# ---- block 1 ----
Block 1, drive-strength map:
Scale bar: 20 microns.
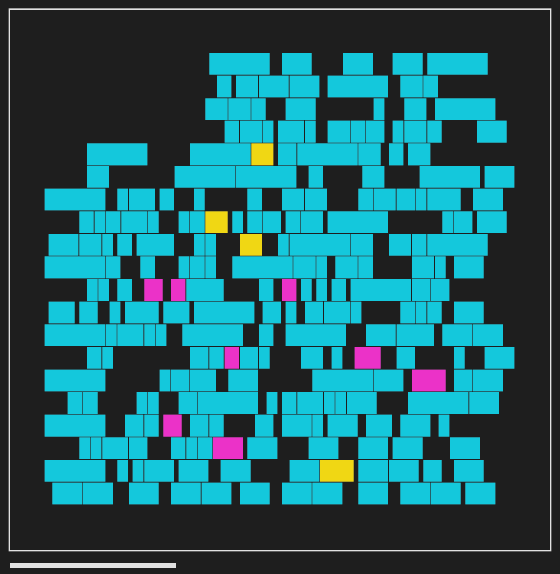
Block 1, metal 2:
Scale bar: 20 microns.
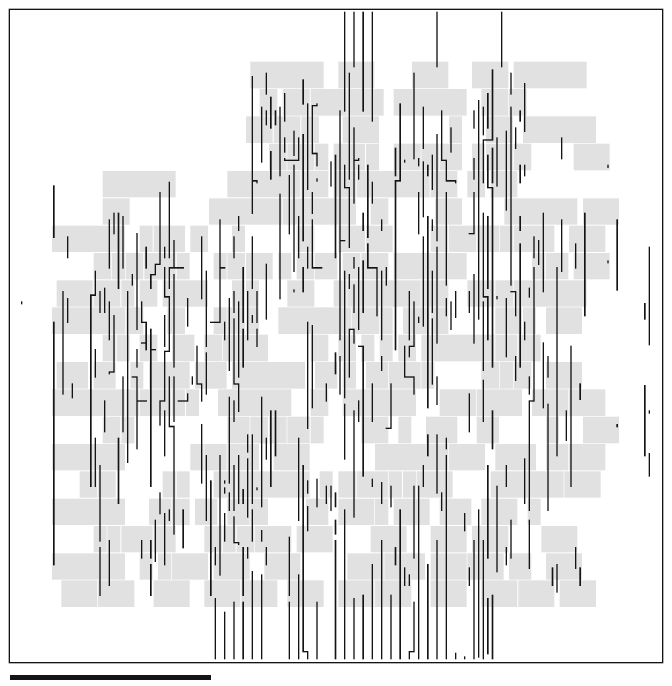
Block 1, congestion heat map:
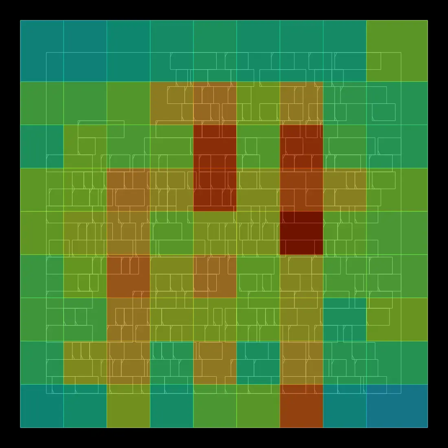
===== src/rtl/pc_sequencer.sv =====
// Fetch/decode/execute control sequencer: steps INIT -> FETCH -> DECODE -> EXEC, counts
// retired instructions and traps into HALT on TRAP HALT or into FAULT on a fetch timeout.
module pc_sequencer #(
  parameter int unsigned TIMEOUT = 255
) (
  input  logic        clk,
  input  logic        reset,
  input  logic        mem_ready,
  input  logic [15:0] ir,
  input  logic        exec_done,
  input  logic        br_taken,
  output logic        mem_req,
  output logic        ld_ir,
  output logic        ld_pc,
  output logic [1:0]  pc_sel,
  output logic [2:0]  state,
  output logic        halted,
  output logic        fault,
  output logic [15:0] icount
);

  typedef enum logic [2:0] {
    StInit   = 3'd0,
    StFetch  = 3'd1,
    StDecode = 3'd2,
    StExec   = 3'd3,
    StHalt   = 3'd4,
    StFault  = 3'd5
  } state_e;

  localparam logic [1:0]  PcSelInc    = 2'b00;
  localparam logic [1:0]  PcSelBranch = 2'b01;
  localparam logic [1:0]  PcSelReset  = 2'b10;
  localparam logic [15:0] TrapHalt    = 16'hF025;
  // Wait count seen in the TIMEOUT-th FETCH cycle.
  localparam logic [7:0]  WaitLast    = 8'(TIMEOUT - 1);

  state_e      state_q, state_d;
  logic [7:0]  wait_q, wait_d;
  logic [15:0] icount_q, icount_d;

  always_comb begin
    state_d  = state_q;
    wait_d   = wait_q;
    icount_d = icount_q;
    mem_req  = 1'b0;
    ld_ir    = 1'b0;
    ld_pc    = 1'b0;
    pc_sel   = PcSelInc;
    case (state_q)
      StInit: begin
        ld_pc   = 1'b1;
        pc_sel  = PcSelReset;
        state_d = StFetch;
      end
      StFetch: begin
        mem_req = 1'b1;
        // A completing read in the last allowed cycle still counts as a normal fetch.
        if (mem_ready) begin
          ld_ir   = 1'b1;
          ld_pc   = 1'b1;
          wait_d  = '0;
          state_d = StDecode;
        end else if (wait_q >= WaitLast) begin
          wait_d  = '0;
          state_d = StFault;
        end else begin
          wait_d = wait_q + 8'd1;
        end
      end
      StDecode: begin
        if (ir == TrapHalt) begin
          icount_d = icount_q + 16'd1;
          state_d  = StHalt;
        end else begin
          state_d = StExec;
        end
      end
      StExec: begin
        if (exec_done) begin
          icount_d = icount_q + 16'd1;
          state_d  = StFetch;
          if (br_taken) begin
            ld_pc  = 1'b1;
            pc_sel = PcSelBranch;
          end
        end
      end
      StHalt, StFault: begin
      end
      default: state_d = StInit;
    endcase
  end

  always_ff @(posedge clk) begin
    if (reset) begin
      state_q  <= StInit;
      wait_q   <= '0;
      icount_q <= '0;
    end else begin
      state_q  <= state_d;
      wait_q   <= wait_d;
      icount_q <= icount_d;
    end
  end

  assign state  = state_q;
  assign halted = (state_q == StHalt);
  assign fault  = (state_q == StFault);
  assign icount = icount_q;

endmodule


===== config.mk =====
export PLATFORM = sky130hd
export DESIGN_NAME = pc_sequencer
export DESIGN_NICKNAME = d
export VERILOG_FILES = /design/src/rtl/pc_sequencer.sv
export SDC_FILE = /design/constraint.sdc
export NUM_CORES = 1
export LEC_CHECK = 0
export ABC_CLOCK_PERIOD_IN_PS = 3970
export CORE_MARGIN = 4
export CORE_UTILIZATION = 45
export DETAILED_ROUTE_END_ITERATION = 12
export GPL_TIMING_DRIVEN = 0
export PLACE_DENSITY_LB_ADDON = 0.3
export SLEW_MARGIN = 20
export SYNTH_ARGS = -nofsm -noshare
export SYNTH_HDL_FRONTEND = slang
export SYNTH_SLANG_ARGS = --single-unit
export TNS_END_PERCENT = 10

===== constraint.sdc =====
create_clock -name clk -period 3.97 [get_ports clk]
set_input_delay 0.794 -clock clk [delete_from_list [all_inputs] [get_ports clk]]
set_output_delay 0.794 -clock clk [all_outputs]
set_load 0.03 [all_outputs]

==> CHANGELOG.md <==
## Flow update

* Status: completed
* Unique cell types at 43
* TritonRoute pass-1 iters at 4
* Clock Skews at 0.00541 ns
* Headroom to the max-slew limit at 0.473
* Post-Syn Area at 1460 sq um
* Hold Path Origin: wait_q[7]$_SDFFE_PP0N_
* Clk buf depth at 2
* Adder-cell share of the synthesized area at 0.0257
* Iteration-0 DRC count of the detailed router at 68
* Tap cells at 44
* Length of routed met3 wiring at between 100 and 150 microns
* Nets at 258
* Clk tree area frac at 0.0137
* Dominant comb cell: simple AND/OR/NAND/NOR gates
* Die area at 4220 sq um
* Sw Ratio at 0.309
* Reg2Reg Depth at 6
* Seq/total area at 0.270
* Top Consumer: registers
* Clock buf count at 3
Notes on 'drive-strength map' of block 1 above:
| size | colour | cells |
|---|---|---|
| x2 | magenta | 8 |
| x3 and x4 | yellow | 4 |
| x1 and smaller | cyan | 221 |
worst setup margin: 0.779 ns
cell area after layout: 2000 sq um

Notes on 'metal 2' of block 1 above:
share of all routed wire: 49%
longest straight run: 24.1 microns
nets with wire on the layer: 218
main direction: vertical
wire length on this layer: 1750 microns
routed vias: 1524
WL final: 3.59 mm
GRT met2 Usage: 0.312

Notes on 'congestion heat map' of block 1 above:
GR Layer Usage met1: 0.240
GR Util met3: 0.0260


# ---- block 2 ----
`src/rtl/alu_arbiter.sv`:
```
// Two-requester round-robin front end for a shared ALU with a registered result.
// Handles one operation at a time and aligns the combinational carry with the registered result.
module alu_arbiter #(
    parameter int WIDTH     = 8,
    parameter int CNT_WIDTH = 16
) (
    input  logic                 clk,
    input  logic                 reset_n,
    // Handshake: a transfer occurs at a rising edge where valid and ready are both 1.
    // Requesters hold payload while valid && !ready. Responses are held unchanged while resp_valid && !resp_ready.
    input  logic                 req0_valid,
    output logic                 req0_ready,
    input  logic [WIDTH-1:0]     req0_a,
    input  logic [WIDTH-1:0]     req0_b,
    input  logic [2:0]           req0_op,
    input  logic                 req1_valid,
    output logic                 req1_ready,
    input  logic [WIDTH-1:0]     req1_a,
    input  logic [WIDTH-1:0]     req1_b,
    input  logic [2:0]           req1_op,
    output logic                 resp_valid,
    input  logic                 resp_ready,
    output logic                 resp_id,
    output logic [WIDTH-1:0]     resp_data,
    output logic                 resp_cout,
    output logic [WIDTH-1:0]     alu_a,
    output logic [WIDTH-1:0]     alu_b,
    output logic [2:0]           alu_op,
    input  logic [WIDTH-1:0]     alu_result,
    input  logic                 alu_cout,
    output logic                 busy,
    output logic [CNT_WIDTH-1:0] ops_done,
    output logic [1:0]           dbg_state
);

    typedef enum logic [1:0] {
        IDLE = 2'd0,
        EXEC = 2'd1,
        RESP = 2'd2
    } state_t;

    localparam logic [2:0] OP_ADD = 3'd4;

    state_t                r_state;
    state_t                w_next_state;
    logic                  r_last;
    logic                  r_id;
    logic                  r_cout_q;
    logic [WIDTH-1:0]      r_alu_a;
    logic [WIDTH-1:0]      r_alu_b;
    logic [2:0]            r_alu_op;
    logic [CNT_WIDTH-1:0]  r_ops_done;
    logic                  w_grant0;
    logic                  w_grant1;
    logic                  w_accept;
    logic                  w_resp_fire;

    // r_last names the requester served most recently; the other one wins a tie.
    always_comb begin
        w_next_state = r_state;
        w_grant0     = 1'b0;
        w_grant1     = 1'b0;
        case (r_state)
            IDLE: begin
                w_grant0 = req0_valid && (!req1_valid || r_last);
                w_grant1 = req1_valid && (!req0_valid || !r_last);
                if (w_grant0 || w_grant1) begin
                    w_next_state = EXEC;
                end
            end
            EXEC: begin
                w_next_state = RESP;
            end
            RESP: begin
                if (resp_ready) begin
                    w_next_state = IDLE;
                end
            end
            default: begin
                w_next_state = IDLE;
            end
        endcase
    end

    assign w_accept    = w_grant0 || w_grant1;
    assign w_resp_fire = (r_state == RESP) && resp_ready;

    always_ff @(posedge clk or negedge reset_n) begin
        if (!reset_n) begin
            r_state    <= IDLE;
            r_last     <= 1'b1;
            r_id       <= 1'b0;
            r_cout_q   <= 1'b0;
            r_alu_a    <= '0;
            r_alu_b    <= '0;
            r_alu_op   <= '0;
            r_ops_done <= '0;
        end else begin
            r_state <= w_next_state;
            if (w_accept) begin
                r_alu_a  <= w_grant1 ? req1_a  : req0_a;
                r_alu_b  <= w_grant1 ? req1_b  : req0_b;
                r_alu_op <= w_grant1 ? req1_op : req0_op;
                r_id     <= w_grant1;
                r_last   <= w_grant1;
            end
            // Carry is combinational on the held operands; capture it alongside the ALU's result flop.
            if (r_state == EXEC) begin
                r_cout_q <= alu_cout;
            end
            if (w_resp_fire) begin
                r_ops_done <= r_ops_done + CNT_WIDTH'(1);
            end
        end
    end

    // Operands stay held through RESP, so alu_result is stable while the response stalls.
    assign req0_ready = w_grant0;
    assign req1_ready = w_grant1;
    assign resp_valid = (r_state == RESP);
    assign resp_data  = resp_valid ? alu_result : '0;
    assign resp_id    = resp_valid && r_id;
    assign resp_cout  = resp_valid && (r_alu_op == OP_ADD) && r_cout_q;
    assign alu_a      = r_alu_a;
    assign alu_b      = r_alu_b;
    assign alu_op     = r_alu_op;
    assign busy       = (r_state != IDLE);
    assign ops_done   = r_ops_done;
    assign dbg_state  = r_state;

endmodule

```
`config.mk`:
```
export PLATFORM = sky130hd
export DESIGN_NAME = alu_arbiter
export DESIGN_NICKNAME = d
export VERILOG_FILES = /design/src/rtl/alu_arbiter.sv
export SDC_FILE = /design/constraint.sdc
export NUM_CORES = 1
export LEC_CHECK = 0
export CELL_PAD_IN_SITES_DETAIL_PLACEMENT = 0
export CELL_PAD_IN_SITES_GLOBAL_PLACEMENT = 2
export CORE_ASPECT_RATIO = 0.5
export CORE_UTILIZATION = 20
export DETAILED_ROUTE_END_ITERATION = 7
export GPL_TIMING_DRIVEN = 0
export PLACE_DENSITY = 0.73
export SETUP_SLACK_MARGIN = 0.1
export SYNTH_ARGS = -nofsm -noshare
export SYNTH_HDL_FRONTEND = slang
export SYNTH_SLANG_ARGS = --single-unit
```
`constraint.sdc`:
```
create_clock -name clk -period 1.39 [get_ports clk]
set_input_delay 0.2085 -clock clk [delete_from_list [all_inputs] [get_ports clk]]
set_output_delay 0.2085 -clock clk [all_outputs]
set_load 0.01 [all_outputs]
```
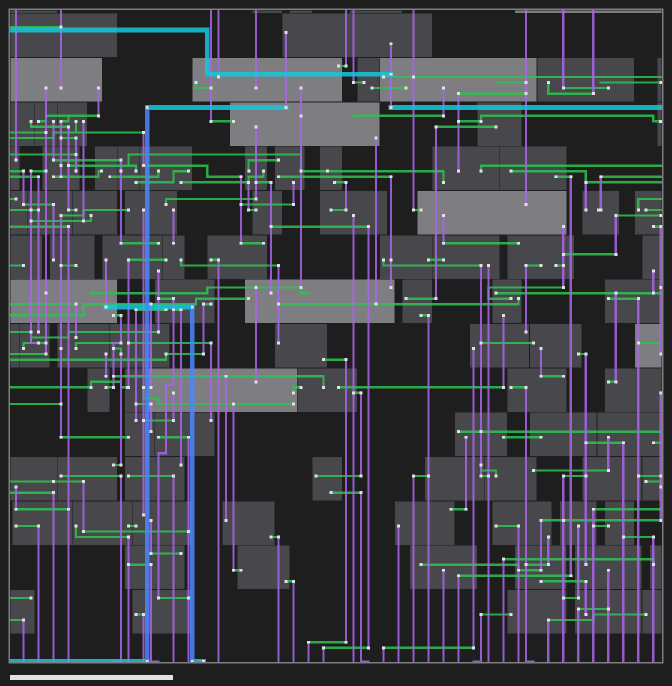
Block 2: a small window of the routed layout
Scale bar: 10 microns. Window x 50 to 90, y 1 to 41 microns. Cells in grey, sequential cells in the stronger grey; small squares are vias.
| layer | colour |
|---|---|
| M1 | green |
| M3 | cyan |
| M2 | purple |
| M4 | blue |
netlist names of flops here include: `alu_op` (3)
sequential cells in the window: 8
most frequent: clkdlybuf4s50_1 (17), buf_6 (8), dfrtp_1 (6)
cells with their middle in the window: 85

==> CHANGELOG.md <==
## Flow update

* Adder-cell share of the synthesized area at 0.00663
* Most frequent logic cell in the layout: clkdlybuf4s50_1
* Synth Seq Share at 0.531
* Area leader, netlist: dfrtp_1
* Sequential cell power at 0.00192 W
* Worst setup margin at -0.181 ns
* XOR-XNOR Cells, Area Fraction at 0.0696
* Minimum clock period after layout at 1.57 ns
* Max Cap Viol at 0
* Area-dominant class: non-clock buffers
* Worst Tran Pin Value at 0.321 ns
* Most used routing layer: met2
* CP Class: reg -> out
* Count leader, synth: dfrtp_1
* Crit-path slowest cell: dfrtp_2
* CP Launch Type: flip-flop
* Reg2Reg Depth at 8
* Failing checks: negative setup slack
* Clock transition at path regs at 0.06 ns
* Ao+oa area frac at 0.0669
* Post-Syn Area at 1890 sq um
* Status: complete, but fails checks
* WL final at 5.72 mm
* Final setup violation count at 41
* IO Pins at 103
* Simple-Gate Area Share at 0.180
* Buffering overhead at 0.354
* CP Launch Point: dbg_state[1]$_DFFE_PN0P_
* Comb power frac at 0.486

# ---- block 3 ----
Block 3, congestion heat map:
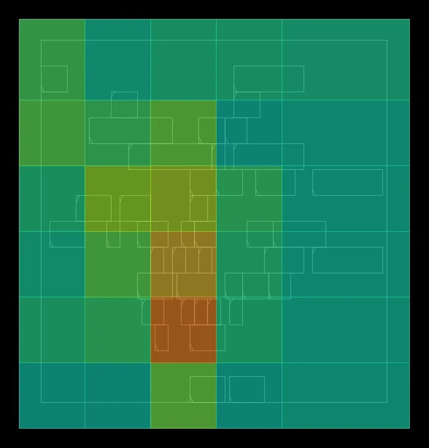
Block 3, routed metal, one colour a layer:
Only two layers are drawn.
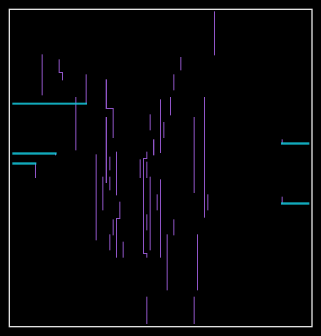
### config.mk
export PLATFORM = sky130hd
export DESIGN_NAME = priority_grant_fsm
export DESIGN_NICKNAME = d
export VERILOG_FILES = /design/src/rtl/priority_grant_fsm_pkg.sv /design/src/rtl/priority_grant_fsm.sv
export SDC_FILE = /design/constraint.sdc
export NUM_CORES = 1
export LEC_CHECK = 0
export ABC_AREA = 1
export CAP_MARGIN = 20
export CORE_AREA = 2 2 39 41
export CTS_CLUSTER_SIZE = 40
export DETAILED_ROUTE_END_ITERATION = 16
export DIE_AREA = 0 0 41 43
export PLACE_DENSITY = 0.39
export SLEW_MARGIN = 20
export SYNTH_ARGS = -nofsm -noshare
export SYNTH_HDL_FRONTEND = slang
export SYNTH_SLANG_ARGS = --single-unit
### constraint.sdc
create_clock -name clk -period 0.88 [get_ports clk]
set_input_delay 0.22 -clock clk [delete_from_list [all_inputs] [get_ports clk]]
set_output_delay 0.22 -clock clk [all_outputs]
set_load 0.05 [all_outputs]
### src/rtl/priority_grant_fsm_pkg.sv
`default_nettype none
// ============================================================================
//  Module   : priority_grant_fsm_pkg
//  Purpose  : Shared types and constants for the three-requester
//             fixed-priority, non-preemptive grant FSM.
//  Revision : 1.0 - initial release
// ============================================================================
package priority_grant_fsm_pkg;

    // Number of requesters; priority order is fixed (index 1 highest).
    localparam int N_REQ = 3;

    // Arbiter state, explicit 2-bit encoding: idle, then one state per owner.
    typedef enum logic [1:0] {
        ST_IDLE = 2'd0,
        ST_G1   = 2'd1,
        ST_G2   = 2'd2,
        ST_G3   = 2'd3
    } state_t;

endpackage : priority_grant_fsm_pkg
`default_nettype wire

### src/rtl/priority_grant_fsm.sv
`default_nettype none
// ============================================================================
//  Module   : priority_grant_fsm
//  Purpose  : Three-requester Moore arbiter, fixed priority r[1]>r[2]>r[3].
//             A granted requester keeps the grant until it drops its request;
//             every release passes through idle, so grants never hand off
//             directly from one owner to another.
//  Revision : 1.0 - initial release
// ============================================================================
module priority_grant_fsm
    import priority_grant_fsm_pkg::*;
(
    input  logic             clk,
    input  logic             resetn,
    input  logic [N_REQ:1]   r,
    output logic [N_REQ:1]   g
);

    state_t r_state;
    state_t w_next_state;

    // State register: synchronous active-low reset overrides every transition.
    always_ff @(posedge clk) begin
        if (!resetn) begin
            r_state <= ST_IDLE;
        end else begin
            r_state <= w_next_state;
        end
    end

    // Next-state: idle picks the lowest-index request; an owner only watches its own bit.
    always_comb begin
        w_next_state = ST_IDLE;
        case (r_state)
            ST_IDLE: begin
                if (r[1]) begin
                    w_next_state = ST_G1;
                end else if (r[2]) begin
                    w_next_state = ST_G2;
                end else if (r[3]) begin
                    w_next_state = ST_G3;
                end else begin
                    w_next_state = ST_IDLE;
                end
            end
            ST_G1:   w_next_state = r[1] ? ST_G1 : ST_IDLE;
            ST_G2:   w_next_state = r[2] ? ST_G2 : ST_IDLE;
            ST_G3:   w_next_state = r[3] ? ST_G3 : ST_IDLE;
            default: w_next_state = ST_IDLE;
        endcase
    end

    // Moore output decode: grant depends on state only, never on r.
    always_comb begin
        g = '0;
        case (r_state)
            ST_G1:   g = 3'b001;
            ST_G2:   g = 3'b010;
            ST_G3:   g = 3'b100;
            default: g = '0;
        endcase
    end

    // Grant vector is always one-hot or empty.
    a_onehot0_g : assert property (@(posedge clk) $onehot0(g));

    // A held owning request keeps the grant unchanged across the next edge.
    a_grant_held : assert property (@(posedge clk)
        (resetn && ((g & r) != '0)) |=> $stable(g));

endmodule : priority_grant_fsm
`default_nettype wire

==> CHANGELOG.md <==
## Flow update

* Crit-path slowest cell: dfxtp_4
* Adder-cell share of the synthesized area at 0
* Internal at just under 0.0004 W
* Iteration-0 DRC count of the detailed router at 2
* M1 WL at between 150 and 200 microns
* Grt total ovfl at 0
* Failing checks: negative setup slack
* Max Cap Viol at 0
* Final setup violation count at 5
* Comb. pwr at 0.000258 W
* Htree depth at 1
* Tool Warnings at 29
* Status: complete, but fails checks
* Hold endpoint: r_state[1]$_SDFF_PN0_
* Setup Total Neg Slack at -1.04 ns
* Cell area leaders: dfxtp_1, inv_1, nand2_1
* Flops at 2
* CP max stage delay at between 0.3 and 0.4 ns
* Inst Count DP at 53
* Critical path buffer and inverter count at 2
* #MultiIn Comb at 16
* Post-Synthesis Cells at 27
* XOR-XNOR Cells, Area Fraction at 0
* PwrDens at 1400 nW/um^2
* Worst setup margin at -0.256 ns
* Vias in the first global route at 188
* Clock Skews at approximately 0.00042 ns
* Nets at 50
* Psw at between 0.00015 and 0.0002 W
* Placed cell area at 330 sq um
Notes on 'congestion heat map' of block 3 above:
GR Util met3: 0.0471
GRT Util Overall: 0.0591
GR Layer Usage met1: 0.0607
Avg WL per Cell: 6.59 microns
most used routing layer: met2

Notes on 'routed metal, one colour a layer' of block 3 above:
| layer | colour | wire length |
|---|---|---|
| M3 | cyan | 25.8 microns |
| M2 | purple | 202 microns |
WL final: 389 microns
routed vias: 199


# ---- block 4 ----
$ cat config.mk
export PLATFORM = sky130hd
export DESIGN_NAME = slb_window_counter
export DESIGN_NICKNAME = d
export VERILOG_FILES = /design/src/rtl/slb_window_counter.sv
export SDC_FILE = /design/constraint.sdc
export NUM_CORES = 1
export LEC_CHECK = 0
export CELL_PAD_IN_SITES_DETAIL_PLACEMENT = 1
export CELL_PAD_IN_SITES_GLOBAL_PLACEMENT = 1
export CORE_ASPECT_RATIO = 2
export CORE_MARGIN = 4
export CORE_UTILIZATION = 25
export CTS_CLUSTER_SIZE = 12
export DETAILED_ROUTE_END_ITERATION = 7
export PLACE_DENSITY = 0.55
export SYNTH_ARGS = -nofsm -noshare
export SYNTH_HDL_FRONTEND = slang
export SYNTH_SLANG_ARGS = --single-unit
$ cat constraint.sdc
create_clock -name clk -period 2 [get_ports clk]
set_input_delay 0.6 -clock clk [delete_from_list [all_inputs] [get_ports clk]]
set_output_delay 0.6 -clock clk [all_outputs]
set_load 0.01 [all_outputs]
$ cat src/rtl/slb_window_counter.sv
// Raster-scan pixel position tracker for a non-overlapping POOL_K x POOL_K pooling stage.
// Flags complete pool windows, line ends and frame ends for each accepted pixel.
module slb_window_counter #(
    parameter int POOL_K = 2,
    parameter int IMG_W  = 28,
    parameter int IMG_H  = 28
) (
    input  logic                     clk,
    input  logic                     rst_n,
    input  logic                     start,
    input  logic                     clr,
    output logic [$clog2(IMG_W)-1:0] col,
    output logic [$clog2(IMG_H)-1:0] row,
    output logic                     out,
    output logic                     line_end,
    output logic                     frame_done,
    output logic                     busy
);

    localparam int CW = $clog2(IMG_W);
    localparam int RW = $clog2(IMG_H);
    localparam int KW = $clog2(POOL_K);
    // Largest multiples of POOL_K that fit; pixels past these only belong to partial windows.
    localparam int WL = (IMG_W / POOL_K) * POOL_K;
    localparam int HL = (IMG_H / POOL_K) * POOL_K;

    localparam logic [CW-1:0] COL_LAST = CW'(IMG_W - 1);
    localparam logic [RW-1:0] ROW_LAST = RW'(IMG_H - 1);
    localparam logic [KW-1:0] K_LAST   = KW'(POOL_K - 1);

    typedef enum logic {IDLE, RUN} state_t;

    state_t        state, state_nxt;
    logic [CW-1:0] col_nxt;
    logic [RW-1:0] row_nxt;
    logic [KW-1:0] kc, kc_nxt;
    logic [KW-1:0] kr, kr_nxt;

    logic accept;
    logic col_last, row_last;

    assign accept   = rst_n & start & ~clr;
    assign col_last = (col == COL_LAST);
    assign row_last = (row == ROW_LAST);

    assign line_end   = accept & col_last;
    assign frame_done = accept & col_last & row_last;
    assign out        = accept & (kc == K_LAST) & (kr == K_LAST)
                        & (32'(col) < WL) & (32'(row) < HL);
    assign busy       = (state == RUN);

    always_comb begin
        col_nxt   = col;
        row_nxt   = row;
        kc_nxt    = kc;
        kr_nxt    = kr;
        state_nxt = state;
        if (clr) begin
            col_nxt   = '0;
            row_nxt   = '0;
            kc_nxt    = '0;
            kr_nxt    = '0;
            state_nxt = IDLE;
        end else if (start) begin
            if (col_last) begin
                col_nxt = '0;
                kc_nxt  = '0;
                if (row_last) begin
                    row_nxt = '0;
                    kr_nxt  = '0;
                end else begin
                    row_nxt = row + RW'(1);
                    kr_nxt  = (kr == K_LAST) ? '0 : kr + KW'(1);
                end
            end else begin
                col_nxt = col + CW'(1);
                kc_nxt  = (kc == K_LAST) ? '0 : kc + KW'(1);
            end
            // A frame-ending pixel always leaves the block idle, from either state.
            if (col_last && row_last) begin
                state_nxt = IDLE;
            end else begin
                state_nxt = RUN;
            end
        end
    end

    always_ff @(posedge clk) begin
        if (!rst_n) begin
            col   <= '0;
            row   <= '0;
            kc    <= '0;
            kr    <= '0;
            state <= IDLE;
        end else begin
            col   <= col_nxt;
            row   <= row_nxt;
            kc    <= kc_nxt;
            kr    <= kr_nxt;
            state <= state_nxt;
        end
    end

endmodule

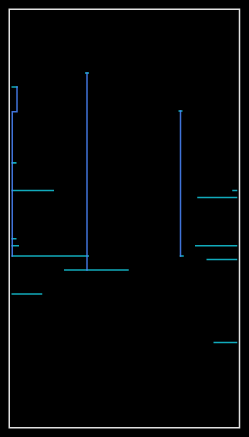
Block 4: routed metal, one colour a layer
Only two layers are drawn.
| layer | colour | wire length |
|---|---|---|
| M4 | blue | 102 microns |
| M3 | cyan | 71.8 microns |
WL final: 2.27 mm
Avg WL per Cell: 15.7 microns
routed vias: 730

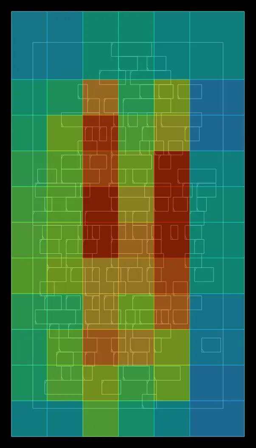
Block 4: congestion heat map
GRT met2 Usage: 0.261
GR Layer Usage met1: 0.143
most used routing layer: met2
GRT Util Overall: 0.150

==> CHANGELOG.md <==
## Flow update

* Headroom to the max-slew limit at 0.852
* WP data arrival at 1.37 ns
* Internal at 0.000427 W
* Cts bufs inserted at 3
* Clock power share at 0.439
* Count leader, synth: dfxtp_1
* CP cell instances: ha_4 > nand4b_1 > nor4_4 > buf_2
* Status: completed
* Setup Buffers After CTS at 2
* Std-Cell Core Area at 2600 sq um
* Metal2 WL at 1.29 mm
* DR top layer: met4
* Cell area after layout at 1160 sq um
* Crit-path slowest cell: dfxtp_2
* CP Launch Type: flip-flop
* Critical path buffer and inverter count at 1
* Clock group total power at 0.000242 W
* Htree depth at 1
* Clock Sinks at 13
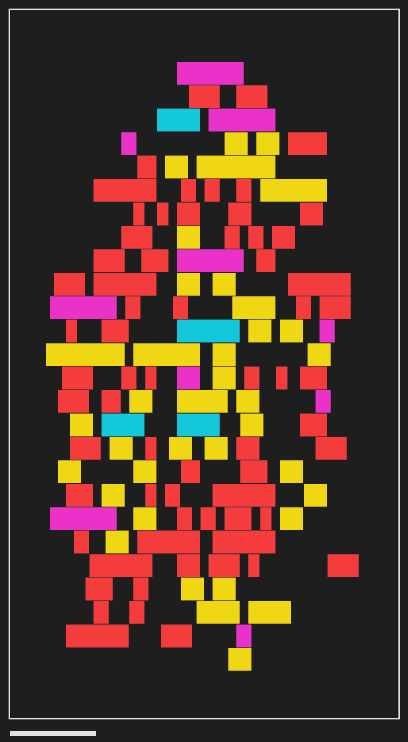
Block 4: drive-strength map
Scale bar: 10 microns.
| size | colour | cells |
|---|---|---|
| x2 | magenta | 10 |
| x6 and larger | cyan | 4 |
| x1 and smaller | red | 66 |
| x3 and x4 | yellow | 37 |
worst setup margin: 0.0272 ns
Area Overhead vs Synth: 68.9%


# ---- block 5 ----
Block 5, the metal 1 layer:
Scale bar: 20 microns. Supply wires on this layer in grey.
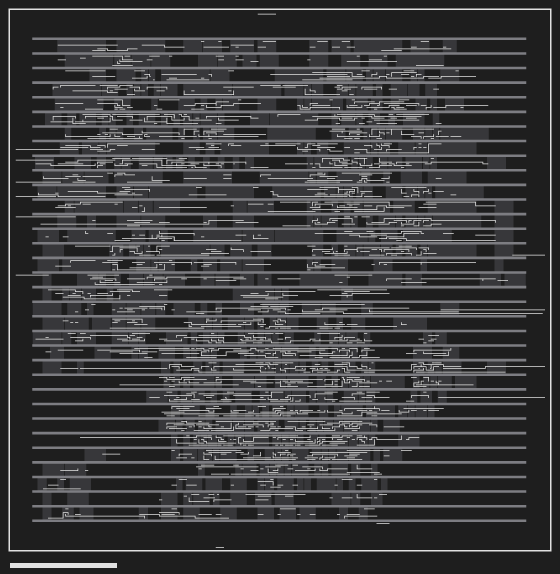
**src/rtl/pipeline_hazard_ctrl.sv**
```systemverilog
// Hazard/sequencing controller for the five-stage SimpleRisc pipeline: RAW interlock,
// taken-branch squash, multi-cycle div/mod hold in EX, and saturating stall/flush counters.
//
// state  | meaning
// S_RUN  | EX not occupied by a multi-cycle op; watching for div/mod entering EX
// S_HOLD | div/mod occupying EX; cnt counts remaining held cycles down to 1
module pipeline_hazard_ctrl #(
  parameter int DIV_CYCLES = 4,
  parameter int CNT_W      = 16
) (
  input  logic             clk,
  input  logic             reset,
  input  logic [31:0]      of_instruction,
  input  logic [31:0]      ex_instruction,
  input  logic [31:0]      ma_instruction,
  input  logic [31:0]      rw_instruction,
  input  logic             ex_is_wb,
  input  logic             ma_is_wb,
  input  logic             rw_is_wb,
  input  logic             isBranchTaken,
  output logic             if_stall,
  output logic             of_stall,
  output logic             of_bubble,
  output logic             ex_bubble,
  output logic             ex_hold,
  output logic             ma_bubble,
  output logic [CNT_W-1:0] stall_cycles,
  output logic [CNT_W-1:0] flush_count
);

  localparam logic [4:0] OP_DIV  = 5'd3;
  localparam logic [4:0] OP_MOD  = 5'd4;
  localparam logic [4:0] OP_LD   = 5'd14;
  localparam logic [4:0] OP_ST   = 5'd15;
  localparam logic [4:0] OP_CALL = 5'd19;
  localparam logic [4:0] OP_RET  = 5'd20;
  localparam logic [3:0] REG_RA  = 4'd15;

  localparam bit         HOLD_EN  = (DIV_CYCLES > 1);
  localparam logic [3:0] DIV_LOAD = 4'(DIV_CYCLES - 1);
  localparam logic [CNT_W-1:0] CNT_ONE = CNT_W'(1);

  typedef enum logic {S_RUN, S_HOLD} state_t;

  state_t     state, state_nxt;
  logic [3:0] cnt, cnt_nxt;
  logic       hold_raw;
  logic       hold_active;
  logic       hazard;
  logic       ex_is_div;

  // True when the given instruction (sitting in OF) reads register r.
  function automatic logic reads_reg(input logic [31:0] instr, input logic [3:0] r);
    logic [4:0] op;
    logic       imm;
    logic       use_rs1, use_rs2, use_rd, use_ra;
    op      = instr[31:27];
    imm     = instr[26];
    use_rs1 = (op <= 5'd7) || ((op >= 5'd10) && (op <= 5'd12)) ||
              (op == OP_LD) || (op == OP_ST);
    use_rs2 = !imm && (op <= 5'd12);
    use_rd  = (op == OP_ST);
    use_ra  = (op == OP_RET);
    return (use_rs1 && (instr[21:18] == r)) ||
           (use_rs2 && (instr[17:14] == r)) ||
           (use_rd  && (instr[25:22] == r)) ||
           (use_ra  && (r == REG_RA));
  endfunction

  // call writes the return address into r15 rather than its rd field.
  function automatic logic [3:0] dest_reg(input logic [31:0] instr);
    return (instr[31:27] == OP_CALL) ? REG_RA : instr[25:22];
  endfunction

  always_comb begin
    hazard = 1'b0;
    if (ex_is_wb && reads_reg(of_instruction, dest_reg(ex_instruction))) hazard = 1'b1;
    if (ma_is_wb && reads_reg(of_instruction, dest_reg(ma_instruction))) hazard = 1'b1;
    if (rw_is_wb && reads_reg(of_instruction, dest_reg(rw_instruction))) hazard = 1'b1;
  end

  assign ex_is_div = (ex_instruction[31:27] == OP_DIV) || (ex_instruction[31:27] == OP_MOD);

  always_comb begin
    state_nxt = state;
    cnt_nxt   = cnt;
    hold_raw  = 1'b0;
    case (state)
      S_RUN: begin
        if (ex_is_div && HOLD_EN) begin
          hold_raw  = 1'b1;
          cnt_nxt   = DIV_LOAD;
          state_nxt = S_HOLD;
        end
      end
      S_HOLD: begin
        cnt_nxt  = cnt - 4'd1;
        hold_raw = (cnt > 4'd1);
        if (cnt <= 4'd1) state_nxt = S_RUN;
      end
      default: state_nxt = S_RUN;
    endcase
  end

  // A div still parked in EX while reset is low must not raise a hold from RUN.
  assign hold_active = hold_raw && reset;

  always_comb begin
    if_stall  = 1'b0;
    of_stall  = 1'b0;
    of_bubble = 1'b0;
    ex_bubble = 1'b0;
    ex_hold   = 1'b0;
    ma_bubble = 1'b0;
    if (isBranchTaken) begin
      of_bubble = 1'b1;
      ex_bubble = 1'b1;
    end else if (hold_active) begin
      if_stall  = 1'b1;
      of_stall  = 1'b1;
      ex_hold   = 1'b1;
      ma_bubble = 1'b1;
    end else if (hazard) begin
      if_stall  = 1'b1;
      of_stall  = 1'b1;
      ex_bubble = 1'b1;
    end
  end

  always_ff @(posedge clk or negedge reset) begin
    if (!reset) begin
      state        <= S_RUN;
      cnt          <= 4'd0;
      stall_cycles <= '0;
      flush_count  <= '0;
    end else begin
      state <= state_nxt;
      cnt   <= cnt_nxt;
      if (if_stall && (stall_cycles != '1)) stall_cycles <= stall_cycles + CNT_ONE;
      if (isBranchTaken && (flush_count != '1)) flush_count <= flush_count + CNT_ONE;
    end
  end

endmodule

```
**config.mk**
```make
export PLATFORM = sky130hd
export DESIGN_NAME = pipeline_hazard_ctrl
export DESIGN_NICKNAME = d
export VERILOG_FILES = /design/src/rtl/pipeline_hazard_ctrl.sv
export SDC_FILE = /design/constraint.sdc
export NUM_CORES = 1
export LEC_CHECK = 0
export ABC_AREA = 1
export CAP_MARGIN = 25
export CORE_MARGIN = 4
export CORE_UTILIZATION = 35
export DETAILED_ROUTE_END_ITERATION = 10
export GPL_ROUTABILITY_DRIVEN = 0
export GPL_TIMING_DRIVEN = 0
export PLACE_DENSITY = 0.78
export SYNTH_ARGS = -nofsm -noshare
export SYNTH_HDL_FRONTEND = slang
export SYNTH_SLANG_ARGS = --single-unit
```
**constraint.sdc**
```tcl
create_clock -name clk -period 3.6 [get_ports clk]
set_clock_uncertainty 0.2 [all_clocks]
set_input_delay 1.08 -clock clk [delete_from_list [all_inputs] [get_ports clk]]
set_output_delay 1.08 -clock clk [all_outputs]
set_load 0.005 [all_outputs]
```
==> CHANGELOG.md <==
## Flow update

* Status: complete, but fails checks
* Failing checks: negative setup slack
* Final setup violation count at 3
* Crit-path slowest cell: buf_6
* Seq. cell area at 926 sq um
* Initial antenna violation count at 0
* Headroom to the max-slew limit at 0.674
* Worst hold stages at 1
* IO Pins at between 150 and 200
* Area Overhead vs Synth at 53.2%
* Metal2 WL at 4.76 mm
* Comb power frac at 0.496
* #MultiIn Comb at 344
* Hold endpoint: flush_count[14]$_DFFE_PN0P_
* Minimum clock period after layout at 4.00 ns
* Unique cell types at 39
* CP endpoint: of_stall
* Maximum vdd ir drop at 0.000418 V
* Length of routed met3 wiring at 653 microns
* CP dominant cell by count: buf_6
* Std-Cell Core Area at 8260 sq um
* Area leader, netlist: dfrtp_1
* Most frequent logic cell in the layout: nand2_1
* Avg WL per Cell at 13.9 microns
* DRC violations left at 0
* Clk latency of the worst-skew pair at a little under 0.3 ns
* Worst setup margin at -0.404 ns
* Sequential cell power at 0.000639 W
* Fillers at slightly below 800
* CP cell instances: buf_2 > nor2_2 > nand3_4 > buf_6 > a21oi_2 > nor2_1 > nand3b_1 > nand2_1 > inv_1 > nand2_1 > nand2_2 > nand4_4 > and2_4 > buf_6 > buf_6
* Leakage power at 2.35 nW
* Critical path buffer and inverter count at 5
* Non-CTS buffers at about 140
* Nets at 724
* Area leader share at 0.309
* R2R Path End: cnt[2]$_DFFE_PN0P_
* Clk buf depth at 2
* Multi-input gate share of total cell area at 0.429
* Ao+oa area frac at 0.0421
* DP HPWL at slightly below 7 mm
## Picture notes: 'the metal 1 layer' of block 5
wire length on this layer: 3910 microns
main direction: horizontal
routed vias: 3522
GR Layer Usage met1: 0.229


# ---- block 6 ----
## src/rtl/dadd_cfg_seq.sv

```systemverilog
// dadd_cfg_seq: APB master sequencer that writes the dadd control register
// ({addend, en}), reads it back, retries on a readback mismatch and reports
// ok / mismatch / timeout on a one-cycle completion pulse.
module dadd_cfg_seq #(
    parameter int APB_AWIDTH = 32,
    parameter int APB_DWIDTH = 32,
    parameter int REG_ADDR   = 0,
    parameter int MAX_RETRY  = 2,
    parameter int TIMEOUT    = 16
) (
    input  logic                  pclk,
    input  logic                  rst,
    input  logic                  cfg_req,
    input  logic                  cfg_en,
    input  logic [4:0]            cfg_addend,
    output logic                  cfg_ready,
    output logic                  cfg_done,
    output logic [1:0]            cfg_err,
    output logic                  busy,
    output logic                  psel,
    output logic                  penable,
    output logic                  pwrite,
    output logic [APB_AWIDTH-1:0] paddr,
    output logic [APB_DWIDTH-1:0] pwdata,
    input  logic                  pready,
    input  logic [APB_DWIDTH-1:0] prdata
);

    localparam int RW = $clog2(MAX_RETRY + 2);
    localparam int TW = $clog2(TIMEOUT + 1);

    localparam logic [1:0] ST_OK       = 2'd0;
    localparam logic [1:0] ST_MISMATCH = 2'd1;
    localparam logic [1:0] ST_TIMEOUT  = 2'd2;

    typedef enum logic [2:0] {
        IDLE      = 3'd0,
        WR_SETUP  = 3'd1,
        WR_ACCESS = 3'd2,
        RD_SETUP  = 3'd3,
        RD_ACCESS = 3'd4,
        CHECK     = 3'd5,
        DONE      = 3'd6
    } state_t;

    state_t          state_q, state_d;
    logic            en_q, en_d;
    logic [4:0]      addend_q, addend_d;
    logic [RW-1:0]   retry_q, retry_d;
    logic [TW-1:0]   tmo_q, tmo_d;
    logic [5:0]      rdbk_q, rdbk_d;
    logic [1:0]      err_q, err_d;

    // Only the low six readback bits carry the register; the rest are ignored.
    logic unused_prdata;
    assign unused_prdata = ^prdata;

    // Register all sequencer state; reset abandons any transfer in flight.
    always_ff @(posedge pclk or posedge rst) begin
        if (rst) begin
            state_q  <= IDLE;
            en_q     <= 1'b0;
            addend_q <= '0;
            retry_q  <= '0;
            tmo_q    <= '0;
            rdbk_q   <= '0;
            err_q    <= ST_OK;
        end else begin
            state_q  <= state_d;
            en_q     <= en_d;
            addend_q <= addend_d;
            retry_q  <= retry_d;
            tmo_q    <= tmo_d;
            rdbk_q   <= rdbk_d;
            err_q    <= err_d;
        end
    end

    // Next-state logic: request capture, APB phase sequencing, timeout and retry.
    always_comb begin
        state_d  = state_q;
        en_d     = en_q;
        addend_d = addend_q;
        retry_d  = retry_q;
        tmo_d    = tmo_q;
        rdbk_d   = rdbk_q;
        err_d    = err_q;
        case (state_q)
            IDLE: begin
                if (cfg_req) begin
                    en_d     = cfg_en;
                    addend_d = cfg_addend;
                    retry_d  = '0;
                    tmo_d    = '0;
                    state_d  = WR_SETUP;
                end
            end
            WR_SETUP: begin
                tmo_d   = '0;
                state_d = WR_ACCESS;
            end
            WR_ACCESS: begin
                if (pready) begin
                    state_d = RD_SETUP;
                end else if (tmo_q == TW'(TIMEOUT - 1)) begin
                    err_d   = ST_TIMEOUT;
                    state_d = DONE;
                end else begin
                    tmo_d = tmo_q + 1'b1;
                end
            end
            RD_SETUP: begin
                tmo_d   = '0;
                state_d = RD_ACCESS;
            end
            RD_ACCESS: begin
                if (pready) begin
                    rdbk_d  = prdata[5:0];
                    state_d = CHECK;
                end else if (tmo_q == TW'(TIMEOUT - 1)) begin
                    err_d   = ST_TIMEOUT;
                    state_d = DONE;
                end else begin
                    tmo_d = tmo_q + 1'b1;
                end
            end
            CHECK: begin
                if (rdbk_q == {addend_q, en_q}) begin
                    err_d   = ST_OK;
                    state_d = DONE;
                end else if (retry_q < RW'(MAX_RETRY)) begin
                    retry_d = retry_q + 1'b1;
                    state_d = WR_SETUP;
                end else begin
                    err_d   = ST_MISMATCH;
                    state_d = DONE;
                end
            end
            DONE: begin
                state_d = IDLE;
            end
            default: begin
                state_d = IDLE;
            end
        endcase
    end

    // Output decode from registered state and captured values only (no pready/prdata path).
    always_comb begin
        psel      = 1'b0;
        penable   = 1'b0;
        pwrite    = 1'b0;
        paddr     = '0;
        pwdata    = '0;
        cfg_ready = (state_q == IDLE);
        busy      = (state_q != IDLE);
        cfg_done  = (state_q == DONE);
        cfg_err   = err_q;
        case (state_q)
            WR_SETUP, WR_ACCESS: begin
                psel        = 1'b1;
                penable     = (state_q == WR_ACCESS);
                pwrite      = 1'b1;
                paddr       = APB_AWIDTH'(REG_ADDR);
                pwdata[5:0] = {addend_q, en_q};
            end
            RD_SETUP, RD_ACCESS: begin
                psel    = 1'b1;
                penable = (state_q == RD_ACCESS);
                paddr   = APB_AWIDTH'(REG_ADDR);
            end
            default: begin
            end
        endcase
    end

endmodule

```

## config.mk

```make
export PLATFORM = sky130hd
export DESIGN_NAME = dadd_cfg_seq
export DESIGN_NICKNAME = d
export VERILOG_FILES = /design/src/rtl/dadd_cfg_seq.sv
export SDC_FILE = /design/constraint.sdc
export NUM_CORES = 1
export LEC_CHECK = 0
export ABC_AREA = 1
export CORE_AREA = 3 3 73 75
export CTS_BUF_LIST = sky130_fd_sc_hd__clkbuf_2 sky130_fd_sc_hd__clkbuf_4 sky130_fd_sc_hd__clkbuf_8
export DETAILED_ROUTE_END_ITERATION = 8
export DIE_AREA = 0 0 76 78
export PLACE_DENSITY = 0.88
export SLEW_MARGIN = 20
export SYNTH_ARGS = -nofsm -noshare
export SYNTH_HDL_FRONTEND = slang
export SYNTH_SLANG_ARGS = --single-unit
```

## constraint.sdc

```tcl
create_clock -name pclk -period 1.8 [get_ports pclk]
set_input_delay 0.27 -clock pclk [delete_from_list [all_inputs] [get_ports pclk]]
set_output_delay 0.27 -clock pclk [all_outputs]
set_load 0.01 [all_outputs]
```

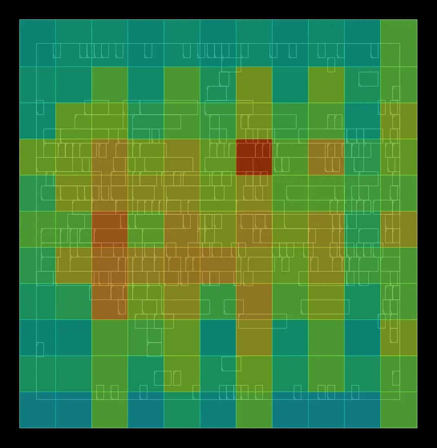
Block 6: congestion heat map
Avg WL per Cell: 9.91 microns
most used routing layer: met2
GR Util met3: 0.0336
GRT Util Overall: 0.110
GR Layer Usage met1: 0.145

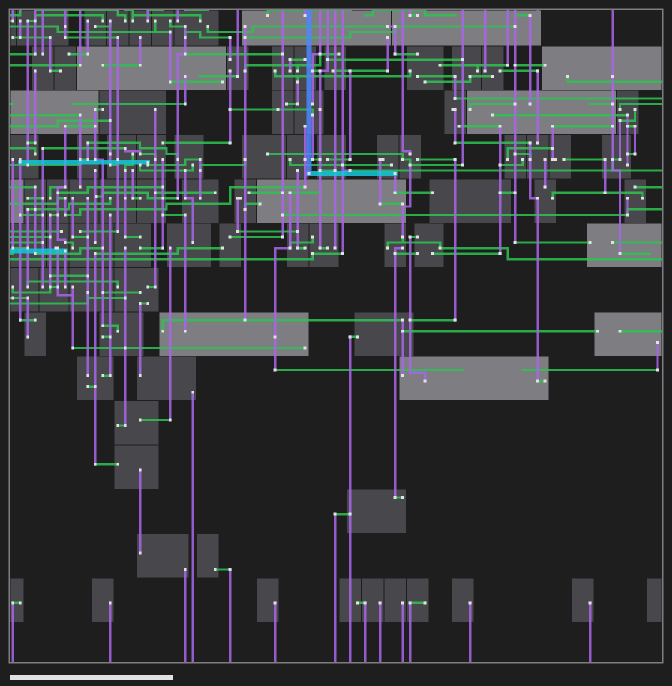
Block 6: a small window of the routed layout
Scale bar: 10 microns. Window x 18 to 58, y 3 to 43 microns. Cells in grey, sequential cells in the stronger grey; small squares are vias.
| layer | colour |
|---|---|
| M1 | green |
| M3 | cyan |
| M2 | purple |
| M4 | blue |
netlist names of flops here include: `addend_q` (3), `rdbk_q` (2), `retry_q` (2)
sequential cells in the window: 10
most frequent: nand2_1 (12), conb_1 (11), dfrtp_1 (10)
cells with their middle in the window: 88

==> CHANGELOG.md <==
## Flow update

* Setup Buffers After CTS at 0
* Area Overhead vs Synth at 14.2%
* Internal at between 0.0015 and 0.002 W
* Grt total ovfl at 0
* Critical path buffer and inverter count at 2
* Post-cts gate resize count at 13
* Die H at 78 microns
* Synth Warn # at 0
* Seq. cell area at around 600 sq um
* XOR-XNOR Cells, Area Fraction at 0.00990
* Std-Cell Core Area at 4720 sq um
* Status: completed
* R2R setup slack at roughly 0.15 ns
* CP Launch Point: state_q[2]$_DFFE_PP0P_
* Logic inverters at 31
* Clock Sinks at 24
* Worst setup margin at about 0.11 ns
* Clock group total power at 0.000479 W
* Length of routed met3 wiring at 256 microns
* Critical path capture point type: output pin
* Top Registers: rdbk_q: 6 flops, addend_q: 5 flops, tmo_q: 5 flops
* Yosys reg bits at 24
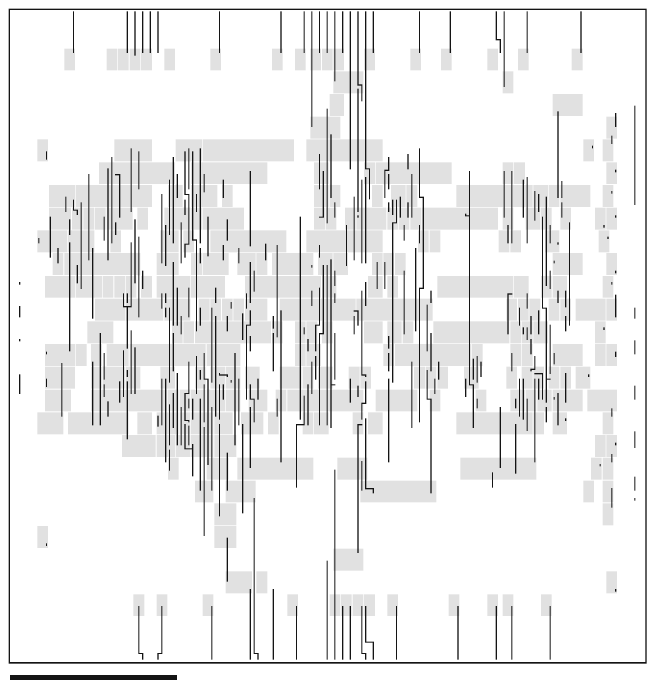
Block 6: metal 2
Scale bar: 20 microns.
longest straight run: 25.5 microns
wire length on this layer: 1630 microns
nets with wire on the layer: 248
GRT met2 Usage: 0.180
WL final: 3.34 mm


# ---- block 7 ----
[config.mk]
export PLATFORM = sky130hd
export DESIGN_NAME = trs80_keyboard_flat
export DESIGN_NICKNAME = d
export VERILOG_FILES = /design/src/rtl/trs80_kbd_pkg.sv /design/src/rtl/trs80_keyboard_if.sv /design/src/rtl/trs80_keymap.sv /design/src/rtl/trs80_keyboard.sv /design/src/flat_wrapper.sv
export SDC_FILE = /design/constraint.sdc
export NUM_CORES = 1
export LEC_CHECK = 0
export CORE_ASPECT_RATIO = 1.2
export CORE_MARGIN = 3
export CORE_UTILIZATION = 50
export CTS_CLUSTER_DIAMETER = 30
export DETAILED_ROUTE_END_ITERATION = 10
export GPL_TIMING_DRIVEN = 0
export HOLD_SLACK_MARGIN = 0.15
export PLACE_DENSITY = 0.65
export SLEW_MARGIN = 10
export SYNTH_ARGS = -nofsm -noshare
export SYNTH_HDL_FRONTEND = slang
export SYNTH_SLANG_ARGS = --single-unit
[constraint.sdc]
create_clock -name clock -period 9.4 [get_ports clock]
set_clock_uncertainty 0.2 [all_clocks]
set_input_delay 1.41 -clock clock [delete_from_list [all_inputs] [get_ports clock]]
set_output_delay 1.41 -clock clock [all_outputs]
set_load 0.005 [all_outputs]
[src/rtl/trs80_kbd_pkg.sv]
// Shared types and constants for the TRS-80 keyboard matrix emulator.
// Latency: n/a (declarations only).
// Backpressure: n/a.
package trs80_kbd_pkg;

  // PS/2 receiver frame position
  typedef enum logic [1:0] {
    RX_IDLE,
    RX_DATA,
    RX_PARITY,
    RX_STOP
  } rx_state_t;

  // Scancodes with special meaning to the decoder
  localparam logic [7:0] SC_EXT    = 8'hE0;  // extended-key prefix
  localparam logic [7:0] SC_BRK    = 8'hF0;  // key-release prefix
  localparam logic [7:0] SC_BAT_OK = 8'hAA;  // keyboard self-test passed

  typedef logic [2:0] row_t;
  typedef logic [2:0] col_t;

  localparam int FILTER_LEN_DEFAULT     = 8;
  localparam int TIMEOUT_CYCLES_DEFAULT = 50000;

endpackage

[src/rtl/trs80_keyboard_if.sv]
// CPU-side read port of the keyboard matrix ($3800-$3BFF window).
// Latency: combinational read, zero cycles from address/select to data.
// Backpressure: none; the read is always answered.
//   cpu_addr      : A7..A0, bit n selects matrix row n
//   keyboard_cs_n : active-low select from the address decode glue
//   keyboard_dout : OR of the selected rows, 1 = key pressed
interface trs80_keyboard_if;
  logic [7:0] cpu_addr;
  logic       keyboard_cs_n;
  logic [7:0] keyboard_dout;

  modport master (output cpu_addr, output keyboard_cs_n, input keyboard_dout);
  modport slave  (input cpu_addr, input keyboard_cs_n, output keyboard_dout);
endinterface

[src/rtl/trs80_keymap.sv]
// Maps {ext, scancode} to a Model I matrix position (row/col) plus a hit flag.
// Latency: purely combinational.
// Backpressure: none.
//   ext  : scancode was preceded by E0
//   code : set-2 scancode byte
//   hit  : code is a mapped key; row/col valid only when set
module trs80_keymap
  import trs80_kbd_pkg::*;
(
  input  logic       ext,
  input  logic [7:0] code,
  output logic       hit,
  output row_t       row,
  output col_t       col
);

  // Octal literal nn reads directly as row n, column n
  logic [5:0] rc;

  always_comb begin
    hit = 1'b1;
    rc  = 6'o00;
    if (!ext) begin
      case (code)
        8'h0E: rc = 6'o00; 8'h1C: rc = 6'o01; 8'h32: rc = 6'o02; 8'h21: rc = 6'o03;
        8'h23: rc = 6'o04; 8'h24: rc = 6'o05; 8'h2B: rc = 6'o06; 8'h34: rc = 6'o07;
        8'h33: rc = 6'o10; 8'h43: rc = 6'o11; 8'h3B: rc = 6'o12; 8'h42: rc = 6'o13;
        8'h4B: rc = 6'o14; 8'h3A: rc = 6'o15; 8'h31: rc = 6'o16; 8'h44: rc = 6'o17;
        8'h4D: rc = 6'o20; 8'h15: rc = 6'o21; 8'h2D: rc = 6'o22; 8'h1B: rc = 6'o23;
        8'h2C: rc = 6'o24; 8'h3C: rc = 6'o25; 8'h2A: rc = 6'o26; 8'h1D: rc = 6'o27;
        8'h22: rc = 6'o30; 8'h35: rc = 6'o31; 8'h1A: rc = 6'o32;
        8'h45: rc = 6'o40; 8'h16: rc = 6'o41; 8'h1E: rc = 6'o42; 8'h26: rc = 6'o43;
        8'h25: rc = 6'o44; 8'h2E: rc = 6'o45; 8'h36: rc = 6'o46; 8'h3D: rc = 6'o47;
        8'h3E: rc = 6'o50; 8'h46: rc = 6'o51; 8'h52: rc = 6'o52; 8'h4C: rc = 6'o53;
        8'h41: rc = 6'o54; 8'h4E: rc = 6'o55; 8'h49: rc = 6'o56; 8'h4A: rc = 6'o57;
        8'h5A: rc = 6'o60; 8'h76: rc = 6'o62; 8'h29: rc = 6'o67;
        8'h12: rc = 6'o70; 8'h59: rc = 6'o70;  // both shifts share one key
        default: hit = 1'b0;
      endcase
    end else begin
      case (code)
        8'h5A: rc = 6'o60;  // keypad ENTER
        8'h6C: rc = 6'o61;  // Home -> CLEAR
        8'h75: rc = 6'o63;
        8'h72: rc = 6'o64;
        8'h6B: rc = 6'o65;
        8'h74: rc = 6'o66;
        default: hit = 1'b0;
      endcase
    end
  end

  assign row = rc[5:3];
  assign col = rc[2:0];

endmodule

[src/rtl/trs80_keyboard.sv]
// PS/2 receiver + scancode decoder maintaining the TRS-80 Model I 8x8 key matrix.
// Latency: matrix visible on keyboard_dout 2 cycles after the stop-bit strobe; reads are combinational.
// Backpressure: none; PS/2 is free-running, malformed or stalled frames are dropped.
//   clock/reset        : system clock, async active-high reset
//   ps2_clk/ps2_data   : raw PS/2 lines, asynchronous to clock
//   bus (slave)        : CPU row select in, pressed-key row data out
module trs80_keyboard
  import trs80_kbd_pkg::*;
#(
  parameter int FILTER_LEN     = FILTER_LEN_DEFAULT,
  parameter int TIMEOUT_CYCLES = TIMEOUT_CYCLES_DEFAULT
) (
  input  logic              clock,
  input  logic              reset,
  input  logic              ps2_clk,
  input  logic              ps2_data,
  trs80_keyboard_if.slave   bus
);

  localparam int FW = $clog2(FILTER_LEN + 1);
  localparam int TW = $clog2(TIMEOUT_CYCLES + 1);
  localparam logic [FW-1:0] FLT_LAST = FW'(FILTER_LEN - 1);
  localparam logic [TW-1:0] TO_LAST  = TW'(TIMEOUT_CYCLES - 1);

  // ---------------- input conditioning ----------------
  logic [1:0]    clk_sync_q, dat_sync_q;
  logic          filt_q, filt_prev_q;
  logic [FW-1:0] flt_cnt_q;
  logic          clk_s, dat_s, strobe;

  assign clk_s  = clk_sync_q[1];
  assign dat_s  = dat_sync_q[1];
  assign strobe = filt_prev_q & ~filt_q;

  always_ff @(posedge clock or posedge reset) begin
    if (reset) begin
      clk_sync_q  <= 2'b11;
      dat_sync_q  <= 2'b11;
      filt_q      <= 1'b1;
      filt_prev_q <= 1'b1;
      flt_cnt_q   <= '0;
    end else begin
      clk_sync_q  <= {clk_sync_q[0], ps2_clk};
      dat_sync_q  <= {dat_sync_q[0], ps2_data};
      filt_prev_q <= filt_q;
      // Count consecutive samples that disagree with the filtered level
      if (clk_s == filt_q) begin
        flt_cnt_q <= '0;
      end else if (flt_cnt_q == FLT_LAST) begin
        filt_q    <= clk_s;
        flt_cnt_q <= '0;
      end else begin
        flt_cnt_q <= flt_cnt_q + 1'b1;
      end
    end
  end

  // ---------------- receiver FSM ----------------
  rx_state_t     state_q, state_d;
  logic [7:0]    shift_q;
  logic [2:0]    bit_cnt_q;
  logic          parity_q;
  logic [TW-1:0] to_cnt_q;
  logic          timeout, accept, frame_err;
  logic          byte_valid_q, rx_err_q;

  always_comb begin
    state_d   = state_q;
    timeout   = 1'b0;
    accept    = 1'b0;
    frame_err = 1'b0;
    // A strobe in the expiry cycle takes priority over the timeout
    if (state_q != RX_IDLE && !strobe && to_cnt_q == TO_LAST) begin
      state_d = RX_IDLE;
      timeout = 1'b1;
    end else if (strobe) begin
      case (state_q)
        RX_IDLE:   if (!dat_s) state_d = RX_DATA;
        RX_DATA:   if (bit_cnt_q == 3'd7) state_d = RX_PARITY;
        RX_PARITY: state_d = RX_STOP;
        RX_STOP: begin
          state_d = RX_IDLE;
          // Odd parity over data + parity bit, stop bit must be high
          if (dat_s && (^{shift_q, parity_q})) accept = 1'b1;
          else                                 frame_err = 1'b1;
        end
        default:   state_d = RX_IDLE;
      endcase
    end
  end

  always_ff @(posedge clock or posedge reset) begin
    if (reset) begin
      state_q      <= RX_IDLE;
      shift_q      <= '0;
      bit_cnt_q    <= '0;
      parity_q     <= 1'b0;
      to_cnt_q     <= '0;
      byte_valid_q <= 1'b0;
      rx_err_q     <= 1'b0;
    end else begin
      state_q      <= state_d;
      byte_valid_q <= accept;
      rx_err_q     <= timeout | frame_err;

      if (state_q == RX_IDLE || strobe || timeout) to_cnt_q <= '0;
      else                                         to_cnt_q <= to_cnt_q + 1'b1;

      if (timeout) begin
        shift_q   <= '0;
        bit_cnt_q <= '0;
      end else if (strobe) begin
        case (state_q)
          RX_IDLE:   bit_cnt_q <= '0;
          RX_DATA: begin
            shift_q   <= {dat_s, shift_q[7:1]};  // LSB arrives first
            bit_cnt_q <= bit_cnt_q + 1'b1;
          end
          RX_PARITY: parity_q <= dat_s;
          default:   ;
        endcase
      end
    end
  end

  // ---------------- decoder + matrix ----------------
  // shift_q still holds the accepted byte while byte_valid_q is high
  logic            ext_q, brk_q;
  logic [7:0][7:0] matrix_q;
  logic            km_hit;
  row_t            km_row;
  col_t            km_col;

  trs80_keymap u_keymap (
    .ext  (ext_q),
    .code (shift_q),
    .hit  (km_hit),
    .row  (km_row),
    .col  (km_col)
  );

  always_ff @(posedge clock or posedge reset) begin
    if (reset) begin
      ext_q    <= 1'b0;
      brk_q    <= 1'b0;
      matrix_q <= '0;
    end else if (rx_err_q) begin
      ext_q <= 1'b0;
      brk_q <= 1'b0;
    end else if (byte_valid_q) begin
      if (shift_q == SC_EXT) begin
        ext_q <= 1'b1;
      end else if (shift_q == SC_BRK) begin
        brk_q <= 1'b1;
      end else if (shift_q == SC_BAT_OK && !ext_q && !brk_q) begin
        matrix_q <= '0;
      end else begin
        if (km_hit) matrix_q[km_row][km_col] <= ~brk_q;
        ext_q <= 1'b0;
        brk_q <= 1'b0;
      end
    end
  end

  // ---------------- read mux ----------------
  logic [7:0] rd_dat;

  always_comb begin
    rd_dat = '0;
    for (int n = 0; n < 8; n++) begin
      if (bus.cpu_addr[n]) rd_dat = rd_dat | matrix_q[n];
    end
    if (bus.keyboard_cs_n) rd_dat = '0;
  end

  assign bus.keyboard_dout = rd_dat;

endmodule
[src/flat_wrapper.sv]
// flat-port wrapper written by rule: the top's interface ports become plain ports
module trs80_keyboard_flat import trs80_kbd_pkg::*;
#(
  parameter int FILTER_LEN     = FILTER_LEN_DEFAULT,
  parameter int TIMEOUT_CYCLES = TIMEOUT_CYCLES_DEFAULT
)
  (clock, reset, ps2_clk, ps2_data, bus_cpu_addr, bus_keyboard_cs_n, bus_keyboard_dout);
  trs80_keyboard_if bus_i ();
  input  logic clock;
  input  logic reset;
  input  logic ps2_clk;
  input  logic ps2_data;
  input wire logic [$bits(bus_i.cpu_addr)-1:0] bus_cpu_addr;
  input wire logic [$bits(bus_i.keyboard_cs_n)-1:0] bus_keyboard_cs_n;
  output wire logic [$bits(bus_i.keyboard_dout)-1:0] bus_keyboard_dout;
  assign bus_i.cpu_addr = bus_cpu_addr;
  assign bus_i.keyboard_cs_n = bus_keyboard_cs_n;
  assign bus_keyboard_dout = bus_i.keyboard_dout;
  trs80_keyboard #(.FILTER_LEN(FILTER_LEN), .TIMEOUT_CYCLES(TIMEOUT_CYCLES)) u_core (.clock(clock), .reset(reset), .ps2_clk(ps2_clk), .ps2_data(ps2_data), .bus(bus_i));
endmodule
==> CHANGELOG.md <==
## Flow update

* Logic inverters at 13
* CTS Root Cell: clkbuf_16
* Final core occ at 0.574
* Area leader share at 0.379
* Die area at 14900 sq um
* TritonRoute pass-1 iters at 6
* Crit path max-delay family: buffers and inverters
* Vias per inst at 6.50
* Status: completed
* Setup Total Neg Slack at 0 ns
* DP HPWL at approximately 14 mm
* Sw Ratio at 0.313
* Multi-input gate share of total cell area at 0.494
* Adder-cell share of the synthesized area at 0.0149
* Clock Sinks at 108
* Headroom to the max-slew limit at 0.348
* Die width at between 100 and 150 microns
* DR top layer: met4
* Max Cap Viol at 0
* Final cell count without fillers at 926
* GR Layer Usage met1 at 0.325
* Minimum clock period after layout at 4.54 ns
* DRC violations left at 0
* Yosys reg bits at 108
* Critical path buffer and inverter count at 2
* Hold endpoint: u_core.clk_sync_q[1]$_DFF_PP1_
* Crit-path slowest cell: clkdlybuf4s50_1
* Cts bufs inserted at 9
* Clock transition at path regs at 0.08 ns
* Cell area after layout at 7400 sq um
* IO Pins at 21
* M1 WL at 8.03 mm
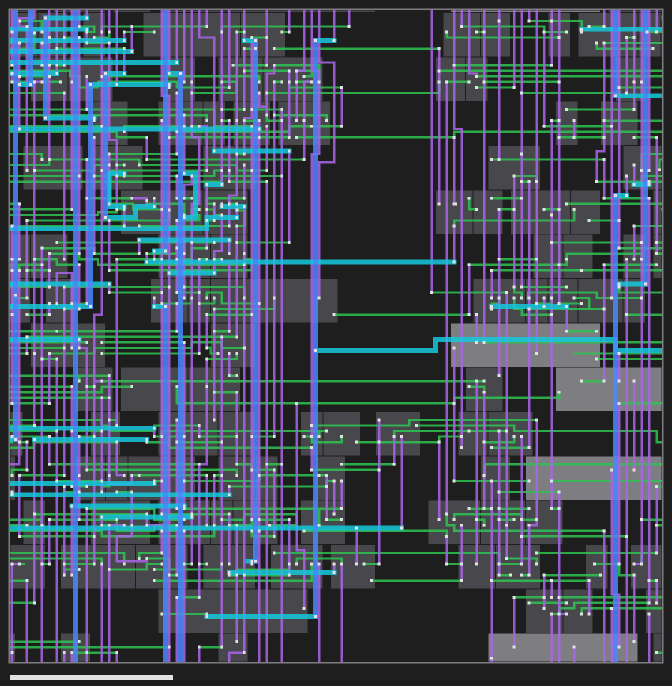
Block 7: a small window of the routed layout
Scale bar: 10 microns. Window x 36 to 76, y 20 to 60 microns. Cells in grey, sequential cells in the stronger grey; small squares are vias.
| layer | colour |
|---|---|
| M4 | blue |
| M2 | purple |
| M1 | green |
| M3 | cyan |
most frequent: buf_2 (7), nand2_1 (6)
sequential cells in the window: 4
cells with their middle in the window: 103
netlist names of flops here include: `u_core.matrix_q` (4)


# ---- block 8 ----
Block 8, a small window of the routed layout:
Scale bar: 10 microns. Window x 44 to 84, y 19 to 59 microns. Cells in grey, sequential cells in the stronger grey; small squares are vias.
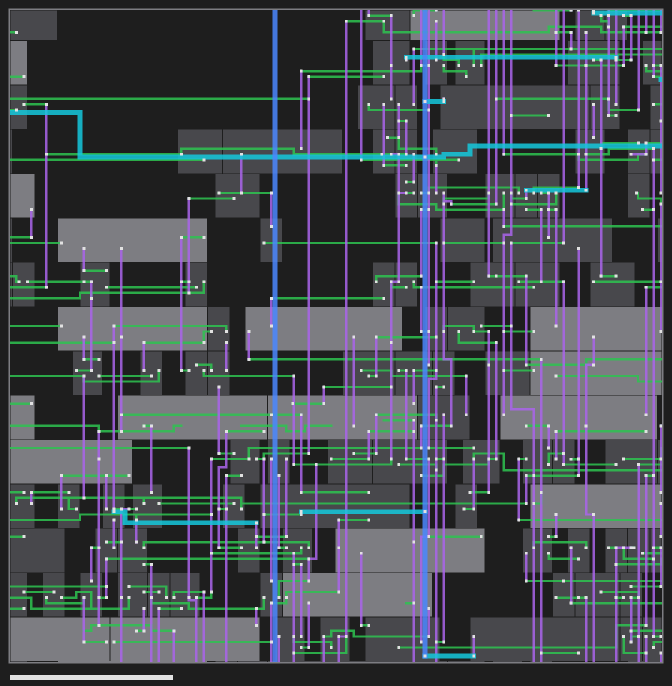
Block 8, congestion heat map:
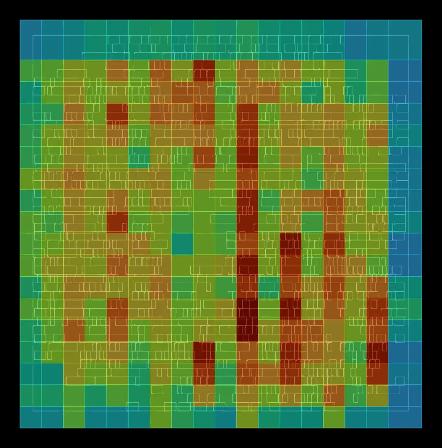
File: src/rtl/reg_wb_arbiter.sv
// rtl/reg_wb_arbiter.sv - register-file write port arbiter: WB-stage writes vs. a 2-entry MDU result buffer
// Optional starvation protection (FORCE state, wait counter, PIPE_STALL) is built when WB_ARB_STARVE_EN is defined.
module reg_wb_arbiter #(
  parameter int STARVE_LIMIT = 4
) (
  input  logic        CLK,
  input  logic        RESET,
  input  logic        PIPE_WE,
  input  logic [4:0]  PIPE_ADDR,
  input  logic [31:0] PIPE_DATA,
  input  logic        MDU_VALID,
  input  logic [4:0]  MDU_ADDR,
  input  logic [31:0] MDU_DATA,
  output logic        MDU_READY,
  output logic        RF_WE,
  output logic [4:0]  RF_ADDR,
  output logic [31:0] RF_DATA,
  output logic        PIPE_STALL,
  input  logic [4:0]  RS1_ADDR,
  input  logic [4:0]  RS2_ADDR,
  output logic        PEND_HIT1,
  output logic        PEND_HIT2
);

`ifdef WB_ARB_STARVE_EN
  typedef enum logic [1:0] {S_IDLE, S_WAIT, S_FORCE} state_t;
  localparam int CW = $clog2(STARVE_LIMIT + 1);
`else
  typedef enum logic {S_IDLE, S_WAIT} state_t;
`endif

  state_t      r_state;
  logic [1:0]  r_count;
  logic        r_head;
  logic [1:0]  r_v;
  logic [4:0]  r_a [2];
  logic [31:0] r_d [2];
  logic        r_rf_we;
  logic [4:0]  r_rf_addr;
  logic [31:0] r_rf_data;

  logic        w_pipe_req, w_pipe_win, w_pop, w_head_wr, w_push, w_tail;
  logic [1:0]  w_squash, w_pop_mask, w_push_mask, w_count_nxt;

`ifdef WB_ARB_STARVE_EN
  logic [CW-1:0] r_wait_cnt;
  logic          w_cnt_hit;
  assign PIPE_STALL = (r_state == S_FORCE);
  assign w_cnt_hit  = (r_wait_cnt + CW'(1)) == CW'(STARVE_LIMIT);
`else
  logic w_unused_limit;
  assign w_unused_limit = |STARVE_LIMIT;
  assign PIPE_STALL     = 1'b0;
`endif

  // A full buffer never refills in the cycle it pops: ready looks only at the registered count.
  assign MDU_READY   = RESET & (r_count < 2'd2);
  assign w_push      = MDU_VALID & MDU_READY & (MDU_ADDR != 5'd0);
  assign w_pipe_req  = PIPE_WE & (PIPE_ADDR != 5'd0);
  assign w_pipe_win  = w_pipe_req & ~PIPE_STALL;
  assign w_pop       = ~w_pipe_win & (r_count != 2'd0);
  assign w_head_wr   = w_pop & r_v[r_head];
  assign w_tail      = r_head ^ (r_count == 2'd1);
  assign w_squash[0] = w_pipe_win & r_v[0] & (r_a[0] == PIPE_ADDR);
  assign w_squash[1] = w_pipe_win & r_v[1] & (r_a[1] == PIPE_ADDR);
  assign w_pop_mask  = w_pop  ? (2'b01 << r_head) : 2'b00;
  assign w_push_mask = w_push ? (2'b01 << w_tail) : 2'b00;
  assign w_count_nxt = r_count + 2'(w_push) - 2'(w_pop);

  assign PEND_HIT1 = (RS1_ADDR != 5'd0) &
                     ((r_v[0] & (r_a[0] == RS1_ADDR)) | (r_v[1] & (r_a[1] == RS1_ADDR)) |
                      (w_push & (MDU_ADDR == RS1_ADDR)));
  assign PEND_HIT2 = (RS2_ADDR != 5'd0) &
                     ((r_v[0] & (r_a[0] == RS2_ADDR)) | (r_v[1] & (r_a[1] == RS2_ADDR)) |
                      (w_push & (MDU_ADDR == RS2_ADDR)));

  assign RF_WE   = r_rf_we;
  assign RF_ADDR = r_rf_addr;
  assign RF_DATA = r_rf_data;

  always_ff @(posedge CLK or negedge RESET) begin
    if (!RESET) begin
      r_count   <= 2'd0;
      r_head    <= 1'b0;
      r_v       <= 2'b00;
      r_a[0]    <= '0;
      r_a[1]    <= '0;
      r_d[0]    <= '0;
      r_d[1]    <= '0;
      r_rf_we   <= 1'b0;
      r_rf_addr <= '0;
      r_rf_data <= '0;
    end else begin
      r_count <= w_count_nxt;
      // Squashed entries stay queued but invalid; they drain later without a write.
      r_v     <= (r_v & ~(w_squash | w_pop_mask)) | w_push_mask;
      if (w_pop)
        r_head <= ~r_head;
      if (w_push) begin
        r_a[w_tail] <= MDU_ADDR;
        r_d[w_tail] <= MDU_DATA;
      end
      r_rf_we <= w_pipe_win | w_head_wr;
      if (w_pipe_win) begin
        r_rf_addr <= PIPE_ADDR;
        r_rf_data <= PIPE_DATA;
      end else if (w_head_wr) begin
        r_rf_addr <= r_a[r_head];
        r_rf_data <= r_d[r_head];
      end
    end
  end

  always_ff @(posedge CLK or negedge RESET) begin
    if (!RESET) begin
      r_state <= S_IDLE;
`ifdef WB_ARB_STARVE_EN
      r_wait_cnt <= '0;
`endif
    end else begin
      case (r_state)
        S_IDLE: if (w_push) r_state <= S_WAIT;
        S_WAIT: begin
          if (w_count_nxt == 2'd0)
            r_state <= S_IDLE;
`ifdef WB_ARB_STARVE_EN
          else if (!w_pop && w_cnt_hit)
            r_state <= S_FORCE;
`endif
        end
`ifdef WB_ARB_STARVE_EN
        S_FORCE: r_state <= (w_count_nxt == 2'd0) ? S_IDLE : S_WAIT;
`endif
        default: r_state <= S_IDLE;
      endcase
`ifdef WB_ARB_STARVE_EN
      if (w_pop)
        r_wait_cnt <= '0;
      else if (r_state == S_WAIT && r_wait_cnt != CW'(STARVE_LIMIT))
        r_wait_cnt <= r_wait_cnt + CW'(1);
`endif
    end
  end

endmodule

File: config.mk
export PLATFORM = sky130hd
export DESIGN_NAME = reg_wb_arbiter
export DESIGN_NICKNAME = d
export VERILOG_FILES = /design/src/rtl/reg_wb_arbiter.sv
export SDC_FILE = /design/constraint.sdc
export NUM_CORES = 1
export LEC_CHECK = 0
export ABC_AREA = 1
export CAP_MARGIN = 5
export CORE_AREA = 4 4 124 126
export DETAILED_ROUTE_END_ITERATION = 12
export DIE_AREA = 0 0 128 130
export PLACE_DENSITY = 0.68
export SLEW_MARGIN = 10
export SYNTH_ARGS = -nofsm -noshare
export SYNTH_HDL_FRONTEND = slang
export SYNTH_SLANG_ARGS = --single-unit
export TNS_END_PERCENT = 50
File: constraint.sdc
create_clock -name CLK -period 2.2 [get_ports CLK]
set_clock_uncertainty 0.05 [all_clocks]
set_input_delay 0.44 -clock CLK [delete_from_list [all_inputs] [get_ports CLK]]
set_output_delay 0.44 -clock CLK [all_outputs]
set_load 0.03 [all_outputs]
==> CHANGELOG.md <==
## Flow update

* Area leader share at 0.492
* Crit-path max FO at 4
* Final ANT Viol Nets at 0
* Seq. cell area at slightly below 3000 sq um
* Yosys synthesis chip area at 5950 sq um
* Critical path buffer and inverter count at 2
* Worst EP required at roughly 1.7 ns
* Synth Seq Share at 0.492
* GRT Util Overall at 0.212
* PnR Total Power at 0.0110 W
* Post-Syn Area at 5950 sq um
* Global-route wire length before repair at 27.9 mm
* Status: completed
* Fillers at 1346
* Dominant comb cell: simple AND/OR/NAND/NOR gates
* Post-cts gate resize count at 22
* Endpoints failing hold at 0
* Grt total ovfl at 0
* Max Cap Viol at 0
* Max Freq at between 400 and 500 MHz
* Post-Synthesis Cells at 803
* Max-slew violations at 0
* Max reg flops at 64
* RSZ-0062 raised after global routing: true
* Top Consumer: combinational logic
* DP HPWL at 11.3 mm
* Reg2Reg Depth at 6
* Synth Warn # at 0
* Hold Crit Class: in -> async
* Nets at 1042
* CP Launch Type: flip-flop
* Area Overhead vs Synth at 38.0%
* Headroom to the max-slew limit at 0.558
* Most instantiated cells after synthesis: nand2_1, nand3_1, dfrtp_1
* #MultiIn Comb at 577
* Logic inverters at around 67
* Metal2 WL at 7.62 mm
* Most frequent logic cell in the layout: nand2_1
* DR top layer: met4
* Setup Buffers After CTS at 1
* WP data arrival at 1.66 ns
* Critical path depth at 9
* PwrDens at 1340 nW/um^2
* Flops at 117
Notes on 'a small window of the routed layout' of block 8 above:
| layer | colour |
|---|---|
| M4 | blue |
| M2 | purple |
| M3 | cyan |
| M1 | green |
most frequent: nand2_1 (30), dfrtp_1 (11), nand3_1 (11)
sequential cells in the window: 15
netlist names of flops here include: `r_d` (6), `r_a` (3), `r_count` (2)
cells with their middle in the window: 107

Notes on 'congestion heat map' of block 8 above:
most used routing layer: met2
GRT met2 Usage: 0.342
final core occ: 0.573
Avg WL per Cell: 14.3 microns


# ---- block 9 ----
**src/rtl/y_mem_port_arbiter.sv**
```systemverilog
// y_mem_port_arbiter: round-robin share of the single-port Y memory between the
// write-back client (locked RMW) and the read client, with registered memory command.
module y_mem_port_arbiter #(
  parameter int AW       = 11,
  parameter int DW       = 256,
  parameter int MAX_LOCK = 8
) (
  input  logic          i_clk,
  input  logic          i_rst_n,
  input  logic          i_wr_req,
  input  logic          i_wr_we,
  input  logic          i_wr_lock,
  input  logic [AW-1:0] i_wr_addr,
  input  logic [DW-1:0] i_wr_wdata,
  output logic          o_wr_gnt,
  output logic          o_wr_rvalid,
  input  logic          i_rd_req,
  input  logic [AW-1:0] i_rd_addr,
  output logic          o_rd_gnt,
  output logic          o_rd_rvalid,
  output logic [DW-1:0] o_rdata,
  output logic          o_mem_en,
  output logic          o_mem_we,
  output logic [AW-1:0] o_mem_addr,
  output logic [DW-1:0] o_mem_wdata,
  input  logic [DW-1:0] i_mem_rdata,
  output logic          o_lock_timeout
);
  localparam int CW = $clog2(MAX_LOCK + 1);
  typedef enum logic {IDLE, LOCKED} state_t;
  state_t        r_state;
  logic          r_last_wr;
  logic [CW-1:0] r_lock_cnt;
  logic          r_wr_tag, r_rd_tag, r_wr_rvalid, r_rd_rvalid, r_lock_timeout;
  logic          r_mem_en, r_mem_we;
  logic [AW-1:0] r_mem_addr;
  logic [DW-1:0] r_mem_wdata;
  logic          w_timeout, w_wr_gnt, w_rd_gnt;
  assign w_timeout = (r_state == LOCKED) && (r_lock_cnt == CW'(MAX_LOCK)) && i_wr_req;
  assign w_wr_gnt  = i_wr_req && ((r_state == LOCKED) ? !w_timeout : (!i_rd_req || !r_last_wr));
  assign w_rd_gnt  = i_rd_req && !w_wr_gnt && ((r_state == IDLE) || w_timeout);
  // Tags follow a read one stage behind the command so rvalid lines up with mem_rdata.
  always_ff @(posedge i_clk or negedge i_rst_n) begin
    if (!i_rst_n) begin
      r_state        <= IDLE;
      r_last_wr      <= 1'b0;
      r_lock_cnt     <= '0;
      r_wr_tag       <= 1'b0;
      r_rd_tag       <= 1'b0;
      r_wr_rvalid    <= 1'b0;
      r_rd_rvalid    <= 1'b0;
      r_lock_timeout <= 1'b0;
      r_mem_en       <= 1'b0;
      r_mem_we       <= 1'b0;
      r_mem_addr     <= '1;
      r_mem_wdata    <= '0;
    end else begin
      r_mem_en    <= w_wr_gnt || w_rd_gnt;
      r_mem_we    <= w_wr_gnt && i_wr_we;
      r_mem_addr  <= w_wr_gnt ? i_wr_addr : w_rd_gnt ? i_rd_addr : '1;
      if (w_wr_gnt) r_mem_wdata <= i_wr_wdata;
      r_wr_tag    <= w_wr_gnt && !i_wr_we;
      r_rd_tag    <= w_rd_gnt;
      r_wr_rvalid <= r_wr_tag;
      r_rd_rvalid <= r_rd_tag;
      if (w_wr_gnt || w_rd_gnt) r_last_wr <= w_wr_gnt;
      if (w_timeout) r_lock_timeout <= 1'b1;
      // A locked grant never happens at cnt==MAX_LOCK, so the increment self-saturates.
      if (w_wr_gnt && i_wr_lock) begin
        r_state    <= LOCKED;
        r_lock_cnt <= r_lock_cnt + CW'(1);
      end else begin
        r_state    <= IDLE;
        r_lock_cnt <= '0;
      end
    end
  end
  assign o_wr_gnt       = w_wr_gnt;
  assign o_rd_gnt       = w_rd_gnt;
  assign o_wr_rvalid    = r_wr_rvalid;
  assign o_rd_rvalid    = r_rd_rvalid;
  assign o_rdata        = i_mem_rdata;
  assign o_mem_en       = r_mem_en;
  assign o_mem_we       = r_mem_we;
  assign o_mem_addr     = r_mem_addr;
  assign o_mem_wdata    = r_mem_wdata;
  assign o_lock_timeout = r_lock_timeout;
endmodule

```
**config.mk**
```make
export PLATFORM = sky130hd
export DESIGN_NAME = y_mem_port_arbiter
export DESIGN_NICKNAME = d
export VERILOG_FILES = /design/src/rtl/y_mem_port_arbiter.sv
export SDC_FILE = /design/constraint.sdc
export NUM_CORES = 1
export LEC_CHECK = 0
export ABC_AREA = 1
export CAP_MARGIN = 10
export CORE_AREA = 8 8 409 411
export CTS_CLUSTER_SIZE = 8
export DETAILED_ROUTE_END_ITERATION = 8
export DIE_AREA = 0 0 417 419
export SYNTH_ARGS = -nofsm -noshare
export SYNTH_HDL_FRONTEND = slang
export SYNTH_SLANG_ARGS = --single-unit
```
**constraint.sdc**
```tcl
create_clock -name i_clk -period 1.9 [get_ports i_clk]
set_clock_uncertainty 0.05 [all_clocks]
set_input_delay 0.38 -clock i_clk [delete_from_list [all_inputs] [get_ports i_clk]]
set_output_delay 0.38 -clock i_clk [all_outputs]
set_load 0.01 [all_outputs]
```
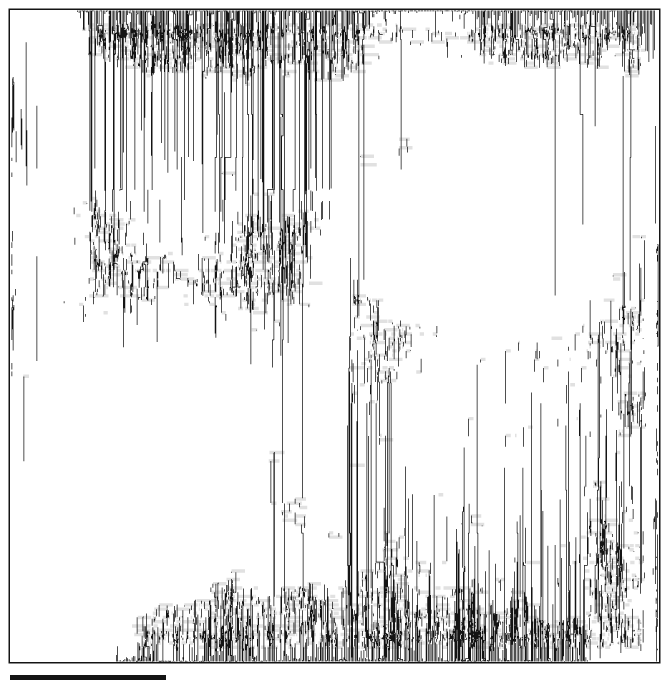
Block 9: metal 2
Scale bar: 100 microns.
nets with wire on the layer: 1887
main direction: vertical
wire length on this layer: 39.0 mm
share of all routed wire: 41%
GRT met2 Usage: 0.138
routed vias: 11133
WL final: 94.0 mm

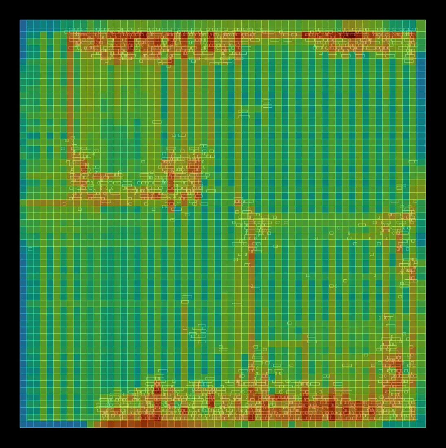
Block 9: congestion heat map
most used routing layer: met2
GRT Util Overall: 0.0971
Avg WL per Cell: 23.3 microns
GR Layer Usage met1: 0.0904

==> CHANGELOG.md <==
## Flow update

* Sequential cell power at ~0.0074 W
* CP cell instances: inv_1 > ha_2 > inv_2 > nor2_4 > nand3_2 > nand2_2 > buf_6 > buf_6
* Cell area leaders: dfrtp_1, nand2_1, buf_4
* R2R Path End: o_mem_wdata[237]$_DFFE_PN0P_
* DR top layer: met4
* Post-Syn Area at roughly 13000 sq um
* Failing checks: negative setup slack
* Post-cts gate resize count at about 350
* Worst setup margin at -0.323 ns
* Share of cells above drive strength 1 at 0.0995
* Critical path buffer and inverter count at 4
* DRC violations left at 0
* Endpoints failing hold at 0
* Final setup violation count at 154
* Reg2Reg Depth at 14
* Worst Tran Pin Value at 0.432 ns
* PwrDens at 951 nW/um^2
* Synth Warn # at 0
* Final ANT Viol Nets at 0
* Metal2 WL at roughly 40 mm
* Status: complete, but fails checks
* Inst Count DP at 3920
* Most frequent logic cell in the layout: nand2_1
* Mux area share at 0
* CP endpoint: o_rd_gnt
* Clock power share at 0.380
* Initial antenna violation count at 66
* Number of synthesized flops with an enable pin at 0
* Area-dominant class: flip-flops and latches
* Sw Ratio at 0.319
* FP Core Util at 0.0788

# ---- block 10 ----
Block 10, routed metal, one colour a layer:
Only two layers are drawn.
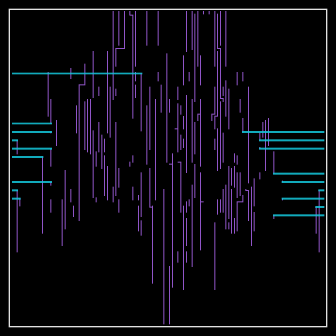
Block 10, the metal 1 layer:
Scale bar: 20 microns. Supply wires on this layer in grey.
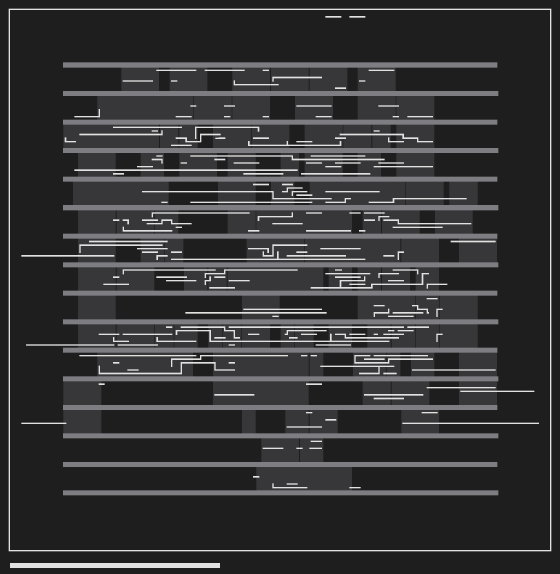
Block 10, drive-strength map:
Scale bar: 20 microns.
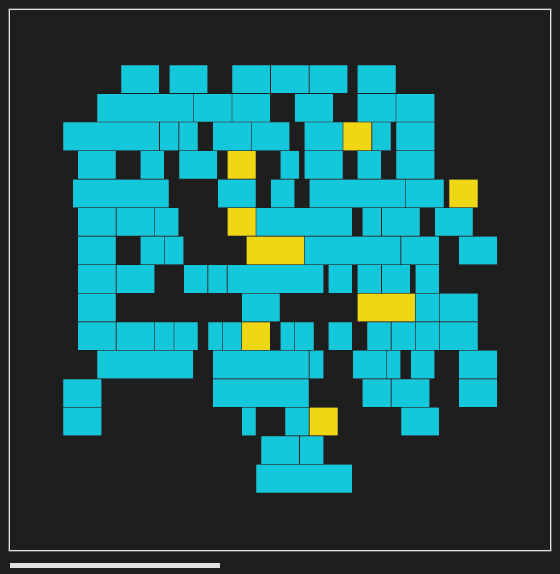
$ cat config.mk
export PLATFORM = sky130hd
export DESIGN_NAME = tdm_lane_mux
export DESIGN_NICKNAME = d
export VERILOG_FILES = /design/src/rtl/tdm_lane_mux_pkg.sv /design/src/rtl/tdm_lane_mux_rr_pick.sv /design/src/rtl/tdm_lane_mux.sv
export SDC_FILE = /design/constraint.sdc
export NUM_CORES = 1
export LEC_CHECK = 0
export ABC_CLOCK_PERIOD_IN_PS = 3950
export CAP_MARGIN = 20
export CORE_MARGIN = 5
export CORE_UTILIZATION = 37
export DETAILED_ROUTE_END_ITERATION = 16
export PLACE_DENSITY = 0.83
export SYNTH_ARGS = -nofsm -noshare
export SYNTH_HDL_FRONTEND = slang
export SYNTH_HIERARCHICAL = 1
export SYNTH_SLANG_ARGS = --single-unit
$ cat constraint.sdc
create_clock -name clk -period 3.95 [get_ports clk]
set_input_delay 0.79 -clock clk [delete_from_list [all_inputs] [get_ports clk]]
set_output_delay 0.79 -clock clk [all_outputs]
set_load 0.02 [all_outputs]
$ cat src/rtl/tdm_lane_mux_pkg.sv
// rtl/tdm_lane_mux_pkg.sv - shared constants and helpers for the lane multiplexer
package tdm_lane_mux_pkg;

  localparam logic MODE_FIXED = 1'b0;
  localparam logic MODE_RR    = 1'b1;

  // Channel index width; never narrower than one bit so a 2-lane mux still has an index.
  function automatic int ch_w_of(input int n);
    return (n <= 2) ? 1 : $clog2(n);
  endfunction

  // Lowest bit position of lane k inside the packed lane bus.
  function automatic int lane_lsb(input int k, input int w);
    return k * w;
  endfunction

endpackage

$ cat src/rtl/tdm_lane_mux_rr_pick.sv
// rtl/tdm_lane_mux_rr_pick.sv - combinational rotated priority finder
module rr_pick #(
  parameter int NUM_CH = 2,
  parameter int CH_W   = 1
) (
  input  logic [NUM_CH-1:0] req,
  input  logic [CH_W-1:0]   base,
  output logic              found,
  output logic [CH_W-1:0]   idx
);

  logic [CH_W:0]   sum;
  logic [CH_W-1:0] cand;

  // Walk base, base+1, ... cyclically and report the first requesting lane.
  always_comb begin
    found = 1'b0;
    idx   = '0;
    sum   = '0;
    cand  = '0;
    for (int i = 0; i < NUM_CH; i++) begin
      sum = {1'b0, base} + (CH_W+1)'(i);
      if (sum >= (CH_W+1)'(NUM_CH)) begin
        sum = sum - (CH_W+1)'(NUM_CH);
      end
      cand = sum[CH_W-1:0];
      if (!found && req[cand]) begin
        found = 1'b1;
        idx   = cand;
      end
    end
  end

endmodule

$ cat src/rtl/tdm_lane_mux.sv
// rtl/tdm_lane_mux.sv - N-lane time-division mux with handshake and skip-idle rotation
module tdm_lane_mux
  import tdm_lane_mux_pkg::*;
#(
  parameter int NUM_CH = 2,
  parameter int W      = 8,
  parameter int CH_W   = ch_w_of(NUM_CH)
) (
  input  logic                clk,
  input  logic                reset,
  input  logic                enable,
  input  logic                mode,
  input  logic [NUM_CH*W-1:0] in_data,
  input  logic [NUM_CH-1:0]   in_valid,
  output logic [NUM_CH-1:0]   in_ready,
  output logic [W-1:0]        out_data,
  output logic                out_valid,
  output logic [CH_W-1:0]     out_ch,
  input  logic                out_ready
);

  logic [CH_W-1:0] ptr;
  logic [CH_W-1:0] sel;
  logic [CH_W-1:0] rr_idx;
  logic            rr_found;
  logic            advance;
  logic [W-1:0]    lanes [NUM_CH];

  // Next pointer with an explicit wrap so non-power-of-2 lane counts stay in range.
  function automatic logic [CH_W-1:0] wrap_inc(input logic [CH_W-1:0] x);
    return (x == CH_W'(NUM_CH-1)) ? '0 : x + CH_W'(1);
  endfunction

  rr_pick #(
    .NUM_CH(NUM_CH),
    .CH_W  (CH_W)
  ) u_rr_pick (
    .req  (in_valid),
    .base (ptr),
    .found(rr_found),
    .idx  (rr_idx)
  );

  // Unpack the lane bus into an indexable array.
  always_comb begin
    for (int k = 0; k < NUM_CH; k++) begin
      lanes[k] = in_data[lane_lsb(k, W) +: W];
    end
  end

  assign advance = ~out_valid | out_ready;
  assign sel     = (mode == MODE_RR) ? rr_idx : ptr;

  // Acknowledge only the selected lane, and only when its beat is actually taken.
  always_comb begin
    in_ready = '0;
    if (reset && enable && advance && in_valid[sel]) begin
      in_ready[sel] = 1'b1;
    end
  end

  // Output stage and slot pointer; everything holds while downstream stalls.
  always_ff @(posedge clk or negedge reset) begin
    if (!reset) begin
      ptr       <= '0;
      out_valid <= 1'b0;
      out_data  <= '0;
      out_ch    <= '0;
    end else if (advance) begin
      if (!enable) begin
        ptr       <= '0;
        out_valid <= 1'b0;
      end else if (mode == MODE_FIXED) begin
        out_data  <= lanes[sel];
        out_ch    <= sel;
        out_valid <= in_valid[sel];
        ptr       <= wrap_inc(ptr);
      end else if (rr_found) begin
        out_data  <= lanes[sel];
        out_ch    <= sel;
        out_valid <= 1'b1;
        ptr       <= wrap_inc(sel);
      end else begin
        out_valid <= 1'b0;
      end
    end
  end

endmodule

==> CHANGELOG.md <==
## Flow update

* Status: completed
* Vias per inst at ~5.4
* Clock Skews at 0.00234 ns
* #MultiIn Comb at between 40 and 50
* Clk tree area frac at 0.0261
* Std-Cell Core Area at between 1500 and 2000 sq um
* CP dominant cell by count: clkdlybuf4s50_1
* Die H at 51.5 microns
* Share of cells above drive strength 1 at 0.0816
* Leakage power at about 0.43 nW
* R2R Path End: out_ch$_DFFE_PN0P_
* CP Class: in -> out
* Comb. pwr at 0.000158 W
* Largest net degree at the start of global routing at 13
* Setup Total Neg Slack at 0 ns
* Initial antenna violation count at 0
* Clk latency of the worst-skew pair at about 0.26 ns
* Synthesized Nets at 85
Notes on 'routed metal, one colour a layer' of block 10 above:
| layer | colour | wire length |
|---|---|---|
| M2 | purple | 862 microns |
| M3 | cyan | 118 microns |
WL final: 1.67 mm
Avg WL per Cell: 14.5 microns
routed vias: 622

Notes on 'the metal 1 layer' of block 10 above:
main direction: horizontal
longest straight run: 21.2 microns
share of all routed wire: 41%
GR Layer Usage met1: 0.149

Notes on 'drive-strength map' of block 10 above:
| size | colour | cells |
|---|---|---|
| x3 and x4 | yellow | 8 |
| x1 and smaller | cyan | 90 |
Area Overhead vs Synth: 58.2%
Non-CTS buffers: 37
cell area after layout: 1010 sq um
worst setup margin: 0.594 ns


# ---- block 11 ----
===== config.mk =====
export PLATFORM = sky130hd
export DESIGN_NAME = seq_det_param
export DESIGN_NICKNAME = d
export VERILOG_FILES = /design/src/rtl/seq_det_pkg.sv /design/src/rtl/seq_det_param_sat_counter.sv /design/src/rtl/seq_det_param.sv
export SDC_FILE = /design/constraint.sdc
export NUM_CORES = 1
export LEC_CHECK = 0
export CORE_MARGIN = 2
export CORE_UTILIZATION = 55
export CTS_CLUSTER_DIAMETER = 80
export CTS_CLUSTER_SIZE = 16
export DETAILED_ROUTE_END_ITERATION = 10
export PLACE_DENSITY = 0.79
export SETUP_SLACK_MARGIN = 0.4
export SYNTH_ARGS = -nofsm -noshare
export SYNTH_HDL_FRONTEND = slang
export SYNTH_SLANG_ARGS = --single-unit

===== constraint.sdc =====
create_clock -name clk -period 5.77 [get_ports clk]
set_input_delay 0.577 -clock clk [delete_from_list [all_inputs] [get_ports clk]]
set_output_delay 0.577 -clock clk [all_outputs]
set_load 0.005 [all_outputs]

===== src/rtl/seq_det_pkg.sv =====
// Shared definitions for the parametrised serial pattern detector.
// Holds the power-on configuration (an overlapping "1010" detector, matching
// the fixed-function block this one replaces), the overlap-mode enum and a
// configuration record.
package seq_det_pkg;

    // Width the package-level default pattern and config record are sized for.
    localparam int PKG_PAT_W = 8;
    localparam int PKG_LEN_W = $clog2(PKG_PAT_W + 1);

    // Reset configuration: pattern is right-aligned, bit [len-1] arrives first.
    localparam logic [PKG_PAT_W-1:0] DEF_PAT = 8'b0000_1010;
    localparam int                   DEF_LEN = 4;
    localparam bit                   DEF_OVP = 1'b1;

    typedef enum logic {
        OVP_OFF = 1'b0,
        OVP_ON  = 1'b1
    } ovp_mode_e;

    typedef struct packed {
        logic [PKG_PAT_W-1:0] pat;
        logic [PKG_LEN_W-1:0] len;
        ovp_mode_e            ovp;
    } cfg_t;

    localparam cfg_t DEF_CFG = '{pat: DEF_PAT, len: PKG_LEN_W'(DEF_LEN), ovp: OVP_ON};

endpackage


===== src/rtl/seq_det_param_sat_counter.sv =====
// Saturating up-counter with synchronous clear.
// Ports:
//   clk  - clock, rising edge
//   rst  - synchronous active-high reset, forces q to 0
//   clr  - synchronous clear, wins over inc
//   inc  - count up by one unless already at MAX
//   q    - current count
module sat_counter #(
    parameter int         W   = 8,
    parameter logic [W-1:0] MAX = {W{1'b1}}
) (
    input  logic         clk,
    input  logic         rst,
    input  logic         clr,
    input  logic         inc,
    output logic [W-1:0] q
);

    logic [W-1:0] cnt_q;
    logic [W-1:0] cnt_d;

    // Next count: a clear always wins, otherwise step up and stick at MAX
    // so the value never wraps back to zero.
    always_comb begin
        cnt_d = cnt_q;
        if (clr) begin
            cnt_d = '0;
        end else if (inc && (cnt_q != MAX)) begin
            cnt_d = cnt_q + W'(1);
        end
    end

    // Count register with synchronous reset.
    always_ff @(posedge clk) begin
        if (rst) begin
            cnt_q <= '0;
        end else begin
            cnt_q <= cnt_d;
        end
    end

    assign q = cnt_q;

endmodule


===== src/rtl/seq_det_param.sv =====
// Runtime-programmable serial pattern detector (Moore output).
// Watches a 1-bit stream for a pattern of 1..PAT_W bits, in overlapping or
// non-overlapping mode, and pulses out for one cycle after the last bit of
// each match. A saturating counter tallies matches since reset or cfg_load.
// Ports:
//   clk, rst            - clock (rising edge), synchronous active-high reset
//   in_valid, in        - serial bit and its qualifier
//   cfg_load            - strobe latching cfg_pat/cfg_len/cfg_ovp; clears
//                         history, fill and match count; drops this cycle's bit
//   cfg_pat, cfg_len    - pattern (bit [len-1] first received) and length
//   cfg_ovp             - 1 = overlapping matches allowed
//   out                 - registered one-cycle match pulse
//   match_cnt           - saturating match count
module seq_det_param #(
    parameter int               PAT_W   = 8,
    parameter int               LEN_W   = $clog2(PAT_W + 1),
    parameter int               CNT_W   = 8,
    parameter logic [PAT_W-1:0] DEF_PAT = PAT_W'(seq_det_pkg::DEF_PAT),
    parameter int               DEF_LEN = seq_det_pkg::DEF_LEN,
    parameter bit               DEF_OVP = seq_det_pkg::DEF_OVP
) (
    input  logic             clk,
    input  logic             rst,
    input  logic             in_valid,
    input  logic             in,
    input  logic             cfg_load,
    input  logic [PAT_W-1:0] cfg_pat,
    input  logic [LEN_W-1:0] cfg_len,
    input  logic             cfg_ovp,
    output logic             out,
    output logic [CNT_W-1:0] match_cnt
);

    import seq_det_pkg::*;

    logic [PAT_W-1:0] hist_q, hist_d;
    logic [PAT_W-1:0] pat_q, pat_d;
    logic [LEN_W-1:0] len_q, len_d;
    ovp_mode_e        ovp_q, ovp_d;
    logic             out_q, out_d;

    logic [LEN_W-1:0] cfg_len_clamped;
    logic [LEN_W-1:0] fill_cnt;
    logic [PAT_W-1:0] len_mask;
    logic             accept;
    logic             fill_enough;
    logic             match;
    logic             fill_clr;

    // A configuration load takes the cycle, so any bit offered alongside it
    // is thrown away rather than shifted into the freshly cleared history.
    assign accept = in_valid & ~cfg_load;

    // Lengths beyond the shift register cannot be honoured, so they are
    // treated as a full-width pattern.
    always_comb begin
        cfg_len_clamped = cfg_len;
        if (cfg_len > LEN_W'(PAT_W)) begin
            cfg_len_clamped = LEN_W'(PAT_W);
        end
    end

    // Configuration and history next-state. History shifts left so the most
    // recent bit sits at [0], lining up with the right-aligned pattern.
    always_comb begin
        pat_d  = pat_q;
        len_d  = len_q;
        ovp_d  = ovp_q;
        hist_d = hist_q;
        if (cfg_load) begin
            pat_d  = cfg_pat;
            len_d  = cfg_len_clamped;
            ovp_d  = cfg_ovp ? OVP_ON : OVP_OFF;
            hist_d = '0;
        end else if (accept) begin
            hist_d = {hist_q[PAT_W-2:0], in};
        end
    end

    // Compare against the history as it will be after this edge. Only the low
    // len_q bits take part, and enough bits must have arrived since the last
    // clear; fill is checked one ahead because the current bit is not yet in
    // the counter. Once fill saturates at PAT_W it already covers any length.
    always_comb begin
        len_mask = '0;
        for (int i = 0; i < PAT_W; i++) begin
            len_mask[i] = (i < int'(len_q));
        end
        fill_enough = ({1'b0, fill_cnt} + (LEN_W + 1)'(1)) >= {1'b0, len_q};
        match = accept && (len_q != '0) && fill_enough &&
                ((hist_d & len_mask) == (pat_q & len_mask));
        out_d    = match;
        fill_clr = cfg_load | (match & (ovp_q == OVP_OFF));
    end

    // State registers. Reset restores the default detector and forgets all
    // partial history so no match can straddle a reset.
    always_ff @(posedge clk) begin
        if (rst) begin
            hist_q <= '0;
            pat_q  <= DEF_PAT;
            len_q  <= LEN_W'(DEF_LEN);
            ovp_q  <= DEF_OVP ? OVP_ON : OVP_OFF;
            out_q  <= 1'b0;
        end else begin
            hist_q <= hist_d;
            pat_q  <= pat_d;
            len_q  <= len_d;
            ovp_q  <= ovp_d;
            out_q  <= out_d;
        end
    end

    // Bits received since the last clear; in non-overlap mode a match
    // restarts it so the next match needs a full set of fresh bits.
    sat_counter #(
        .W   (LEN_W),
        .MAX (LEN_W'(PAT_W))
    ) u_fill (
        .clk (clk),
        .rst (rst),
        .clr (fill_clr),
        .inc (accept),
        .q   (fill_cnt)
    );

    sat_counter #(
        .W (CNT_W)
    ) u_match_cnt (
        .clk (clk),
        .rst (rst),
        .clr (cfg_load),
        .inc (match),
        .q   (match_cnt)
    );

    assign out = out_q;

endmodule

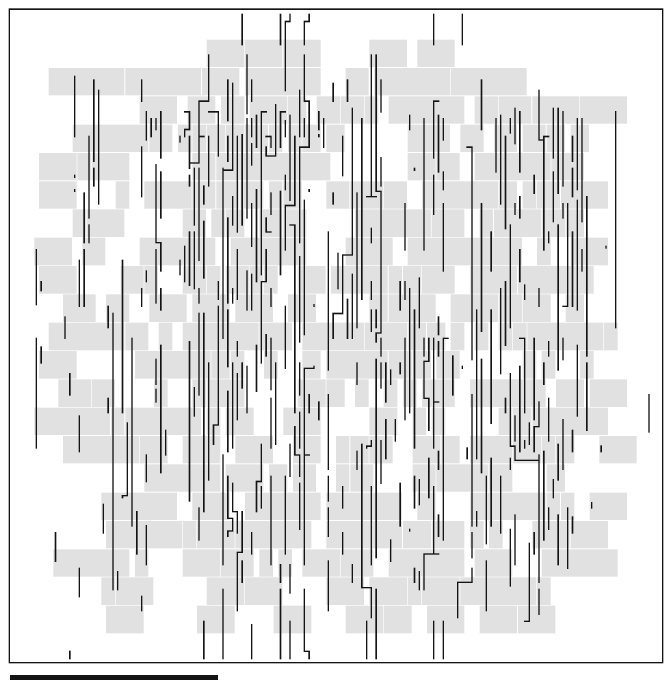
Block 11: metal 2
Scale bar: 20 microns.
share of all routed wire: 45%
main direction: vertical
nets with wire on the layer: 216
longest straight run: 26.5 microns
routed vias: 1614
GRT met2 Usage: 0.362
WL final: 3.93 mm

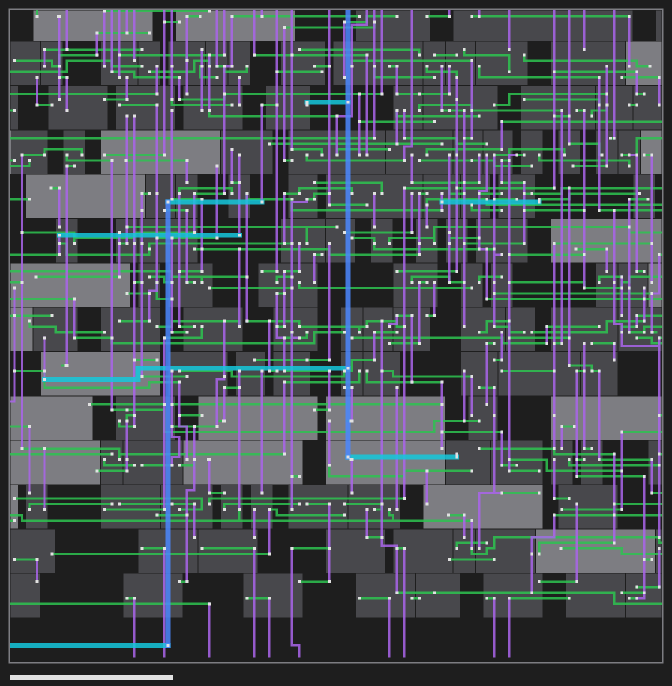
Block 11: a small window of the routed layout
Scale bar: 10 microns. Window x 11 to 51, y 0 to 40 microns. Cells in grey, sequential cells in the stronger grey; small squares are vias.
| layer | colour |
|---|---|
| M4 | blue |
| M3 | cyan |
| M2 | purple |
| M1 | green |
sequential cells in the window: 16
cells with their middle in the window: 127
most frequent: nor2_1 (18), dfxtp_1 (16), mux2i_1 (14)
netlist names of flops here include: `hist_q` (7), `pat_q` (6), `u_match_cnt.q` (2)

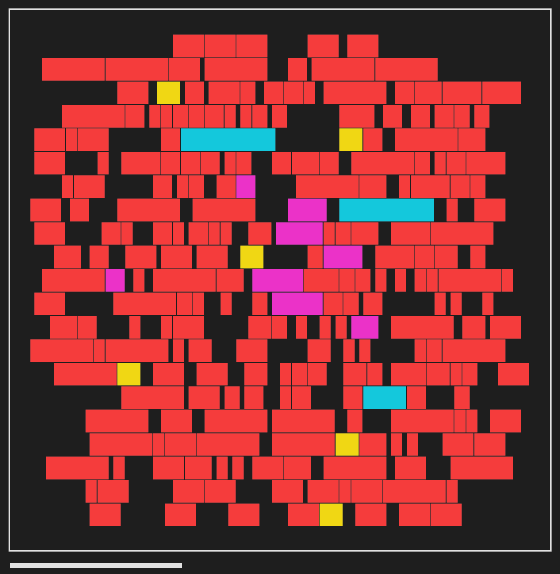
Block 11: drive-strength map
Scale bar: 20 microns.
| size | colour | cells |
|---|---|---|
| x6 and larger | cyan | 3 |
| x1 and smaller | red | 226 |
| x3 and x4 | yellow | 6 |
| x2 | magenta | 8 |
Non-CTS buffers: 27
cell area after layout: 2260 sq um
worst setup margin: 3.01 ns

==> CHANGELOG.md <==
## Flow update

* Worst R2R Start: u_fill.q[0]$_SDFFE_PP0P_
* Placed cell area at 2150 sq um
* Status: completed
* Logic inverters at 8
* Sequential cell power at 0.000248 W
* Comb gate area at 1110 sq um
* Crit path max-delay family: buffers and inverters
* Initial antenna violation count at 0
* Worst EP required at around 6.0 ns
* Headroom to the max-slew limit at 0.508
* CP Launch Type: input port
* Worst hold stages at 2
* Most used routing layer: met2
* Clk latency of the worst-skew pair at 0.34 ns
* Top Layout Cells: dfxtp_1, nor2_1, clkdlybuf4s50_1
* Max-slew violations at 0
* Clock power share at 0.424
* Ys cells at 221
* Tap cells at 46
* Max Cap Viol at 0
* Metal2 WL at 1.76 mm
* Max Freq at 362 MHz
* Avg WL per Cell at ~14 microns
* Final setup violation count at 0
* Clock group total power at 0.000228 W
* #MultiIn Comb at about 170
* DRC violations left at 0
* Vias in the first global route at 1549
* Yosys reg bits at 34
* Clk buf depth at 2
* Top Consumer: registers
* Dominant flop cell: dfxtp_1
* Leakage power at 0.951 nW
* PnR Total Power at 0.000537 W
* Maximum vdd ir drop at 0.000169 V
* GR Util met3 at 0.0559
* Adder-cell share of the synthesized area at 0.0463
* Vias per inst at 5.58
* Crit-path slowest cell: clkdlybuf4s50_1
* Mux area share at 0.0959
* Setup Total Neg Slack at 0 ns
* Seq. cell area at 681 sq um
* Cts bufs inserted at 5
* Cell area leaders: dfxtp_1, mux2i_1, nor2_1

# ---- block 12 ----
===== src/rtl/microwave_countdown_timer.sv =====
// Microwave countdown core: BCD MM:SS keypad entry, 1 Hz countdown, heater and beeper control.
// Optional quick-add (+30 s on start) is enabled by defining TIMER_ADD30_EN.
module microwave_countdown_timer #(
  parameter int unsigned BEEP_TICKS = 3
) (
  input  logic       clk,
  input  logic       reset,
  input  logic       tick_1hz,
  input  logic       key_valid,
  input  logic [3:0] key_digit,
  input  logic       start,
  input  logic       stop,
  input  logic       door_open,
  output logic [3:0] min_D1,
  output logic [3:0] min_D0,
  output logic [3:0] sec_D1,
  output logic [3:0] sec_D0,
  output logic       heater_on,
  output logic       beep,
  output logic       done
);

  typedef enum logic [1:0] {
    IDLE,
    RUN,
    PAUSE,
    DONE
  } state_t;

  localparam logic [3:0] BEEP_LAST = 4'(BEEP_TICKS - 1);

  state_t     state;
  logic [3:0] beep_cnt;

  logic       is_zero;
  logic [3:0] dec_m1, dec_m0, dec_s1, dec_s0;
  logic       dec_zero;

  assign is_zero  = ({min_D1, min_D0, sec_D1, sec_D0} == 16'h0000);
  assign dec_zero = ({dec_m1, dec_m0, dec_s1, dec_s0} == 16'h0000);

  // Seconds tens of 6-9 borrow like any other digit, so 01:90 walks down through 01:00.
  always_comb begin : decrement
    // NOTE: every always_comb output gets a default first so no path infers a latch.
    dec_m1 = min_D1;
    dec_m0 = min_D0;
    dec_s1 = sec_D1;
    dec_s0 = sec_D0;
    if (sec_D0 != 4'd0) begin
      dec_s0 = sec_D0 - 4'd1;
    end else if (sec_D1 != 4'd0) begin
      dec_s1 = sec_D1 - 4'd1;
      dec_s0 = 4'd9;
    end else begin
      dec_s1 = 4'd5;
      dec_s0 = 4'd9;
      if (min_D0 != 4'd0) begin
        dec_m0 = min_D0 - 4'd1;
      end else begin
        dec_m0 = 4'd9;
        dec_m1 = min_D1 - 4'd1;
      end
    end
  end

`ifdef TIMER_ADD30_EN
  logic [7:0] sec_sum, min_sum;
  logic [3:0] add_m1, add_m0, add_s1, add_s0;

  // Normal seconds carry at 60; an oversized seconds field (6x-9x) carries at 100.
  always_comb begin : add30
    sec_sum = 8'(sec_D1) * 8'd10 + 8'(sec_D0) + 8'd30;
    min_sum = 8'(min_D1) * 8'd10 + 8'(min_D0);
    if (sec_D1 <= 4'd5) begin
      if (sec_sum >= 8'd60) begin
        sec_sum = sec_sum - 8'd60;
        min_sum = min_sum + 8'd1;
      end
    end else if (sec_sum >= 8'd100) begin
      sec_sum = sec_sum - 8'd100;
      min_sum = min_sum + 8'd1;
    end
    if (min_sum > 8'd99) begin
      add_m1 = 4'd9;
      add_m0 = 4'd9;
      add_s1 = 4'd5;
      add_s0 = 4'd9;
    end else begin
      add_m1 = 4'(min_sum / 8'd10);
      add_m0 = 4'(min_sum % 8'd10);
      add_s1 = 4'(sec_sum / 8'd10);
      add_s0 = 4'(sec_sum % 8'd10);
    end
  end
`endif

  // Each state walks its own priority chain; events with no meaning in a state fall through.
  always_ff @(posedge clk or posedge reset) begin
    if (reset) begin
      state     <= IDLE;
      min_D1    <= 4'd0;
      min_D0    <= 4'd0;
      sec_D1    <= 4'd0;
      sec_D0    <= 4'd0;
      heater_on <= 1'b0;
      beep      <= 1'b0;
      done      <= 1'b0;
      beep_cnt  <= 4'd0;
    end else begin
      // NOTE: sequential state uses non-blocking assignments so every register samples pre-edge values.
      done <= 1'b0;
      unique case (state)
        IDLE: begin
          if (stop) begin
            min_D1 <= 4'd0;
            min_D0 <= 4'd0;
            sec_D1 <= 4'd0;
            sec_D0 <= 4'd0;
          end else if (start && !door_open && !is_zero) begin
            state     <= RUN;
            heater_on <= 1'b1;
`ifdef TIMER_ADD30_EN
          end else if (start && !door_open) begin
            sec_D1    <= 4'd3;
            state     <= RUN;
            heater_on <= 1'b1;
`endif
          end else if (key_valid && key_digit <= 4'd9) begin
            min_D1 <= min_D0;
            min_D0 <= sec_D1;
            sec_D1 <= sec_D0;
            sec_D0 <= key_digit;
          end
        end

        RUN: begin
          if (stop || door_open) begin
            state     <= PAUSE;
            heater_on <= 1'b0;
`ifdef TIMER_ADD30_EN
          end else if (start) begin
            min_D1 <= add_m1;
            min_D0 <= add_m0;
            sec_D1 <= add_s1;
            sec_D0 <= add_s0;
`endif
          end else if (tick_1hz) begin
            min_D1 <= dec_m1;
            min_D0 <= dec_m0;
            sec_D1 <= dec_s1;
            sec_D0 <= dec_s0;
            if (dec_zero) begin
              state     <= DONE;
              heater_on <= 1'b0;
              beep      <= 1'b1;
              done      <= 1'b1;
              beep_cnt  <= 4'd0;
            end
          end
        end

        PAUSE: begin
          if (stop) begin
            state  <= IDLE;
            min_D1 <= 4'd0;
            min_D0 <= 4'd0;
            sec_D1 <= 4'd0;
            sec_D0 <= 4'd0;
          end else if (start && !door_open) begin
            state     <= RUN;
            heater_on <= 1'b1;
          end
        end

        DONE: begin
          if (stop) begin
            state    <= IDLE;
            beep     <= 1'b0;
            beep_cnt <= 4'd0;
          end else if (tick_1hz) begin
            if (beep_cnt == BEEP_LAST) begin
              state    <= IDLE;
              beep     <= 1'b0;
              beep_cnt <= 4'd0;
            end else begin
              beep_cnt <= beep_cnt + 4'd1;
            end
          end
        end
      endcase
    end
  end

endmodule


===== config.mk =====
export PLATFORM = sky130hd
export DESIGN_NAME = microwave_countdown_timer
export DESIGN_NICKNAME = d
export VERILOG_FILES = /design/src/rtl/microwave_countdown_timer.sv
export SDC_FILE = /design/constraint.sdc
export NUM_CORES = 1
export LEC_CHECK = 0
export ABC_CLOCK_PERIOD_IN_PS = 3800
export CORE_AREA = 8 8 68 70
export DETAILED_ROUTE_END_ITERATION = 8
export DIE_AREA = 0 0 76 78
export PLACE_DENSITY = 0.73
export SETUP_SLACK_MARGIN = 0.15
export SYNTH_ARGS = -nofsm -noshare
export SYNTH_HDL_FRONTEND = slang
export SYNTH_SLANG_ARGS = --single-unit

===== constraint.sdc =====
create_clock -name clk -period 3.8 [get_ports clk]
set_input_delay 0.38 -clock clk [delete_from_list [all_inputs] [get_ports clk]]
set_output_delay 0.38 -clock clk [all_outputs]
set_load 0.05 [all_outputs]

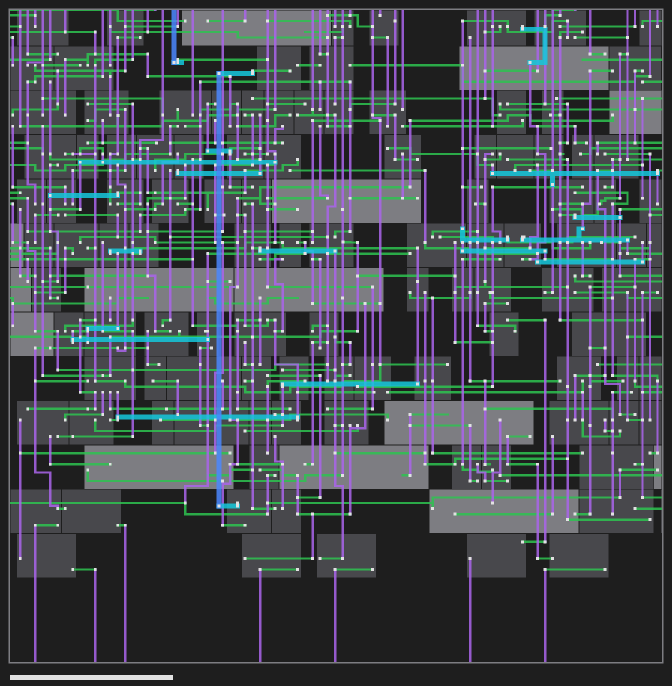
Block 12: a small window of the routed layout
Scale bar: 10 microns. Window x 18 to 58, y 3 to 43 microns. Cells in grey, sequential cells in the stronger grey; small squares are vias.
| layer | colour |
|---|---|
| M2 | purple |
| M4 | blue |
| M1 | green |
| M3 | cyan |
sequential cells in the window: 9
most frequent: o21ai_1 (10), a21oi_1 (9), dfrtp_1 (9)
cells with their middle in the window: 114
netlist names of flops here include: `min_D1` (4)

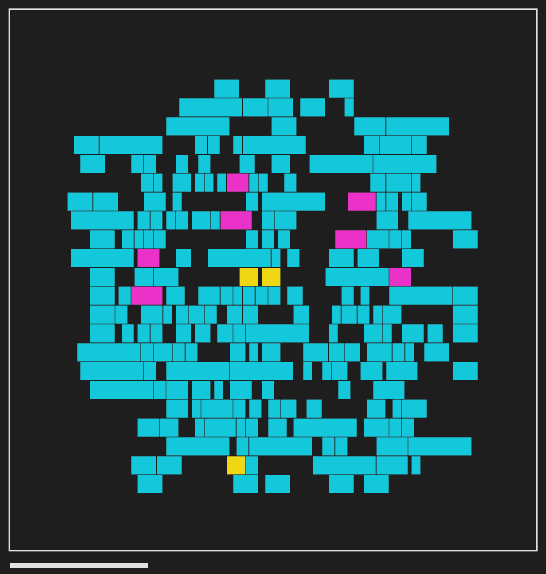
Block 12: drive-strength map
Scale bar: 20 microns.
| size | colour | cells |
|---|---|---|
| x2 | magenta | 7 |
| x3 and x4 | yellow | 3 |
| x1 and smaller | cyan | 206 |
worst setup margin: 1.11 ns
Area Overhead vs Synth: 18.2%

==> CHANGELOG.md <==
## Flow update

* Status: completed
* Maximum vdd ir drop at 0.000440 V
* CP Class: reg -> reg
* Final core occ at 0.563
* Critical path buffer and inverter count at 0
* Hold WS at slightly above 0.5 ns
* GRT met2 Usage at 0.245
* Area-dominant class: combinational gates
* N_diodes at 0
* Crit-path slowest cell: a311o_1
* Clk buf depth at 2
* I/O Buffers at 29
* Initial antenna violation count at 0
* Multi-input gate share of total cell area at 0.474
* Post-Syn Area at 1690 sq um
* Vias in the first global route at between 1500 and 2000
* Final ANT Viol Nets at 0
* Most frequent logic cell in the layout: clkdlybuf4s50_1
* Nets at about 240
* Critical path depth at 5
* Most used routing layer: met2
* #MultiIn Comb at 145
* TritonCTS clock tree: done
* Fillers at 322
* Worst hold stages at 1
* Global-route wire length before repair at 7.69 mm
* Cell area after layout at 2000 sq um
* Hold endpoint: beep$_DFFE_PP0P_
* Hold Buf Count CTS at 0
* Setup Buffers After CTS at 0
* Crit path max-delay family: AND-OR/OR-AND gates
* Dominant comb cell: AND-OR/OR-AND gates
* CP Launch Point: sec_D1[0]$_DFFE_PP0P_
* CP max stage delay at around 0.77 ns
* Clock group total power at around 0.00013 W
* Clock Sinks at 25
* R2R setup slack at 1.11 ns
* Reg2Reg Depth at 5
* Area leader share at 0.370
* Final setup violation count at 0
* Max Freq at 372 MHz

# ---- block 13 ----
## config.mk

```make
export PLATFORM = sky130hd
export DESIGN_NAME = div16_seq_flat
export DESIGN_NICKNAME = d
export VERILOG_FILES = /design/src/rtl/div16_seq_pkg.sv /design/src/rtl/div16_seq_if.sv /design/src/rtl/div16_seq_step.sv /design/src/rtl/div16_seq.sv /design/src/flat_wrapper.sv
export SDC_FILE = /design/constraint.sdc
export NUM_CORES = 1
export LEC_CHECK = 0
export CAP_MARGIN = 10
export CORE_MARGIN = 2
export CORE_UTILIZATION = 60
export CTS_BUF_LIST = sky130_fd_sc_hd__clkbuf_2
export DETAILED_ROUTE_END_ITERATION = 8
export PLACE_DENSITY_LB_ADDON = 0.1
export SYNTH_ARGS = -nofsm -noshare
export SYNTH_HDL_FRONTEND = slang
export SYNTH_SLANG_ARGS = --single-unit
```

## constraint.sdc

```tcl
create_clock -name clk -period 5.4 [get_ports clk]
set_input_delay 1.08 -clock clk [delete_from_list [all_inputs] [get_ports clk]]
set_output_delay 1.08 -clock clk [all_outputs]
set_load 0.01 [all_outputs]
```

## src/rtl/div16_seq_pkg.sv

```systemverilog
// Shared ALU package: divider width, counter width helper and the
// divider FSM state type.
package alu_pkg;

  localparam int DIV_WIDTH = 16;

  // Iteration counter must be able to hold the value WIDTH itself.
  function automatic int div_cnt_w(input int width);
    return $clog2(width) + 1;
  endfunction

  localparam int DIV_CNT_W = div_cnt_w(DIV_WIDTH);

  typedef enum logic [1:0] {
    IDLE = 2'd0,
    RUN  = 2'd1,
    FIN  = 2'd2
  } div_state_t;

endpackage

```

## src/rtl/div16_seq_if.sv

```systemverilog
// Handshake/operand bundle for the sequential divider.
//   start, A, B : request side (master drives)
//   Q, R        : quotient / remainder (slave drives)
//   busy, done  : progress status; dbz : divide-by-zero flag
interface div16_seq_if
  import alu_pkg::*;
#(
  parameter int WIDTH = DIV_WIDTH
) ();

  logic             start;
  logic [WIDTH-1:0] A;
  logic [WIDTH-1:0] B;
  logic [WIDTH-1:0] Q;
  logic [WIDTH-1:0] R;
  logic             busy;
  logic             done;
  logic             dbz;

  modport master (
    output start, A, B,
    input  Q, R, busy, done, dbz
  );

  modport slave (
    input  start, A, B,
    output Q, R, busy, done, dbz
  );

endinterface

```

## src/rtl/div16_seq_step.sv

```systemverilog
// One restoring-division step (purely combinational).
//   rem      : current partial remainder, top bit dropped
//   din      : next dividend bit shifted into the remainder
//   divisor  : divisor
//   rem_next : remainder after the trial subtract
//   q_bit    : quotient bit produced by this step
// The partial remainder entering any step is below 2**(WIDTH-1) (it has
// absorbed at most WIDTH-1 dividend bits), so its MSB is always zero and
// is not needed to form the shifted value.
module div16_step
  import alu_pkg::*;
#(
  parameter int WIDTH = DIV_WIDTH
) (
  input  logic [WIDTH-2:0] rem,
  input  logic             din,
  input  logic [WIDTH-1:0] divisor,
  output logic [WIDTH-1:0] rem_next,
  output logic             q_bit
);

  logic [WIDTH-1:0] shifted;
  logic [WIDTH:0]   trial;

  always_comb begin
    shifted  = {rem, din};
    trial    = {1'b0, shifted} - {1'b0, divisor};
    q_bit    = ~trial[WIDTH];
    rem_next = q_bit ? trial[WIDTH-1:0] : shifted;
  end

endmodule

```

## src/rtl/div16_seq.sv

```systemverilog
// Sequential unsigned restoring divider, one quotient bit per cycle.
//   clk   : clock, rising edge
//   reset : synchronous, active-high
//   bus   : div16_seq_if slave (start/A/B in; Q/R/busy/done/dbz out)
// Divide-by-zero skips iteration: Q = all ones, R = A, dbz = 1.
module div16_seq
  import alu_pkg::*;
#(
  parameter int WIDTH = DIV_WIDTH
) (
  input  logic        clk,
  input  logic        reset,
  div16_seq_if.slave  bus
);

  localparam int CNT_W = div_cnt_w(WIDTH);

  div_state_t       state_q, state_d;
  logic [WIDTH-1:0] qsr_q, qsr_d;
  logic [WIDTH-1:0] rem_q, rem_d;
  logic [WIDTH-1:0] dvs_q, dvs_d;
  logic [CNT_W-1:0] cnt_q, cnt_d;
  logic [WIDTH-1:0] q_q, q_d;
  logic [WIDTH-1:0] r_q, r_d;
  logic             dbz_q, dbz_d;

  logic [WIDTH-1:0] step_rem;
  logic             step_q;

  div16_step #(.WIDTH(WIDTH)) u_step (
    .rem      (rem_q[WIDTH-2:0]),
    .din      (qsr_q[WIDTH-1]),
    .divisor  (dvs_q),
    .rem_next (step_rem),
    .q_bit    (step_q)
  );

  always_comb begin
    state_d = state_q;
    qsr_d   = qsr_q;
    rem_d   = rem_q;
    dvs_d   = dvs_q;
    cnt_d   = cnt_q;
    q_d     = q_q;
    r_d     = r_q;
    dbz_d   = dbz_q;

    unique case (state_q)
      IDLE: begin
        if (bus.start) begin
          if (bus.B != '0) begin
            qsr_d   = bus.A;
            dvs_d   = bus.B;
            rem_d   = '0;
            cnt_d   = '0;
            dbz_d   = 1'b0;
            state_d = RUN;
          end else begin
            q_d     = '1;
            r_d     = bus.A;
            dbz_d   = 1'b1;
            state_d = FIN;
          end
        end
      end
      RUN: begin
        qsr_d = {qsr_q[WIDTH-2:0], step_q};
        rem_d = step_rem;
        cnt_d = cnt_q + 1'b1;
        // Last iteration publishes this cycle's step result directly.
        if (cnt_q == CNT_W'(WIDTH - 1)) begin
          q_d     = {qsr_q[WIDTH-2:0], step_q};
          r_d     = step_rem;
          state_d = FIN;
        end
      end
      FIN: state_d = IDLE;
      default: state_d = IDLE;
    endcase
  end

  always_ff @(posedge clk) begin
    if (reset) begin
      state_q <= IDLE;
      qsr_q   <= '0;
      rem_q   <= '0;
      dvs_q   <= '0;
      cnt_q   <= '0;
      q_q     <= '0;
      r_q     <= '0;
      dbz_q   <= 1'b0;
    end else begin
      state_q <= state_d;
      qsr_q   <= qsr_d;
      rem_q   <= rem_d;
      dvs_q   <= dvs_d;
      cnt_q   <= cnt_d;
      q_q     <= q_d;
      r_q     <= r_d;
      dbz_q   <= dbz_d;
    end
  end

  assign bus.Q    = q_q;
  assign bus.R    = r_q;
  assign bus.dbz  = dbz_q;
  assign bus.busy = (state_q == RUN);
  assign bus.done = (state_q == FIN);

endmodule

```

## src/flat_wrapper.sv

```systemverilog
// flat-port wrapper written by rule: the top's interface ports become plain ports
module div16_seq_flat import alu_pkg::*;
#(
  parameter int WIDTH = DIV_WIDTH
)
  (clk, reset, bus_start, bus_A, bus_B, bus_Q, bus_R, bus_busy, bus_done, bus_dbz);
  div16_seq_if #(.WIDTH(WIDTH)) bus_i ();
  input  logic clk;
  input  logic reset;
  input wire logic [$bits(bus_i.start)-1:0] bus_start;
  input wire logic [$bits(bus_i.A)-1:0] bus_A;
  input wire logic [$bits(bus_i.B)-1:0] bus_B;
  output wire logic [$bits(bus_i.Q)-1:0] bus_Q;
  output wire logic [$bits(bus_i.R)-1:0] bus_R;
  output wire logic [$bits(bus_i.busy)-1:0] bus_busy;
  output wire logic [$bits(bus_i.done)-1:0] bus_done;
  output wire logic [$bits(bus_i.dbz)-1:0] bus_dbz;
  assign bus_i.start = bus_start;
  assign bus_i.A = bus_A;
  assign bus_i.B = bus_B;
  assign bus_Q = bus_i.Q;
  assign bus_R = bus_i.R;
  assign bus_busy = bus_i.busy;
  assign bus_done = bus_i.done;
  assign bus_dbz = bus_i.dbz;
  div16_seq #(.WIDTH(WIDTH)) u_core (.clk(clk), .reset(reset), .bus(bus_i));
endmodule
```

==> CHANGELOG.md <==
## Flow update

* Final ANT Viol Nets at 0
* Most instantiated cells after synthesis: nand2_1, dfxtp_1, nor2_1
* Simple-Gate Area Share at 0.224
* Cell area leaders: dfxtp_1, nand2_1, nor2_1
* Crit path max-delay family: buffers and inverters
* WL final at between 10 and 15 mm
* GRT met2 Usage at 0.432
* Critical path capture point type: output pin
* Max Cap Viol at 0
* Internal at 0.000999 W
* Comb power frac at 0.309
* Max Freq at 268 MHz
* IO Pins at 70
* Vias per inst at 5.62
* DP HPWL at 7.49 mm
* Status: completed
* Post-Synthesis Cells at 542
* Yosys synthesis chip area at 4370 sq um
* Fillers at 600
* Share of cells above drive strength 1 at 0.0736
* Max-slew violations at 0
* Grt total ovfl at 0
* Comb. pwr at 0.000477 W
* Cts bufs inserted at 9
* Nets at 647
* TritonCTS clock tree: done
* Flops at 87
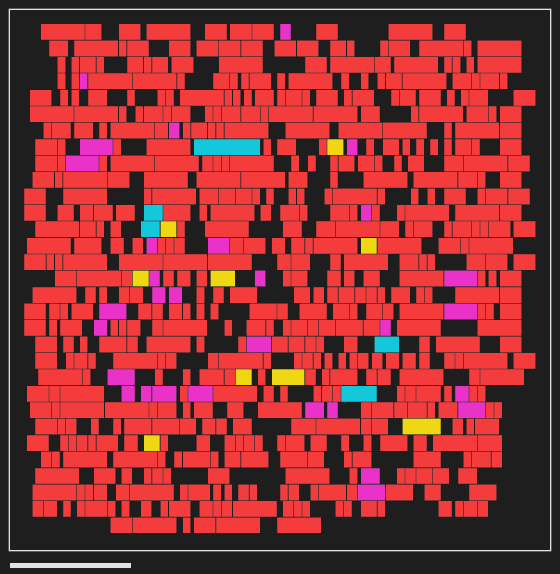
Block 13: drive-strength map
Scale bar: 20 microns.
| size | colour | cells |
|---|---|---|
| x1 and smaller | red | 554 |
| x3 and x4 | yellow | 9 |
| x6 and larger | cyan | 5 |
| x2 | magenta | 30 |
cell area after layout: 5200 sq um
worst setup margin: 1.66 ns
Non-CTS buffers: 73
Area Overhead vs Synth: 19.1%


# ---- block 14 ----
Block 14, congestion heat map:
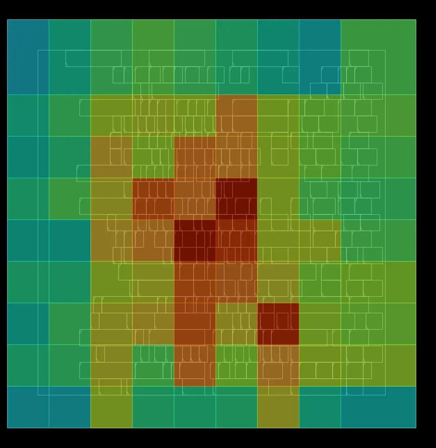
File: src/rtl/video_timing_generator_pkg.sv
// Shared constants and helpers for the video timing generator and its pattern source.
package video_timing_generator_pkg;

  localparam logic [1:0] PAT_BARS  = 2'd0;
  localparam logic [1:0] PAT_GRAD  = 2'd1;
  localparam logic [1:0] PAT_CHECK = 2'd2;
  localparam logic [1:0] PAT_BLACK = 2'd3;

  function automatic int unsigned vtg_total(input int unsigned active, input int unsigned fp,
                                            input int unsigned sync, input int unsigned bp);
    return active + fp + sync + bp;
  endfunction

endpackage

File: src/rtl/test_pattern_gen.sv
// Combinational test pattern source; only present when VTG_TEST_PATTERN_EN is defined.
`ifdef VTG_TEST_PATTERN_EN
module test_pattern_gen
  import video_timing_generator_pkg::*;
#(
  parameter int unsigned H_ACTIVE     = 640,
  parameter int unsigned NUM_CHANNELS = 3,
  parameter int unsigned COLOR_DEPTH  = 8,
  parameter int unsigned HW           = 10,
  parameter int unsigned VW           = 10
) (
  input  logic [HW-1:0]                       i_h_cnt,
  input  logic [VW-1:0]                       i_v_cnt,
  input  logic [1:0]                          i_pattern,
  output logic [NUM_CHANNELS*COLOR_DEPTH-1:0] o_pixel
);

  logic [2:0]             w_bar;
  logic [COLOR_DEPTH-1:0] w_grad;
  logic                   w_check;
  logic                   w_unused_v_cnt;

  // Bar index is only meaningful inside the active region; blanking masks the rest.
  assign w_bar          = 3'((32'(i_h_cnt) * 32'd8) / H_ACTIVE);
  assign w_grad         = COLOR_DEPTH'(i_h_cnt);
  assign w_check        = i_h_cnt[3] ^ i_v_cnt[3];
  assign w_unused_v_cnt = ^i_v_cnt;

  always_comb begin
    o_pixel = '0;
    for (int unsigned c = 0; c < NUM_CHANNELS; c++) begin
      unique case (i_pattern)
        PAT_BARS:  o_pixel[c*COLOR_DEPTH +: COLOR_DEPTH] = {COLOR_DEPTH{w_bar[c % 3]}};
        PAT_GRAD:  o_pixel[c*COLOR_DEPTH +: COLOR_DEPTH] = w_grad;
        PAT_CHECK: o_pixel[c*COLOR_DEPTH +: COLOR_DEPTH] = {COLOR_DEPTH{w_check}};
        PAT_BLACK: o_pixel[c*COLOR_DEPTH +: COLOR_DEPTH] = '0;
        default:   o_pixel[c*COLOR_DEPTH +: COLOR_DEPTH] = '0;
      endcase
    end
  end

endmodule
`endif

File: src/rtl/video_timing_generator.sv
// Raster timing generator with registered DE/sync/pixel outputs.
// Define VTG_TEST_PATTERN_EN to enable selectable test patterns; otherwise active video is white.
module video_timing_generator
  import video_timing_generator_pkg::*;
#(
  parameter int unsigned H_ACTIVE     = 640,
  parameter int unsigned H_FP         = 16,
  parameter int unsigned H_SYNC       = 96,
  parameter int unsigned H_BP         = 48,
  parameter int unsigned V_ACTIVE     = 480,
  parameter int unsigned V_FP         = 10,
  parameter int unsigned V_SYNC       = 2,
  parameter int unsigned V_BP         = 33,
  parameter bit          HSYNC_POL    = 1'b0,
  parameter bit          VSYNC_POL    = 1'b0,
  parameter int unsigned NUM_CHANNELS = 3,
  parameter int unsigned COLOR_DEPTH  = 8
) (
  input  logic                                pixel_clk,
  input  logic                                rst_n,
  input  logic                                en,
  input  logic [1:0]                          pattern_sel,
  output logic                                de,
  output logic                                hsync,
  output logic                                vsync,
  output logic [3:0]                          ctl,
  output logic [NUM_CHANNELS*COLOR_DEPTH-1:0] pixel_data,
  output logic                                frame_start
);

  localparam int unsigned H_TOTAL = vtg_total(H_ACTIVE, H_FP, H_SYNC, H_BP);
  localparam int unsigned V_TOTAL = vtg_total(V_ACTIVE, V_FP, V_SYNC, V_BP);
  localparam int unsigned HW      = $clog2(H_TOTAL);
  localparam int unsigned VW      = $clog2(V_TOTAL);
  localparam int unsigned PW      = NUM_CHANNELS * COLOR_DEPTH;

  logic [HW-1:0] r_h_cnt;
  logic [VW-1:0] r_v_cnt;
  logic          w_de;
  logic          w_hs_act;
  logic          w_vs_act;
  logic          w_first;
  logic [PW-1:0] w_pixel;

  logic          r_de;
  logic          r_hsync;
  logic          r_vsync;
  logic [PW-1:0] r_pixel;
  logic          r_frame_start;

  always_ff @(posedge pixel_clk or negedge rst_n) begin
    if (!rst_n) begin
      r_h_cnt <= '0;
      r_v_cnt <= '0;
    end else if (!en) begin
      r_h_cnt <= '0;
      r_v_cnt <= '0;
    end else if (32'(r_h_cnt) == H_TOTAL - 1) begin
      r_h_cnt <= '0;
      r_v_cnt <= (32'(r_v_cnt) == V_TOTAL - 1) ? '0 : r_v_cnt + 1'b1;
    end else begin
      r_h_cnt <= r_h_cnt + 1'b1;
    end
  end

  // Comparisons are done at 32 bits so range ends equal to 2**HW do not wrap.
  assign w_de     = (32'(r_h_cnt) < H_ACTIVE) && (32'(r_v_cnt) < V_ACTIVE);
  assign w_hs_act = (32'(r_h_cnt) >= H_ACTIVE + H_FP) &&
                    (32'(r_h_cnt) <  H_ACTIVE + H_FP + H_SYNC);
  assign w_vs_act = (32'(r_v_cnt) >= V_ACTIVE + V_FP) &&
                    (32'(r_v_cnt) <  V_ACTIVE + V_FP + V_SYNC);
  assign w_first  = (r_h_cnt == '0) && (r_v_cnt == '0);

`ifdef VTG_TEST_PATTERN_EN
  logic [1:0] r_pattern_q;

  // Latched only at the frame origin so a frame never mixes two patterns.
  always_ff @(posedge pixel_clk or negedge rst_n) begin
    if (!rst_n) begin
      r_pattern_q <= PAT_BARS;
    end else if (w_first) begin
      r_pattern_q <= pattern_sel;
    end
  end

  test_pattern_gen #(
    .H_ACTIVE     (H_ACTIVE),
    .NUM_CHANNELS (NUM_CHANNELS),
    .COLOR_DEPTH  (COLOR_DEPTH),
    .HW           (HW),
    .VW           (VW)
  ) u_test_pattern_gen (
    .i_h_cnt   (r_h_cnt),
    .i_v_cnt   (r_v_cnt),
    .i_pattern (r_pattern_q),
    .o_pixel   (w_pixel)
  );
`else
  logic w_unused_pattern_sel;

  assign w_unused_pattern_sel = ^pattern_sel;
  assign w_pixel              = '1;
`endif

  always_ff @(posedge pixel_clk or negedge rst_n) begin
    if (!rst_n) begin
      r_de          <= 1'b0;
      r_hsync       <= ~HSYNC_POL;
      r_vsync       <= ~VSYNC_POL;
      r_pixel       <= '0;
      r_frame_start <= 1'b0;
    end else begin
      r_de          <= en & w_de;
      r_hsync       <= (en & w_hs_act) ? HSYNC_POL : ~HSYNC_POL;
      r_vsync       <= (en & w_vs_act) ? VSYNC_POL : ~VSYNC_POL;
      r_pixel       <= (en & w_de) ? w_pixel : '0;
      r_frame_start <= en & w_first;
    end
  end

  assign de          = r_de;
  assign hsync       = r_hsync;
  assign vsync       = r_vsync;
  assign ctl         = 4'b0000;
  assign pixel_data  = r_pixel;
  assign frame_start = r_frame_start;

endmodule

File: config.mk
export PLATFORM = sky130hd
export DESIGN_NAME = video_timing_generator
export DESIGN_NICKNAME = d
export VERILOG_FILES = /design/src/rtl/video_timing_generator_pkg.sv /design/src/rtl/test_pattern_gen.sv /design/src/rtl/video_timing_generator.sv
export SDC_FILE = /design/constraint.sdc
export NUM_CORES = 1
export LEC_CHECK = 0
export ABC_AREA = 1
export CORE_MARGIN = 5
export CORE_UTILIZATION = 50
export CTS_CLUSTER_SIZE = 25
export DETAILED_ROUTE_END_ITERATION = 16
export GPL_ROUTABILITY_DRIVEN = 1
export GPL_TIMING_DRIVEN = 0
export PLACE_DENSITY = 0.87
export RECOVER_POWER = 100
export SYNTH_ARGS = -nofsm -noshare
export SYNTH_HDL_FRONTEND = slang
export SYNTH_SLANG_ARGS = --single-unit
File: constraint.sdc
create_clock -name pixel_clk -period 2 [get_ports pixel_clk]
set_clock_uncertainty 0.2 [all_clocks]
set_input_delay 0.3 -clock pixel_clk [delete_from_list [all_inputs] [get_ports pixel_clk]]
set_output_delay 0.3 -clock pixel_clk [all_outputs]
set_load 0.01 [all_outputs]
==> CHANGELOG.md <==
## Flow update

* Comb. pwr at 0.000149 W
* Setup Total Neg Slack at 0 ns
* Max-slew violations at 0
* Status: completed
* Die width at 67.6 microns
* Endpoints failing hold at 0
* Worst R2R Start: r_h_cnt[0]$_DFF_PN0_
* Top Consumer: registers
* Mux area share at 0
* Clock power share at 0.351
* Placed cell area at 2030 sq um
* Area leader, netlist: dfrtp_1
* WP data arrival at 1.41 ns
* Post-cts gate resize count at 27
* Final ANT Viol Nets at 0
* CP endpoint: pixel_data[15]
* Maximum vdd ir drop at 0.000246 V
* Worst EP required at 1.50 ns
* TritonRoute pass-1 iters at 4
* GR Util met3 at 0.0383
* Dominant comb cell: simple AND/OR/NAND/NOR gates
* Die area at around 4600 sq um
* R2R setup slack at 0.19 ns
* #MultiIn Comb at approximately 150
* XOR-XNOR Cells, Area Fraction at 0.0158
* CP Class: reg -> out
* Simple-Gate Area Share at 0.347
* Row count at 21
* Post-Syn Area at 1660 sq um
* Sw Ratio at 0.227
* Critical path buffer and inverter count at 3
About 'congestion heat map' of block 14:
GR Layer Usage met1: 0.202
final core occ: 0.628


# ---- block 15 ----
Block 15, congestion heat map:
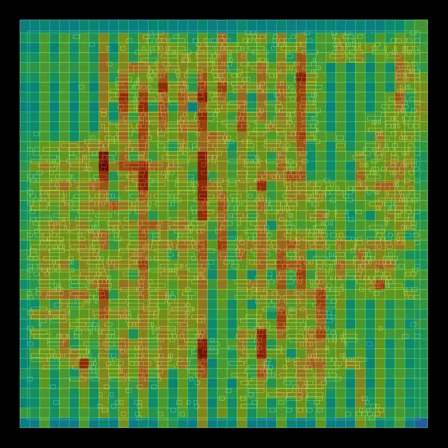
==> src/rtl/dte_diag_seq.sv <==
// DTE diagnostic sequencer: per-channel request FIFOs, round-robin arbiter and an
// EBUS diag-cycle FSM with misc (CROBAR) handling and a held reply port.
module dte_diag_seq #(
    parameter int unsigned NCH     = 2,
    parameter int unsigned DEPTH   = 4,
    parameter int unsigned DW      = 36,
    parameter int unsigned STB_CYC = 2,
    parameter int unsigned RD_LAT  = 2,
    localparam int unsigned CW     = (NCH > 1) ? $clog2(NCH) : 1
) (
    input  logic              clk,
    input  logic              rst_n,
    input  logic [NCH-1:0]    req_valid,
    output logic [NCH-1:0]    req_ready,
    input  logic [2*NCH-1:0]  req_type,
    input  logic [7*NCH-1:0]  req_diag,
    input  logic [DW*NCH-1:0] req_data,
    output logic              rsp_valid,
    input  logic              rsp_ready,
    output logic [CW-1:0]     rsp_ch,
    output logic [1:0]        rsp_type,
    output logic [6:0]        rsp_diag,
    output logic [DW-1:0]     rsp_data,
    output logic [6:0]        ebus_ds,
    output logic              ebus_diag_strobe,
    output logic              ebus_drive,
    output logic [DW-1:0]     ebus_data_out,
    input  logic [DW-1:0]     ebus_data_in,
    output logic              crobar,
    output logic              busy
);

    localparam int unsigned PW = $clog2(DEPTH);
    localparam int unsigned EW = 9 + DW;

    typedef enum logic [2:0] {StIdle, StSetup, StStrobe, StWait, StCapture, StReply} state_e;

    state_e          state_q, state_d;
    logic [3:0]      cnt_q, cnt_d;
    logic [CW-1:0]   last_q, last_d;
    logic [CW-1:0]   cmd_ch_q, cmd_ch_d;
    logic [1:0]      cmd_type_q, cmd_type_d;
    logic [6:0]      cmd_diag_q, cmd_diag_d;
    logic [DW-1:0]   cmd_data_q, cmd_data_d;
    logic [DW-1:0]   rsp_data_q, rsp_data_d;
    logic            crobar_q, crobar_d;

    logic [EW-1:0]   mem_q [NCH][DEPTH];
    logic [PW-1:0]   wr_ptr_q [NCH];
    logic [PW-1:0]   rd_ptr_q [NCH];
    logic [PW:0]     fifo_cnt_q [NCH];
    logic [NCH-1:0]  push, pop, nonempty;

    logic            gnt_any, found_hi, found_lo;
    logic [CW-1:0]   gnt_ch, hi_ch, lo_ch;
    logic [EW-1:0]   head;

    always_comb begin
        for (int c = 0; c < NCH; c++) begin
            nonempty[c]  = fifo_cnt_q[c] != '0;
            req_ready[c] = fifo_cnt_q[c] != (PW+1)'(DEPTH);
            push[c]      = req_valid[c] & req_ready[c];
        end
    end

    // Lowest non-empty channel above the last grant wins; otherwise wrap to the lowest overall.
    always_comb begin
        found_hi = 1'b0;
        found_lo = 1'b0;
        hi_ch    = '0;
        lo_ch    = '0;
        for (int c = NCH - 1; c >= 0; c--) begin
            if (nonempty[c]) begin
                if (CW'(c) > last_q) begin
                    found_hi = 1'b1;
                    hi_ch    = CW'(c);
                end else begin
                    found_lo = 1'b1;
                    lo_ch    = CW'(c);
                end
            end
        end
        gnt_any = found_hi | found_lo;
        gnt_ch  = found_hi ? hi_ch : lo_ch;
        head    = mem_q[gnt_ch][rd_ptr_q[gnt_ch]];
        for (int c = 0; c < NCH; c++) begin
            pop[c] = (state_q == StIdle) && gnt_any && (gnt_ch == CW'(c));
        end
    end

    always_ff @(posedge clk) begin
        for (int c = 0; c < NCH; c++) begin
            if (push[c]) begin
                mem_q[c][wr_ptr_q[c]] <= {req_type[2*c +: 2], req_diag[7*c +: 7], req_data[DW*c +: DW]};
            end
        end
    end

    always_ff @(posedge clk or negedge rst_n) begin
        if (!rst_n) begin
            for (int c = 0; c < NCH; c++) begin
                wr_ptr_q[c]   <= '0;
                rd_ptr_q[c]   <= '0;
                fifo_cnt_q[c] <= '0;
            end
        end else begin
            for (int c = 0; c < NCH; c++) begin
                if (push[c]) wr_ptr_q[c] <= wr_ptr_q[c] + 1'b1;
                if (pop[c])  rd_ptr_q[c] <= rd_ptr_q[c] + 1'b1;
                if (push[c] && !pop[c])      fifo_cnt_q[c] <= fifo_cnt_q[c] + 1'b1;
                else if (pop[c] && !push[c]) fifo_cnt_q[c] <= fifo_cnt_q[c] - 1'b1;
            end
        end
    end

    always_comb begin
        state_d    = state_q;
        cnt_d      = cnt_q;
        last_d     = last_q;
        cmd_ch_d   = cmd_ch_q;
        cmd_type_d = cmd_type_q;
        cmd_diag_d = cmd_diag_q;
        cmd_data_d = cmd_data_q;
        rsp_data_d = rsp_data_q;
        crobar_d   = crobar_q;
        unique case (state_q)
            StIdle: begin
                if (gnt_any) begin
                    last_d     = gnt_ch;
                    cmd_ch_d   = gnt_ch;
                    cmd_type_d = head[DW+8 -: 2];
                    cmd_diag_d = head[DW+6 -: 7];
                    cmd_data_d = head[DW-1:0];
                    rsp_data_d = '0;
                    if (head[DW+8 -: 2] == 2'd3) begin
                        state_d = StReply;
                        if (head[DW+6 -: 7] == 7'd0)      crobar_d = 1'b0;
                        else if (head[DW+6 -: 7] == 7'd1) crobar_d = 1'b1;
                    end else begin
                        state_d = StSetup;
                    end
                end
            end
            StSetup: begin
                state_d = StStrobe;
                cnt_d   = 4'(STB_CYC - 1);
            end
            StStrobe: begin
                if (cnt_q != '0) begin
                    cnt_d = cnt_q - 1'b1;
                end else if (RD_LAT == 0) begin
                    state_d = StCapture;
                end else begin
                    state_d = StWait;
                    cnt_d   = 4'(RD_LAT - 1);
                end
            end
            StWait: begin
                if (cnt_q != '0) cnt_d = cnt_q - 1'b1;
                else             state_d = StCapture;
            end
            StCapture: begin
                if (cmd_type_q == 2'd1) rsp_data_d = ebus_data_in;
                state_d = StReply;
            end
            StReply: begin
                if (rsp_ready) state_d = StIdle;
            end
            default: state_d = StIdle;
        endcase
    end

    always_ff @(posedge clk or negedge rst_n) begin
        if (!rst_n) begin
            state_q    <= StIdle;
            cnt_q      <= '0;
            last_q     <= CW'(NCH - 1);
            cmd_ch_q   <= '0;
            cmd_type_q <= '0;
            cmd_diag_q <= '0;
            cmd_data_q <= '0;
            rsp_data_q <= '0;
            crobar_q   <= 1'b1;
        end else begin
            state_q    <= state_d;
            cnt_q      <= cnt_d;
            last_q     <= last_d;
            cmd_ch_q   <= cmd_ch_d;
            cmd_type_q <= cmd_type_d;
            cmd_diag_q <= cmd_diag_d;
            cmd_data_q <= cmd_data_d;
            rsp_data_q <= rsp_data_d;
            crobar_q   <= crobar_d;
        end
    end

    // EBUS outputs decode straight from state so reset drops them asynchronously.
    always_comb begin
        busy             = state_q != StIdle;
        rsp_valid        = state_q == StReply;
        ebus_diag_strobe = state_q == StStrobe;
        ebus_ds          = (state_q inside {StSetup, StStrobe, StWait, StCapture}) ? cmd_diag_q : 7'd0;
        ebus_drive       = (cmd_type_q == 2'd2) && (state_q inside {StSetup, StStrobe, StWait});
        ebus_data_out    = ebus_drive ? cmd_data_q : '0;
        rsp_ch           = cmd_ch_q;
        rsp_type         = cmd_type_q;
        rsp_diag         = cmd_diag_q;
        rsp_data         = rsp_data_q;
        crobar           = crobar_q;
    end

endmodule
==> config.mk <==
export PLATFORM = sky130hd
export DESIGN_NAME = dte_diag_seq
export DESIGN_NICKNAME = d
export VERILOG_FILES = /design/src/rtl/dte_diag_seq.sv
export SDC_FILE = /design/constraint.sdc
export NUM_CORES = 1
export LEC_CHECK = 0
export CORE_MARGIN = 5
export CORE_UTILIZATION = 25
export CTS_BUF_LIST = sky130_fd_sc_hd__clkbuf_2 sky130_fd_sc_hd__clkbuf_4 sky130_fd_sc_hd__clkbuf_8
export CTS_CLUSTER_DIAMETER = 150
export DETAILED_ROUTE_END_ITERATION = 8
export PLACE_DENSITY_LB_ADDON = 0.12
export SLEW_MARGIN = 20
export SYNTH_ARGS = -nofsm -noshare
export SYNTH_HDL_FRONTEND = slang
export SYNTH_SLANG_ARGS = --single-unit
==> constraint.sdc <==
create_clock -name clk -period 3 [get_ports clk]
set_input_delay 0.3 -clock clk [delete_from_list [all_inputs] [get_ports clk]]
set_output_delay 0.3 -clock clk [all_outputs]
set_load 0.005 [all_outputs]
==> CHANGELOG.md <==
## Flow update

* Max Cap Viol at 0
* Largest net degree at the start of global routing at roughly 79
* FP Core Util at 0.253
* Clock buf count at 142
* Post-cts gate resize count at ~43
* Minimum clock period after layout at between 2 and 3 ns
* Fillers at 7365
* Synthesized Nets at roughly 1500
* Cts bufs inserted at 88
* Clock Skews at 0.0327 ns
* Hold WS at 0.140 ns
* Iteration-0 DRC count of the detailed router at between 600 and 700
* CP endpoint: ebus_data_out[27]
* Cell area leaders: edfxtp_1, dfrtp_1, nand2_1
* Seq. cell area at 13400 sq um
* Status: completed
* Synthesized area per cell at between 10 and 15 sq um
* DR top layer: met4
* Most used routing layer: met2
* WP data arrival at 2.56 ns
About 'congestion heat map' of block 15:
final core occ: 0.331
GR Util met3: 0.0397


# ---- block 16 ----
Block 16, a small window of the routed layout:
Scale bar: 10 microns. Window x 61 to 101, y 28 to 68 microns. Cells in grey, sequential cells in the stronger grey; small squares are vias.
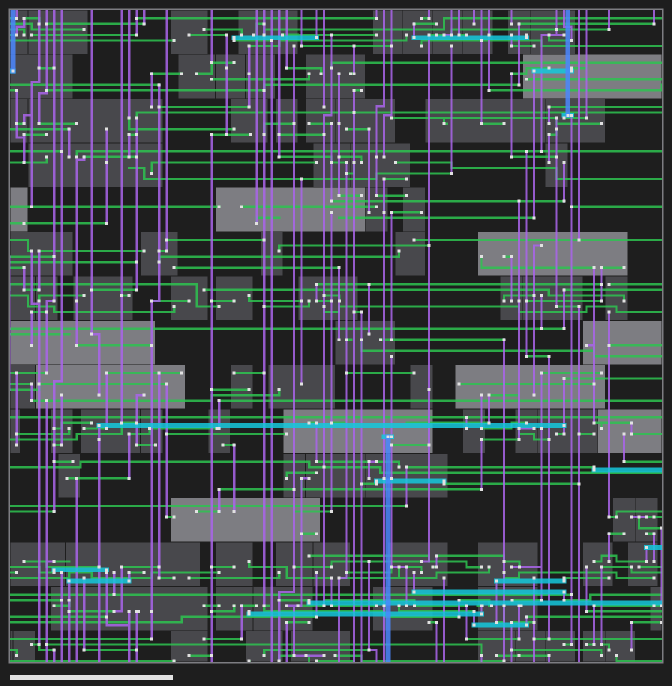
Block 16, metal 2:
Scale bar: 50 microns.
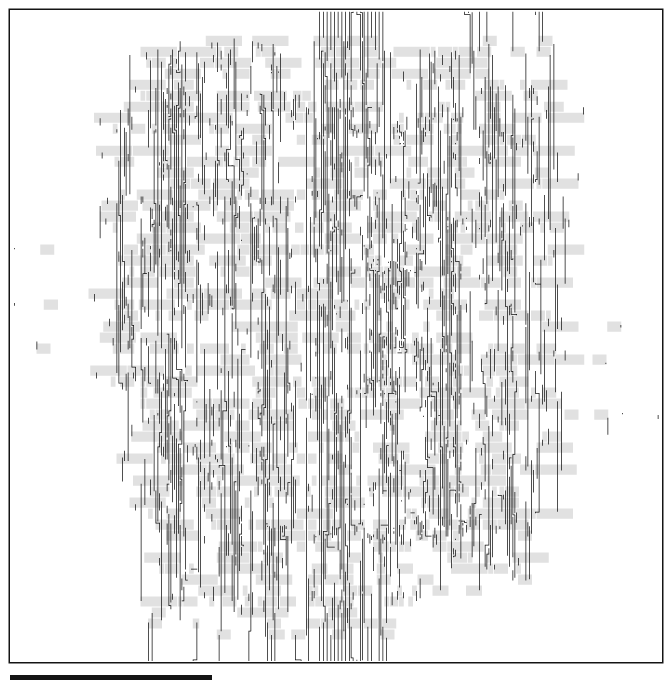
Block 16, drive-strength map:
Scale bar: 50 microns.
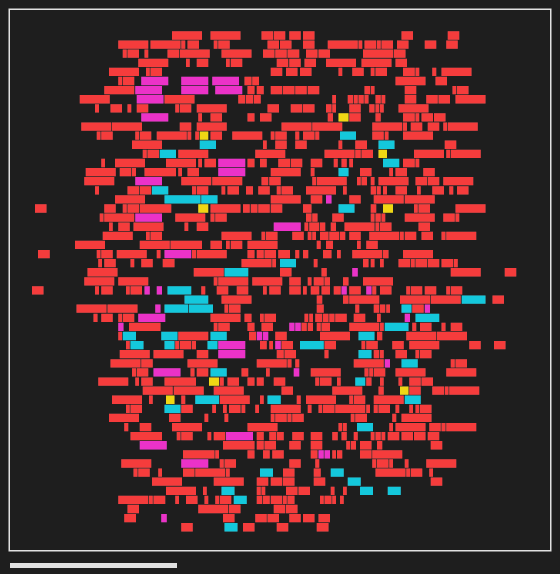
--- config.mk ---
export PLATFORM = sky130hd
export DESIGN_NAME = reg_file_flat
export DESIGN_NICKNAME = d
export VERILOG_FILES = /design/src/rtl/reg_file_pkg.sv /design/src/rtl/reg_file_if.sv /design/src/rtl/reg_word.sv /design/src/rtl/reg_file.sv /design/src/flat_wrapper.sv
export SDC_FILE = /design/constraint.sdc
export NUM_CORES = 1
export LEC_CHECK = 0
export ABC_CLOCK_PERIOD_IN_PS = 5200
export CAP_MARGIN = 5
export CORE_MARGIN = 4
export CORE_UTILIZATION = 32
export CTS_BUF_LIST = sky130_fd_sc_hd__clkbuf_8
export CTS_CLUSTER_SIZE = 16
export DETAILED_ROUTE_END_ITERATION = 12
export GPL_ROUTABILITY_DRIVEN = 0
export GPL_TIMING_DRIVEN = 0
export PLACE_DENSITY = 0.55
export SYNTH_ARGS = -nofsm -noshare
export SYNTH_HDL_FRONTEND = slang
export SYNTH_HIERARCHICAL = 1
export SYNTH_SLANG_ARGS = --single-unit
--- constraint.sdc ---
create_clock -name clk -period 5.2 [get_ports clk]
set_clock_uncertainty 0.2 [all_clocks]
set_input_delay 1.04 -clock clk [delete_from_list [all_inputs] [get_ports clk]]
set_output_delay 1.04 -clock clk [all_outputs]
set_load 0.01 [all_outputs]
--- src/rtl/reg_file_pkg.sv ---
// rtl/reg_file_pkg.sv - shared constants and types for the register file
package reg_file_pkg;

    localparam int DEFAULT_WIDTH = 16;
    localparam int DEFAULT_DEPTH = 8;
    localparam int ZERO_IDX      = 0;

    typedef logic [DEFAULT_WIDTH-1:0] word_t;

endpackage

--- src/rtl/reg_file_if.sv ---
// rtl/reg_file_if.sv - write port plus two read ports of the register file
interface reg_file_if #(
    parameter int WIDTH  = 16,
    parameter int ADDR_W = 3
);

    logic              clr;
    logic              we;
    logic [ADDR_W-1:0] waddr;
    logic [WIDTH-1:0]  wdata;
    logic [ADDR_W-1:0] raddr_a;
    logic [WIDTH-1:0]  rdata_a;
    logic [ADDR_W-1:0] raddr_b;
    logic [WIDTH-1:0]  rdata_b;

    modport master (
        output clr, we, waddr, wdata, raddr_a, raddr_b,
        input  rdata_a, rdata_b
    );

    modport slave (
        input  clr, we, waddr, wdata, raddr_a, raddr_b,
        output rdata_a, rdata_b
    );

endinterface

--- src/rtl/reg_word.sv ---
// rtl/reg_word.sv - one storage word with async reset, sync clear and load enable
module reg_word #(
    parameter int WIDTH = 16
) (
    input  logic             clk,
    input  logic             rst,
    input  logic             clr,
    input  logic             load,
    input  logic [WIDTH-1:0] d,
    output logic [WIDTH-1:0] q
);

    logic [WIDTH-1:0] val_d;
    logic [WIDTH-1:0] val_q;

    always_comb begin
        val_d = val_q;
        if (clr) begin
            val_d = '0;
        end else if (load) begin
            val_d = d;
        end
    end

    always_ff @(posedge clk or posedge rst) begin
        if (rst) begin
            val_q <= '0;
        end else begin
            val_q <= val_d;
        end
    end

    assign q = val_q;

endmodule

--- src/rtl/reg_file.sv ---
// rtl/reg_file.sv - DEPTH x WIDTH register file, one write port, two async read ports
// Optional write-through forwarding enabled by REG_FILE_BYPASS_EN.
module reg_file
    import reg_file_pkg::*;
#(
    parameter  int WIDTH    = DEFAULT_WIDTH,
    parameter  int DEPTH    = DEFAULT_DEPTH,
    parameter  int ZERO_REG = 1,
    localparam int ADDR_W   = $clog2(DEPTH)
) (
    input  logic       clk,
    input  logic       rst,
    reg_file_if.slave  bus
);

    logic [DEPTH-1:0] load;
    logic [WIDTH-1:0] word_val [DEPTH];
    logic             write_ok;
    logic [WIDTH-1:0] rd_a;
    logic [WIDTH-1:0] rd_b;

    // Out-of-range addresses and the hardwired zero register never accept data.
    always_comb begin
        write_ok = bus.we && (32'(bus.waddr) < DEPTH);
        if ((ZERO_REG != 0) && (bus.waddr == ADDR_W'(ZERO_IDX))) begin
            write_ok = 1'b0;
        end
    end

    always_comb begin
        load = '0;
        for (int i = 0; i < DEPTH; i++) begin
            if (write_ok && (bus.waddr == ADDR_W'(i))) begin
                load[i] = 1'b1;
            end
        end
    end

    for (genvar g = 0; g < DEPTH; g++) begin : g_word
        reg_word #(.WIDTH(WIDTH)) u_word (
            .clk  (clk),
            .rst  (rst),
            .clr  (bus.clr),
            .load (load[g]),
            .d    (bus.wdata),
            .q    (word_val[g])
        );
    end

    // Unmatched addresses (>= DEPTH) fall through to zero.
    function automatic logic [WIDTH-1:0] read_word(input logic [ADDR_W-1:0] addr);
        logic [WIDTH-1:0] r;
        r = '0;
        for (int i = 0; i < DEPTH; i++) begin
            if (addr == ADDR_W'(i)) begin
                r = word_val[i];
            end
        end
        return r;
    endfunction

    always_comb begin
        rd_a = read_word(bus.raddr_a);
        rd_b = read_word(bus.raddr_b);
`ifdef REG_FILE_BYPASS_EN
        if (write_ok && !bus.clr && !rst) begin
            if (bus.raddr_a == bus.waddr) begin
                rd_a = bus.wdata;
            end
            if (bus.raddr_b == bus.waddr) begin
                rd_b = bus.wdata;
            end
        end
`endif
    end

    assign bus.rdata_a = rd_a;
    assign bus.rdata_b = rd_b;

endmodule
--- src/flat_wrapper.sv ---
// flat-port wrapper written by rule: the top's interface ports become plain ports
module reg_file_flat import reg_file_pkg::*;
#(
    parameter  int WIDTH    = DEFAULT_WIDTH,
    parameter  int DEPTH    = DEFAULT_DEPTH,
    parameter  int ZERO_REG = 1,
    localparam int ADDR_W   = $clog2(DEPTH)
)
  (clk, rst, bus_clr, bus_we, bus_waddr, bus_wdata, bus_raddr_a, bus_raddr_b, bus_rdata_a, bus_rdata_b);
  reg_file_if #(.WIDTH(WIDTH)) bus_i ();
  input  logic clk;
  input  logic rst;
  input wire logic [$bits(bus_i.clr)-1:0] bus_clr;
  input wire logic [$bits(bus_i.we)-1:0] bus_we;
  input wire logic [$bits(bus_i.waddr)-1:0] bus_waddr;
  input wire logic [$bits(bus_i.wdata)-1:0] bus_wdata;
  input wire logic [$bits(bus_i.raddr_a)-1:0] bus_raddr_a;
  input wire logic [$bits(bus_i.raddr_b)-1:0] bus_raddr_b;
  output wire logic [$bits(bus_i.rdata_a)-1:0] bus_rdata_a;
  output wire logic [$bits(bus_i.rdata_b)-1:0] bus_rdata_b;
  assign bus_i.clr = bus_clr;
  assign bus_i.we = bus_we;
  assign bus_i.waddr = bus_waddr;
  assign bus_i.wdata = bus_wdata;
  assign bus_i.raddr_a = bus_raddr_a;
  assign bus_i.raddr_b = bus_raddr_b;
  assign bus_rdata_a = bus_i.rdata_a;
  assign bus_rdata_b = bus_i.rdata_b;
  reg_file #(.WIDTH(WIDTH), .DEPTH(DEPTH), .ZERO_REG(ZERO_REG)) u_core (.clk(clk), .rst(rst), .bus(bus_i));
endmodule
==> CHANGELOG.md <==
## Flow update

* Count leader, synth: mux2i_1
* Die H at 161 microns
* Worst setup margin at ~0.38 ns
* Final ANT Viol Nets at 0
* Synthesized Nets at 713
* XOR-XNOR Cells, Area Fraction at 0
* Setup Buffers After CTS at 0
* Std-Cell Core Area at 22800 sq um
* Reg2Reg Depth at 2
* Hold Path Origin: u_core/g_word[0].u_word/q[13]$_DFFE_PP0P_
* DRC violations left at 0
* Critical path depth at 7
* Top Layout Cells: mux2i_1, nor2_1, dfrtp_1
* Fillers at roughly 2300
* Cell area leaders: dfrtp_1, mux2i_1, nor2_1
* Post-Syn Area at 7520 sq um
* Vias in the first global route at approximately 5600
* Final cell count without fillers at 1085
* Max Freq at approximately 210 MHz
* Avg WL per Cell at 20.8 microns
* Inst Count DP at 1053
* Max Cap Viol at 0
* CP max stage delay at around 0.5 ns
* Placed cell area at 8470 sq um
* Hold Crit Class: reg -> reg
* Area leader, netlist: dfrtp_1
* FP Core Util at 0.329
* Clock buf count at 17
* IO Pins at 61
* Internal at 0.00154 W
* CP Launch Type: input port
* Unique cell types at 29
* #MultiIn Comb at 485
* Post-cts gate resize count at 0
* Status: completed
## Picture notes: 'a small window of the routed layout' of block 16
| layer | colour |
|---|---|
| M1 | green |
| M4 | blue |
| M3 | cyan |
| M2 | purple |
most frequent: nor2b_1 (13), a221o_1 (11)
netlist names of flops here include: `u_core/g_word.u_word/q` (9)
cells with their middle in the window: 91
sequential cells in the window: 9

## Picture notes: 'metal 2' of block 16
main direction: vertical
longest straight run: 72.4 microns
share of all routed wire: 48%
wire length on this layer: 10800 microns
GRT met2 Usage: 0.287
WL final: 22.6 mm

## Picture notes: 'drive-strength map' of block 16
| size | colour | cells |
|---|---|---|
| x2 | magenta | 41 |
| x6 and larger | cyan | 45 |
| x1 and smaller | red | 678 |
| x3 and x4 | yellow | 8 |
Non-CTS buffers: 119
cell area after layout: 8860 sq um
Area Overhead vs Synth: 17.8%


# ---- block 17 ----
File: src/rtl/operand_pkg.sv
// operand_pkg: shared widths, FSM state encoding and shift codes for the operand-fetch stage.
package operand_pkg;
   localparam int DW = 16;
   localparam int NREG = 8;
   typedef enum logic [1:0] {IDLE, RD_A, RD_B, HOLD} state_t;
   localparam logic [1:0] SH_NONE = 2'b00;
   localparam logic [1:0] SH_LSL = 2'b01;
   localparam logic [1:0] SH_LSR = 2'b10;
   localparam logic [1:0] SH_ASR = 2'b11;
endpackage

File: src/rtl/operand_fetch_if.sv
// operand_fetch_if: command, writeback and operand handshake bundle; master drives commands, slave is the fetch stage.
interface operand_fetch_if #(parameter int DW = operand_pkg::DW, parameter int NREG = operand_pkg::NREG);
   localparam int AW = $clog2(NREG);
   logic start;
   logic [AW-1:0] rn;
   logic [AW-1:0] rm;
   logic [1:0] shift;
   logic use_imm;
   logic [4:0] imm;
   logic zero_a;
   logic wr_en;
   logic [AW-1:0] wr_addr;
   logic [DW-1:0] wr_data;
   logic busy;
   logic op_valid;
   logic op_ready;
   logic [DW-1:0] ain;
   logic [DW-1:0] bin;
   modport master (output start, rn, rm, shift, use_imm, imm, zero_a, wr_en, wr_addr, wr_data, op_ready,
                   input busy, op_valid, ain, bin);
   modport slave (input start, rn, rm, shift, use_imm, imm, zero_a, wr_en, wr_addr, wr_data, op_ready,
                  output busy, op_valid, ain, bin);
endinterface

File: src/rtl/operand_fetch_regfile.sv
// regfile: NREG x DW register file, one synchronous write port, two combinational read ports, sync active-low clear.
module regfile #(parameter int DW = 16, parameter int NREG = 8, localparam int AW = $clog2(NREG)) (
   input  logic          clk,
   input  logic          reset_n,
   input  logic          wr_en,
   input  logic [AW-1:0] wr_addr,
   input  logic [DW-1:0] wr_data,
   input  logic [AW-1:0] ra_addr,
   output logic [DW-1:0] ra_data,
   input  logic [AW-1:0] rb_addr,
   output logic [DW-1:0] rb_data
);
   logic [DW-1:0] mem_q [NREG];
   always_ff @(posedge clk) begin
      if (!reset_n)
         for (int i = 0; i < NREG; i++) mem_q[i] <= '0;
      else if (wr_en)
         mem_q[wr_addr] <= wr_data;
   end
   assign ra_data = mem_q[ra_addr];
   assign rb_data = mem_q[rb_addr];
endmodule

File: src/rtl/operand_fetch.sv
// operand_fetch: reads A then B from the register file, applies shift/immediate, holds operands under valid/ready.
// Define OPERAND_BYPASS_EN to forward same-cycle writeback data into the A/B reads.
module operand_fetch import operand_pkg::*; #(parameter int DW = operand_pkg::DW, parameter int NREG = operand_pkg::NREG) (
   input logic clk,
   input logic reset_n,
   operand_fetch_if.slave bus
);
   localparam int AW = $clog2(NREG);
   state_t state_q, state_d;
   logic [AW-1:0] rn_q, rn_d, rm_q, rm_d;
   logic [1:0] sh_q, sh_d;
   logic ui_q, ui_d, za_q, za_d;
   logic [4:0] imm_q, imm_d;
   logic [DW-1:0] a_q, a_d, b_q, b_d;
   logic [DW-1:0] rf_a, rf_b, rd_a, rd_b, sh_b;
   logic take;

   regfile #(.DW(DW), .NREG(NREG)) u_rf (
      .clk(clk), .reset_n(reset_n),
      .wr_en(bus.wr_en), .wr_addr(bus.wr_addr), .wr_data(bus.wr_data),
      .ra_addr(rn_q), .ra_data(rf_a),
      .rb_addr(rm_q), .rb_data(rf_b)
   );

`ifdef OPERAND_BYPASS_EN
   assign rd_a = (bus.wr_en && bus.wr_addr == rn_q) ? bus.wr_data : rf_a;
   assign rd_b = (bus.wr_en && bus.wr_addr == rm_q) ? bus.wr_data : rf_b;
`else
   assign rd_a = rf_a;
   assign rd_b = rf_b;
`endif

   assign sh_b = sh_q == SH_NONE ? rd_b :
                 sh_q == SH_LSL  ? {rd_b[DW-2:0], 1'b0} :
                 sh_q == SH_LSR  ? {1'b0, rd_b[DW-1:1]} :
                                   {rd_b[DW-1], rd_b[DW-1:1]};
   // A new command is only taken from IDLE or on a completing handshake.
   assign take = bus.start && (state_q == IDLE || (state_q == HOLD && bus.op_ready));

   always_comb begin
      state_d = state_q;
      rn_d = take ? bus.rn : rn_q;
      rm_d = take ? bus.rm : rm_q;
      sh_d = take ? bus.shift : sh_q;
      ui_d = take ? bus.use_imm : ui_q;
      imm_d = take ? bus.imm : imm_q;
      za_d = take ? bus.zero_a : za_q;
      a_d = a_q;
      b_d = b_q;
      case (state_q)
         IDLE: state_d = take ? RD_A : IDLE;
         RD_A: begin
            a_d = rd_a;
            state_d = RD_B;
         end
         RD_B: begin
            b_d = ui_q ? {{(DW-5){imm_q[4]}}, imm_q} : sh_b;
            state_d = HOLD;
         end
         HOLD: state_d = !bus.op_ready ? HOLD : bus.start ? RD_A : IDLE;
         default: state_d = IDLE;
      endcase
   end

   always_ff @(posedge clk) begin
      if (!reset_n) begin
         state_q <= IDLE;
         rn_q <= '0;
         rm_q <= '0;
         sh_q <= '0;
         ui_q <= 1'b0;
         imm_q <= '0;
         za_q <= 1'b0;
         a_q <= '0;
         b_q <= '0;
      end else begin
         state_q <= state_d;
         rn_q <= rn_d;
         rm_q <= rm_d;
         sh_q <= sh_d;
         ui_q <= ui_d;
         imm_q <= imm_d;
         za_q <= za_d;
         a_q <= a_d;
         b_q <= b_d;
      end
   end

   assign bus.busy = state_q != IDLE;
   assign bus.op_valid = state_q == HOLD;
   assign bus.ain = (state_q == HOLD && za_q) ? '0 : a_q;
   assign bus.bin = b_q;
endmodule

File: src/flat_wrapper.sv
// flat-port wrapper written by rule: the top's interface ports become plain ports
module operand_fetch_flat import operand_pkg::*;
#(parameter int DW = operand_pkg::DW, parameter int NREG = operand_pkg::NREG)
  (clk, reset_n, bus_start, bus_rn, bus_rm, bus_shift, bus_use_imm, bus_imm, bus_zero_a, bus_wr_en, bus_wr_addr, bus_wr_data, bus_op_ready, bus_busy, bus_op_valid, bus_ain, bus_bin);
  operand_fetch_if #(.DW(DW), .NREG(NREG)) bus_i ();
  input logic clk;
  input logic reset_n;
  input wire logic [$bits(bus_i.start)-1:0] bus_start;
  input wire logic [$bits(bus_i.rn)-1:0] bus_rn;
  input wire logic [$bits(bus_i.rm)-1:0] bus_rm;
  input wire logic [$bits(bus_i.shift)-1:0] bus_shift;
  input wire logic [$bits(bus_i.use_imm)-1:0] bus_use_imm;
  input wire logic [$bits(bus_i.imm)-1:0] bus_imm;
  input wire logic [$bits(bus_i.zero_a)-1:0] bus_zero_a;
  input wire logic [$bits(bus_i.wr_en)-1:0] bus_wr_en;
  input wire logic [$bits(bus_i.wr_addr)-1:0] bus_wr_addr;
  input wire logic [$bits(bus_i.wr_data)-1:0] bus_wr_data;
  input wire logic [$bits(bus_i.op_ready)-1:0] bus_op_ready;
  output wire logic [$bits(bus_i.busy)-1:0] bus_busy;
  output wire logic [$bits(bus_i.op_valid)-1:0] bus_op_valid;
  output wire logic [$bits(bus_i.ain)-1:0] bus_ain;
  output wire logic [$bits(bus_i.bin)-1:0] bus_bin;
  assign bus_i.start = bus_start;
  assign bus_i.rn = bus_rn;
  assign bus_i.rm = bus_rm;
  assign bus_i.shift = bus_shift;
  assign bus_i.use_imm = bus_use_imm;
  assign bus_i.imm = bus_imm;
  assign bus_i.zero_a = bus_zero_a;
  assign bus_i.wr_en = bus_wr_en;
  assign bus_i.wr_addr = bus_wr_addr;
  assign bus_i.wr_data = bus_wr_data;
  assign bus_i.op_ready = bus_op_ready;
  assign bus_busy = bus_i.busy;
  assign bus_op_valid = bus_i.op_valid;
  assign bus_ain = bus_i.ain;
  assign bus_bin = bus_i.bin;
  operand_fetch #(.DW(DW), .NREG(NREG)) u_core (.clk(clk), .reset_n(reset_n), .bus(bus_i));
endmodule
File: config.mk
export PLATFORM = sky130hd
export DESIGN_NAME = operand_fetch_flat
export DESIGN_NICKNAME = d
export VERILOG_FILES = /design/src/rtl/operand_pkg.sv /design/src/rtl/operand_fetch_if.sv /design/src/rtl/operand_fetch_regfile.sv /design/src/rtl/operand_fetch.sv /design/src/flat_wrapper.sv
export SDC_FILE = /design/constraint.sdc
export NUM_CORES = 1
export LEC_CHECK = 0
export CORE_MARGIN = 2
export CORE_UTILIZATION = 35
export DETAILED_ROUTE_END_ITERATION = 6
export GPL_TIMING_DRIVEN = 0
export PLACE_DENSITY_LB_ADDON = 0.3
export RECOVER_POWER = 50
export SKIP_CTS_REPAIR_TIMING = 1
export SYNTH_ARGS = -nofsm -noshare
export SYNTH_HDL_FRONTEND = slang
export SYNTH_HIERARCHICAL = 1
export SYNTH_SLANG_ARGS = --single-unit
File: constraint.sdc
create_clock -name clk -period 3.75 [get_ports clk]
set_input_delay 0.75 -clock clk [delete_from_list [all_inputs] [get_ports clk]]
set_output_delay 0.75 -clock clk [all_outputs]
set_load 0.005 [all_outputs]
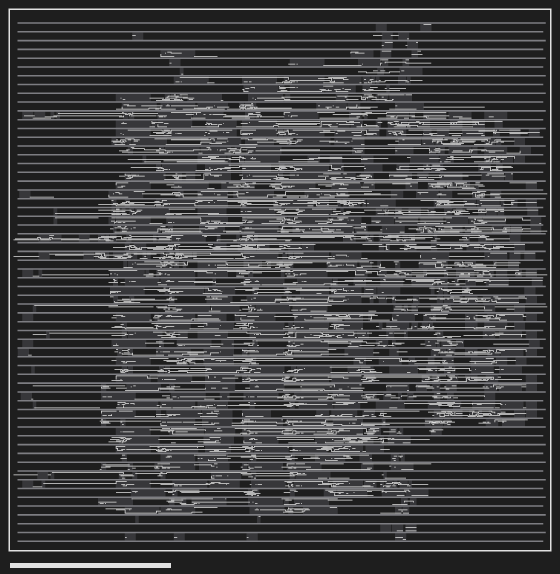
Block 17: the metal 1 layer
Scale bar: 50 microns. Supply wires on this layer in grey.
nets with wire on the layer: 766
share of all routed wire: 46%
wire length on this layer: 10300 microns
routed vias: 6097
GR Layer Usage met1: 0.227

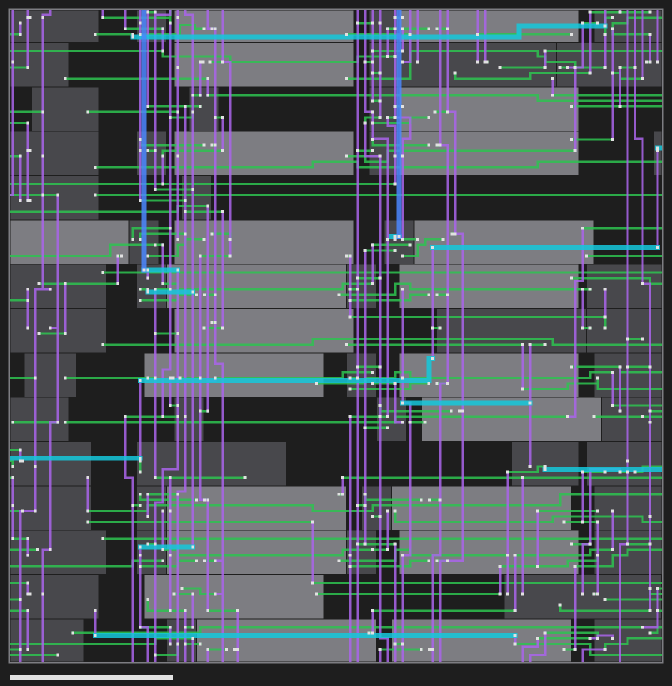
Block 17: a small window of the routed layout
Scale bar: 10 microns. Window x 64 to 104, y 30 to 70 microns. Cells in grey, sequential cells in the stronger grey; small squares are vias.
| layer | colour |
|---|---|
| M4 | blue |
| M1 | green |
| M3 | cyan |
| M2 | purple |
most frequent: edfxtp_1 (22), nor3_1 (20), mux4_1 (12)
cells with their middle in the window: 61
netlist names of flops here include: `u_core/u_rf/mem_q` (22)
sequential cells in the window: 22

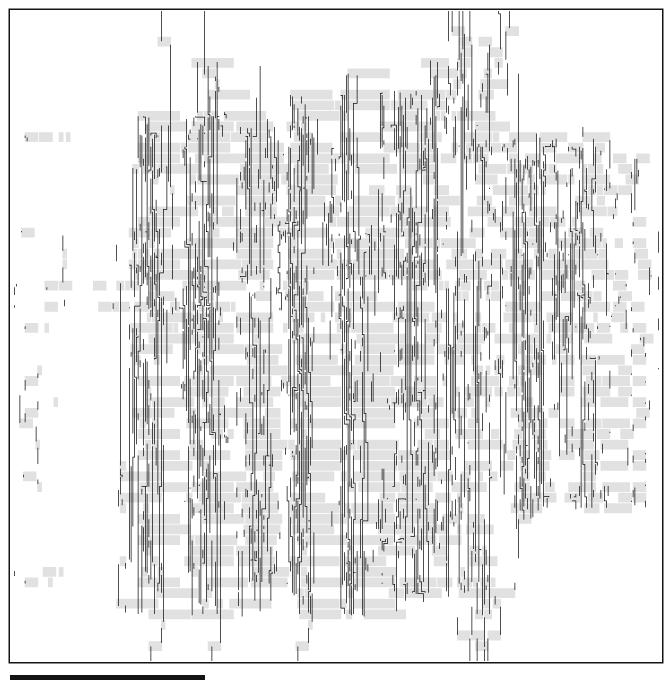
Block 17: metal 2
Scale bar: 50 microns.
main direction: vertical
share of all routed wire: 47%
GRT met2 Usage: 0.273
WL final: 22.3 mm

==> CHANGELOG.md <==
## Flow update

* Status: complete, but fails checks
* Failing checks: design-rule violations
* Share of power burned in registers at 0.461
* Die area at 28000 sq um
* Area-dominant class: flip-flops and latches
* Clk tree area frac at 0.0543
* Headroom to the max-slew limit at 0.354
* Max reg flops at 128
* GRT Util Overall at 0.165
* Yosys reg bits at between 150 and 200
* Fin crit share at 0.807
* Metal2 WL at approximately 11 mm
* Crit-path max FO at 10
* WP data arrival at 2.28 ns
* Final ANT Viol Nets at 0
* Global-route wire length before repair at 35.6 mm
* Dominant comb cell: multiplexers
* R2R Path End: u_core/bus.bin[2]$_SDFFE_PN0P_
* Iteration-0 DRC count of the detailed router at roughly 460
* Crit-path slowest cell: clkdlybuf4s50_1
* Clk buf depth at 2
* Clock power share at 0.354
* DRC violations left at 10
* Sw Ratio at 0.278
* Max Cap Viol at 0
* Sequential cell power at 0.00231 W
* Vias per inst at 5.38
* Critical path buffer and inverter count at 2
* Pre-CTS setup slack at 0.720 ns
* Worst Tran Pin Value at 0.959 ns
* Gpl congestion at 0.838
* Inst Count DP at 1102
* Worst setup margin at 0.722 ns
* N_diodes at 0
* FP Core Util at 0.357
* Tap cells at 335
* Ys async rst share at 0
* Synthesized area per cell at around 14 sq um
* Critical path capture point type: output pin
* Internal at between 0.003 and 0.004 W
* Clock transition at path regs at 0.07 ns

# ---- block 18 ----
===== src/rtl/fft_parallel_unloader.sv =====
// Parallel-to-serial output stage of the DIF FFT: captures a full frame in one
// cycle and streams it out one sample per accepted beat, optionally in natural order.
module fft_parallel_unloader #(
  parameter int DATA_WIDTH = 24,
  parameter int POW        = 3,
  parameter bit BIT_REV    = 1'b1
) (
  input  logic                              clk,
  input  logic                              rst_n,
  input  logic                              load_valid,
  output logic                              load_ready,
  input  logic [(2**POW)*DATA_WIDTH-1:0]    sink_r,
  input  logic [(2**POW)*DATA_WIDTH-1:0]    sink_i,
  output logic                              source_valid,
  input  logic                              source_ready,
  output logic signed [DATA_WIDTH-1:0]      source_r,
  output logic signed [DATA_WIDTH-1:0]      source_i,
  output logic [POW-1:0]                    source_idx,
  output logic                              source_sop,
  output logic                              source_eop
);

  localparam int N = 2**POW;
  localparam logic [POW-1:0] LAST = POW'(N - 1);

  typedef enum logic {IDLE, STREAM} state_e;

  state_e                       state_q;
  logic [POW-1:0]               cnt_q;
  logic signed [DATA_WIDTH-1:0] buf_r_q [N];
  logic signed [DATA_WIDTH-1:0] buf_i_q [N];
  logic [POW-1:0]               addr;
  logic                         last;
  logic                         load_fire;
  logic                         out_fire;

  assign source_valid = (state_q == STREAM);
  assign last         = (cnt_q == LAST);
  // Ready may rise combinationally on the eop beat so the next frame lands with no bubble.
  assign load_ready   = (state_q == IDLE) | (source_valid & last & source_ready);
  assign load_fire    = load_valid & load_ready;
  assign out_fire     = source_valid & source_ready;

  generate
    if (BIT_REV) begin : g_rev
      for (genvar b = 0; b < POW; b++) begin : g_bit
        assign addr[b] = cnt_q[POW-1-b];
      end
    end else begin : g_lin
      assign addr = cnt_q;
    end
  endgenerate

  always_ff @(posedge clk or negedge rst_n) begin
    if (!rst_n) begin
      state_q <= IDLE;
      cnt_q   <= '0;
    end else begin
      case (state_q)
        IDLE: begin
          if (load_fire) begin
            state_q <= STREAM;
            cnt_q   <= '0;
          end
        end
        STREAM: begin
          if (out_fire) begin
            if (last) begin
              cnt_q <= '0;
              if (!load_fire) state_q <= IDLE;
            end else begin
              cnt_q <= cnt_q + 1'b1;
            end
          end
        end
        default: begin
          state_q <= IDLE;
          cnt_q   <= '0;
        end
      endcase
    end
  end

  always_ff @(posedge clk or negedge rst_n) begin
    if (!rst_n) begin
      for (int j = 0; j < N; j++) begin
        buf_r_q[j] <= '0;
        buf_i_q[j] <= '0;
      end
    end else if (load_fire) begin
      for (int j = 0; j < N; j++) begin
        buf_r_q[j] <= sink_r[j*DATA_WIDTH +: DATA_WIDTH];
        buf_i_q[j] <= sink_i[j*DATA_WIDTH +: DATA_WIDTH];
      end
    end
  end

  assign source_r   = source_valid ? buf_r_q[addr] : '0;
  assign source_i   = source_valid ? buf_i_q[addr] : '0;
  assign source_idx = source_valid ? cnt_q : '0;
  assign source_sop = source_valid & (cnt_q == '0);
  assign source_eop = source_valid & last;

endmodule


===== config.mk =====
export PLATFORM = sky130hd
export DESIGN_NAME = fft_parallel_unloader
export DESIGN_NICKNAME = d
export VERILOG_FILES = /design/src/rtl/fft_parallel_unloader.sv
export SDC_FILE = /design/constraint.sdc
export NUM_CORES = 1
export LEC_CHECK = 0
export ABC_AREA = 0
export CORE_MARGIN = 3
export CORE_UTILIZATION = 51
export DETAILED_ROUTE_END_ITERATION = 10
export PLACE_DENSITY = 0.82
export SLEW_MARGIN = 40
export SYNTH_ARGS = -nofsm -noshare
export SYNTH_HDL_FRONTEND = slang
export SYNTH_SLANG_ARGS = --single-unit

===== constraint.sdc =====
create_clock -name clk -period 2.9 [get_ports clk]
set_clock_uncertainty 0.2 [all_clocks]
set_input_delay 0.435 -clock clk [delete_from_list [all_inputs] [get_ports clk]]
set_output_delay 0.435 -clock clk [all_outputs]
set_load 0.1 [all_outputs]

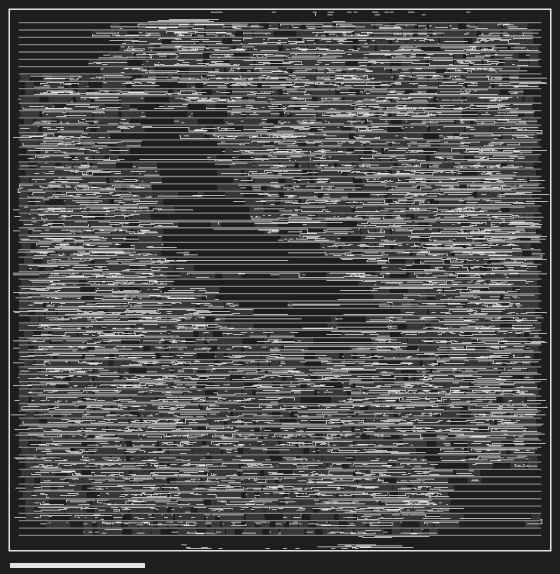
Block 18: the metal 1 layer
Scale bar: 50 microns. Supply wires on this layer in grey.
wire length on this layer: 22.1 mm
longest straight run: 52.4 microns
nets with wire on the layer: 1815
GR Layer Usage met1: 0.356
routed vias: 11710

==> CHANGELOG.md <==
## Flow update

* Die width at between 200 and 250 microns
* IO Pins at approximately 440
* Worst setup margin at -0.0952 ns
* Final setup violation count at 36
* Critical path capture point type: output pin
* Max Cap Viol at 0
* Internal at 0.0219 W
* Clock group total power at 0.00555 W
* Failing checks: negative setup slack
* Worst EP required at 2.27 ns
* Most frequent logic cell in the layout: clkdlybuf4s50_1
* Share of power burned in registers at 0.270
* Sequential cell power at 0.00976 W
* Std-Cell Core Area at 37000 sq um
* Status: complete, but fails checks
* CP Launch Point: cnt_q[2]$_DFFE_PN0P_
* Hold Buf Count CTS at 1
* Synth Seq Share at 0.503
* Iteration-0 DRC count of the detailed router at ~620
* Endpoints failing hold at 0
* PnR Total Power at 0.0361 W
* Vias in the first global route at 13362
* Final ANT Viol Nets at 0
* DRC violations left at 0
* Psw at ~0.014 W
* Pre-CTS setup slack at 0.341 ns
* Yosys synthesis chip area at roughly 19000 sq um
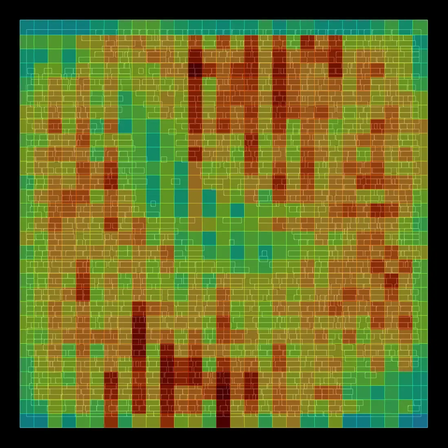
Block 18: congestion heat map
GRT met2 Usage: 0.437
Avg WL per Cell: 25.5 microns
most used routing layer: met2
final core occ: 0.735
GR Util met3: 0.0728


# ---- block 19 ----
## src/rtl/pes_usr_rx.sv

```systemverilog
// pes_usr_rx: serial-in/parallel-out receiver with a one-entry valid/ready output.
// Optional even-parity bit per word when PES_USR_RX_PARITY_EN is defined.
module pes_usr_rx #(
  parameter int WIDTH = 4
) (
  input  logic             clk,
  input  logic             rst_n,
  input  logic             clr,
  input  logic             sin,
  input  logic             sin_valid,
  input  logic             dir,
  output logic [WIDTH-1:0] q,
  output logic             q_valid,
  input  logic             q_ready,
  output logic             ovf,
  output logic             par_err
);

  localparam int CW = $clog2(WIDTH + 1);

  typedef enum logic {
    S_DATA,
    S_PAR
  } state_t;

  state_t           state_q, state_d;
  logic [WIDTH-1:0] sr_q, sr_d, sh;
  logic [CW-1:0]    cnt_q, cnt_d;
  logic             dir_q, dir_d, dir_e;
  logic [WIDTH-1:0] q_q, q_d, word;
  logic             qv_q, qv_d;
  logic             ovf_q, ovf_d;
  logic             done;
`ifdef PES_USR_RX_PARITY_EN
  logic             perr_q, perr_d, perr_new;
`endif

  // dir is sampled live on the first bit, then held for the rest of the word
  assign dir_e = (cnt_q == '0) ? dir : dir_q;
  assign sh    = dir_e ? {sr_q[WIDTH-2:0], sin}
                       : {sin, sr_q[WIDTH-1:1]};

  // next-state: bit assembly, word completion and output register update
  always_comb begin
    state_d = state_q;
    sr_d    = sr_q;
    cnt_d   = cnt_q;
    dir_d   = dir_q;
    done    = 1'b0;
    word    = sh;
    q_d     = q_q;
    qv_d    = qv_q;
    ovf_d   = ovf_q;
`ifdef PES_USR_RX_PARITY_EN
    perr_d   = perr_q;
    perr_new = 1'b0;
`endif
    if (clr) begin
      sr_d    = '0;
      cnt_d   = '0;
      state_d = S_DATA;
      ovf_d   = 1'b0;
    end else if (sin_valid) begin
      if (state_q == S_PAR) begin
        done    = 1'b1;
        word    = sr_q;
        state_d = S_DATA;
`ifdef PES_USR_RX_PARITY_EN
        perr_new = (^sr_q) ^ sin;
`endif
      end else begin
        sr_d = sh;
        if (cnt_q == '0) dir_d = dir;
        if (cnt_q == CW'(WIDTH - 1)) begin
          cnt_d = '0;
`ifdef PES_USR_RX_PARITY_EN
          state_d = S_PAR;
`else
          done = 1'b1;
`endif
        end else begin
          cnt_d = cnt_q + CW'(1);
        end
      end
    end
    if (done) begin
      if (qv_q && !q_ready) begin
        ovf_d = 1'b1;
      end else begin
        q_d  = word;
        qv_d = 1'b1;
`ifdef PES_USR_RX_PARITY_EN
        perr_d = perr_new;
`endif
      end
    end else if (qv_q && q_ready) begin
      qv_d = 1'b0;
    end
  end

  // state and datapath registers
  always_ff @(posedge clk or negedge rst_n) begin
    if (!rst_n) begin
      state_q <= S_DATA;
      sr_q    <= '0;
      cnt_q   <= '0;
      dir_q   <= 1'b0;
      q_q     <= '0;
      qv_q    <= 1'b0;
      ovf_q   <= 1'b0;
    end else begin
      state_q <= state_d;
      sr_q    <= sr_d;
      cnt_q   <= cnt_d;
      dir_q   <= dir_d;
      q_q     <= q_d;
      qv_q    <= qv_d;
      ovf_q   <= ovf_d;
    end
  end

`ifdef PES_USR_RX_PARITY_EN
  // parity error tag lives with the word in q
  always_ff @(posedge clk or negedge rst_n) begin
    if (!rst_n) perr_q <= 1'b0;
    else        perr_q <= perr_d;
  end

  assign par_err = perr_q;
`else
  assign par_err = 1'b0;
`endif

  assign q       = q_q;
  assign q_valid = qv_q;
  assign ovf     = ovf_q;

endmodule

```

## config.mk

```make
export PLATFORM = sky130hd
export DESIGN_NAME = pes_usr_rx
export DESIGN_NICKNAME = d
export VERILOG_FILES = /design/src/rtl/pes_usr_rx.sv
export SDC_FILE = /design/constraint.sdc
export NUM_CORES = 1
export LEC_CHECK = 0
export CORE_ASPECT_RATIO = 1.4
export CORE_MARGIN = 2
export CORE_UTILIZATION = 40
export DETAILED_ROUTE_END_ITERATION = 12
export DONT_BUFFER_PORTS = 1
export PLACE_DENSITY = 0.61
export SYNTH_ARGS = -nofsm -noshare
export SYNTH_HDL_FRONTEND = slang
export SYNTH_SLANG_ARGS = --single-unit
```

## constraint.sdc

```tcl
create_clock -name clk -period 2.35 [get_ports clk]
set_clock_uncertainty 0.05 [all_clocks]
set_input_delay 0.235 -clock clk [delete_from_list [all_inputs] [get_ports clk]]
set_output_delay 0.235 -clock clk [all_outputs]
set_load 0.02 [all_outputs]
```

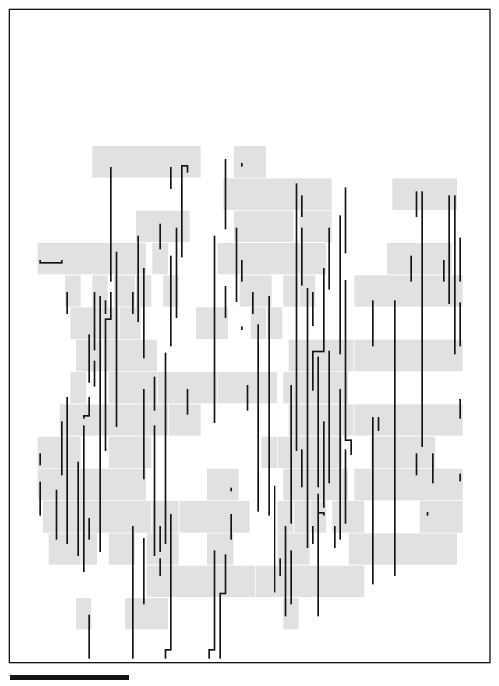
Block 19: metal 2
Scale bar: 10 microns.
share of all routed wire: 50%
wire length on this layer: 637 microns
nets with wire on the layer: 64
main direction: vertical
longest straight run: 23.1 microns
GRT met2 Usage: 0.230
routed vias: 451
WL final: 1.28 mm

==> CHANGELOG.md <==
## Flow update

* Dominant comb cell: multiplexers
* Simple-Gate Area Share at 0.157
* Die width at 40.4 microns
* Status: completed
* Synthesized Nets at 72
* Synth Seq Share at 0.472
* Share of power burned in registers at 0.521
* Mux area share at 0.211
* Gpl congestion at approximately 0.63
* Top Layout Cells: dfrtp_1, nor2_1, mux2_4
* Critical path capture point type: flip-flop
* Area leader share at 0.472
* Area leader, netlist: dfrtp_1
* Clock transition at path regs at 0.09 ns
* Initial antenna violation count at 0
* Hold endpoint: sr_q[2]$_DFFE_PN0P_
* Flops at 14
* Clk latency of the worst-skew pair at 0.28 ns
* Crit path max-delay family: multiplexers
* CP max stage delay at 0.39 ns
* Unique cell types at 24
* Comb power frac at 0.157
* CP endpoint: q[0]$_DFFE_PN0P_
* CP dominant cell by count: mux2_4
* FP Core Util at 0.422
* Seq. cell area at roughly 350 sq um
* Global-route wire length before repair at 1.97 mm
* Tool Warnings at 27
* DRC violations left at 0
* CP Launch Type: flip-flop
* Clock group total power at 0.000174 W
* M1 WL at 547 microns
* Cell area leaders: dfrtp_1, mux2_4, nor2_1
* Most instantiated cells after synthesis: dfrtp_1, nor2_1, mux2_4
* Iteration-0 DRC count of the detailed router at 5
* GRT Util Overall at 0.139
* PnR Total Power at 0.000541 W
* Hold Crit Class: in -> reg
* WP data arrival at 2.08 ns
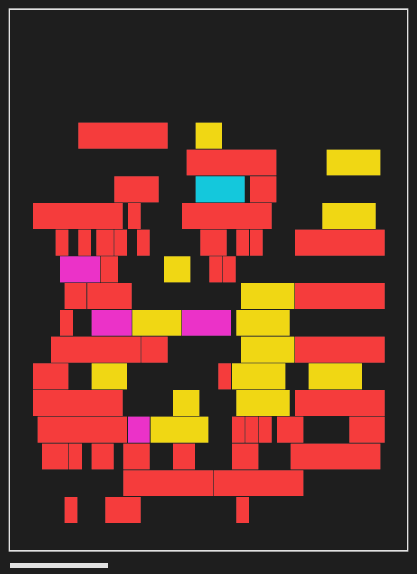
Block 19: drive-strength map
Scale bar: 10 microns.
| size | colour | cells |
|---|---|---|
| x2 | magenta | 4 |
| x6 and larger | cyan | 1 |
| x3 and x4 | yellow | 14 |
| x1 and smaller | red | 48 |
worst setup margin: 0.388 ns
Area Overhead vs Synth: 9.78%
Non-CTS buffers: 3
cell area after layout: 815 sq um


# ---- block 20 ----
Block 20, drive-strength map:
Scale bar: 20 microns.
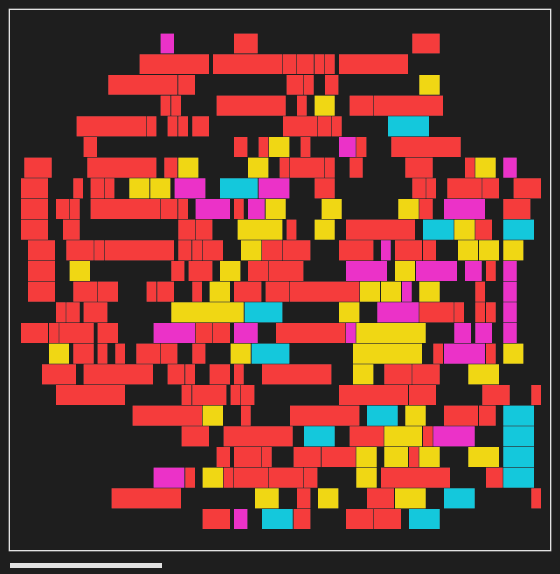
Block 20, congestion heat map:
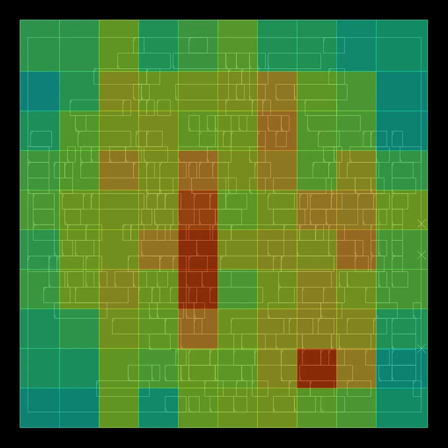
Block 20, the metal 1 layer:
Scale bar: 20 microns. Supply wires on this layer in grey.
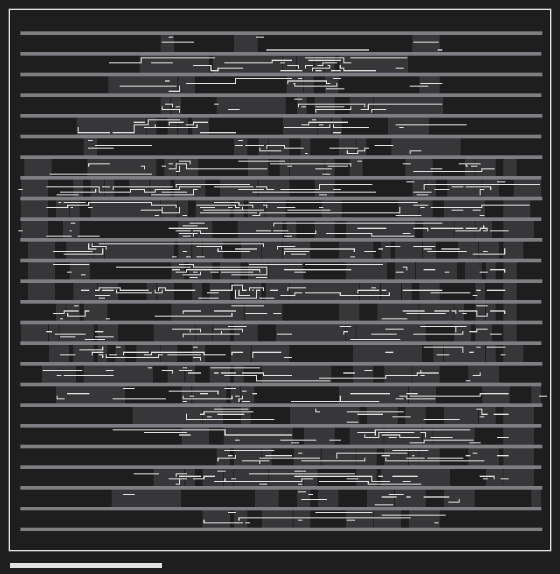
File: config.mk
export PLATFORM = sky130hd
export DESIGN_NAME = kaipokrandt_fsm_movx
export DESIGN_NICKNAME = d
export VERILOG_FILES = /design/src/rtl/kaipokrandt_fsm_movx.sv
export SDC_FILE = /design/constraint.sdc
export NUM_CORES = 1
export LEC_CHECK = 0
export ABC_CLOCK_PERIOD_IN_PS = 1750
export CAP_MARGIN = 40
export CORE_MARGIN = 1
export CORE_UTILIZATION = 35
export DETAILED_ROUTE_END_ITERATION = 8
export GPL_ROUTABILITY_DRIVEN = 1
export PLACE_DENSITY_LB_ADDON = 0.25
export SLEW_MARGIN = 20
export SYNTH_ARGS = -nofsm -noshare
export SYNTH_HDL_FRONTEND = slang
export SYNTH_SLANG_ARGS = --single-unit
File: constraint.sdc
create_clock -name clk -period 1.75 [get_ports clk]
set_input_delay 0.35 -clock clk [delete_from_list [all_inputs] [get_ports clk]]
set_output_delay 0.35 -clock clk [all_outputs]
set_load 0.02 [all_outputs]
File: src/rtl/kaipokrandt_fsm_movx.sv
// Register-transfer sequencer: MOV, SWAP (via temp) and wrapping block MOVN with bus-settle cycles.
// Define KAIPOKRANDT_MOVX_SWAP_EN to compile in SWAP mode and the temp-register strobes.
module kaipokrandt_fsm_movx #(
    parameter int unsigned NREG   = 8,
    parameter int unsigned SEL_W  = 3,
    parameter int unsigned CNT_W  = 4,
    parameter int unsigned SETTLE = 0
) (
    input  logic             clk,
    input  logic             reset,
    input  logic             start,
    input  logic             dec_mov,
    input  logic [1:0]       mode,
    input  logic [SEL_W-1:0] src_sel,
    input  logic [SEL_W-1:0] dst_sel,
    input  logic [CNT_W-1:0] count,
    output logic             busy,
    output logic             done,
    output logic             err,
    output logic [NREG-1:0]  src_reg_en,
    output logic [NREG-1:0]  dst_reg_ld,
    output logic             tmp_en,
    output logic             tmp_ld
);

`ifdef KAIPOKRANDT_MOVX_SWAP_EN
    localparam bit SwapEn = 1'b1;
`else
    localparam bit SwapEn = 1'b0;
`endif

    typedef enum logic [1:0] {StIdle, StDrive, StXfer, StDone} state_e;

    localparam logic [1:0]       ModeSwap   = 2'b01;
    localparam logic [1:0]       ModeMovn   = 2'b10;
    localparam logic [1:0]       ModeIll    = 2'b11;
    localparam logic [SEL_W-1:0] LastIdx    = SEL_W'(NREG - 1);
    localparam logic [SEL_W:0]   NregW      = (SEL_W + 1)'(NREG);
    localparam logic [3:0]       SettleLast = 4'((SETTLE > 0) ? SETTLE - 1 : 0);
    localparam state_e           FirstState = (SETTLE > 0) ? StDrive : StXfer;

    state_e           state_q, state_d;
    logic [1:0]       mode_q, mode_d;
    logic [SEL_W-1:0] src_q, src_d, dst_q, dst_d;
    logic [CNT_W-1:0] step_q, step_d, last_q, last_d;
    logic [3:0]       settle_q, settle_d;
    logic             err_q, err_d;
    logic             cap_err, cap_zero;

    logic             load, src_on, dst_on;
    logic [SEL_W-1:0] src_idx, dst_idx;

    // Indices wrap at NREG-1, not at the power of two, so non-power-of-two files work.
    function automatic logic [SEL_W-1:0] wrap_inc(input logic [SEL_W-1:0] idx);
        return (idx == LastIdx) ? '0 : idx + SEL_W'(1);
    endfunction

    always_comb begin
        cap_err  = (mode == ModeIll) || ({1'b0, src_sel} >= NregW) || ({1'b0, dst_sel} >= NregW)
                   || (!SwapEn && mode == ModeSwap);
        cap_zero = (mode == ModeMovn && count == '0) ||
                   (SwapEn && mode == ModeSwap && src_sel == dst_sel);
    end

    always_comb begin
        state_d  = state_q;
        mode_d   = mode_q;
        src_d    = src_q;
        dst_d    = dst_q;
        step_d   = step_q;
        last_d   = last_q;
        settle_d = settle_q;
        err_d    = err_q;
        unique case (state_q)
            StIdle: begin
                if (start && dec_mov) begin
                    mode_d   = mode;
                    src_d    = src_sel;
                    dst_d    = dst_sel;
                    step_d   = '0;
                    settle_d = '0;
                    err_d    = cap_err;
                    if (mode == ModeSwap)      last_d = CNT_W'(2);
                    else if (mode == ModeMovn) last_d = count - CNT_W'(1);
                    else                       last_d = '0;
                    state_d = (cap_err || cap_zero) ? StDone : FirstState;
                end
            end
            StDrive: begin
                settle_d = settle_q + 4'd1;
                if (settle_q == SettleLast) begin
                    settle_d = '0;
                    state_d  = StXfer;
                end
            end
            StXfer: begin
                if (step_q == last_q) begin
                    state_d = StDone;
                end else begin
                    step_d = step_q + CNT_W'(1);
                    if (mode_q == ModeMovn) begin
                        src_d = wrap_inc(src_q);
                        dst_d = wrap_inc(dst_q);
                    end
                    state_d = FirstState;
                end
            end
            StDone: state_d = StIdle;
            default: state_d = StIdle;
        endcase
    end

    always_ff @(posedge clk or negedge reset) begin
        if (!reset) begin
            state_q  <= StIdle;
            mode_q   <= '0;
            src_q    <= '0;
            dst_q    <= '0;
            step_q   <= '0;
            last_q   <= '0;
            settle_q <= '0;
            err_q    <= 1'b0;
        end else begin
            state_q  <= state_d;
            mode_q   <= mode_d;
            src_q    <= src_d;
            dst_q    <= dst_d;
            step_q   <= step_d;
            last_q   <= last_d;
            settle_q <= settle_d;
            err_q    <= err_d;
        end
    end

    always_comb begin
        busy    = (state_q == StDrive) || (state_q == StXfer);
        done    = (state_q == StDone);
        err     = done && err_q;
        load    = (state_q == StXfer);
        src_on  = 1'b0;
        dst_on  = 1'b0;
        src_idx = src_q;
        dst_idx = dst_q;
        tmp_en  = 1'b0;
        tmp_ld  = 1'b0;
        if (busy) begin
            if (SwapEn && mode_q == ModeSwap) begin
                // Swap steps: src->tmp, dst->src, tmp->dst.
                if (step_q == CNT_W'(0)) begin
                    src_on = 1'b1;
                    tmp_ld = load;
                end else if (step_q == CNT_W'(1)) begin
                    src_idx = dst_q;
                    src_on  = 1'b1;
                    dst_idx = src_q;
                    dst_on  = load;
                end else begin
                    tmp_en = 1'b1;
                    dst_on = load;
                end
            end else begin
                src_on = 1'b1;
                dst_on = load;
            end
        end
        for (int unsigned i = 0; i < NREG; i++) begin
            src_reg_en[i] = src_on && (src_idx == SEL_W'(i));
            dst_reg_ld[i] = dst_on && (dst_idx == SEL_W'(i));
        end
    end

endmodule
==> CHANGELOG.md <==
## Flow update

* CP cell instances: inv_2 > ha_4 > buf_6 > and3_4 > buf_6
* CP max stage delay at approximately 0.39 ns
* Ys cells at 184
* Crit-path max FO at 6
* Worst R2R Start: state_q[1]$_DFFE_PN0P_
* Vias in the first global route at 1493
* Status: complete, but fails checks
* DRC violations left at 3
* Clk tree area frac at 0.0184
* Tool Warnings at 43
* Failing checks: design-rule violations
* M1 WL at 1.64 mm
* R2R setup slack at roughly 0.08 ns
* Avg WL per Cell at around 12 microns
* Pre-CTS setup slack at -0.233 ns
* XOR-XNOR Cells, Area Fraction at 0.0157
## Picture notes: 'drive-strength map' of block 20
| size | colour | cells |
|---|---|---|
| x1 and smaller | red | 167 |
| x6 and larger | cyan | 15 |
| x2 | magenta | 27 |
| x3 and x4 | yellow | 46 |
worst setup margin: 0.000506 ns
Area Overhead vs Synth: 47.0%
Non-CTS buffers: 71
cell area after layout: 2450 sq um

## Picture notes: 'congestion heat map' of block 20
GR Util met3: 0.0214
GRT met2 Usage: 0.283
GR Layer Usage met1: 0.201
GRT Util Overall: 0.162
most used routing layer: met2

## Picture notes: 'the metal 1 layer' of block 20
wire length on this layer: 1640 microns
longest straight run: 22.5 microns
nets with wire on the layer: 238
main direction: horizontal
share of all routed wire: 45%
routed vias: 1481
WL final: 3.69 mm


# ---- block 21 ----
Block 21, the metal 1 layer:
Scale bar: 20 microns. Supply wires on this layer in grey.
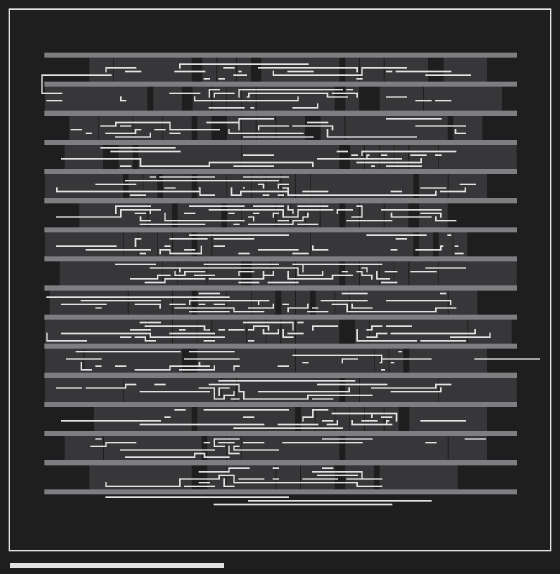
`config.mk`:
```
export PLATFORM = sky130hd
export DESIGN_NAME = q5_glitch_filter
export DESIGN_NICKNAME = d
export VERILOG_FILES = /design/src/rtl/q5_glitch_filter.sv
export SDC_FILE = /design/constraint.sdc
export NUM_CORES = 1
export LEC_CHECK = 0
export ABC_AREA = 1
export CORE_MARGIN = 3
export CORE_UTILIZATION = 44
export CTS_BUF_LIST = sky130_fd_sc_hd__clkbuf_16
export CTS_CLUSTER_DIAMETER = 30
export DETAILED_ROUTE_END_ITERATION = 8
export PLACE_DENSITY = 0.72
export SLEW_MARGIN = 15
export SYNTH_ARGS = -nofsm -noshare
export SYNTH_HDL_FRONTEND = slang
export SYNTH_SLANG_ARGS = --single-unit
```
`constraint.sdc`:
```
create_clock -name clk -period 1.4 [get_ports clk]
set_clock_uncertainty 0.15 [all_clocks]
set_input_delay 0.42 -clock clk [delete_from_list [all_inputs] [get_ports clk]]
set_output_delay 0.42 -clock clk [all_outputs]
set_load 0.05 [all_outputs]
```
`src/rtl/q5_glitch_filter.sv`:
```
// ============================================================================
// Module   : q5_glitch_filter
// Purpose  : Synchronises and debounces the q5 hazard output and counts each
//            pulse that it rejects as a glitch.
// Revision : 1.0  initial release
// ============================================================================
`default_nettype none

module q5_glitch_filter #(
  parameter int FILT_LEN = 4,
  parameter int CNT_W    = 8
) (
  input  logic             clk,
  input  logic             rst_n,
  input  logic             din,
  input  logic             en,
  input  logic             clr,
  output logic             dout,
  output logic             glitch_pulse,
  output logic [CNT_W-1:0] glitch_cnt,
  output logic             cnt_sat,
  output logic             busy
);

  localparam int RUN_W = $clog2(FILT_LEN);

  localparam logic [RUN_W-1:0] c_RUN_ONE  = RUN_W'(1);
  localparam logic [RUN_W-1:0] c_RUN_LAST = RUN_W'(FILT_LEN - 1);
  localparam logic [CNT_W-1:0] c_CNT_LAST = {{(CNT_W-1){1'b1}}, 1'b0};

  localparam logic [0:0] c_IDLE = 1'b0;
  localparam logic [0:0] c_PEND = 1'b1;

  logic             r_s1;
  logic             r_s2;
  logic [0:0]       r_state;
  logic [RUN_W-1:0] r_run;
  logic             r_busy;
  logic             r_dout;
  logic             r_pulse;
  logic [CNT_W-1:0] r_cnt;
  logic             r_sat;

  logic [0:0]       w_state_nxt;
  logic [RUN_W-1:0] w_run_nxt;
  logic             w_mismatch;
  logic             w_accept;
  logic             w_glitch;
  logic             w_dout_nxt;

  // Two-flop synchroniser runs regardless of en/clr.
  always_ff @(posedge clk or negedge rst_n) begin
    if (!rst_n) begin
      r_s1 <= 1'b0;
      r_s2 <= 1'b0;
    end else begin
      r_s1 <= din;
      r_s2 <= r_s1;
    end
  end

  assign w_mismatch = (r_s2 != r_dout);

  always_ff @(posedge clk or negedge rst_n) begin
    if (!rst_n) begin
      r_state <= c_IDLE;
      r_run   <= '0;
      r_busy  <= 1'b0;
    end else begin
      r_state <= w_state_nxt;
      r_run   <= w_run_nxt;
      r_busy  <= (w_state_nxt == c_PEND);
    end
  end

  always_comb begin
    w_state_nxt = r_state;
    w_run_nxt   = r_run;
    case (r_state)
      c_IDLE: begin
        if (w_mismatch && en) begin
          w_state_nxt = c_PEND;
          w_run_nxt   = c_RUN_ONE;
        end
      end
      c_PEND: begin
        if (!en || !w_mismatch || (r_run == c_RUN_LAST)) begin
          w_state_nxt = c_IDLE;
          w_run_nxt   = '0;
        end else begin
          w_run_nxt   = r_run + c_RUN_ONE;
        end
      end
      default: begin
        w_state_nxt = c_IDLE;
        w_run_nxt   = '0;
      end
    endcase
  end

  // A run that survives FILT_LEN samples is accepted; one that ends early is a glitch.
  always_comb begin
    w_accept   = (r_state == c_PEND) && en && w_mismatch && (r_run == c_RUN_LAST);
    w_glitch   = (r_state == c_PEND) && en && !w_mismatch;
    w_dout_nxt = w_accept ? r_s2 : r_dout;
  end

  always_ff @(posedge clk or negedge rst_n) begin
    if (!rst_n) begin
      r_dout  <= 1'b0;
      r_pulse <= 1'b0;
    end else begin
      r_dout  <= w_dout_nxt;
      r_pulse <= w_glitch;
    end
  end

  // clr takes priority over a coincident glitch; the pulse itself is unaffected.
  always_ff @(posedge clk or negedge rst_n) begin
    if (!rst_n) begin
      r_cnt <= '0;
      r_sat <= 1'b0;
    end else if (clr) begin
      r_cnt <= '0;
      r_sat <= 1'b0;
    end else if (w_glitch && !(&r_cnt)) begin
      r_cnt <= r_cnt + 1'b1;
      if (r_cnt == c_CNT_LAST) begin
        r_sat <= 1'b1;
      end
    end
  end

  assign dout         = r_dout;
  assign glitch_pulse = r_pulse;
  assign glitch_cnt   = r_cnt;
  assign cnt_sat      = r_sat;
  assign busy         = r_busy;

endmodule

`default_nettype wire

```
==> CHANGELOG.md <==
## Flow update

* Status: complete, but fails checks
* Failing checks: negative setup slack
* Placed cell area at 1290 sq um
* Top Consumer: clock
* Worst setup margin at -0.135 ns
* Logic inverters at 15
* Crit-path max FO at 3
* Number of synthesized flops with an enable pin at 0
* Simple-Gate Area Share at 0.373
* Share of cells above drive strength 1 at 0.477
* Avg WL per Cell at ~17 microns
* Fin crit share at 1.10
* CP Launch Type: flip-flop
* Cts bufs inserted at 3
* I/O Buffers at 16
* DP HPWL at 1.47 mm
* Most used routing layer: met2
* Final setup violation count at 19
## Picture notes: 'the metal 1 layer' of block 21
wire length on this layer: 1130 microns
longest straight run: 17.0 microns
share of all routed wire: 37%
WL final: 3.05 mm
routed vias: 971
GR Layer Usage met1: 0.278


# ---- block 22 ----
Block 22, a small window of the routed layout:
Scale bar: 10 microns. Window x 21 to 61, y 9 to 49 microns. Cells in grey, sequential cells in the stronger grey; small squares are vias.
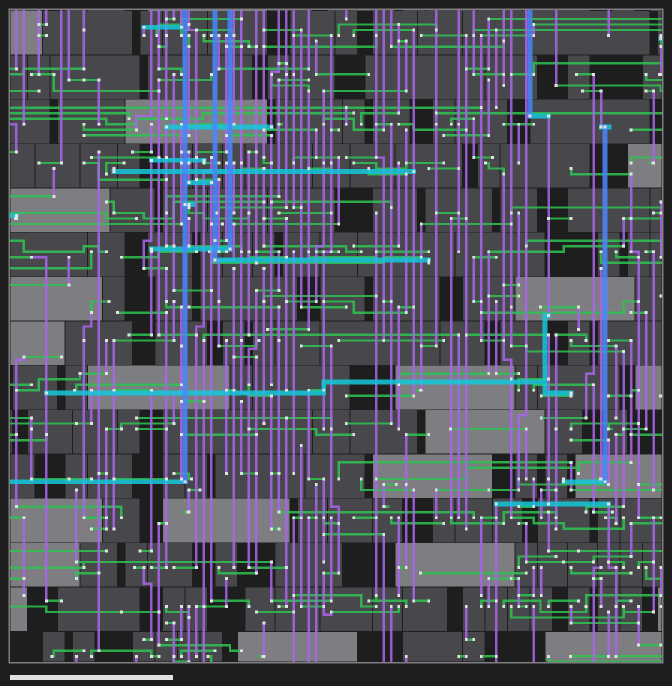
Block 22, drive-strength map:
Scale bar: 20 microns.
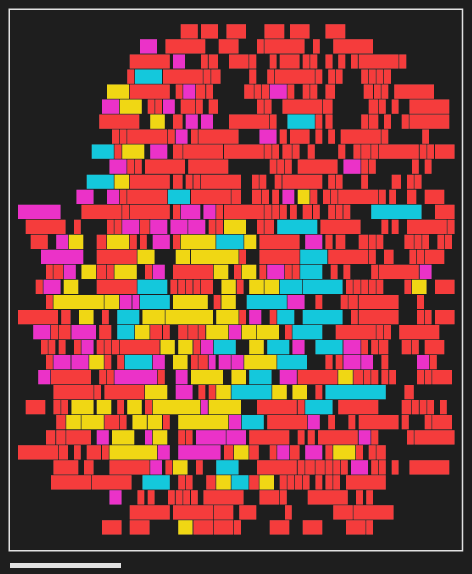
Block 22, the metal 1 layer:
Scale bar: 20 microns. Supply wires on this layer in grey.
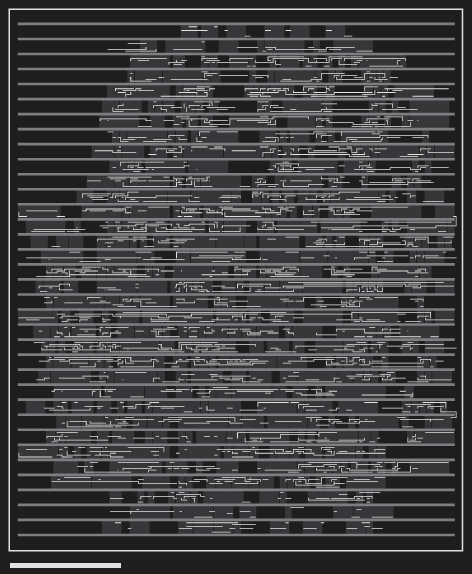
[src/rtl/jstk_spi_responder.sv]
// SPI mode-0 responder for a joystick: returns a 40-bit snapshot of the stick
// position and buttons, and takes an LED command from the first byte the master
// sends. SCLK, SS and MOSI are oversampled through synchronizers on clk.
//
// state  | meaning
// -------+-------------------------------------------------------------
// IDLE   | no frame in progress, MISO held low, SCLK ignored
// ACTIVE | frame in progress, shifting MOSI in and tx_sh out
// HOLD   | all 40 bits exchanged, waiting for SS to rise, MISO low
module jstk_spi_responder #(
    parameter int SYNC_STAGES = 2
) (
    input  logic       clk,
    input  logic       rst,
    input  logic       SCLK,
    input  logic       SS,
    input  logic       MOSI,
    output logic       MISO,
    input  logic [9:0] x_pos,
    input  logic [9:0] y_pos,
    input  logic [2:0] buttons,
    output logic [1:0] led,
    output logic       frame_done,
    output logic       frame_err
);

    localparam logic [2:0] FLUSH_N = 3'(SYNC_STAGES);

    typedef enum logic [1:0] {
        IDLE   = 2'd0,
        ACTIVE = 2'd1,
        HOLD   = 2'd2
    } state_t;

    state_t                 state;
    logic [SYNC_STAGES-1:0] sclk_sync;
    logic [SYNC_STAGES-1:0] ss_sync;
    logic [SYNC_STAGES-1:0] mosi_sync;
    logic                   sclk_d;
    logic                   ss_d;
    logic [2:0]             flush_cnt;
    logic                   armed;
    logic [39:0]            tx_sh;
    logic [7:0]             rx_sh;
    logic [7:0]             cmd_byte;
    logic [5:0]             bit_cnt;

    logic sclk_s, ss_s, mosi_s;
    logic sclk_rise, sclk_fall, ss_rise, ss_fall;

    assign sclk_s    = sclk_sync[SYNC_STAGES-1];
    assign ss_s      = ss_sync[SYNC_STAGES-1];
    assign mosi_s    = mosi_sync[SYNC_STAGES-1];
    assign sclk_rise = ~sclk_d & sclk_s;
    assign sclk_fall = sclk_d & ~sclk_s;
    assign ss_rise   = ~ss_d & ss_s;
    // A falling SS only starts a frame once SS has been seen high after reset,
    // so a frame interrupted by reset is never picked up halfway through.
    assign ss_fall   = ss_d & ~ss_s & armed;

    // Input synchronizers and previous-value registers for edge detection.
    always_ff @(posedge clk) begin
        if (!rst) begin
            sclk_sync <= '0;
            ss_sync   <= '1;
            mosi_sync <= '0;
            sclk_d    <= 1'b0;
            ss_d      <= 1'b1;
        end else begin
            sclk_sync <= {sclk_sync[SYNC_STAGES-2:0], SCLK};
            ss_sync   <= {ss_sync[SYNC_STAGES-2:0], SS};
            mosi_sync <= {mosi_sync[SYNC_STAGES-2:0], MOSI};
            sclk_d    <= sclk_s;
            ss_d      <= ss_s;
        end
    end

    // Arm frame start once the synchronizer holds real data and SS reads high.
    always_ff @(posedge clk) begin
        if (!rst) begin
            flush_cnt <= 3'd0;
            armed     <= 1'b0;
        end else begin
            if (flush_cnt != FLUSH_N)
                flush_cnt <= flush_cnt + 3'd1;
            else if (ss_s)
                armed <= 1'b1;
        end
    end

    // Frame FSM: snapshot, shift in/out, and end-of-frame reporting.
    always_ff @(posedge clk) begin
        if (!rst) begin
            state      <= IDLE;
            MISO       <= 1'b0;
            led        <= 2'b00;
            frame_done <= 1'b0;
            frame_err  <= 1'b0;
            bit_cnt    <= 6'd0;
            tx_sh      <= 40'd0;
            rx_sh      <= 8'd0;
            cmd_byte   <= 8'd0;
        end else begin
            frame_done <= 1'b0;
            frame_err  <= 1'b0;
            case (state)
                IDLE: begin
                    MISO <= 1'b0;
                    if (ss_fall) begin
                        tx_sh   <= {x_pos[7:0], 6'b0, x_pos[9:8],
                                    y_pos[7:0], 6'b0, y_pos[9:8],
                                    5'b0, buttons};
                        MISO    <= x_pos[7];
                        bit_cnt <= 6'd0;
                        rx_sh   <= 8'd0;
                        state   <= ACTIVE;
                    end
                end
                ACTIVE: begin
                    // SS rising wins over any SCLK edge seen in the same cycle.
                    if (ss_rise) begin
                        state     <= IDLE;
                        MISO      <= 1'b0;
                        frame_err <= 1'b1;
                    end else if (sclk_rise) begin
                        rx_sh   <= {rx_sh[6:0], mosi_s};
                        bit_cnt <= bit_cnt + 6'd1;
                        if (bit_cnt == 6'd7)
                            cmd_byte <= {rx_sh[6:0], mosi_s};
                        if (bit_cnt == 6'd39) begin
                            state <= HOLD;
                            MISO  <= 1'b0;
                        end
                    end else if (sclk_fall) begin
                        tx_sh <= {tx_sh[38:0], 1'b0};
                        MISO  <= tx_sh[38];
                    end
                end
                HOLD: begin
                    MISO <= 1'b0;
                    if (ss_rise) begin
                        state      <= IDLE;
                        frame_done <= 1'b1;
                        if (cmd_byte[7:2] == 6'b100000)
                            led <= cmd_byte[1:0];
                    end
                end
                default: begin
                    state <= IDLE;
                    MISO  <= 1'b0;
                end
            endcase
        end
    end

endmodule

[config.mk]
export PLATFORM = sky130hd
export DESIGN_NAME = jstk_spi_responder
export DESIGN_NICKNAME = d
export VERILOG_FILES = /design/src/rtl/jstk_spi_responder.sv
export SDC_FILE = /design/constraint.sdc
export NUM_CORES = 1
export LEC_CHECK = 0
export ABC_AREA = 1
export CAP_MARGIN = 0
export CORE_ASPECT_RATIO = 1.2
export CORE_UTILIZATION = 45
export CTS_CLUSTER_DIAMETER = 120
export CTS_CLUSTER_SIZE = 20
export DETAILED_ROUTE_END_ITERATION = 7
export PLACE_DENSITY = 0.72
export SLEW_MARGIN = 0
export SYNTH_ARGS = -nofsm -noshare
export SYNTH_HDL_FRONTEND = slang
export SYNTH_SLANG_ARGS = --single-unit
[constraint.sdc]
create_clock -name clk -period 1.4 [get_ports clk]
set_clock_uncertainty 0.2 [all_clocks]
set_input_delay 0.14 -clock clk [delete_from_list [all_inputs] [get_ports clk]]
set_output_delay 0.14 -clock clk [all_outputs]
set_load 0.02 [all_outputs]
==> CHANGELOG.md <==
## Flow update

* Status: complete, but fails checks
* Failing checks: negative setup slack
* CP cell instances: inv_4 > nor2_4 > buf_6 > nand2_4 > nand3_4 > buf_8 > nand2_2 > o21ai_1 > nor2_1
* #MultiIn Comb at between 300 and 400
* Flops at approximately 79
* Max Freq at 647 MHz
* Final setup violation count at between 60 and 70
* TritonCTS clock tree: done
* Synthesized Nets at 542
* PwrDens at 1050 nW/um^2
* Logic inverters at about 54
* FP Core Util at 0.470
* Top Layout Cells: nor2_1, nand2_1, dfxtp_1
* Count leader, synth: nor2_1
* CP endpoint: rx_sh[2]$_SDFFE_PN0P_
* Simple-Gate Area Share at 0.318
* Max-slew violations at 0
* Sw Ratio at 0.288
* Worst setup margin at -0.145 ns
* DR top layer: met4
* Fin crit share at 1.10
* Clk latency of the worst-skew pair at 0.37 ns
* Dominant flop cell: dfxtp_1
* CP Launch Type: flip-flop
About 'a small window of the routed layout' of block 22:
| layer | colour |
|---|---|
| M1 | green |
| M3 | cyan |
| M2 | purple |
| M4 | blue |
sequential cells in the window: 15
most frequent: buf_4 (22), nand2_1 (21), nor2_1 (19)
netlist names of flops here include: `tx_sh` (7), `ss_sync` (2)
cells with their middle in the window: 159

About 'drive-strength map' of block 22:
| size | colour | cells |
|---|---|---|
| x6 and larger | cyan | 33 |
| x1 and smaller | red | 416 |
| x3 and x4 | yellow | 67 |
| x2 | magenta | 72 |
Area Overhead vs Synth: 42.6%
Non-CTS buffers: 85
cell area after layout: 4900 sq um
worst setup margin: -0.145 ns

About 'the metal 1 layer' of block 22:
nets with wire on the layer: 570
wire length on this layer: 3570 microns
main direction: horizontal
share of all routed wire: 40%
routed vias: 3358
GR Layer Usage met1: 0.243
WL final: 8.88 mm


# ---- block 23 ----
File: config.mk
export PLATFORM = sky130hd
export DESIGN_NAME = muldiv_unit
export DESIGN_NICKNAME = d
export VERILOG_FILES = /design/src/rtl/muldiv_unit.sv
export SDC_FILE = /design/constraint.sdc
export NUM_CORES = 1
export LEC_CHECK = 0
export ABC_AREA = 0
export CAP_MARGIN = 20
export CORE_UTILIZATION = 60
export CTS_BUF_LIST = sky130_fd_sc_hd__clkbuf_16
export CTS_CLUSTER_DIAMETER = 40
export CTS_CLUSTER_SIZE = 20
export DETAILED_ROUTE_END_ITERATION = 8
export PLACE_DENSITY = 0.93
export SYNTH_ARGS = -nofsm -noshare
export SYNTH_HDL_FRONTEND = slang
export SYNTH_SLANG_ARGS = --single-unit
File: constraint.sdc
create_clock -name clk -period 3.8 [get_ports clk]
set_input_delay 0.76 -clock clk [delete_from_list [all_inputs] [get_ports clk]]
set_output_delay 0.76 -clock clk [all_outputs]
set_load 0.1 [all_outputs]
File: src/rtl/muldiv_unit.sv
// muldiv_unit: iterative multiply/divide unit with HI/LO result registers.
//   MULT/MULTU use shift-add, DIV/DIVU use restoring shift-subtract, one
//   step per clock. Signed ops run on magnitudes; signs are fixed in FIX.
//   Optional build macro MULDIV_EARLY_EXIT_EN: multiplies leave RUN as soon
//   as the remaining multiplier bits are all zero (results unchanged).
module muldiv_unit #(
   parameter int N = 32
) (
   input  logic         clk,
   input  logic         rst_n,
   input  logic         start,
   input  logic [1:0]   op,
   input  logic [N-1:0] srcA,
   input  logic [N-1:0] srcB,
   input  logic         hi_we,
   input  logic         lo_we,
   input  logic [N-1:0] wd,
   output logic         busy,
   output logic         done,
   output logic         div_zero,
   output logic [N-1:0] hi,
   output logic [N-1:0] lo
);

   localparam int CW = $clog2(N);

   localparam logic [1:0] S_IDLE = 2'd0;
   localparam logic [1:0] S_RUN  = 2'd1;
   localparam logic [1:0] S_FIX  = 2'd2;

   logic [1:0]     state;
   logic [CW-1:0]  count;
   logic           div_q;      // latched op is a divide
   logic           neg_q;      // product / quotient must be negated
   logic           rem_neg_q;  // remainder takes the dividend's sign
   logic           dz_q;       // divisor was zero
   logic [2*N-1:0] acc;        // mul: product; div: {remainder, quotient}
   logic [2*N-1:0] b_reg;      // mul: shifted multiplicand; div: divisor in low half
   logic [N-1:0]   c_reg;      // mul: remaining multiplier bits

   // operand preparation in the launch cycle
   logic           is_signed;
   logic           a_neg;
   logic           b_neg;
   logic [N-1:0]   abs_a;
   logic [N-1:0]   abs_b;
   logic           accept;

   assign is_signed = ~op[0];
   assign a_neg     = is_signed & srcA[N-1];
   assign b_neg     = is_signed & srcB[N-1];
   assign abs_a     = a_neg ? -srcA : srcA;
   assign abs_b     = b_neg ? -srcB : srcB;
   assign accept    = (state == S_IDLE) && start;
   assign busy      = (state != S_IDLE);

   // restoring-division trial subtract: {remainder, next dividend bit} - divisor
   logic [N:0] partial;
   logic [N:0] diff;
   assign partial = acc[2*N-1:N-1];
   assign diff    = partial - {1'b0, b_reg[N-1:0]};

   // RUN termination
   logic last_step;
   logic mul_exit;
   logic run_done;
   assign last_step = (count == CW'(N - 1));
`ifdef MULDIV_EARLY_EXIT_EN
   assign mul_exit  = ~div_q & ~|c_reg[N-1:1];
`else
   assign mul_exit  = 1'b0;
`endif
   assign run_done  = last_step | mul_exit;

   // sign correction of the finished result
   logic [2*N-1:0] prod_fix;
   logic [N-1:0]   quo_fix;
   logic [N-1:0]   rem_fix;
   logic [N-1:0]   res_hi;
   logic [N-1:0]   res_lo;

   // select sign-corrected HI/LO values for the FIX write
   always_comb begin
      // NOTE: every always_comb output gets a default first so no path can infer a latch.
      prod_fix = acc;
      quo_fix  = acc[N-1:0];
      rem_fix  = acc[2*N-1:N];
      if (neg_q) begin
         prod_fix = -acc;
         quo_fix  = -acc[N-1:0];
      end
      if (rem_neg_q)
         rem_fix = -acc[2*N-1:N];
      if (dz_q)
         quo_fix = '1;
      res_hi = div_q ? rem_fix : prod_fix[2*N-1:N];
      res_lo = div_q ? quo_fix : prod_fix[N-1:0];
   end

   // control FSM: IDLE -> RUN -> FIX -> IDLE, done pulses after FIX
   always_ff @(posedge clk or negedge rst_n) begin
      if (!rst_n) begin
         state <= S_IDLE;
         count <= '0;
         done  <= 1'b0;
      end else begin
         // NOTE: state is updated with non-blocking assignments so every register samples pre-edge values.
         done <= (state == S_FIX);
         case (state)
            S_IDLE: begin
               if (start) begin
                  state <= S_RUN;
                  count <= '0;
               end
            end
            S_RUN: begin
               count <= count + CW'(1);
               if (run_done)
                  state <= S_FIX;
            end
            S_FIX:   state <= S_IDLE;
            default: state <= S_IDLE;
         endcase
      end
   end

   // datapath: latch operands at launch, then one shift step per RUN cycle
   always_ff @(posedge clk or negedge rst_n) begin
      if (!rst_n) begin
         // NOTE: the datapath is flops, not a memory array, so clearing it on reset is cheap and keeps state deterministic.
         div_q     <= 1'b0;
         neg_q     <= 1'b0;
         rem_neg_q <= 1'b0;
         dz_q      <= 1'b0;
         acc       <= '0;
         b_reg     <= '0;
         c_reg     <= '0;
      end else if (accept) begin
         div_q     <= op[1];
         neg_q     <= a_neg ^ b_neg;
         rem_neg_q <= a_neg;
         dz_q      <= op[1] & (srcB == '0);
         acc       <= op[1] ? {{N{1'b0}}, abs_a} : '0;
         b_reg     <= op[1] ? {{N{1'b0}}, abs_b} : {{N{1'b0}}, abs_a};
         c_reg     <= abs_b;
      end else if (state == S_RUN) begin
         if (div_q) begin
            acc <= diff[N] ? {acc[2*N-2:0], 1'b0}
                           : {diff[N-1:0], acc[N-2:0], 1'b1};
         end else begin
            if (c_reg[0])
               acc <= acc + b_reg;
            b_reg <= {b_reg[2*N-2:0], 1'b0};
            c_reg <= {1'b0, c_reg[N-1:1]};
         end
      end
   end

   // architectural HI/LO and div_zero flag
   always_ff @(posedge clk or negedge rst_n) begin
      if (!rst_n) begin
         hi       <= '0;
         lo       <= '0;
         div_zero <= 1'b0;
      end else if (state == S_FIX) begin
         hi       <= res_hi;
         lo       <= res_lo;
         div_zero <= dz_q;
      end else if (accept) begin
         // a launch takes priority over a same-cycle MTHI/MTLO
         div_zero <= 1'b0;
      end else if (state == S_IDLE) begin
         if (hi_we)
            hi <= wd;
         if (lo_we)
            lo <= wd;
      end
   end

endmodule
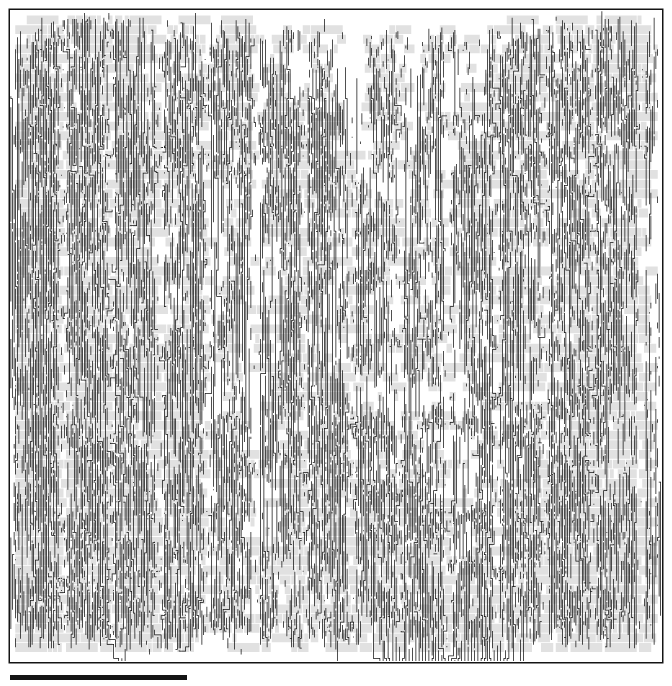
Block 23: metal 2
Scale bar: 50 microns.
wire length on this layer: 35.5 mm
share of all routed wire: 45%
longest straight run: 66.0 microns
GRT met2 Usage: 0.743
routed vias: 22304
WL final: 78.1 mm

==> CHANGELOG.md <==
## Flow update

* Status: completed
* Hold Crit Class: in -> async
* Clock Skews at 0.0381 ns
* Pre-CTS setup slack at -0.0145 ns
* Endpoints failing hold at 0
* Seq/total area at 0.246
* Adder-cell share of the synthesized area at 0.0658
* Post-cts gate resize count at 0
* #MultiIn Comb at 2137
* Area leader share at 0.299
* DP HPWL at 58.3 mm
* Cts bufs inserted at 39
* Ys async rst share at 1.00
* CP endpoint: acc[50]$_DFFE_PN0P_
* M1 WL at approximately 29 mm
* DR top layer: met4
* Die width at 184 microns
* Clk buf depth at 3
* Grt total ovfl at 0
* Seq. cell area at approximately 5900 sq um
* Gpl congestion at 1.06
* Row count at around 66
* Multi-input gate share of total cell area at 0.541
* Tap cells at 442

# ---- block 24 ----
Block 24, congestion heat map:
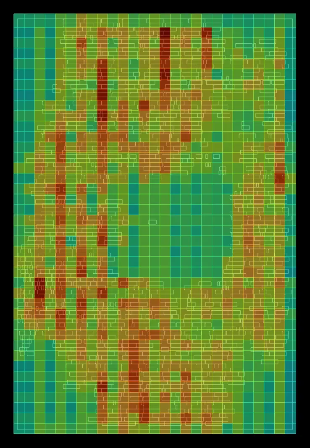
Block 24, metal 2:
Scale bar: 50 microns.
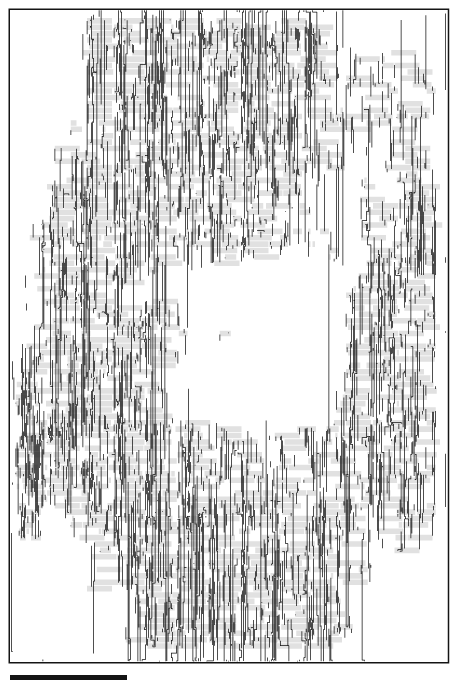
Block 24, the metal 1 layer:
Scale bar: 50 microns. Supply wires on this layer in grey.
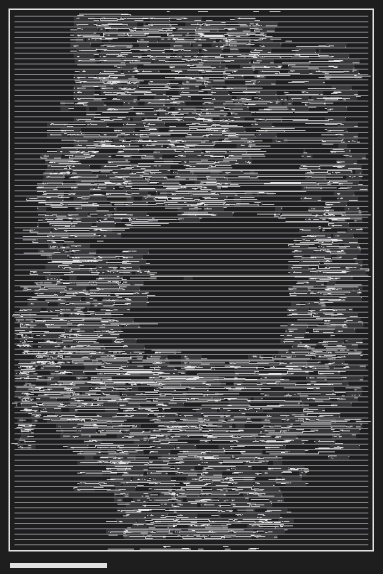
### src/rtl/issue_queue_pkg.sv
// Shared types and defaults for the decode-to-issue instruction queue.
// Global true/false constants live here next to the queue depth default.
package issue_queue_pkg;

    localparam bit TRUE  = 1'b1;
    localparam bit FALSE = 1'b0;

    localparam int IQ_DEPTH        = 8;
    localparam int IQ_STALL_THRESH = 2;

    typedef struct packed {
        logic [31:0] pc;
        logic [31:0] instr;
    } iq_entry_t;

    // Occupancy counter must represent 0..depth inclusive.
    function automatic int cnt_width(input int depth);
        return $clog2(depth) + 1;
    endfunction

endpackage

### src/rtl/issue_queue_if.sv
// Decode/issue data path plus the controller's stall/flush handshake for the issue queue.
// The queue is the slave (responder); decode, issue and the controller together form the master.
interface issue_queue_if
    import issue_queue_pkg::*;
#(
    parameter int DEPTH = IQ_DEPTH,
    parameter int WIDTH = $bits(iq_entry_t)
);

    logic                        push_valid;
    logic [WIDTH-1:0]            push_data;
    logic                        stall_to_id_is;
    logic                        pop_req;
    logic                        stall_to_is;
    logic                        flash_to_iq;
    logic                        head_valid;
    logic [WIDTH-1:0]            head_data;
    logic                        stall_from_decode;
    logic [cnt_width(DEPTH)-1:0] count;
    logic                        overflow_err;

    modport master (
        output push_valid, push_data, stall_to_id_is,
        output pop_req, stall_to_is, flash_to_iq,
        input  head_valid, head_data, stall_from_decode, count, overflow_err
    );

    modport slave (
        input  push_valid, push_data, stall_to_id_is,
        input  pop_req, stall_to_is, flash_to_iq,
        output head_valid, head_data, stall_from_decode, count, overflow_err
    );

endinterface

### src/rtl/issue_queue.sv
// Circular FIFO between decode and issue with controller stall/flush gating,
// an early stall request on low free space and a sticky overflow flag.
module issue_queue
    import issue_queue_pkg::*;
#(
    parameter int DEPTH        = IQ_DEPTH,
    parameter int WIDTH        = $bits(iq_entry_t),
    parameter int STALL_THRESH = IQ_STALL_THRESH
) (
    input  logic         clk,
    input  logic         rst,
    issue_queue_if.slave iq
);

    localparam int PTR_W = $clog2(DEPTH);
    localparam int CNT_W = cnt_width(DEPTH);

    logic [WIDTH-1:0] storage [DEPTH];

    logic [PTR_W-1:0] rd_ptr_reg, rd_ptr_next;
    logic [PTR_W-1:0] wr_ptr_reg, wr_ptr_next;
    logic [CNT_W-1:0] count_reg, count_next;
    logic             overflow_reg, overflow_next;

    logic             full;
    logic             empty;
    logic             push_try;
    logic             push_en;
    logic             pop_en;
    logic [CNT_W-1:0] free_slots;

    assign full  = (count_reg == CNT_W'(DEPTH));
    assign empty = (count_reg == '0);

    // Flush outranks everything; a pop frees a slot in the same cycle so a full queue can still accept.
    assign push_try = iq.push_valid & ~iq.stall_to_id_is & ~iq.flash_to_iq;
    assign pop_en   = iq.pop_req & ~iq.stall_to_is & ~iq.flash_to_iq & ~empty;
    assign push_en  = push_try & (~full | pop_en);

    always_comb begin
        rd_ptr_next   = rd_ptr_reg;
        wr_ptr_next   = wr_ptr_reg;
        count_next    = count_reg;
        overflow_next = overflow_reg;

        if (iq.flash_to_iq) begin
            rd_ptr_next = '0;
            wr_ptr_next = '0;
            count_next  = '0;
        end else begin
            if (push_en) begin
                wr_ptr_next = wr_ptr_reg + PTR_W'(1);
            end
            if (pop_en) begin
                rd_ptr_next = rd_ptr_reg + PTR_W'(1);
            end
            case ({push_en, pop_en})
                2'b10:   count_next = count_reg + CNT_W'(1);
                2'b01:   count_next = count_reg - CNT_W'(1);
                default: count_next = count_reg;
            endcase
        end

        if (push_try && full && !pop_en) begin
            overflow_next = TRUE;
        end
    end

    always_ff @(posedge clk or posedge rst) begin
        if (rst) begin
            rd_ptr_reg   <= '0;
            wr_ptr_reg   <= '0;
            count_reg    <= '0;
            overflow_reg <= FALSE;
        end else begin
            rd_ptr_reg   <= rd_ptr_next;
            wr_ptr_reg   <= wr_ptr_next;
            count_reg    <= count_next;
            overflow_reg <= overflow_next;
        end
    end

    // Payload storage carries no reset so it can map onto distributed/block memory.
    always_ff @(posedge clk) begin
        if (push_en) begin
            storage[wr_ptr_reg] <= iq.push_data;
        end
    end

    assign free_slots = CNT_W'(DEPTH) - count_reg;

    assign iq.head_valid        = ~empty;
    assign iq.head_data         = storage[rd_ptr_reg];
    assign iq.stall_from_decode = (free_slots <= CNT_W'(STALL_THRESH));
    assign iq.count             = count_reg;
    assign iq.overflow_err      = overflow_reg;

endmodule

### src/flat_wrapper.sv
// flat-port wrapper written by rule: the top's interface ports become plain ports
module issue_queue_flat import issue_queue_pkg::*;
#(
    parameter int DEPTH        = IQ_DEPTH,
    parameter int WIDTH        = $bits(iq_entry_t),
    parameter int STALL_THRESH = IQ_STALL_THRESH
)
  (clk, rst, iq_push_valid, iq_push_data, iq_stall_to_id_is, iq_pop_req, iq_stall_to_is, iq_flash_to_iq, iq_head_valid, iq_head_data, iq_stall_from_decode, iq_count, iq_overflow_err);
  issue_queue_if #(.DEPTH(DEPTH), .WIDTH(WIDTH)) iq_i ();
  input  logic clk;
  input  logic rst;
  input wire logic [$bits(iq_i.push_valid)-1:0] iq_push_valid;
  input wire logic [$bits(iq_i.push_data)-1:0] iq_push_data;
  input wire logic [$bits(iq_i.stall_to_id_is)-1:0] iq_stall_to_id_is;
  input wire logic [$bits(iq_i.pop_req)-1:0] iq_pop_req;
  input wire logic [$bits(iq_i.stall_to_is)-1:0] iq_stall_to_is;
  input wire logic [$bits(iq_i.flash_to_iq)-1:0] iq_flash_to_iq;
  output wire logic [$bits(iq_i.head_valid)-1:0] iq_head_valid;
  output wire logic [$bits(iq_i.head_data)-1:0] iq_head_data;
  output wire logic [$bits(iq_i.stall_from_decode)-1:0] iq_stall_from_decode;
  output wire logic [$bits(iq_i.count)-1:0] iq_count;
  output wire logic [$bits(iq_i.overflow_err)-1:0] iq_overflow_err;
  assign iq_i.push_valid = iq_push_valid;
  assign iq_i.push_data = iq_push_data;
  assign iq_i.stall_to_id_is = iq_stall_to_id_is;
  assign iq_i.pop_req = iq_pop_req;
  assign iq_i.stall_to_is = iq_stall_to_is;
  assign iq_i.flash_to_iq = iq_flash_to_iq;
  assign iq_head_valid = iq_i.head_valid;
  assign iq_head_data = iq_i.head_data;
  assign iq_stall_from_decode = iq_i.stall_from_decode;
  assign iq_count = iq_i.count;
  assign iq_overflow_err = iq_i.overflow_err;
  issue_queue #(.DEPTH(DEPTH), .WIDTH(WIDTH), .STALL_THRESH(STALL_THRESH)) u_core (.clk(clk), .rst(rst), .iq(iq_i));
endmodule
### config.mk
export PLATFORM = sky130hd
export DESIGN_NAME = issue_queue_flat
export DESIGN_NICKNAME = d
export VERILOG_FILES = /design/src/rtl/issue_queue_pkg.sv /design/src/rtl/issue_queue_if.sv /design/src/rtl/issue_queue.sv /design/src/flat_wrapper.sv
export SDC_FILE = /design/constraint.sdc
export NUM_CORES = 1
export LEC_CHECK = 0
export CAP_MARGIN = 0
export CORE_ASPECT_RATIO = 1.5
export CORE_MARGIN = 2
export CORE_UTILIZATION = 40
export CTS_BUF_LIST = sky130_fd_sc_hd__clkbuf_8
export DETAILED_ROUTE_END_ITERATION = 8
export DONT_BUFFER_PORTS = 1
export GPL_TIMING_DRIVEN = 0
export PLACE_DENSITY = 0.64
export SYNTH_ARGS = -nofsm -noshare
export SYNTH_HDL_FRONTEND = slang
export SYNTH_SLANG_ARGS = --single-unit
### constraint.sdc
create_clock -name clk -period 14.3 [get_ports clk]
set_input_delay 4.29 -clock clk [delete_from_list [all_inputs] [get_ports clk]]
set_output_delay 4.29 -clock clk [all_outputs]
set_load 0.01 [all_outputs]
==> CHANGELOG.md <==
## Flow update

* Status: completed
* Critical path buffer and inverter count at 2
* Psw at 0.000593 W
* Most instantiated cells after synthesis: edfxtp_1, mux4_2, mux2_2
* Logic inverters at 5
* Sequential cell power at 0.00170 W
* Crit-path slowest cell: clkbuf_1
* Ys cells at approximately 830
* DR top layer: met4
* Internal at 0.00226 W
* Worst R2R Start: u_core.iq.count[0]$_DFFE_PP0P_
* Gpl congestion at 0.711
* Sw Ratio at 0.208
* Cell area after layout at 22800 sq um
* CP max stage delay at 0.69 ns
* Hold WS at 0.543 ns
* Most used routing layer: met2
* Metal2 WL at 21.3 mm
* Non-CTS buffers at 70
* CP Class: reg -> out
* Dominant flop cell: edfxtp_1
* Minimum clock period after layout at 7.09 ns
* Top Layout Cells: edfxtp_1, mux4_2, clkbuf_8
* Buffering overhead at 0.0343
* R2R Path End: u_core.storage[0][15]$_DFFE_PP_
* Clock Sinks at approximately 520
* Critical path depth at 3
* Critical path capture point type: output pin
* Synthesized area per cell at 24.1 sq um
* Synth Seq Share at 0.782
Notes on 'congestion heat map' of block 24 above:
GRT Util Overall: 0.161
Avg WL per Cell: 24.6 microns
final core occ: 0.459
GR Util met3: 0.0504
GRT met2 Usage: 0.281

Notes on 'metal 2' of block 24 above:
share of all routed wire: 52%
main direction: vertical
wire length on this layer: 21.3 mm
nets with wire on the layer: 961
WL final: 40.7 mm
routed vias: 8799

Notes on 'the metal 1 layer' of block 24 above:
wire length on this layer: 15600 microns
longest straight run: 113 microns
main direction: horizontal
GR Layer Usage met1: 0.185


# ---- block 25 ----
Block 25, routed metal, one colour a layer:
Only two layers are drawn.
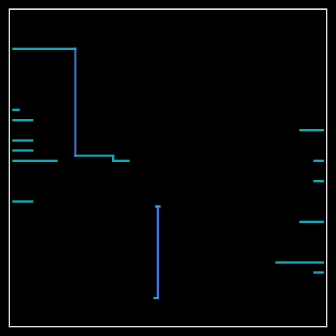
Block 25, drive-strength map:
Scale bar: 10 microns.
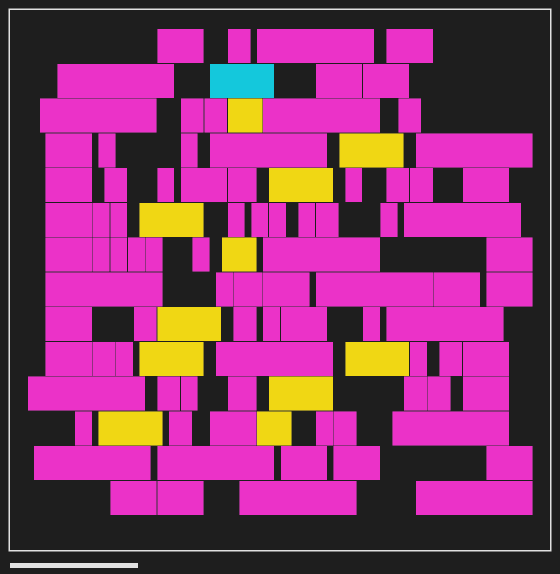
==> src/rtl/frame_presence_pkg.sv <==
// Shared types and helpers for the frame presence monitor.
// Optional build macro: FRAME_PRESENCE_LIVE_EN (live re-presence mode).
package frame_presence_pkg;

    typedef enum logic {
        DISARMED = 1'b0,
        ARMED    = 1'b1
    } fpm_state_t;

    localparam int MAX_CH   = 16;
    localparam int MAX_MISS = 255;

    function automatic int cnt_w(input int miss);
        return $clog2(miss + 1);
    endfunction

endpackage

==> src/rtl/frame_presence_monitor_channel.sv <==
// Per-channel presence tracker: seen flag, saturating miss counter, absent bit.
// Optional build macro: FRAME_PRESENCE_LIVE_EN (absent clears on reappearance).
import frame_presence_pkg::*;

module presence_channel #(
    parameter int MISS_FRAMES = 1,
    parameter int CNT_W       = cnt_w(MISS_FRAMES)
) (
    input  logic clk,
    input  logic resetN,
    input  logic i_draw,
    input  logic i_sof,
    input  logic i_eval,
    input  logic i_clear,
    input  logic i_mask,
    output logic o_absent,
    output logic o_absent_nxt,
    output logic o_pulse
);

    localparam logic [CNT_W-1:0] MISS_C = CNT_W'(MISS_FRAMES);

    logic             r_seen;
    logic [CNT_W-1:0] r_cnt;
    logic             r_absent;
    logic             r_pulse;

    logic             w_seen_nxt;
    logic [CNT_W-1:0] w_cnt_nxt;
    logic [CNT_W-1:0] w_cnt_sat;
    logic [CNT_W:0]   w_cnt_inc;
    logic             w_abs_nxt;
    logic             w_pulse_nxt;
    logic             w_reset_cnt;

    assign w_cnt_inc = {1'b0, r_cnt} + 1'b1;
    assign w_cnt_sat = (w_cnt_inc >= {1'b0, MISS_C}) ? MISS_C
                                                     : w_cnt_inc[CNT_W-1:0];

`ifdef FRAME_PRESENCE_LIVE_EN
    assign w_reset_cnt = r_seen;
`else
    // Once absent, a late draw no longer rewinds the counter.
    assign w_reset_cnt = r_seen && !r_absent;
`endif

    always_comb begin
        w_seen_nxt  = i_sof ? i_draw : (r_seen | i_draw);
        w_cnt_nxt   = r_cnt;
        w_abs_nxt   = r_absent;
        w_pulse_nxt = 1'b0;
        if (i_clear || !i_mask) begin
            w_seen_nxt = 1'b0;
            w_cnt_nxt  = '0;
            w_abs_nxt  = 1'b0;
        end else if (i_eval) begin
            if (w_reset_cnt) begin
                w_cnt_nxt = '0;
`ifdef FRAME_PRESENCE_LIVE_EN
                w_abs_nxt = 1'b0;
`endif
            end else if (!r_seen) begin
                w_cnt_nxt = w_cnt_sat;
                if (w_cnt_sat == MISS_C && r_cnt != MISS_C) begin
                    w_abs_nxt   = 1'b1;
                    w_pulse_nxt = 1'b1;
                end
            end
        end
    end

    always_ff @(posedge clk or negedge resetN) begin
        if (!resetN) begin
            r_seen   <= 1'b0;
            r_cnt    <= '0;
            r_absent <= 1'b0;
            r_pulse  <= 1'b0;
        end else begin
            r_seen   <= w_seen_nxt;
            r_cnt    <= w_cnt_nxt;
            r_absent <= w_abs_nxt;
            r_pulse  <= w_pulse_nxt;
        end
    end

    assign o_absent     = r_absent;
    assign o_absent_nxt = w_abs_nxt;
    assign o_pulse      = r_pulse;

endmodule

==> src/rtl/frame_presence_monitor.sv <==
// Multi-channel per-frame presence monitor: arming FSM plus allAbsent reduction.
// Optional build macro: FRAME_PRESENCE_LIVE_EN (live re-presence mode).
import frame_presence_pkg::*;

module frame_presence_monitor #(
    parameter int NUM_CH      = 4,
    parameter int MISS_FRAMES = 1
) (
    input  logic              clk,
    input  logic              resetN,
    input  logic              startOfFrame,
    input  logic [NUM_CH-1:0] drawReq,
    input  logic [NUM_CH-1:0] chMask,
    input  logic              rearm,
    output logic              armed,
    output logic [NUM_CH-1:0] absent,
    output logic [NUM_CH-1:0] absentPulse,
    output logic              allAbsent
);

    fpm_state_t r_state;
    fpm_state_t w_state_nxt;
    logic       w_eval;
    logic       r_all_absent;

    logic [NUM_CH-1:0] w_abs_nxt;
    logic              w_all_nxt;

    always_comb begin
        w_state_nxt = r_state;
        w_eval      = 1'b0;
        unique case (r_state)
            DISARMED: begin
                if (!rearm && startOfFrame) w_state_nxt = ARMED;
            end
            ARMED: begin
                if (rearm) w_state_nxt = DISARMED;
                else       w_eval      = startOfFrame;
            end
            default: w_state_nxt = DISARMED;
        endcase
    end

    always_ff @(posedge clk or negedge resetN) begin
        if (!resetN) r_state <= DISARMED;
        else         r_state <= w_state_nxt;
    end

    for (genvar g = 0; g < NUM_CH; g++) begin : g_ch
        presence_channel #(
            .MISS_FRAMES (MISS_FRAMES)
        ) u_ch (
            .clk          (clk),
            .resetN       (resetN),
            .i_draw       (drawReq[g]),
            .i_sof        (startOfFrame),
            .i_eval       (w_eval),
            .i_clear      (rearm),
            .i_mask       (chMask[g]),
            .o_absent     (absent[g]),
            .o_absent_nxt (w_abs_nxt[g]),
            .o_pulse      (absentPulse[g])
        );
    end

    // Reduced from next-state bits so it moves on the same edge as absent.
    assign w_all_nxt = (&(w_abs_nxt | ~chMask)) && (|chMask);

    always_ff @(posedge clk or negedge resetN) begin
        if (!resetN) r_all_absent <= 1'b0;
        else         r_all_absent <= w_all_nxt;
    end

    assign armed     = (r_state == ARMED);
    assign allAbsent = r_all_absent;

endmodule

==> config.mk <==
export PLATFORM = sky130hd
export DESIGN_NAME = frame_presence_monitor
export DESIGN_NICKNAME = d
export VERILOG_FILES = /design/src/rtl/frame_presence_pkg.sv /design/src/rtl/frame_presence_monitor_channel.sv /design/src/rtl/frame_presence_monitor.sv
export SDC_FILE = /design/constraint.sdc
export NUM_CORES = 1
export LEC_CHECK = 0
export CORE_UTILIZATION = 49
export DETAILED_ROUTE_END_ITERATION = 7
export GPL_ROUTABILITY_DRIVEN = 0
export PLACE_DENSITY_LB_ADDON = 0.15
export SYNTH_ARGS = -nofsm -noshare
export SYNTH_HDL_FRONTEND = slang
export SYNTH_HIERARCHICAL = 1
export SYNTH_SLANG_ARGS = --single-unit
==> constraint.sdc <==
create_clock -name clk -period 4.75 [get_ports clk]
set_input_delay 0.95 -clock clk [delete_from_list [all_inputs] [get_ports clk]]
set_output_delay 0.95 -clock clk [all_outputs]
set_load 0.02 [all_outputs]
==> CHANGELOG.md <==
## Flow update

* Final setup violation count at 0
* Sw Ratio at 0.230
* R2R Path End: allAbsent$_DFF_PN0_
* Setup Buffers After CTS at 0
* Fillers at approximately 130
* Final ANT Viol Nets at 0
* Status: completed
* Simple-Gate Area Share at 0.235
* Area leader, netlist: dfrtp_1
* Die H at 42.3 microns
* Global-route wire length before repair at roughly 2.4 mm
* Final core occ at 0.704
* Worst EP required at 4.95 ns
* Vias per inst at between 5 and 6
* Htree depth at 1
* Hold Crit Class: reg -> reg
* GRT met2 Usage at 0.317
* I/O Buffers at 21
* Minimum clock period after layout at 2.87 ns
* Multi-input gate share of total cell area at 0.282
## Picture notes: 'routed metal, one colour a layer' of block 25
| layer | colour | wire length |
|---|---|---|
| M3 | cyan | 48.8 microns |
| M4 | blue | 26.5 microns |
Avg WL per Cell: 12.7 microns
routed vias: 589

## Picture notes: 'drive-strength map' of block 25
| size | colour | cells |
|---|---|---|
| x6 and larger | cyan | 1 |
| x1 and smaller | magenta | 87 |
| x3 and x4 | yellow | 11 |
worst setup margin: 1.88 ns
Non-CTS buffers: 21
Area Overhead vs Synth: 33.5%


# ---- block 26 ----
[src/rtl/pipeline_ctrl_pkg.sv]
// rtl/pipeline_ctrl_pkg.sv - shared encodings for the pipeline hazard controller
package pipeline_ctrl_pkg;

    typedef enum logic {
        RUN   = 1'b0,
        MULTI = 1'b1
    } state_t;

    localparam logic [4:0] ZERO_REG     = 5'd0;
    localparam logic [1:0] MEMREAD_NONE = 2'b00;

endpackage

[src/rtl/sat_counter.sv]
// rtl/sat_counter.sv - parameterised saturating up-counter with async active-low clear
module sat_counter #(
    parameter int W = 16
) (
    input  logic         clk,
    input  logic         rst_n,
    input  logic         en,
    output logic [W-1:0] count
);

    always_ff @(posedge clk or negedge rst_n) begin
        if (!rst_n) begin
            count <= '0;
        end else if (en && (count != {W{1'b1}})) begin
            count <= count + W'(1);
        end
    end

endmodule

[src/rtl/pipeline_hazard_ctrl.sv]
// rtl/pipeline_hazard_ctrl.sv - ID/EX hazard sequencing: load-use, branch flush, multi-cycle hold
module pipeline_hazard_ctrl
    import pipeline_ctrl_pkg::*;
#(
    parameter int MULT_LATENCY = 4,
    parameter int MC_W         = 3,
    parameter int CNT_W        = 16
) (
    input  logic             Clk,
    input  logic             Rst_n,
    input  logic [4:0]       IFIDRs,
    input  logic [4:0]       IFIDRt,
    input  logic             IFIDUsesRt,
    input  logic             IDMultiCycle,
    input  logic [1:0]       IDEXMemRead,
    input  logic [4:0]       IDEXRt,
    input  logic             BranchTaken,
    output logic             PCWrite,
    output logic             IFIDWrite,
    output logic             IFIDFlush,
    output logic             IDEXHazard,
    output logic             IDEXFlush,
    output logic             Busy,
    output logic [CNT_W-1:0] StallCount
);

    state_t          state, state_nxt;
    logic [MC_W-1:0] mc, mc_nxt;
    logic            lu;

    assign lu = (IDEXMemRead != MEMREAD_NONE) && (IDEXRt != ZERO_REG) &&
                ((IDEXRt == IFIDRs) || (IFIDUsesRt && (IDEXRt == IFIDRt)));

    always_ff @(posedge Clk or negedge Rst_n) begin
        if (!Rst_n) begin
            state <= RUN;
            mc    <= '0;
        end else begin
            state <= state_nxt;
            mc    <= mc_nxt;
        end
    end

    always_comb begin
        state_nxt  = state;
        mc_nxt     = mc;
        PCWrite    = 1'b1;
        IFIDWrite  = 1'b1;
        IFIDFlush  = 1'b0;
        IDEXHazard = 1'b0;
        IDEXFlush  = 1'b0;
        Busy       = 1'b0;
        if (!Rst_n) begin
            // Outputs must look like a flushed, frozen pipe while reset is held.
            PCWrite   = 1'b0;
            IFIDWrite = 1'b0;
            IFIDFlush = 1'b1;
            IDEXFlush = 1'b1;
            state_nxt = RUN;
            mc_nxt    = '0;
        end else begin
            case (state)
                RUN: begin
                    if (BranchTaken) begin
                        IFIDFlush = 1'b1;
                        IDEXFlush = 1'b1;
                    end else if (lu) begin
                        PCWrite    = 1'b0;
                        IFIDWrite  = 1'b0;
                        IDEXHazard = 1'b1;
                    end else if (IDMultiCycle) begin
                        state_nxt = MULTI;
                        mc_nxt    = MC_W'(MULT_LATENCY - 1);
                    end
                end
                MULTI: begin
                    // Operands were captured on entry, so bubbles behind the op are safe.
                    PCWrite    = 1'b0;
                    IFIDWrite  = 1'b0;
                    IDEXHazard = 1'b1;
                    Busy       = 1'b1;
                    if (mc == '0) begin
                        state_nxt = RUN;
                    end else begin
                        mc_nxt = mc - MC_W'(1);
                    end
                end
                default: begin
                    state_nxt = RUN;
                end
            endcase
        end
    end

    sat_counter #(
        .W(CNT_W)
    ) u_stall_cnt (
        .clk  (Clk),
        .rst_n(Rst_n),
        .en   (!PCWrite && Rst_n),
        .count(StallCount)
    );

endmodule

[config.mk]
export PLATFORM = sky130hd
export DESIGN_NAME = pipeline_hazard_ctrl
export DESIGN_NICKNAME = d
export VERILOG_FILES = /design/src/rtl/pipeline_ctrl_pkg.sv /design/src/rtl/sat_counter.sv /design/src/rtl/pipeline_hazard_ctrl.sv
export SDC_FILE = /design/constraint.sdc
export NUM_CORES = 1
export LEC_CHECK = 0
export CAP_MARGIN = 15
export CORE_UTILIZATION = 30
export CTS_BUF_LIST = sky130_fd_sc_hd__clkbuf_8
export DETAILED_ROUTE_END_ITERATION = 8
export GPL_TIMING_DRIVEN = 0
export PLACE_DENSITY = 0.54
export SYNTH_ARGS = -nofsm -noshare
export SYNTH_HDL_FRONTEND = slang
export SYNTH_SLANG_ARGS = --single-unit
[constraint.sdc]
create_clock -name Clk -period 3 [get_ports Clk]
set_input_delay 0.6 -clock Clk [delete_from_list [all_inputs] [get_ports Clk]]
set_output_delay 0.6 -clock Clk [all_outputs]
set_load 0.01 [all_outputs]
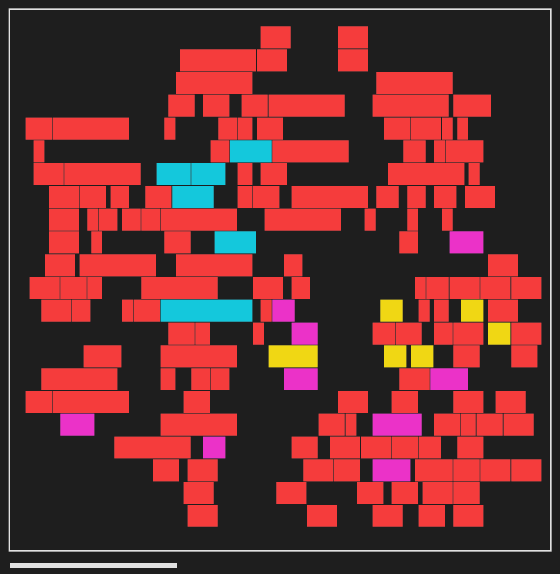
Block 26: drive-strength map
Scale bar: 20 microns.
| size | colour | cells |
|---|---|---|
| x3 and x4 | yellow | 6 |
| x6 and larger | cyan | 6 |
| x2 | magenta | 9 |
| x1 and smaller | red | 141 |
Area Overhead vs Synth: 51.4%
worst setup margin: 0.128 ns
Non-CTS buffers: 50

==> CHANGELOG.md <==
## Flow update

* GR Layer Usage met1 at 0.195
* Reg2Reg Depth at 8
* Crit-path max FO at 3
* Logic inverters at 6
* Comb gate area at 631 sq um
* Cell area after layout at 1770 sq um
* Max reg flops at 16
* IO Pins at approximately 44
* Yosys reg bits at 20
* Final core occ at 0.477
* Top Consumer: registers
* CP Class: in -> out
* Clk latency of the worst-skew pair at 0.25 ns
* CTS Root Cell: clkbuf_8
* Clock group total power at 0.000264 W
* Crit-path slowest cell: clkdlybuf4s50_1
* Placed cell area at 1660 sq um
* Die H at 64.5 microns
* Clock Sinks at 20
* Most used routing layer: met2
* Worst R2R Start: u_stall_cnt.count[0]$_DFFE_PN0P_
* Gpl congestion at 0.716
* TritonRoute pass-1 iters at 4
* Hold Crit Class: in -> async
* Avg WL per Cell at 12.6 microns
* Global-route wire length before repair at around 4.5 mm
* Share of cells above drive strength 1 at 0.130
* Number of synthesized flops with an enable pin at 0
* #MultiIn Comb at 82
* Status: completed

# ---- block 27 ----
<file path="config.mk">
export PLATFORM = sky130hd
export DESIGN_NAME = embed_sequencer
export DESIGN_NICKNAME = d
export VERILOG_FILES = /design/src/rtl/embed_sequencer.sv
export SDC_FILE = /design/constraint.sdc
export NUM_CORES = 1
export LEC_CHECK = 0
export ABC_AREA = 1
export CORE_UTILIZATION = 46
export CTS_CLUSTER_DIAMETER = 40
export DETAILED_ROUTE_END_ITERATION = 8
export PLACE_DENSITY = 0.88
export SLEW_MARGIN = 20
export SYNTH_ARGS = -nofsm -noshare
export SYNTH_HDL_FRONTEND = slang
export SYNTH_SLANG_ARGS = --single-unit
</file>
<file path="constraint.sdc">
create_clock -name clk -period 2.2 [get_ports clk]
set_input_delay 0.22 -clock clk [delete_from_list [all_inputs] [get_ports clk]]
set_output_delay 0.22 -clock clk [all_outputs]
set_load 0.005 [all_outputs]
</file>
<file path="src/rtl/embed_sequencer.sv">
// embed_sequencer: walks a block of LL coefficient addresses, feeds each
// host/watermark coefficient pair plus a frame-constant alpha to the
// combinational embedder and writes the result to the output memory.
// Pipeline: read issue -> memory data -> operand regs -> write (3 cycles).
module embed_sequencer #(
    parameter int DATA_W   = 32,
    parameter int ADDR_W   = 12,
    parameter int NUM_COEF = 4096
) (
    input  logic              clk,
    input  logic              rst_n,
    input  logic              start,
    input  logic              abort,
    input  logic [ADDR_W:0]   len,
    input  logic [DATA_W-1:0] alpha_cfg,
    output logic              rd_en,
    output logic [ADDR_W-1:0] rd_addr,
    input  logic [DATA_W-1:0] rd_ll1,
    input  logic [DATA_W-1:0] rd_ll2,
    output logic [DATA_W-1:0] emb_ll1,
    output logic [DATA_W-1:0] emb_ll2,
    output logic [DATA_W-1:0] emb_alpha,
    input  logic [DATA_W-1:0] emb_ll_new,
    output logic              wr_en,
    output logic [ADDR_W-1:0] wr_addr,
    output logic [DATA_W-1:0] wr_data,
    output logic              busy,
    output logic              done,
    output logic              aborted,
    output logic [ADDR_W:0]   coef_cnt
);
    localparam int CW = ADDR_W + 1;
    localparam logic [CW-1:0] MAX_LEN = CW'(NUM_COEF);

    typedef enum logic [1:0] {IDLE, READ, DRAIN, FIN} state_t;

    state_t            state_q, state_d;
    logic [CW-1:0]     len_q, len_d, len_eff;
    logic              rd_en_q, rd_en_d;
    logic [ADDR_W-1:0] rd_addr_q, rd_addr_d;
    logic              rd_vld_q, rd_vld_d;
    logic [ADDR_W-1:0] rd_vld_addr_q, rd_vld_addr_d;
    logic              s1_vld_q, s1_vld_d;
    logic [ADDR_W-1:0] s1_addr_q, s1_addr_d;
    logic [DATA_W-1:0] emb_ll1_q, emb_ll1_d;
    logic [DATA_W-1:0] emb_ll2_q, emb_ll2_d;
    logic [DATA_W-1:0] emb_alpha_q, emb_alpha_d;
    logic              wr_en_q, wr_en_d;
    logic [ADDR_W-1:0] wr_addr_q, wr_addr_d;
    logic [DATA_W-1:0] wr_data_q, wr_data_d;
    logic              busy_q, busy_d;
    logic              done_q, done_d;
    logic              aborted_q, aborted_d;
    logic [CW-1:0]     coef_cnt_q, coef_cnt_d;

    // Next-state, pipeline advance and registered-output computation.
    always_comb begin
        state_d       = state_q;
        len_d         = len_q;
        rd_en_d       = rd_en_q;
        rd_addr_d     = rd_addr_q;
        emb_alpha_d   = emb_alpha_q;
        busy_d        = busy_q;
        done_d        = 1'b0;
        aborted_d     = 1'b0;
        coef_cnt_d    = coef_cnt_q;
        len_eff       = (len > MAX_LEN) ? MAX_LEN : len;

        // Pipeline stages advance every cycle; operand and write regs hold
        // their last contents when no valid data arrives.
        rd_vld_d      = rd_en_q;
        rd_vld_addr_d = rd_addr_q;
        s1_vld_d      = rd_vld_q;
        s1_addr_d     = s1_addr_q;
        emb_ll1_d     = emb_ll1_q;
        emb_ll2_d     = emb_ll2_q;
        if (rd_vld_q) begin
            emb_ll1_d = rd_ll1;
            emb_ll2_d = rd_ll2;
            s1_addr_d = rd_vld_addr_q;
        end
        wr_en_d   = s1_vld_q;
        wr_addr_d = wr_addr_q;
        wr_data_d = wr_data_q;
        if (s1_vld_q) begin
            wr_addr_d = s1_addr_q;
            wr_data_d = emb_ll_new;
        end

        if (wr_en_q && (coef_cnt_q < len_q))
            coef_cnt_d = coef_cnt_q + CW'(1);

        case (state_q)
            IDLE: begin
                if (start && !abort) begin
                    len_d       = len_eff;
                    emb_alpha_d = alpha_cfg;
                    coef_cnt_d  = '0;
                    busy_d      = 1'b1;
                    if (len_eff == '0) begin
                        state_d = FIN;
                    end else begin
                        state_d   = READ;
                        rd_en_d   = 1'b1;
                        rd_addr_d = '0;
                    end
                end
            end
            READ, DRAIN: begin
                if (abort) begin
                    // Drop everything in flight; the write already on the
                    // bus this cycle is the last one issued.
                    state_d   = IDLE;
                    aborted_d = 1'b1;
                    busy_d    = 1'b0;
                    rd_en_d   = 1'b0;
                    rd_vld_d  = 1'b0;
                    s1_vld_d  = 1'b0;
                    wr_en_d   = 1'b0;
                end else if (state_q == READ) begin
                    if ({1'b0, rd_addr_q} == len_q - CW'(1)) begin
                        state_d = DRAIN;
                        rd_en_d = 1'b0;
                    end else begin
                        rd_addr_d = rd_addr_q + ADDR_W'(1);
                    end
                end else if (s1_vld_q && ({1'b0, s1_addr_q} == len_q - CW'(1))) begin
                    // Final write goes out next cycle, in FIN.
                    state_d = FIN;
                end
            end
            FIN: begin
                state_d = IDLE;
                done_d  = 1'b1;
                busy_d  = 1'b0;
            end
            default: state_d = IDLE;
        endcase
    end

    // State and all registered outputs, cleared by asynchronous reset.
    always_ff @(posedge clk or negedge rst_n) begin
        if (!rst_n) begin
            state_q       <= IDLE;
            len_q         <= '0;
            rd_en_q       <= 1'b0;
            rd_addr_q     <= '0;
            rd_vld_q      <= 1'b0;
            rd_vld_addr_q <= '0;
            s1_vld_q      <= 1'b0;
            s1_addr_q     <= '0;
            emb_ll1_q     <= '0;
            emb_ll2_q     <= '0;
            emb_alpha_q   <= '0;
            wr_en_q       <= 1'b0;
            wr_addr_q     <= '0;
            wr_data_q     <= '0;
            busy_q        <= 1'b0;
            done_q        <= 1'b0;
            aborted_q     <= 1'b0;
            coef_cnt_q    <= '0;
        end else begin
            state_q       <= state_d;
            len_q         <= len_d;
            rd_en_q       <= rd_en_d;
            rd_addr_q     <= rd_addr_d;
            rd_vld_q      <= rd_vld_d;
            rd_vld_addr_q <= rd_vld_addr_d;
            s1_vld_q      <= s1_vld_d;
            s1_addr_q     <= s1_addr_d;
            emb_ll1_q     <= emb_ll1_d;
            emb_ll2_q     <= emb_ll2_d;
            emb_alpha_q   <= emb_alpha_d;
            wr_en_q       <= wr_en_d;
            wr_addr_q     <= wr_addr_d;
            wr_data_q     <= wr_data_d;
            busy_q        <= busy_d;
            done_q        <= done_d;
            aborted_q     <= aborted_d;
            coef_cnt_q    <= coef_cnt_d;
        end
    end

    // Abort cancels the read issued in the same cycle.
    assign rd_en     = rd_en_q & ~abort;
    assign rd_addr   = rd_addr_q;
    assign emb_ll1   = emb_ll1_q;
    assign emb_ll2   = emb_ll2_q;
    assign emb_alpha = emb_alpha_q;
    assign wr_en     = wr_en_q;
    assign wr_addr   = wr_addr_q;
    assign wr_data   = wr_data_q;
    assign busy      = busy_q;
    assign done      = done_q;
    assign aborted   = aborted_q;
    assign coef_cnt  = coef_cnt_q;

endmodule

</file>
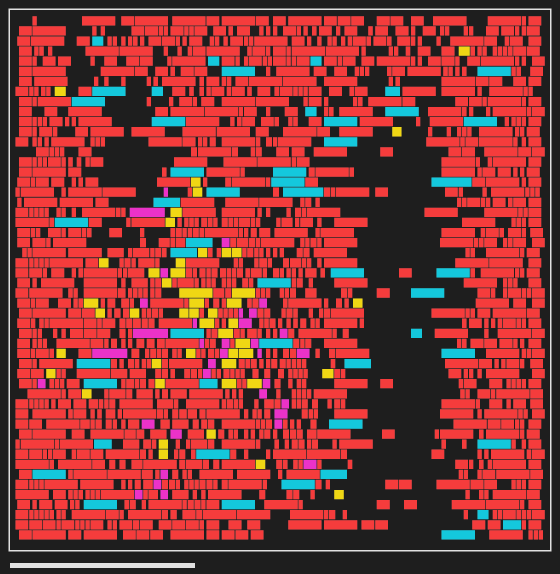
Block 27: drive-strength map
Scale bar: 50 microns.
| size | colour | cells |
|---|---|---|
| x1 and smaller | red | 1394 |
| x3 and x4 | yellow | 47 |
| x6 and larger | cyan | 49 |
| x2 | magenta | 34 |
Non-CTS buffers: 346
worst setup margin: 0.126 ns
Area Overhead vs Synth: 49.5%
cell area after layout: 14200 sq um

==> CHANGELOG.md <==
## Flow update

* Top Consumer: combinational logic
* M1 WL at 10.8 mm
* Avg WL per Cell at between 15 and 20 microns
* PnR Total Power at about 0.019 W
* Cell area leaders: dfrtp_1, nand2_1, nand3_1
* Fin crit share at 0.943
* Share of cells above drive strength 1 at 0.0853
* Yosys synthesis chip area at 9500 sq um
* Comb power frac at 0.424
* Clk buf depth at 3
* Multi-input gate share of total cell area at 0.272
* Synthesized Nets at between 1000 and 1500
* Status: completed
* Simple-Gate Area Share at 0.316
* Htree depth at 1


==> screenshots <==
Metal 2.
(a)
Scale bar: 20 microns.
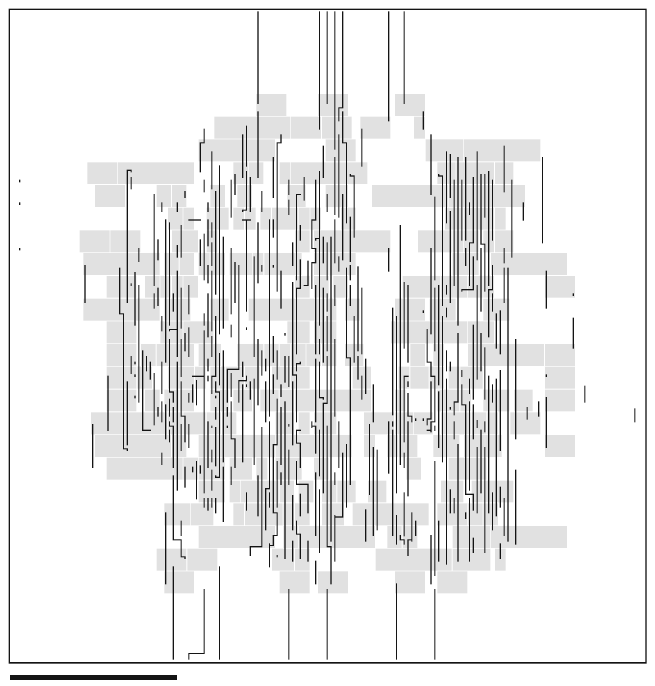
(b)
Scale bar: 20 microns.
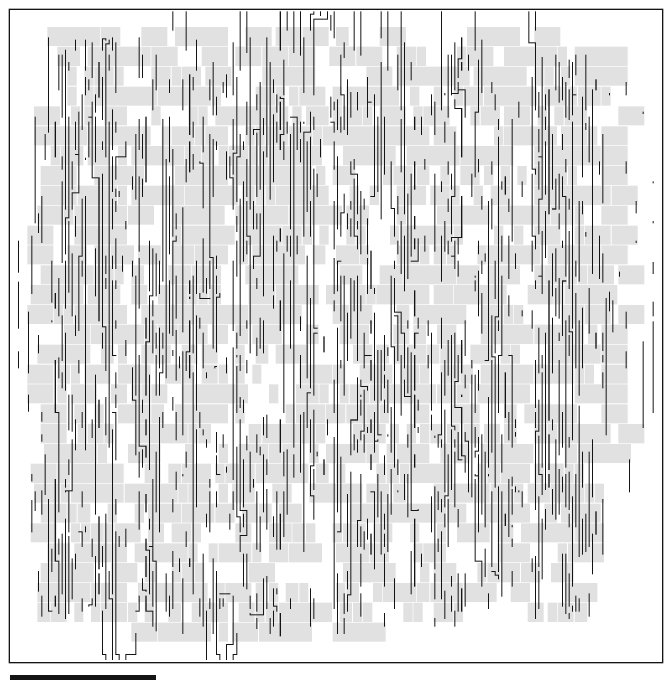
(c)
Scale bar: 100 microns.
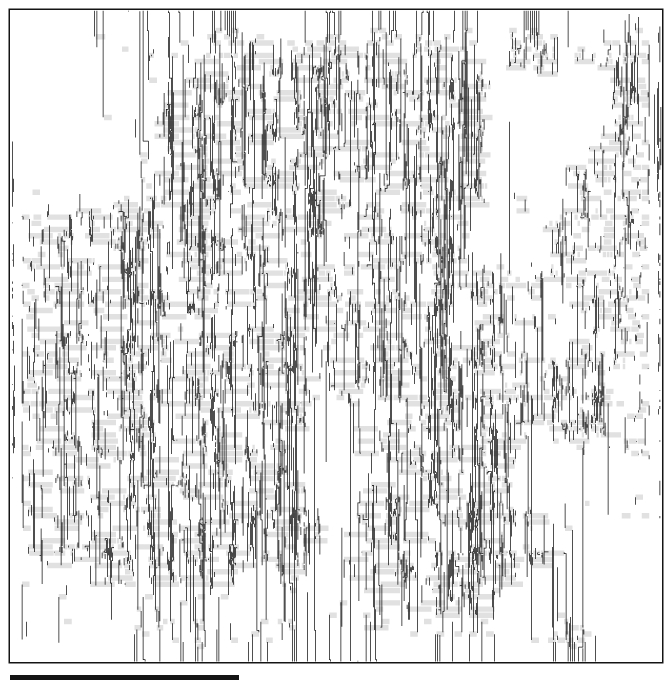
(d)
Scale bar: 20 microns.
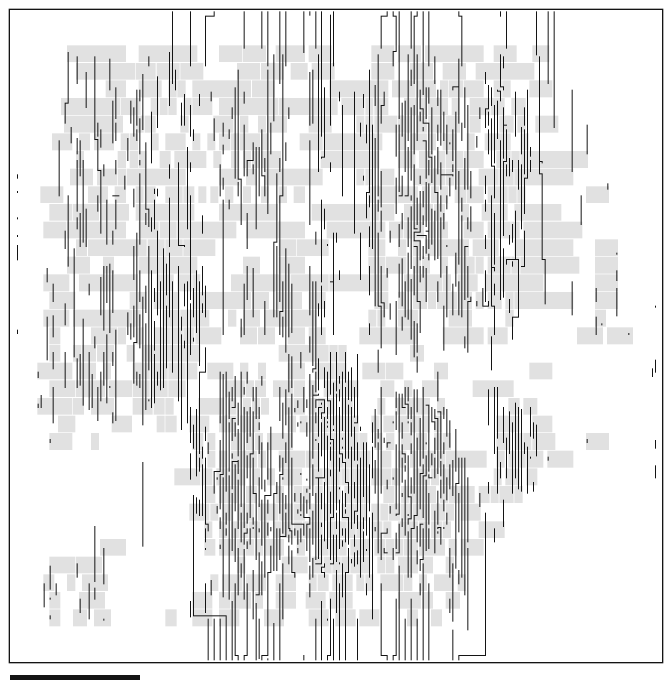
(e)
Scale bar: 50 microns.
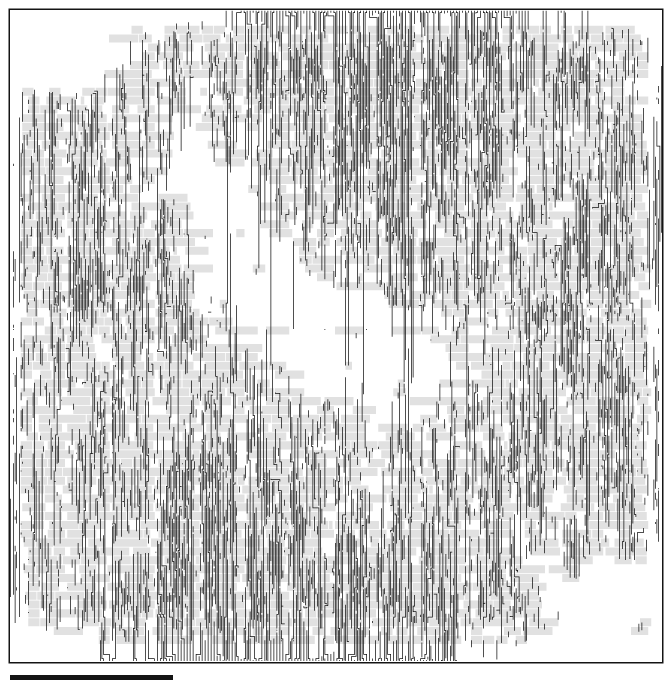
(f)
Scale bar: 20 microns.
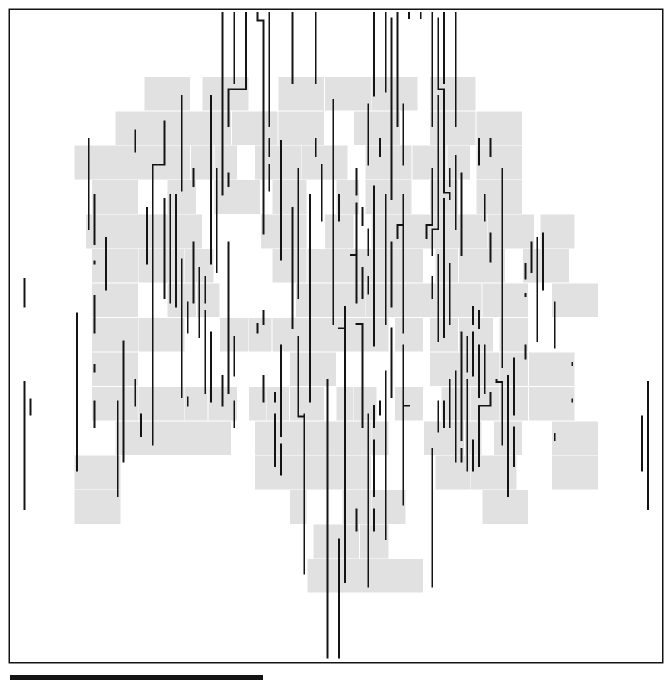
block 18 -> (e)
block 10 -> (f)
block 12 -> (a)
block 13 -> (b)
block 15 -> (c)
block 5 -> (d)
The one with the largest die is (c).
The one with the smallest die is (f).


==> screenshots <==
Routed metal, one colour a layer.
Only two layers are drawn.
panel A
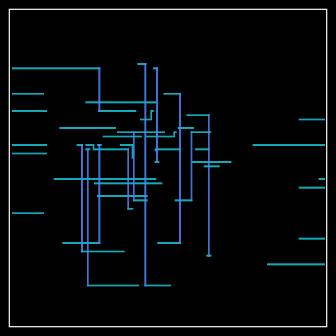
panel B
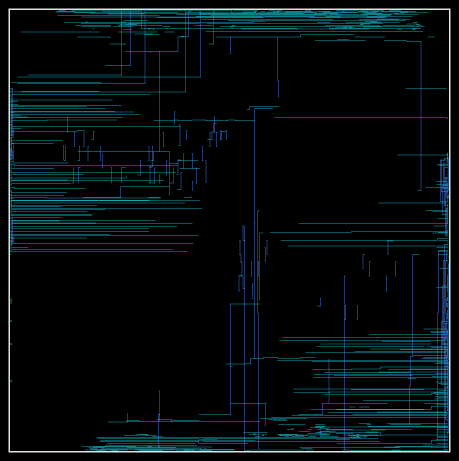
panel C
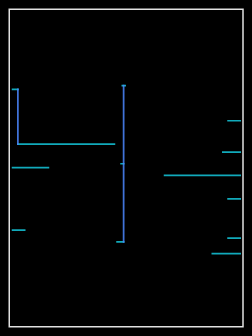
panel B: block 9
panel A: block 21
panel C: block 19
The one with the most wire is panel B.
The one with the least wire is panel C.

Key to panel B:
| layer | colour | wire length |
|---|---|---|
| M4 | blue | 4450 microns |
| M3 | cyan | 21.0 mm |

No activity file was given, so power comes from the tool's default toggle rates.
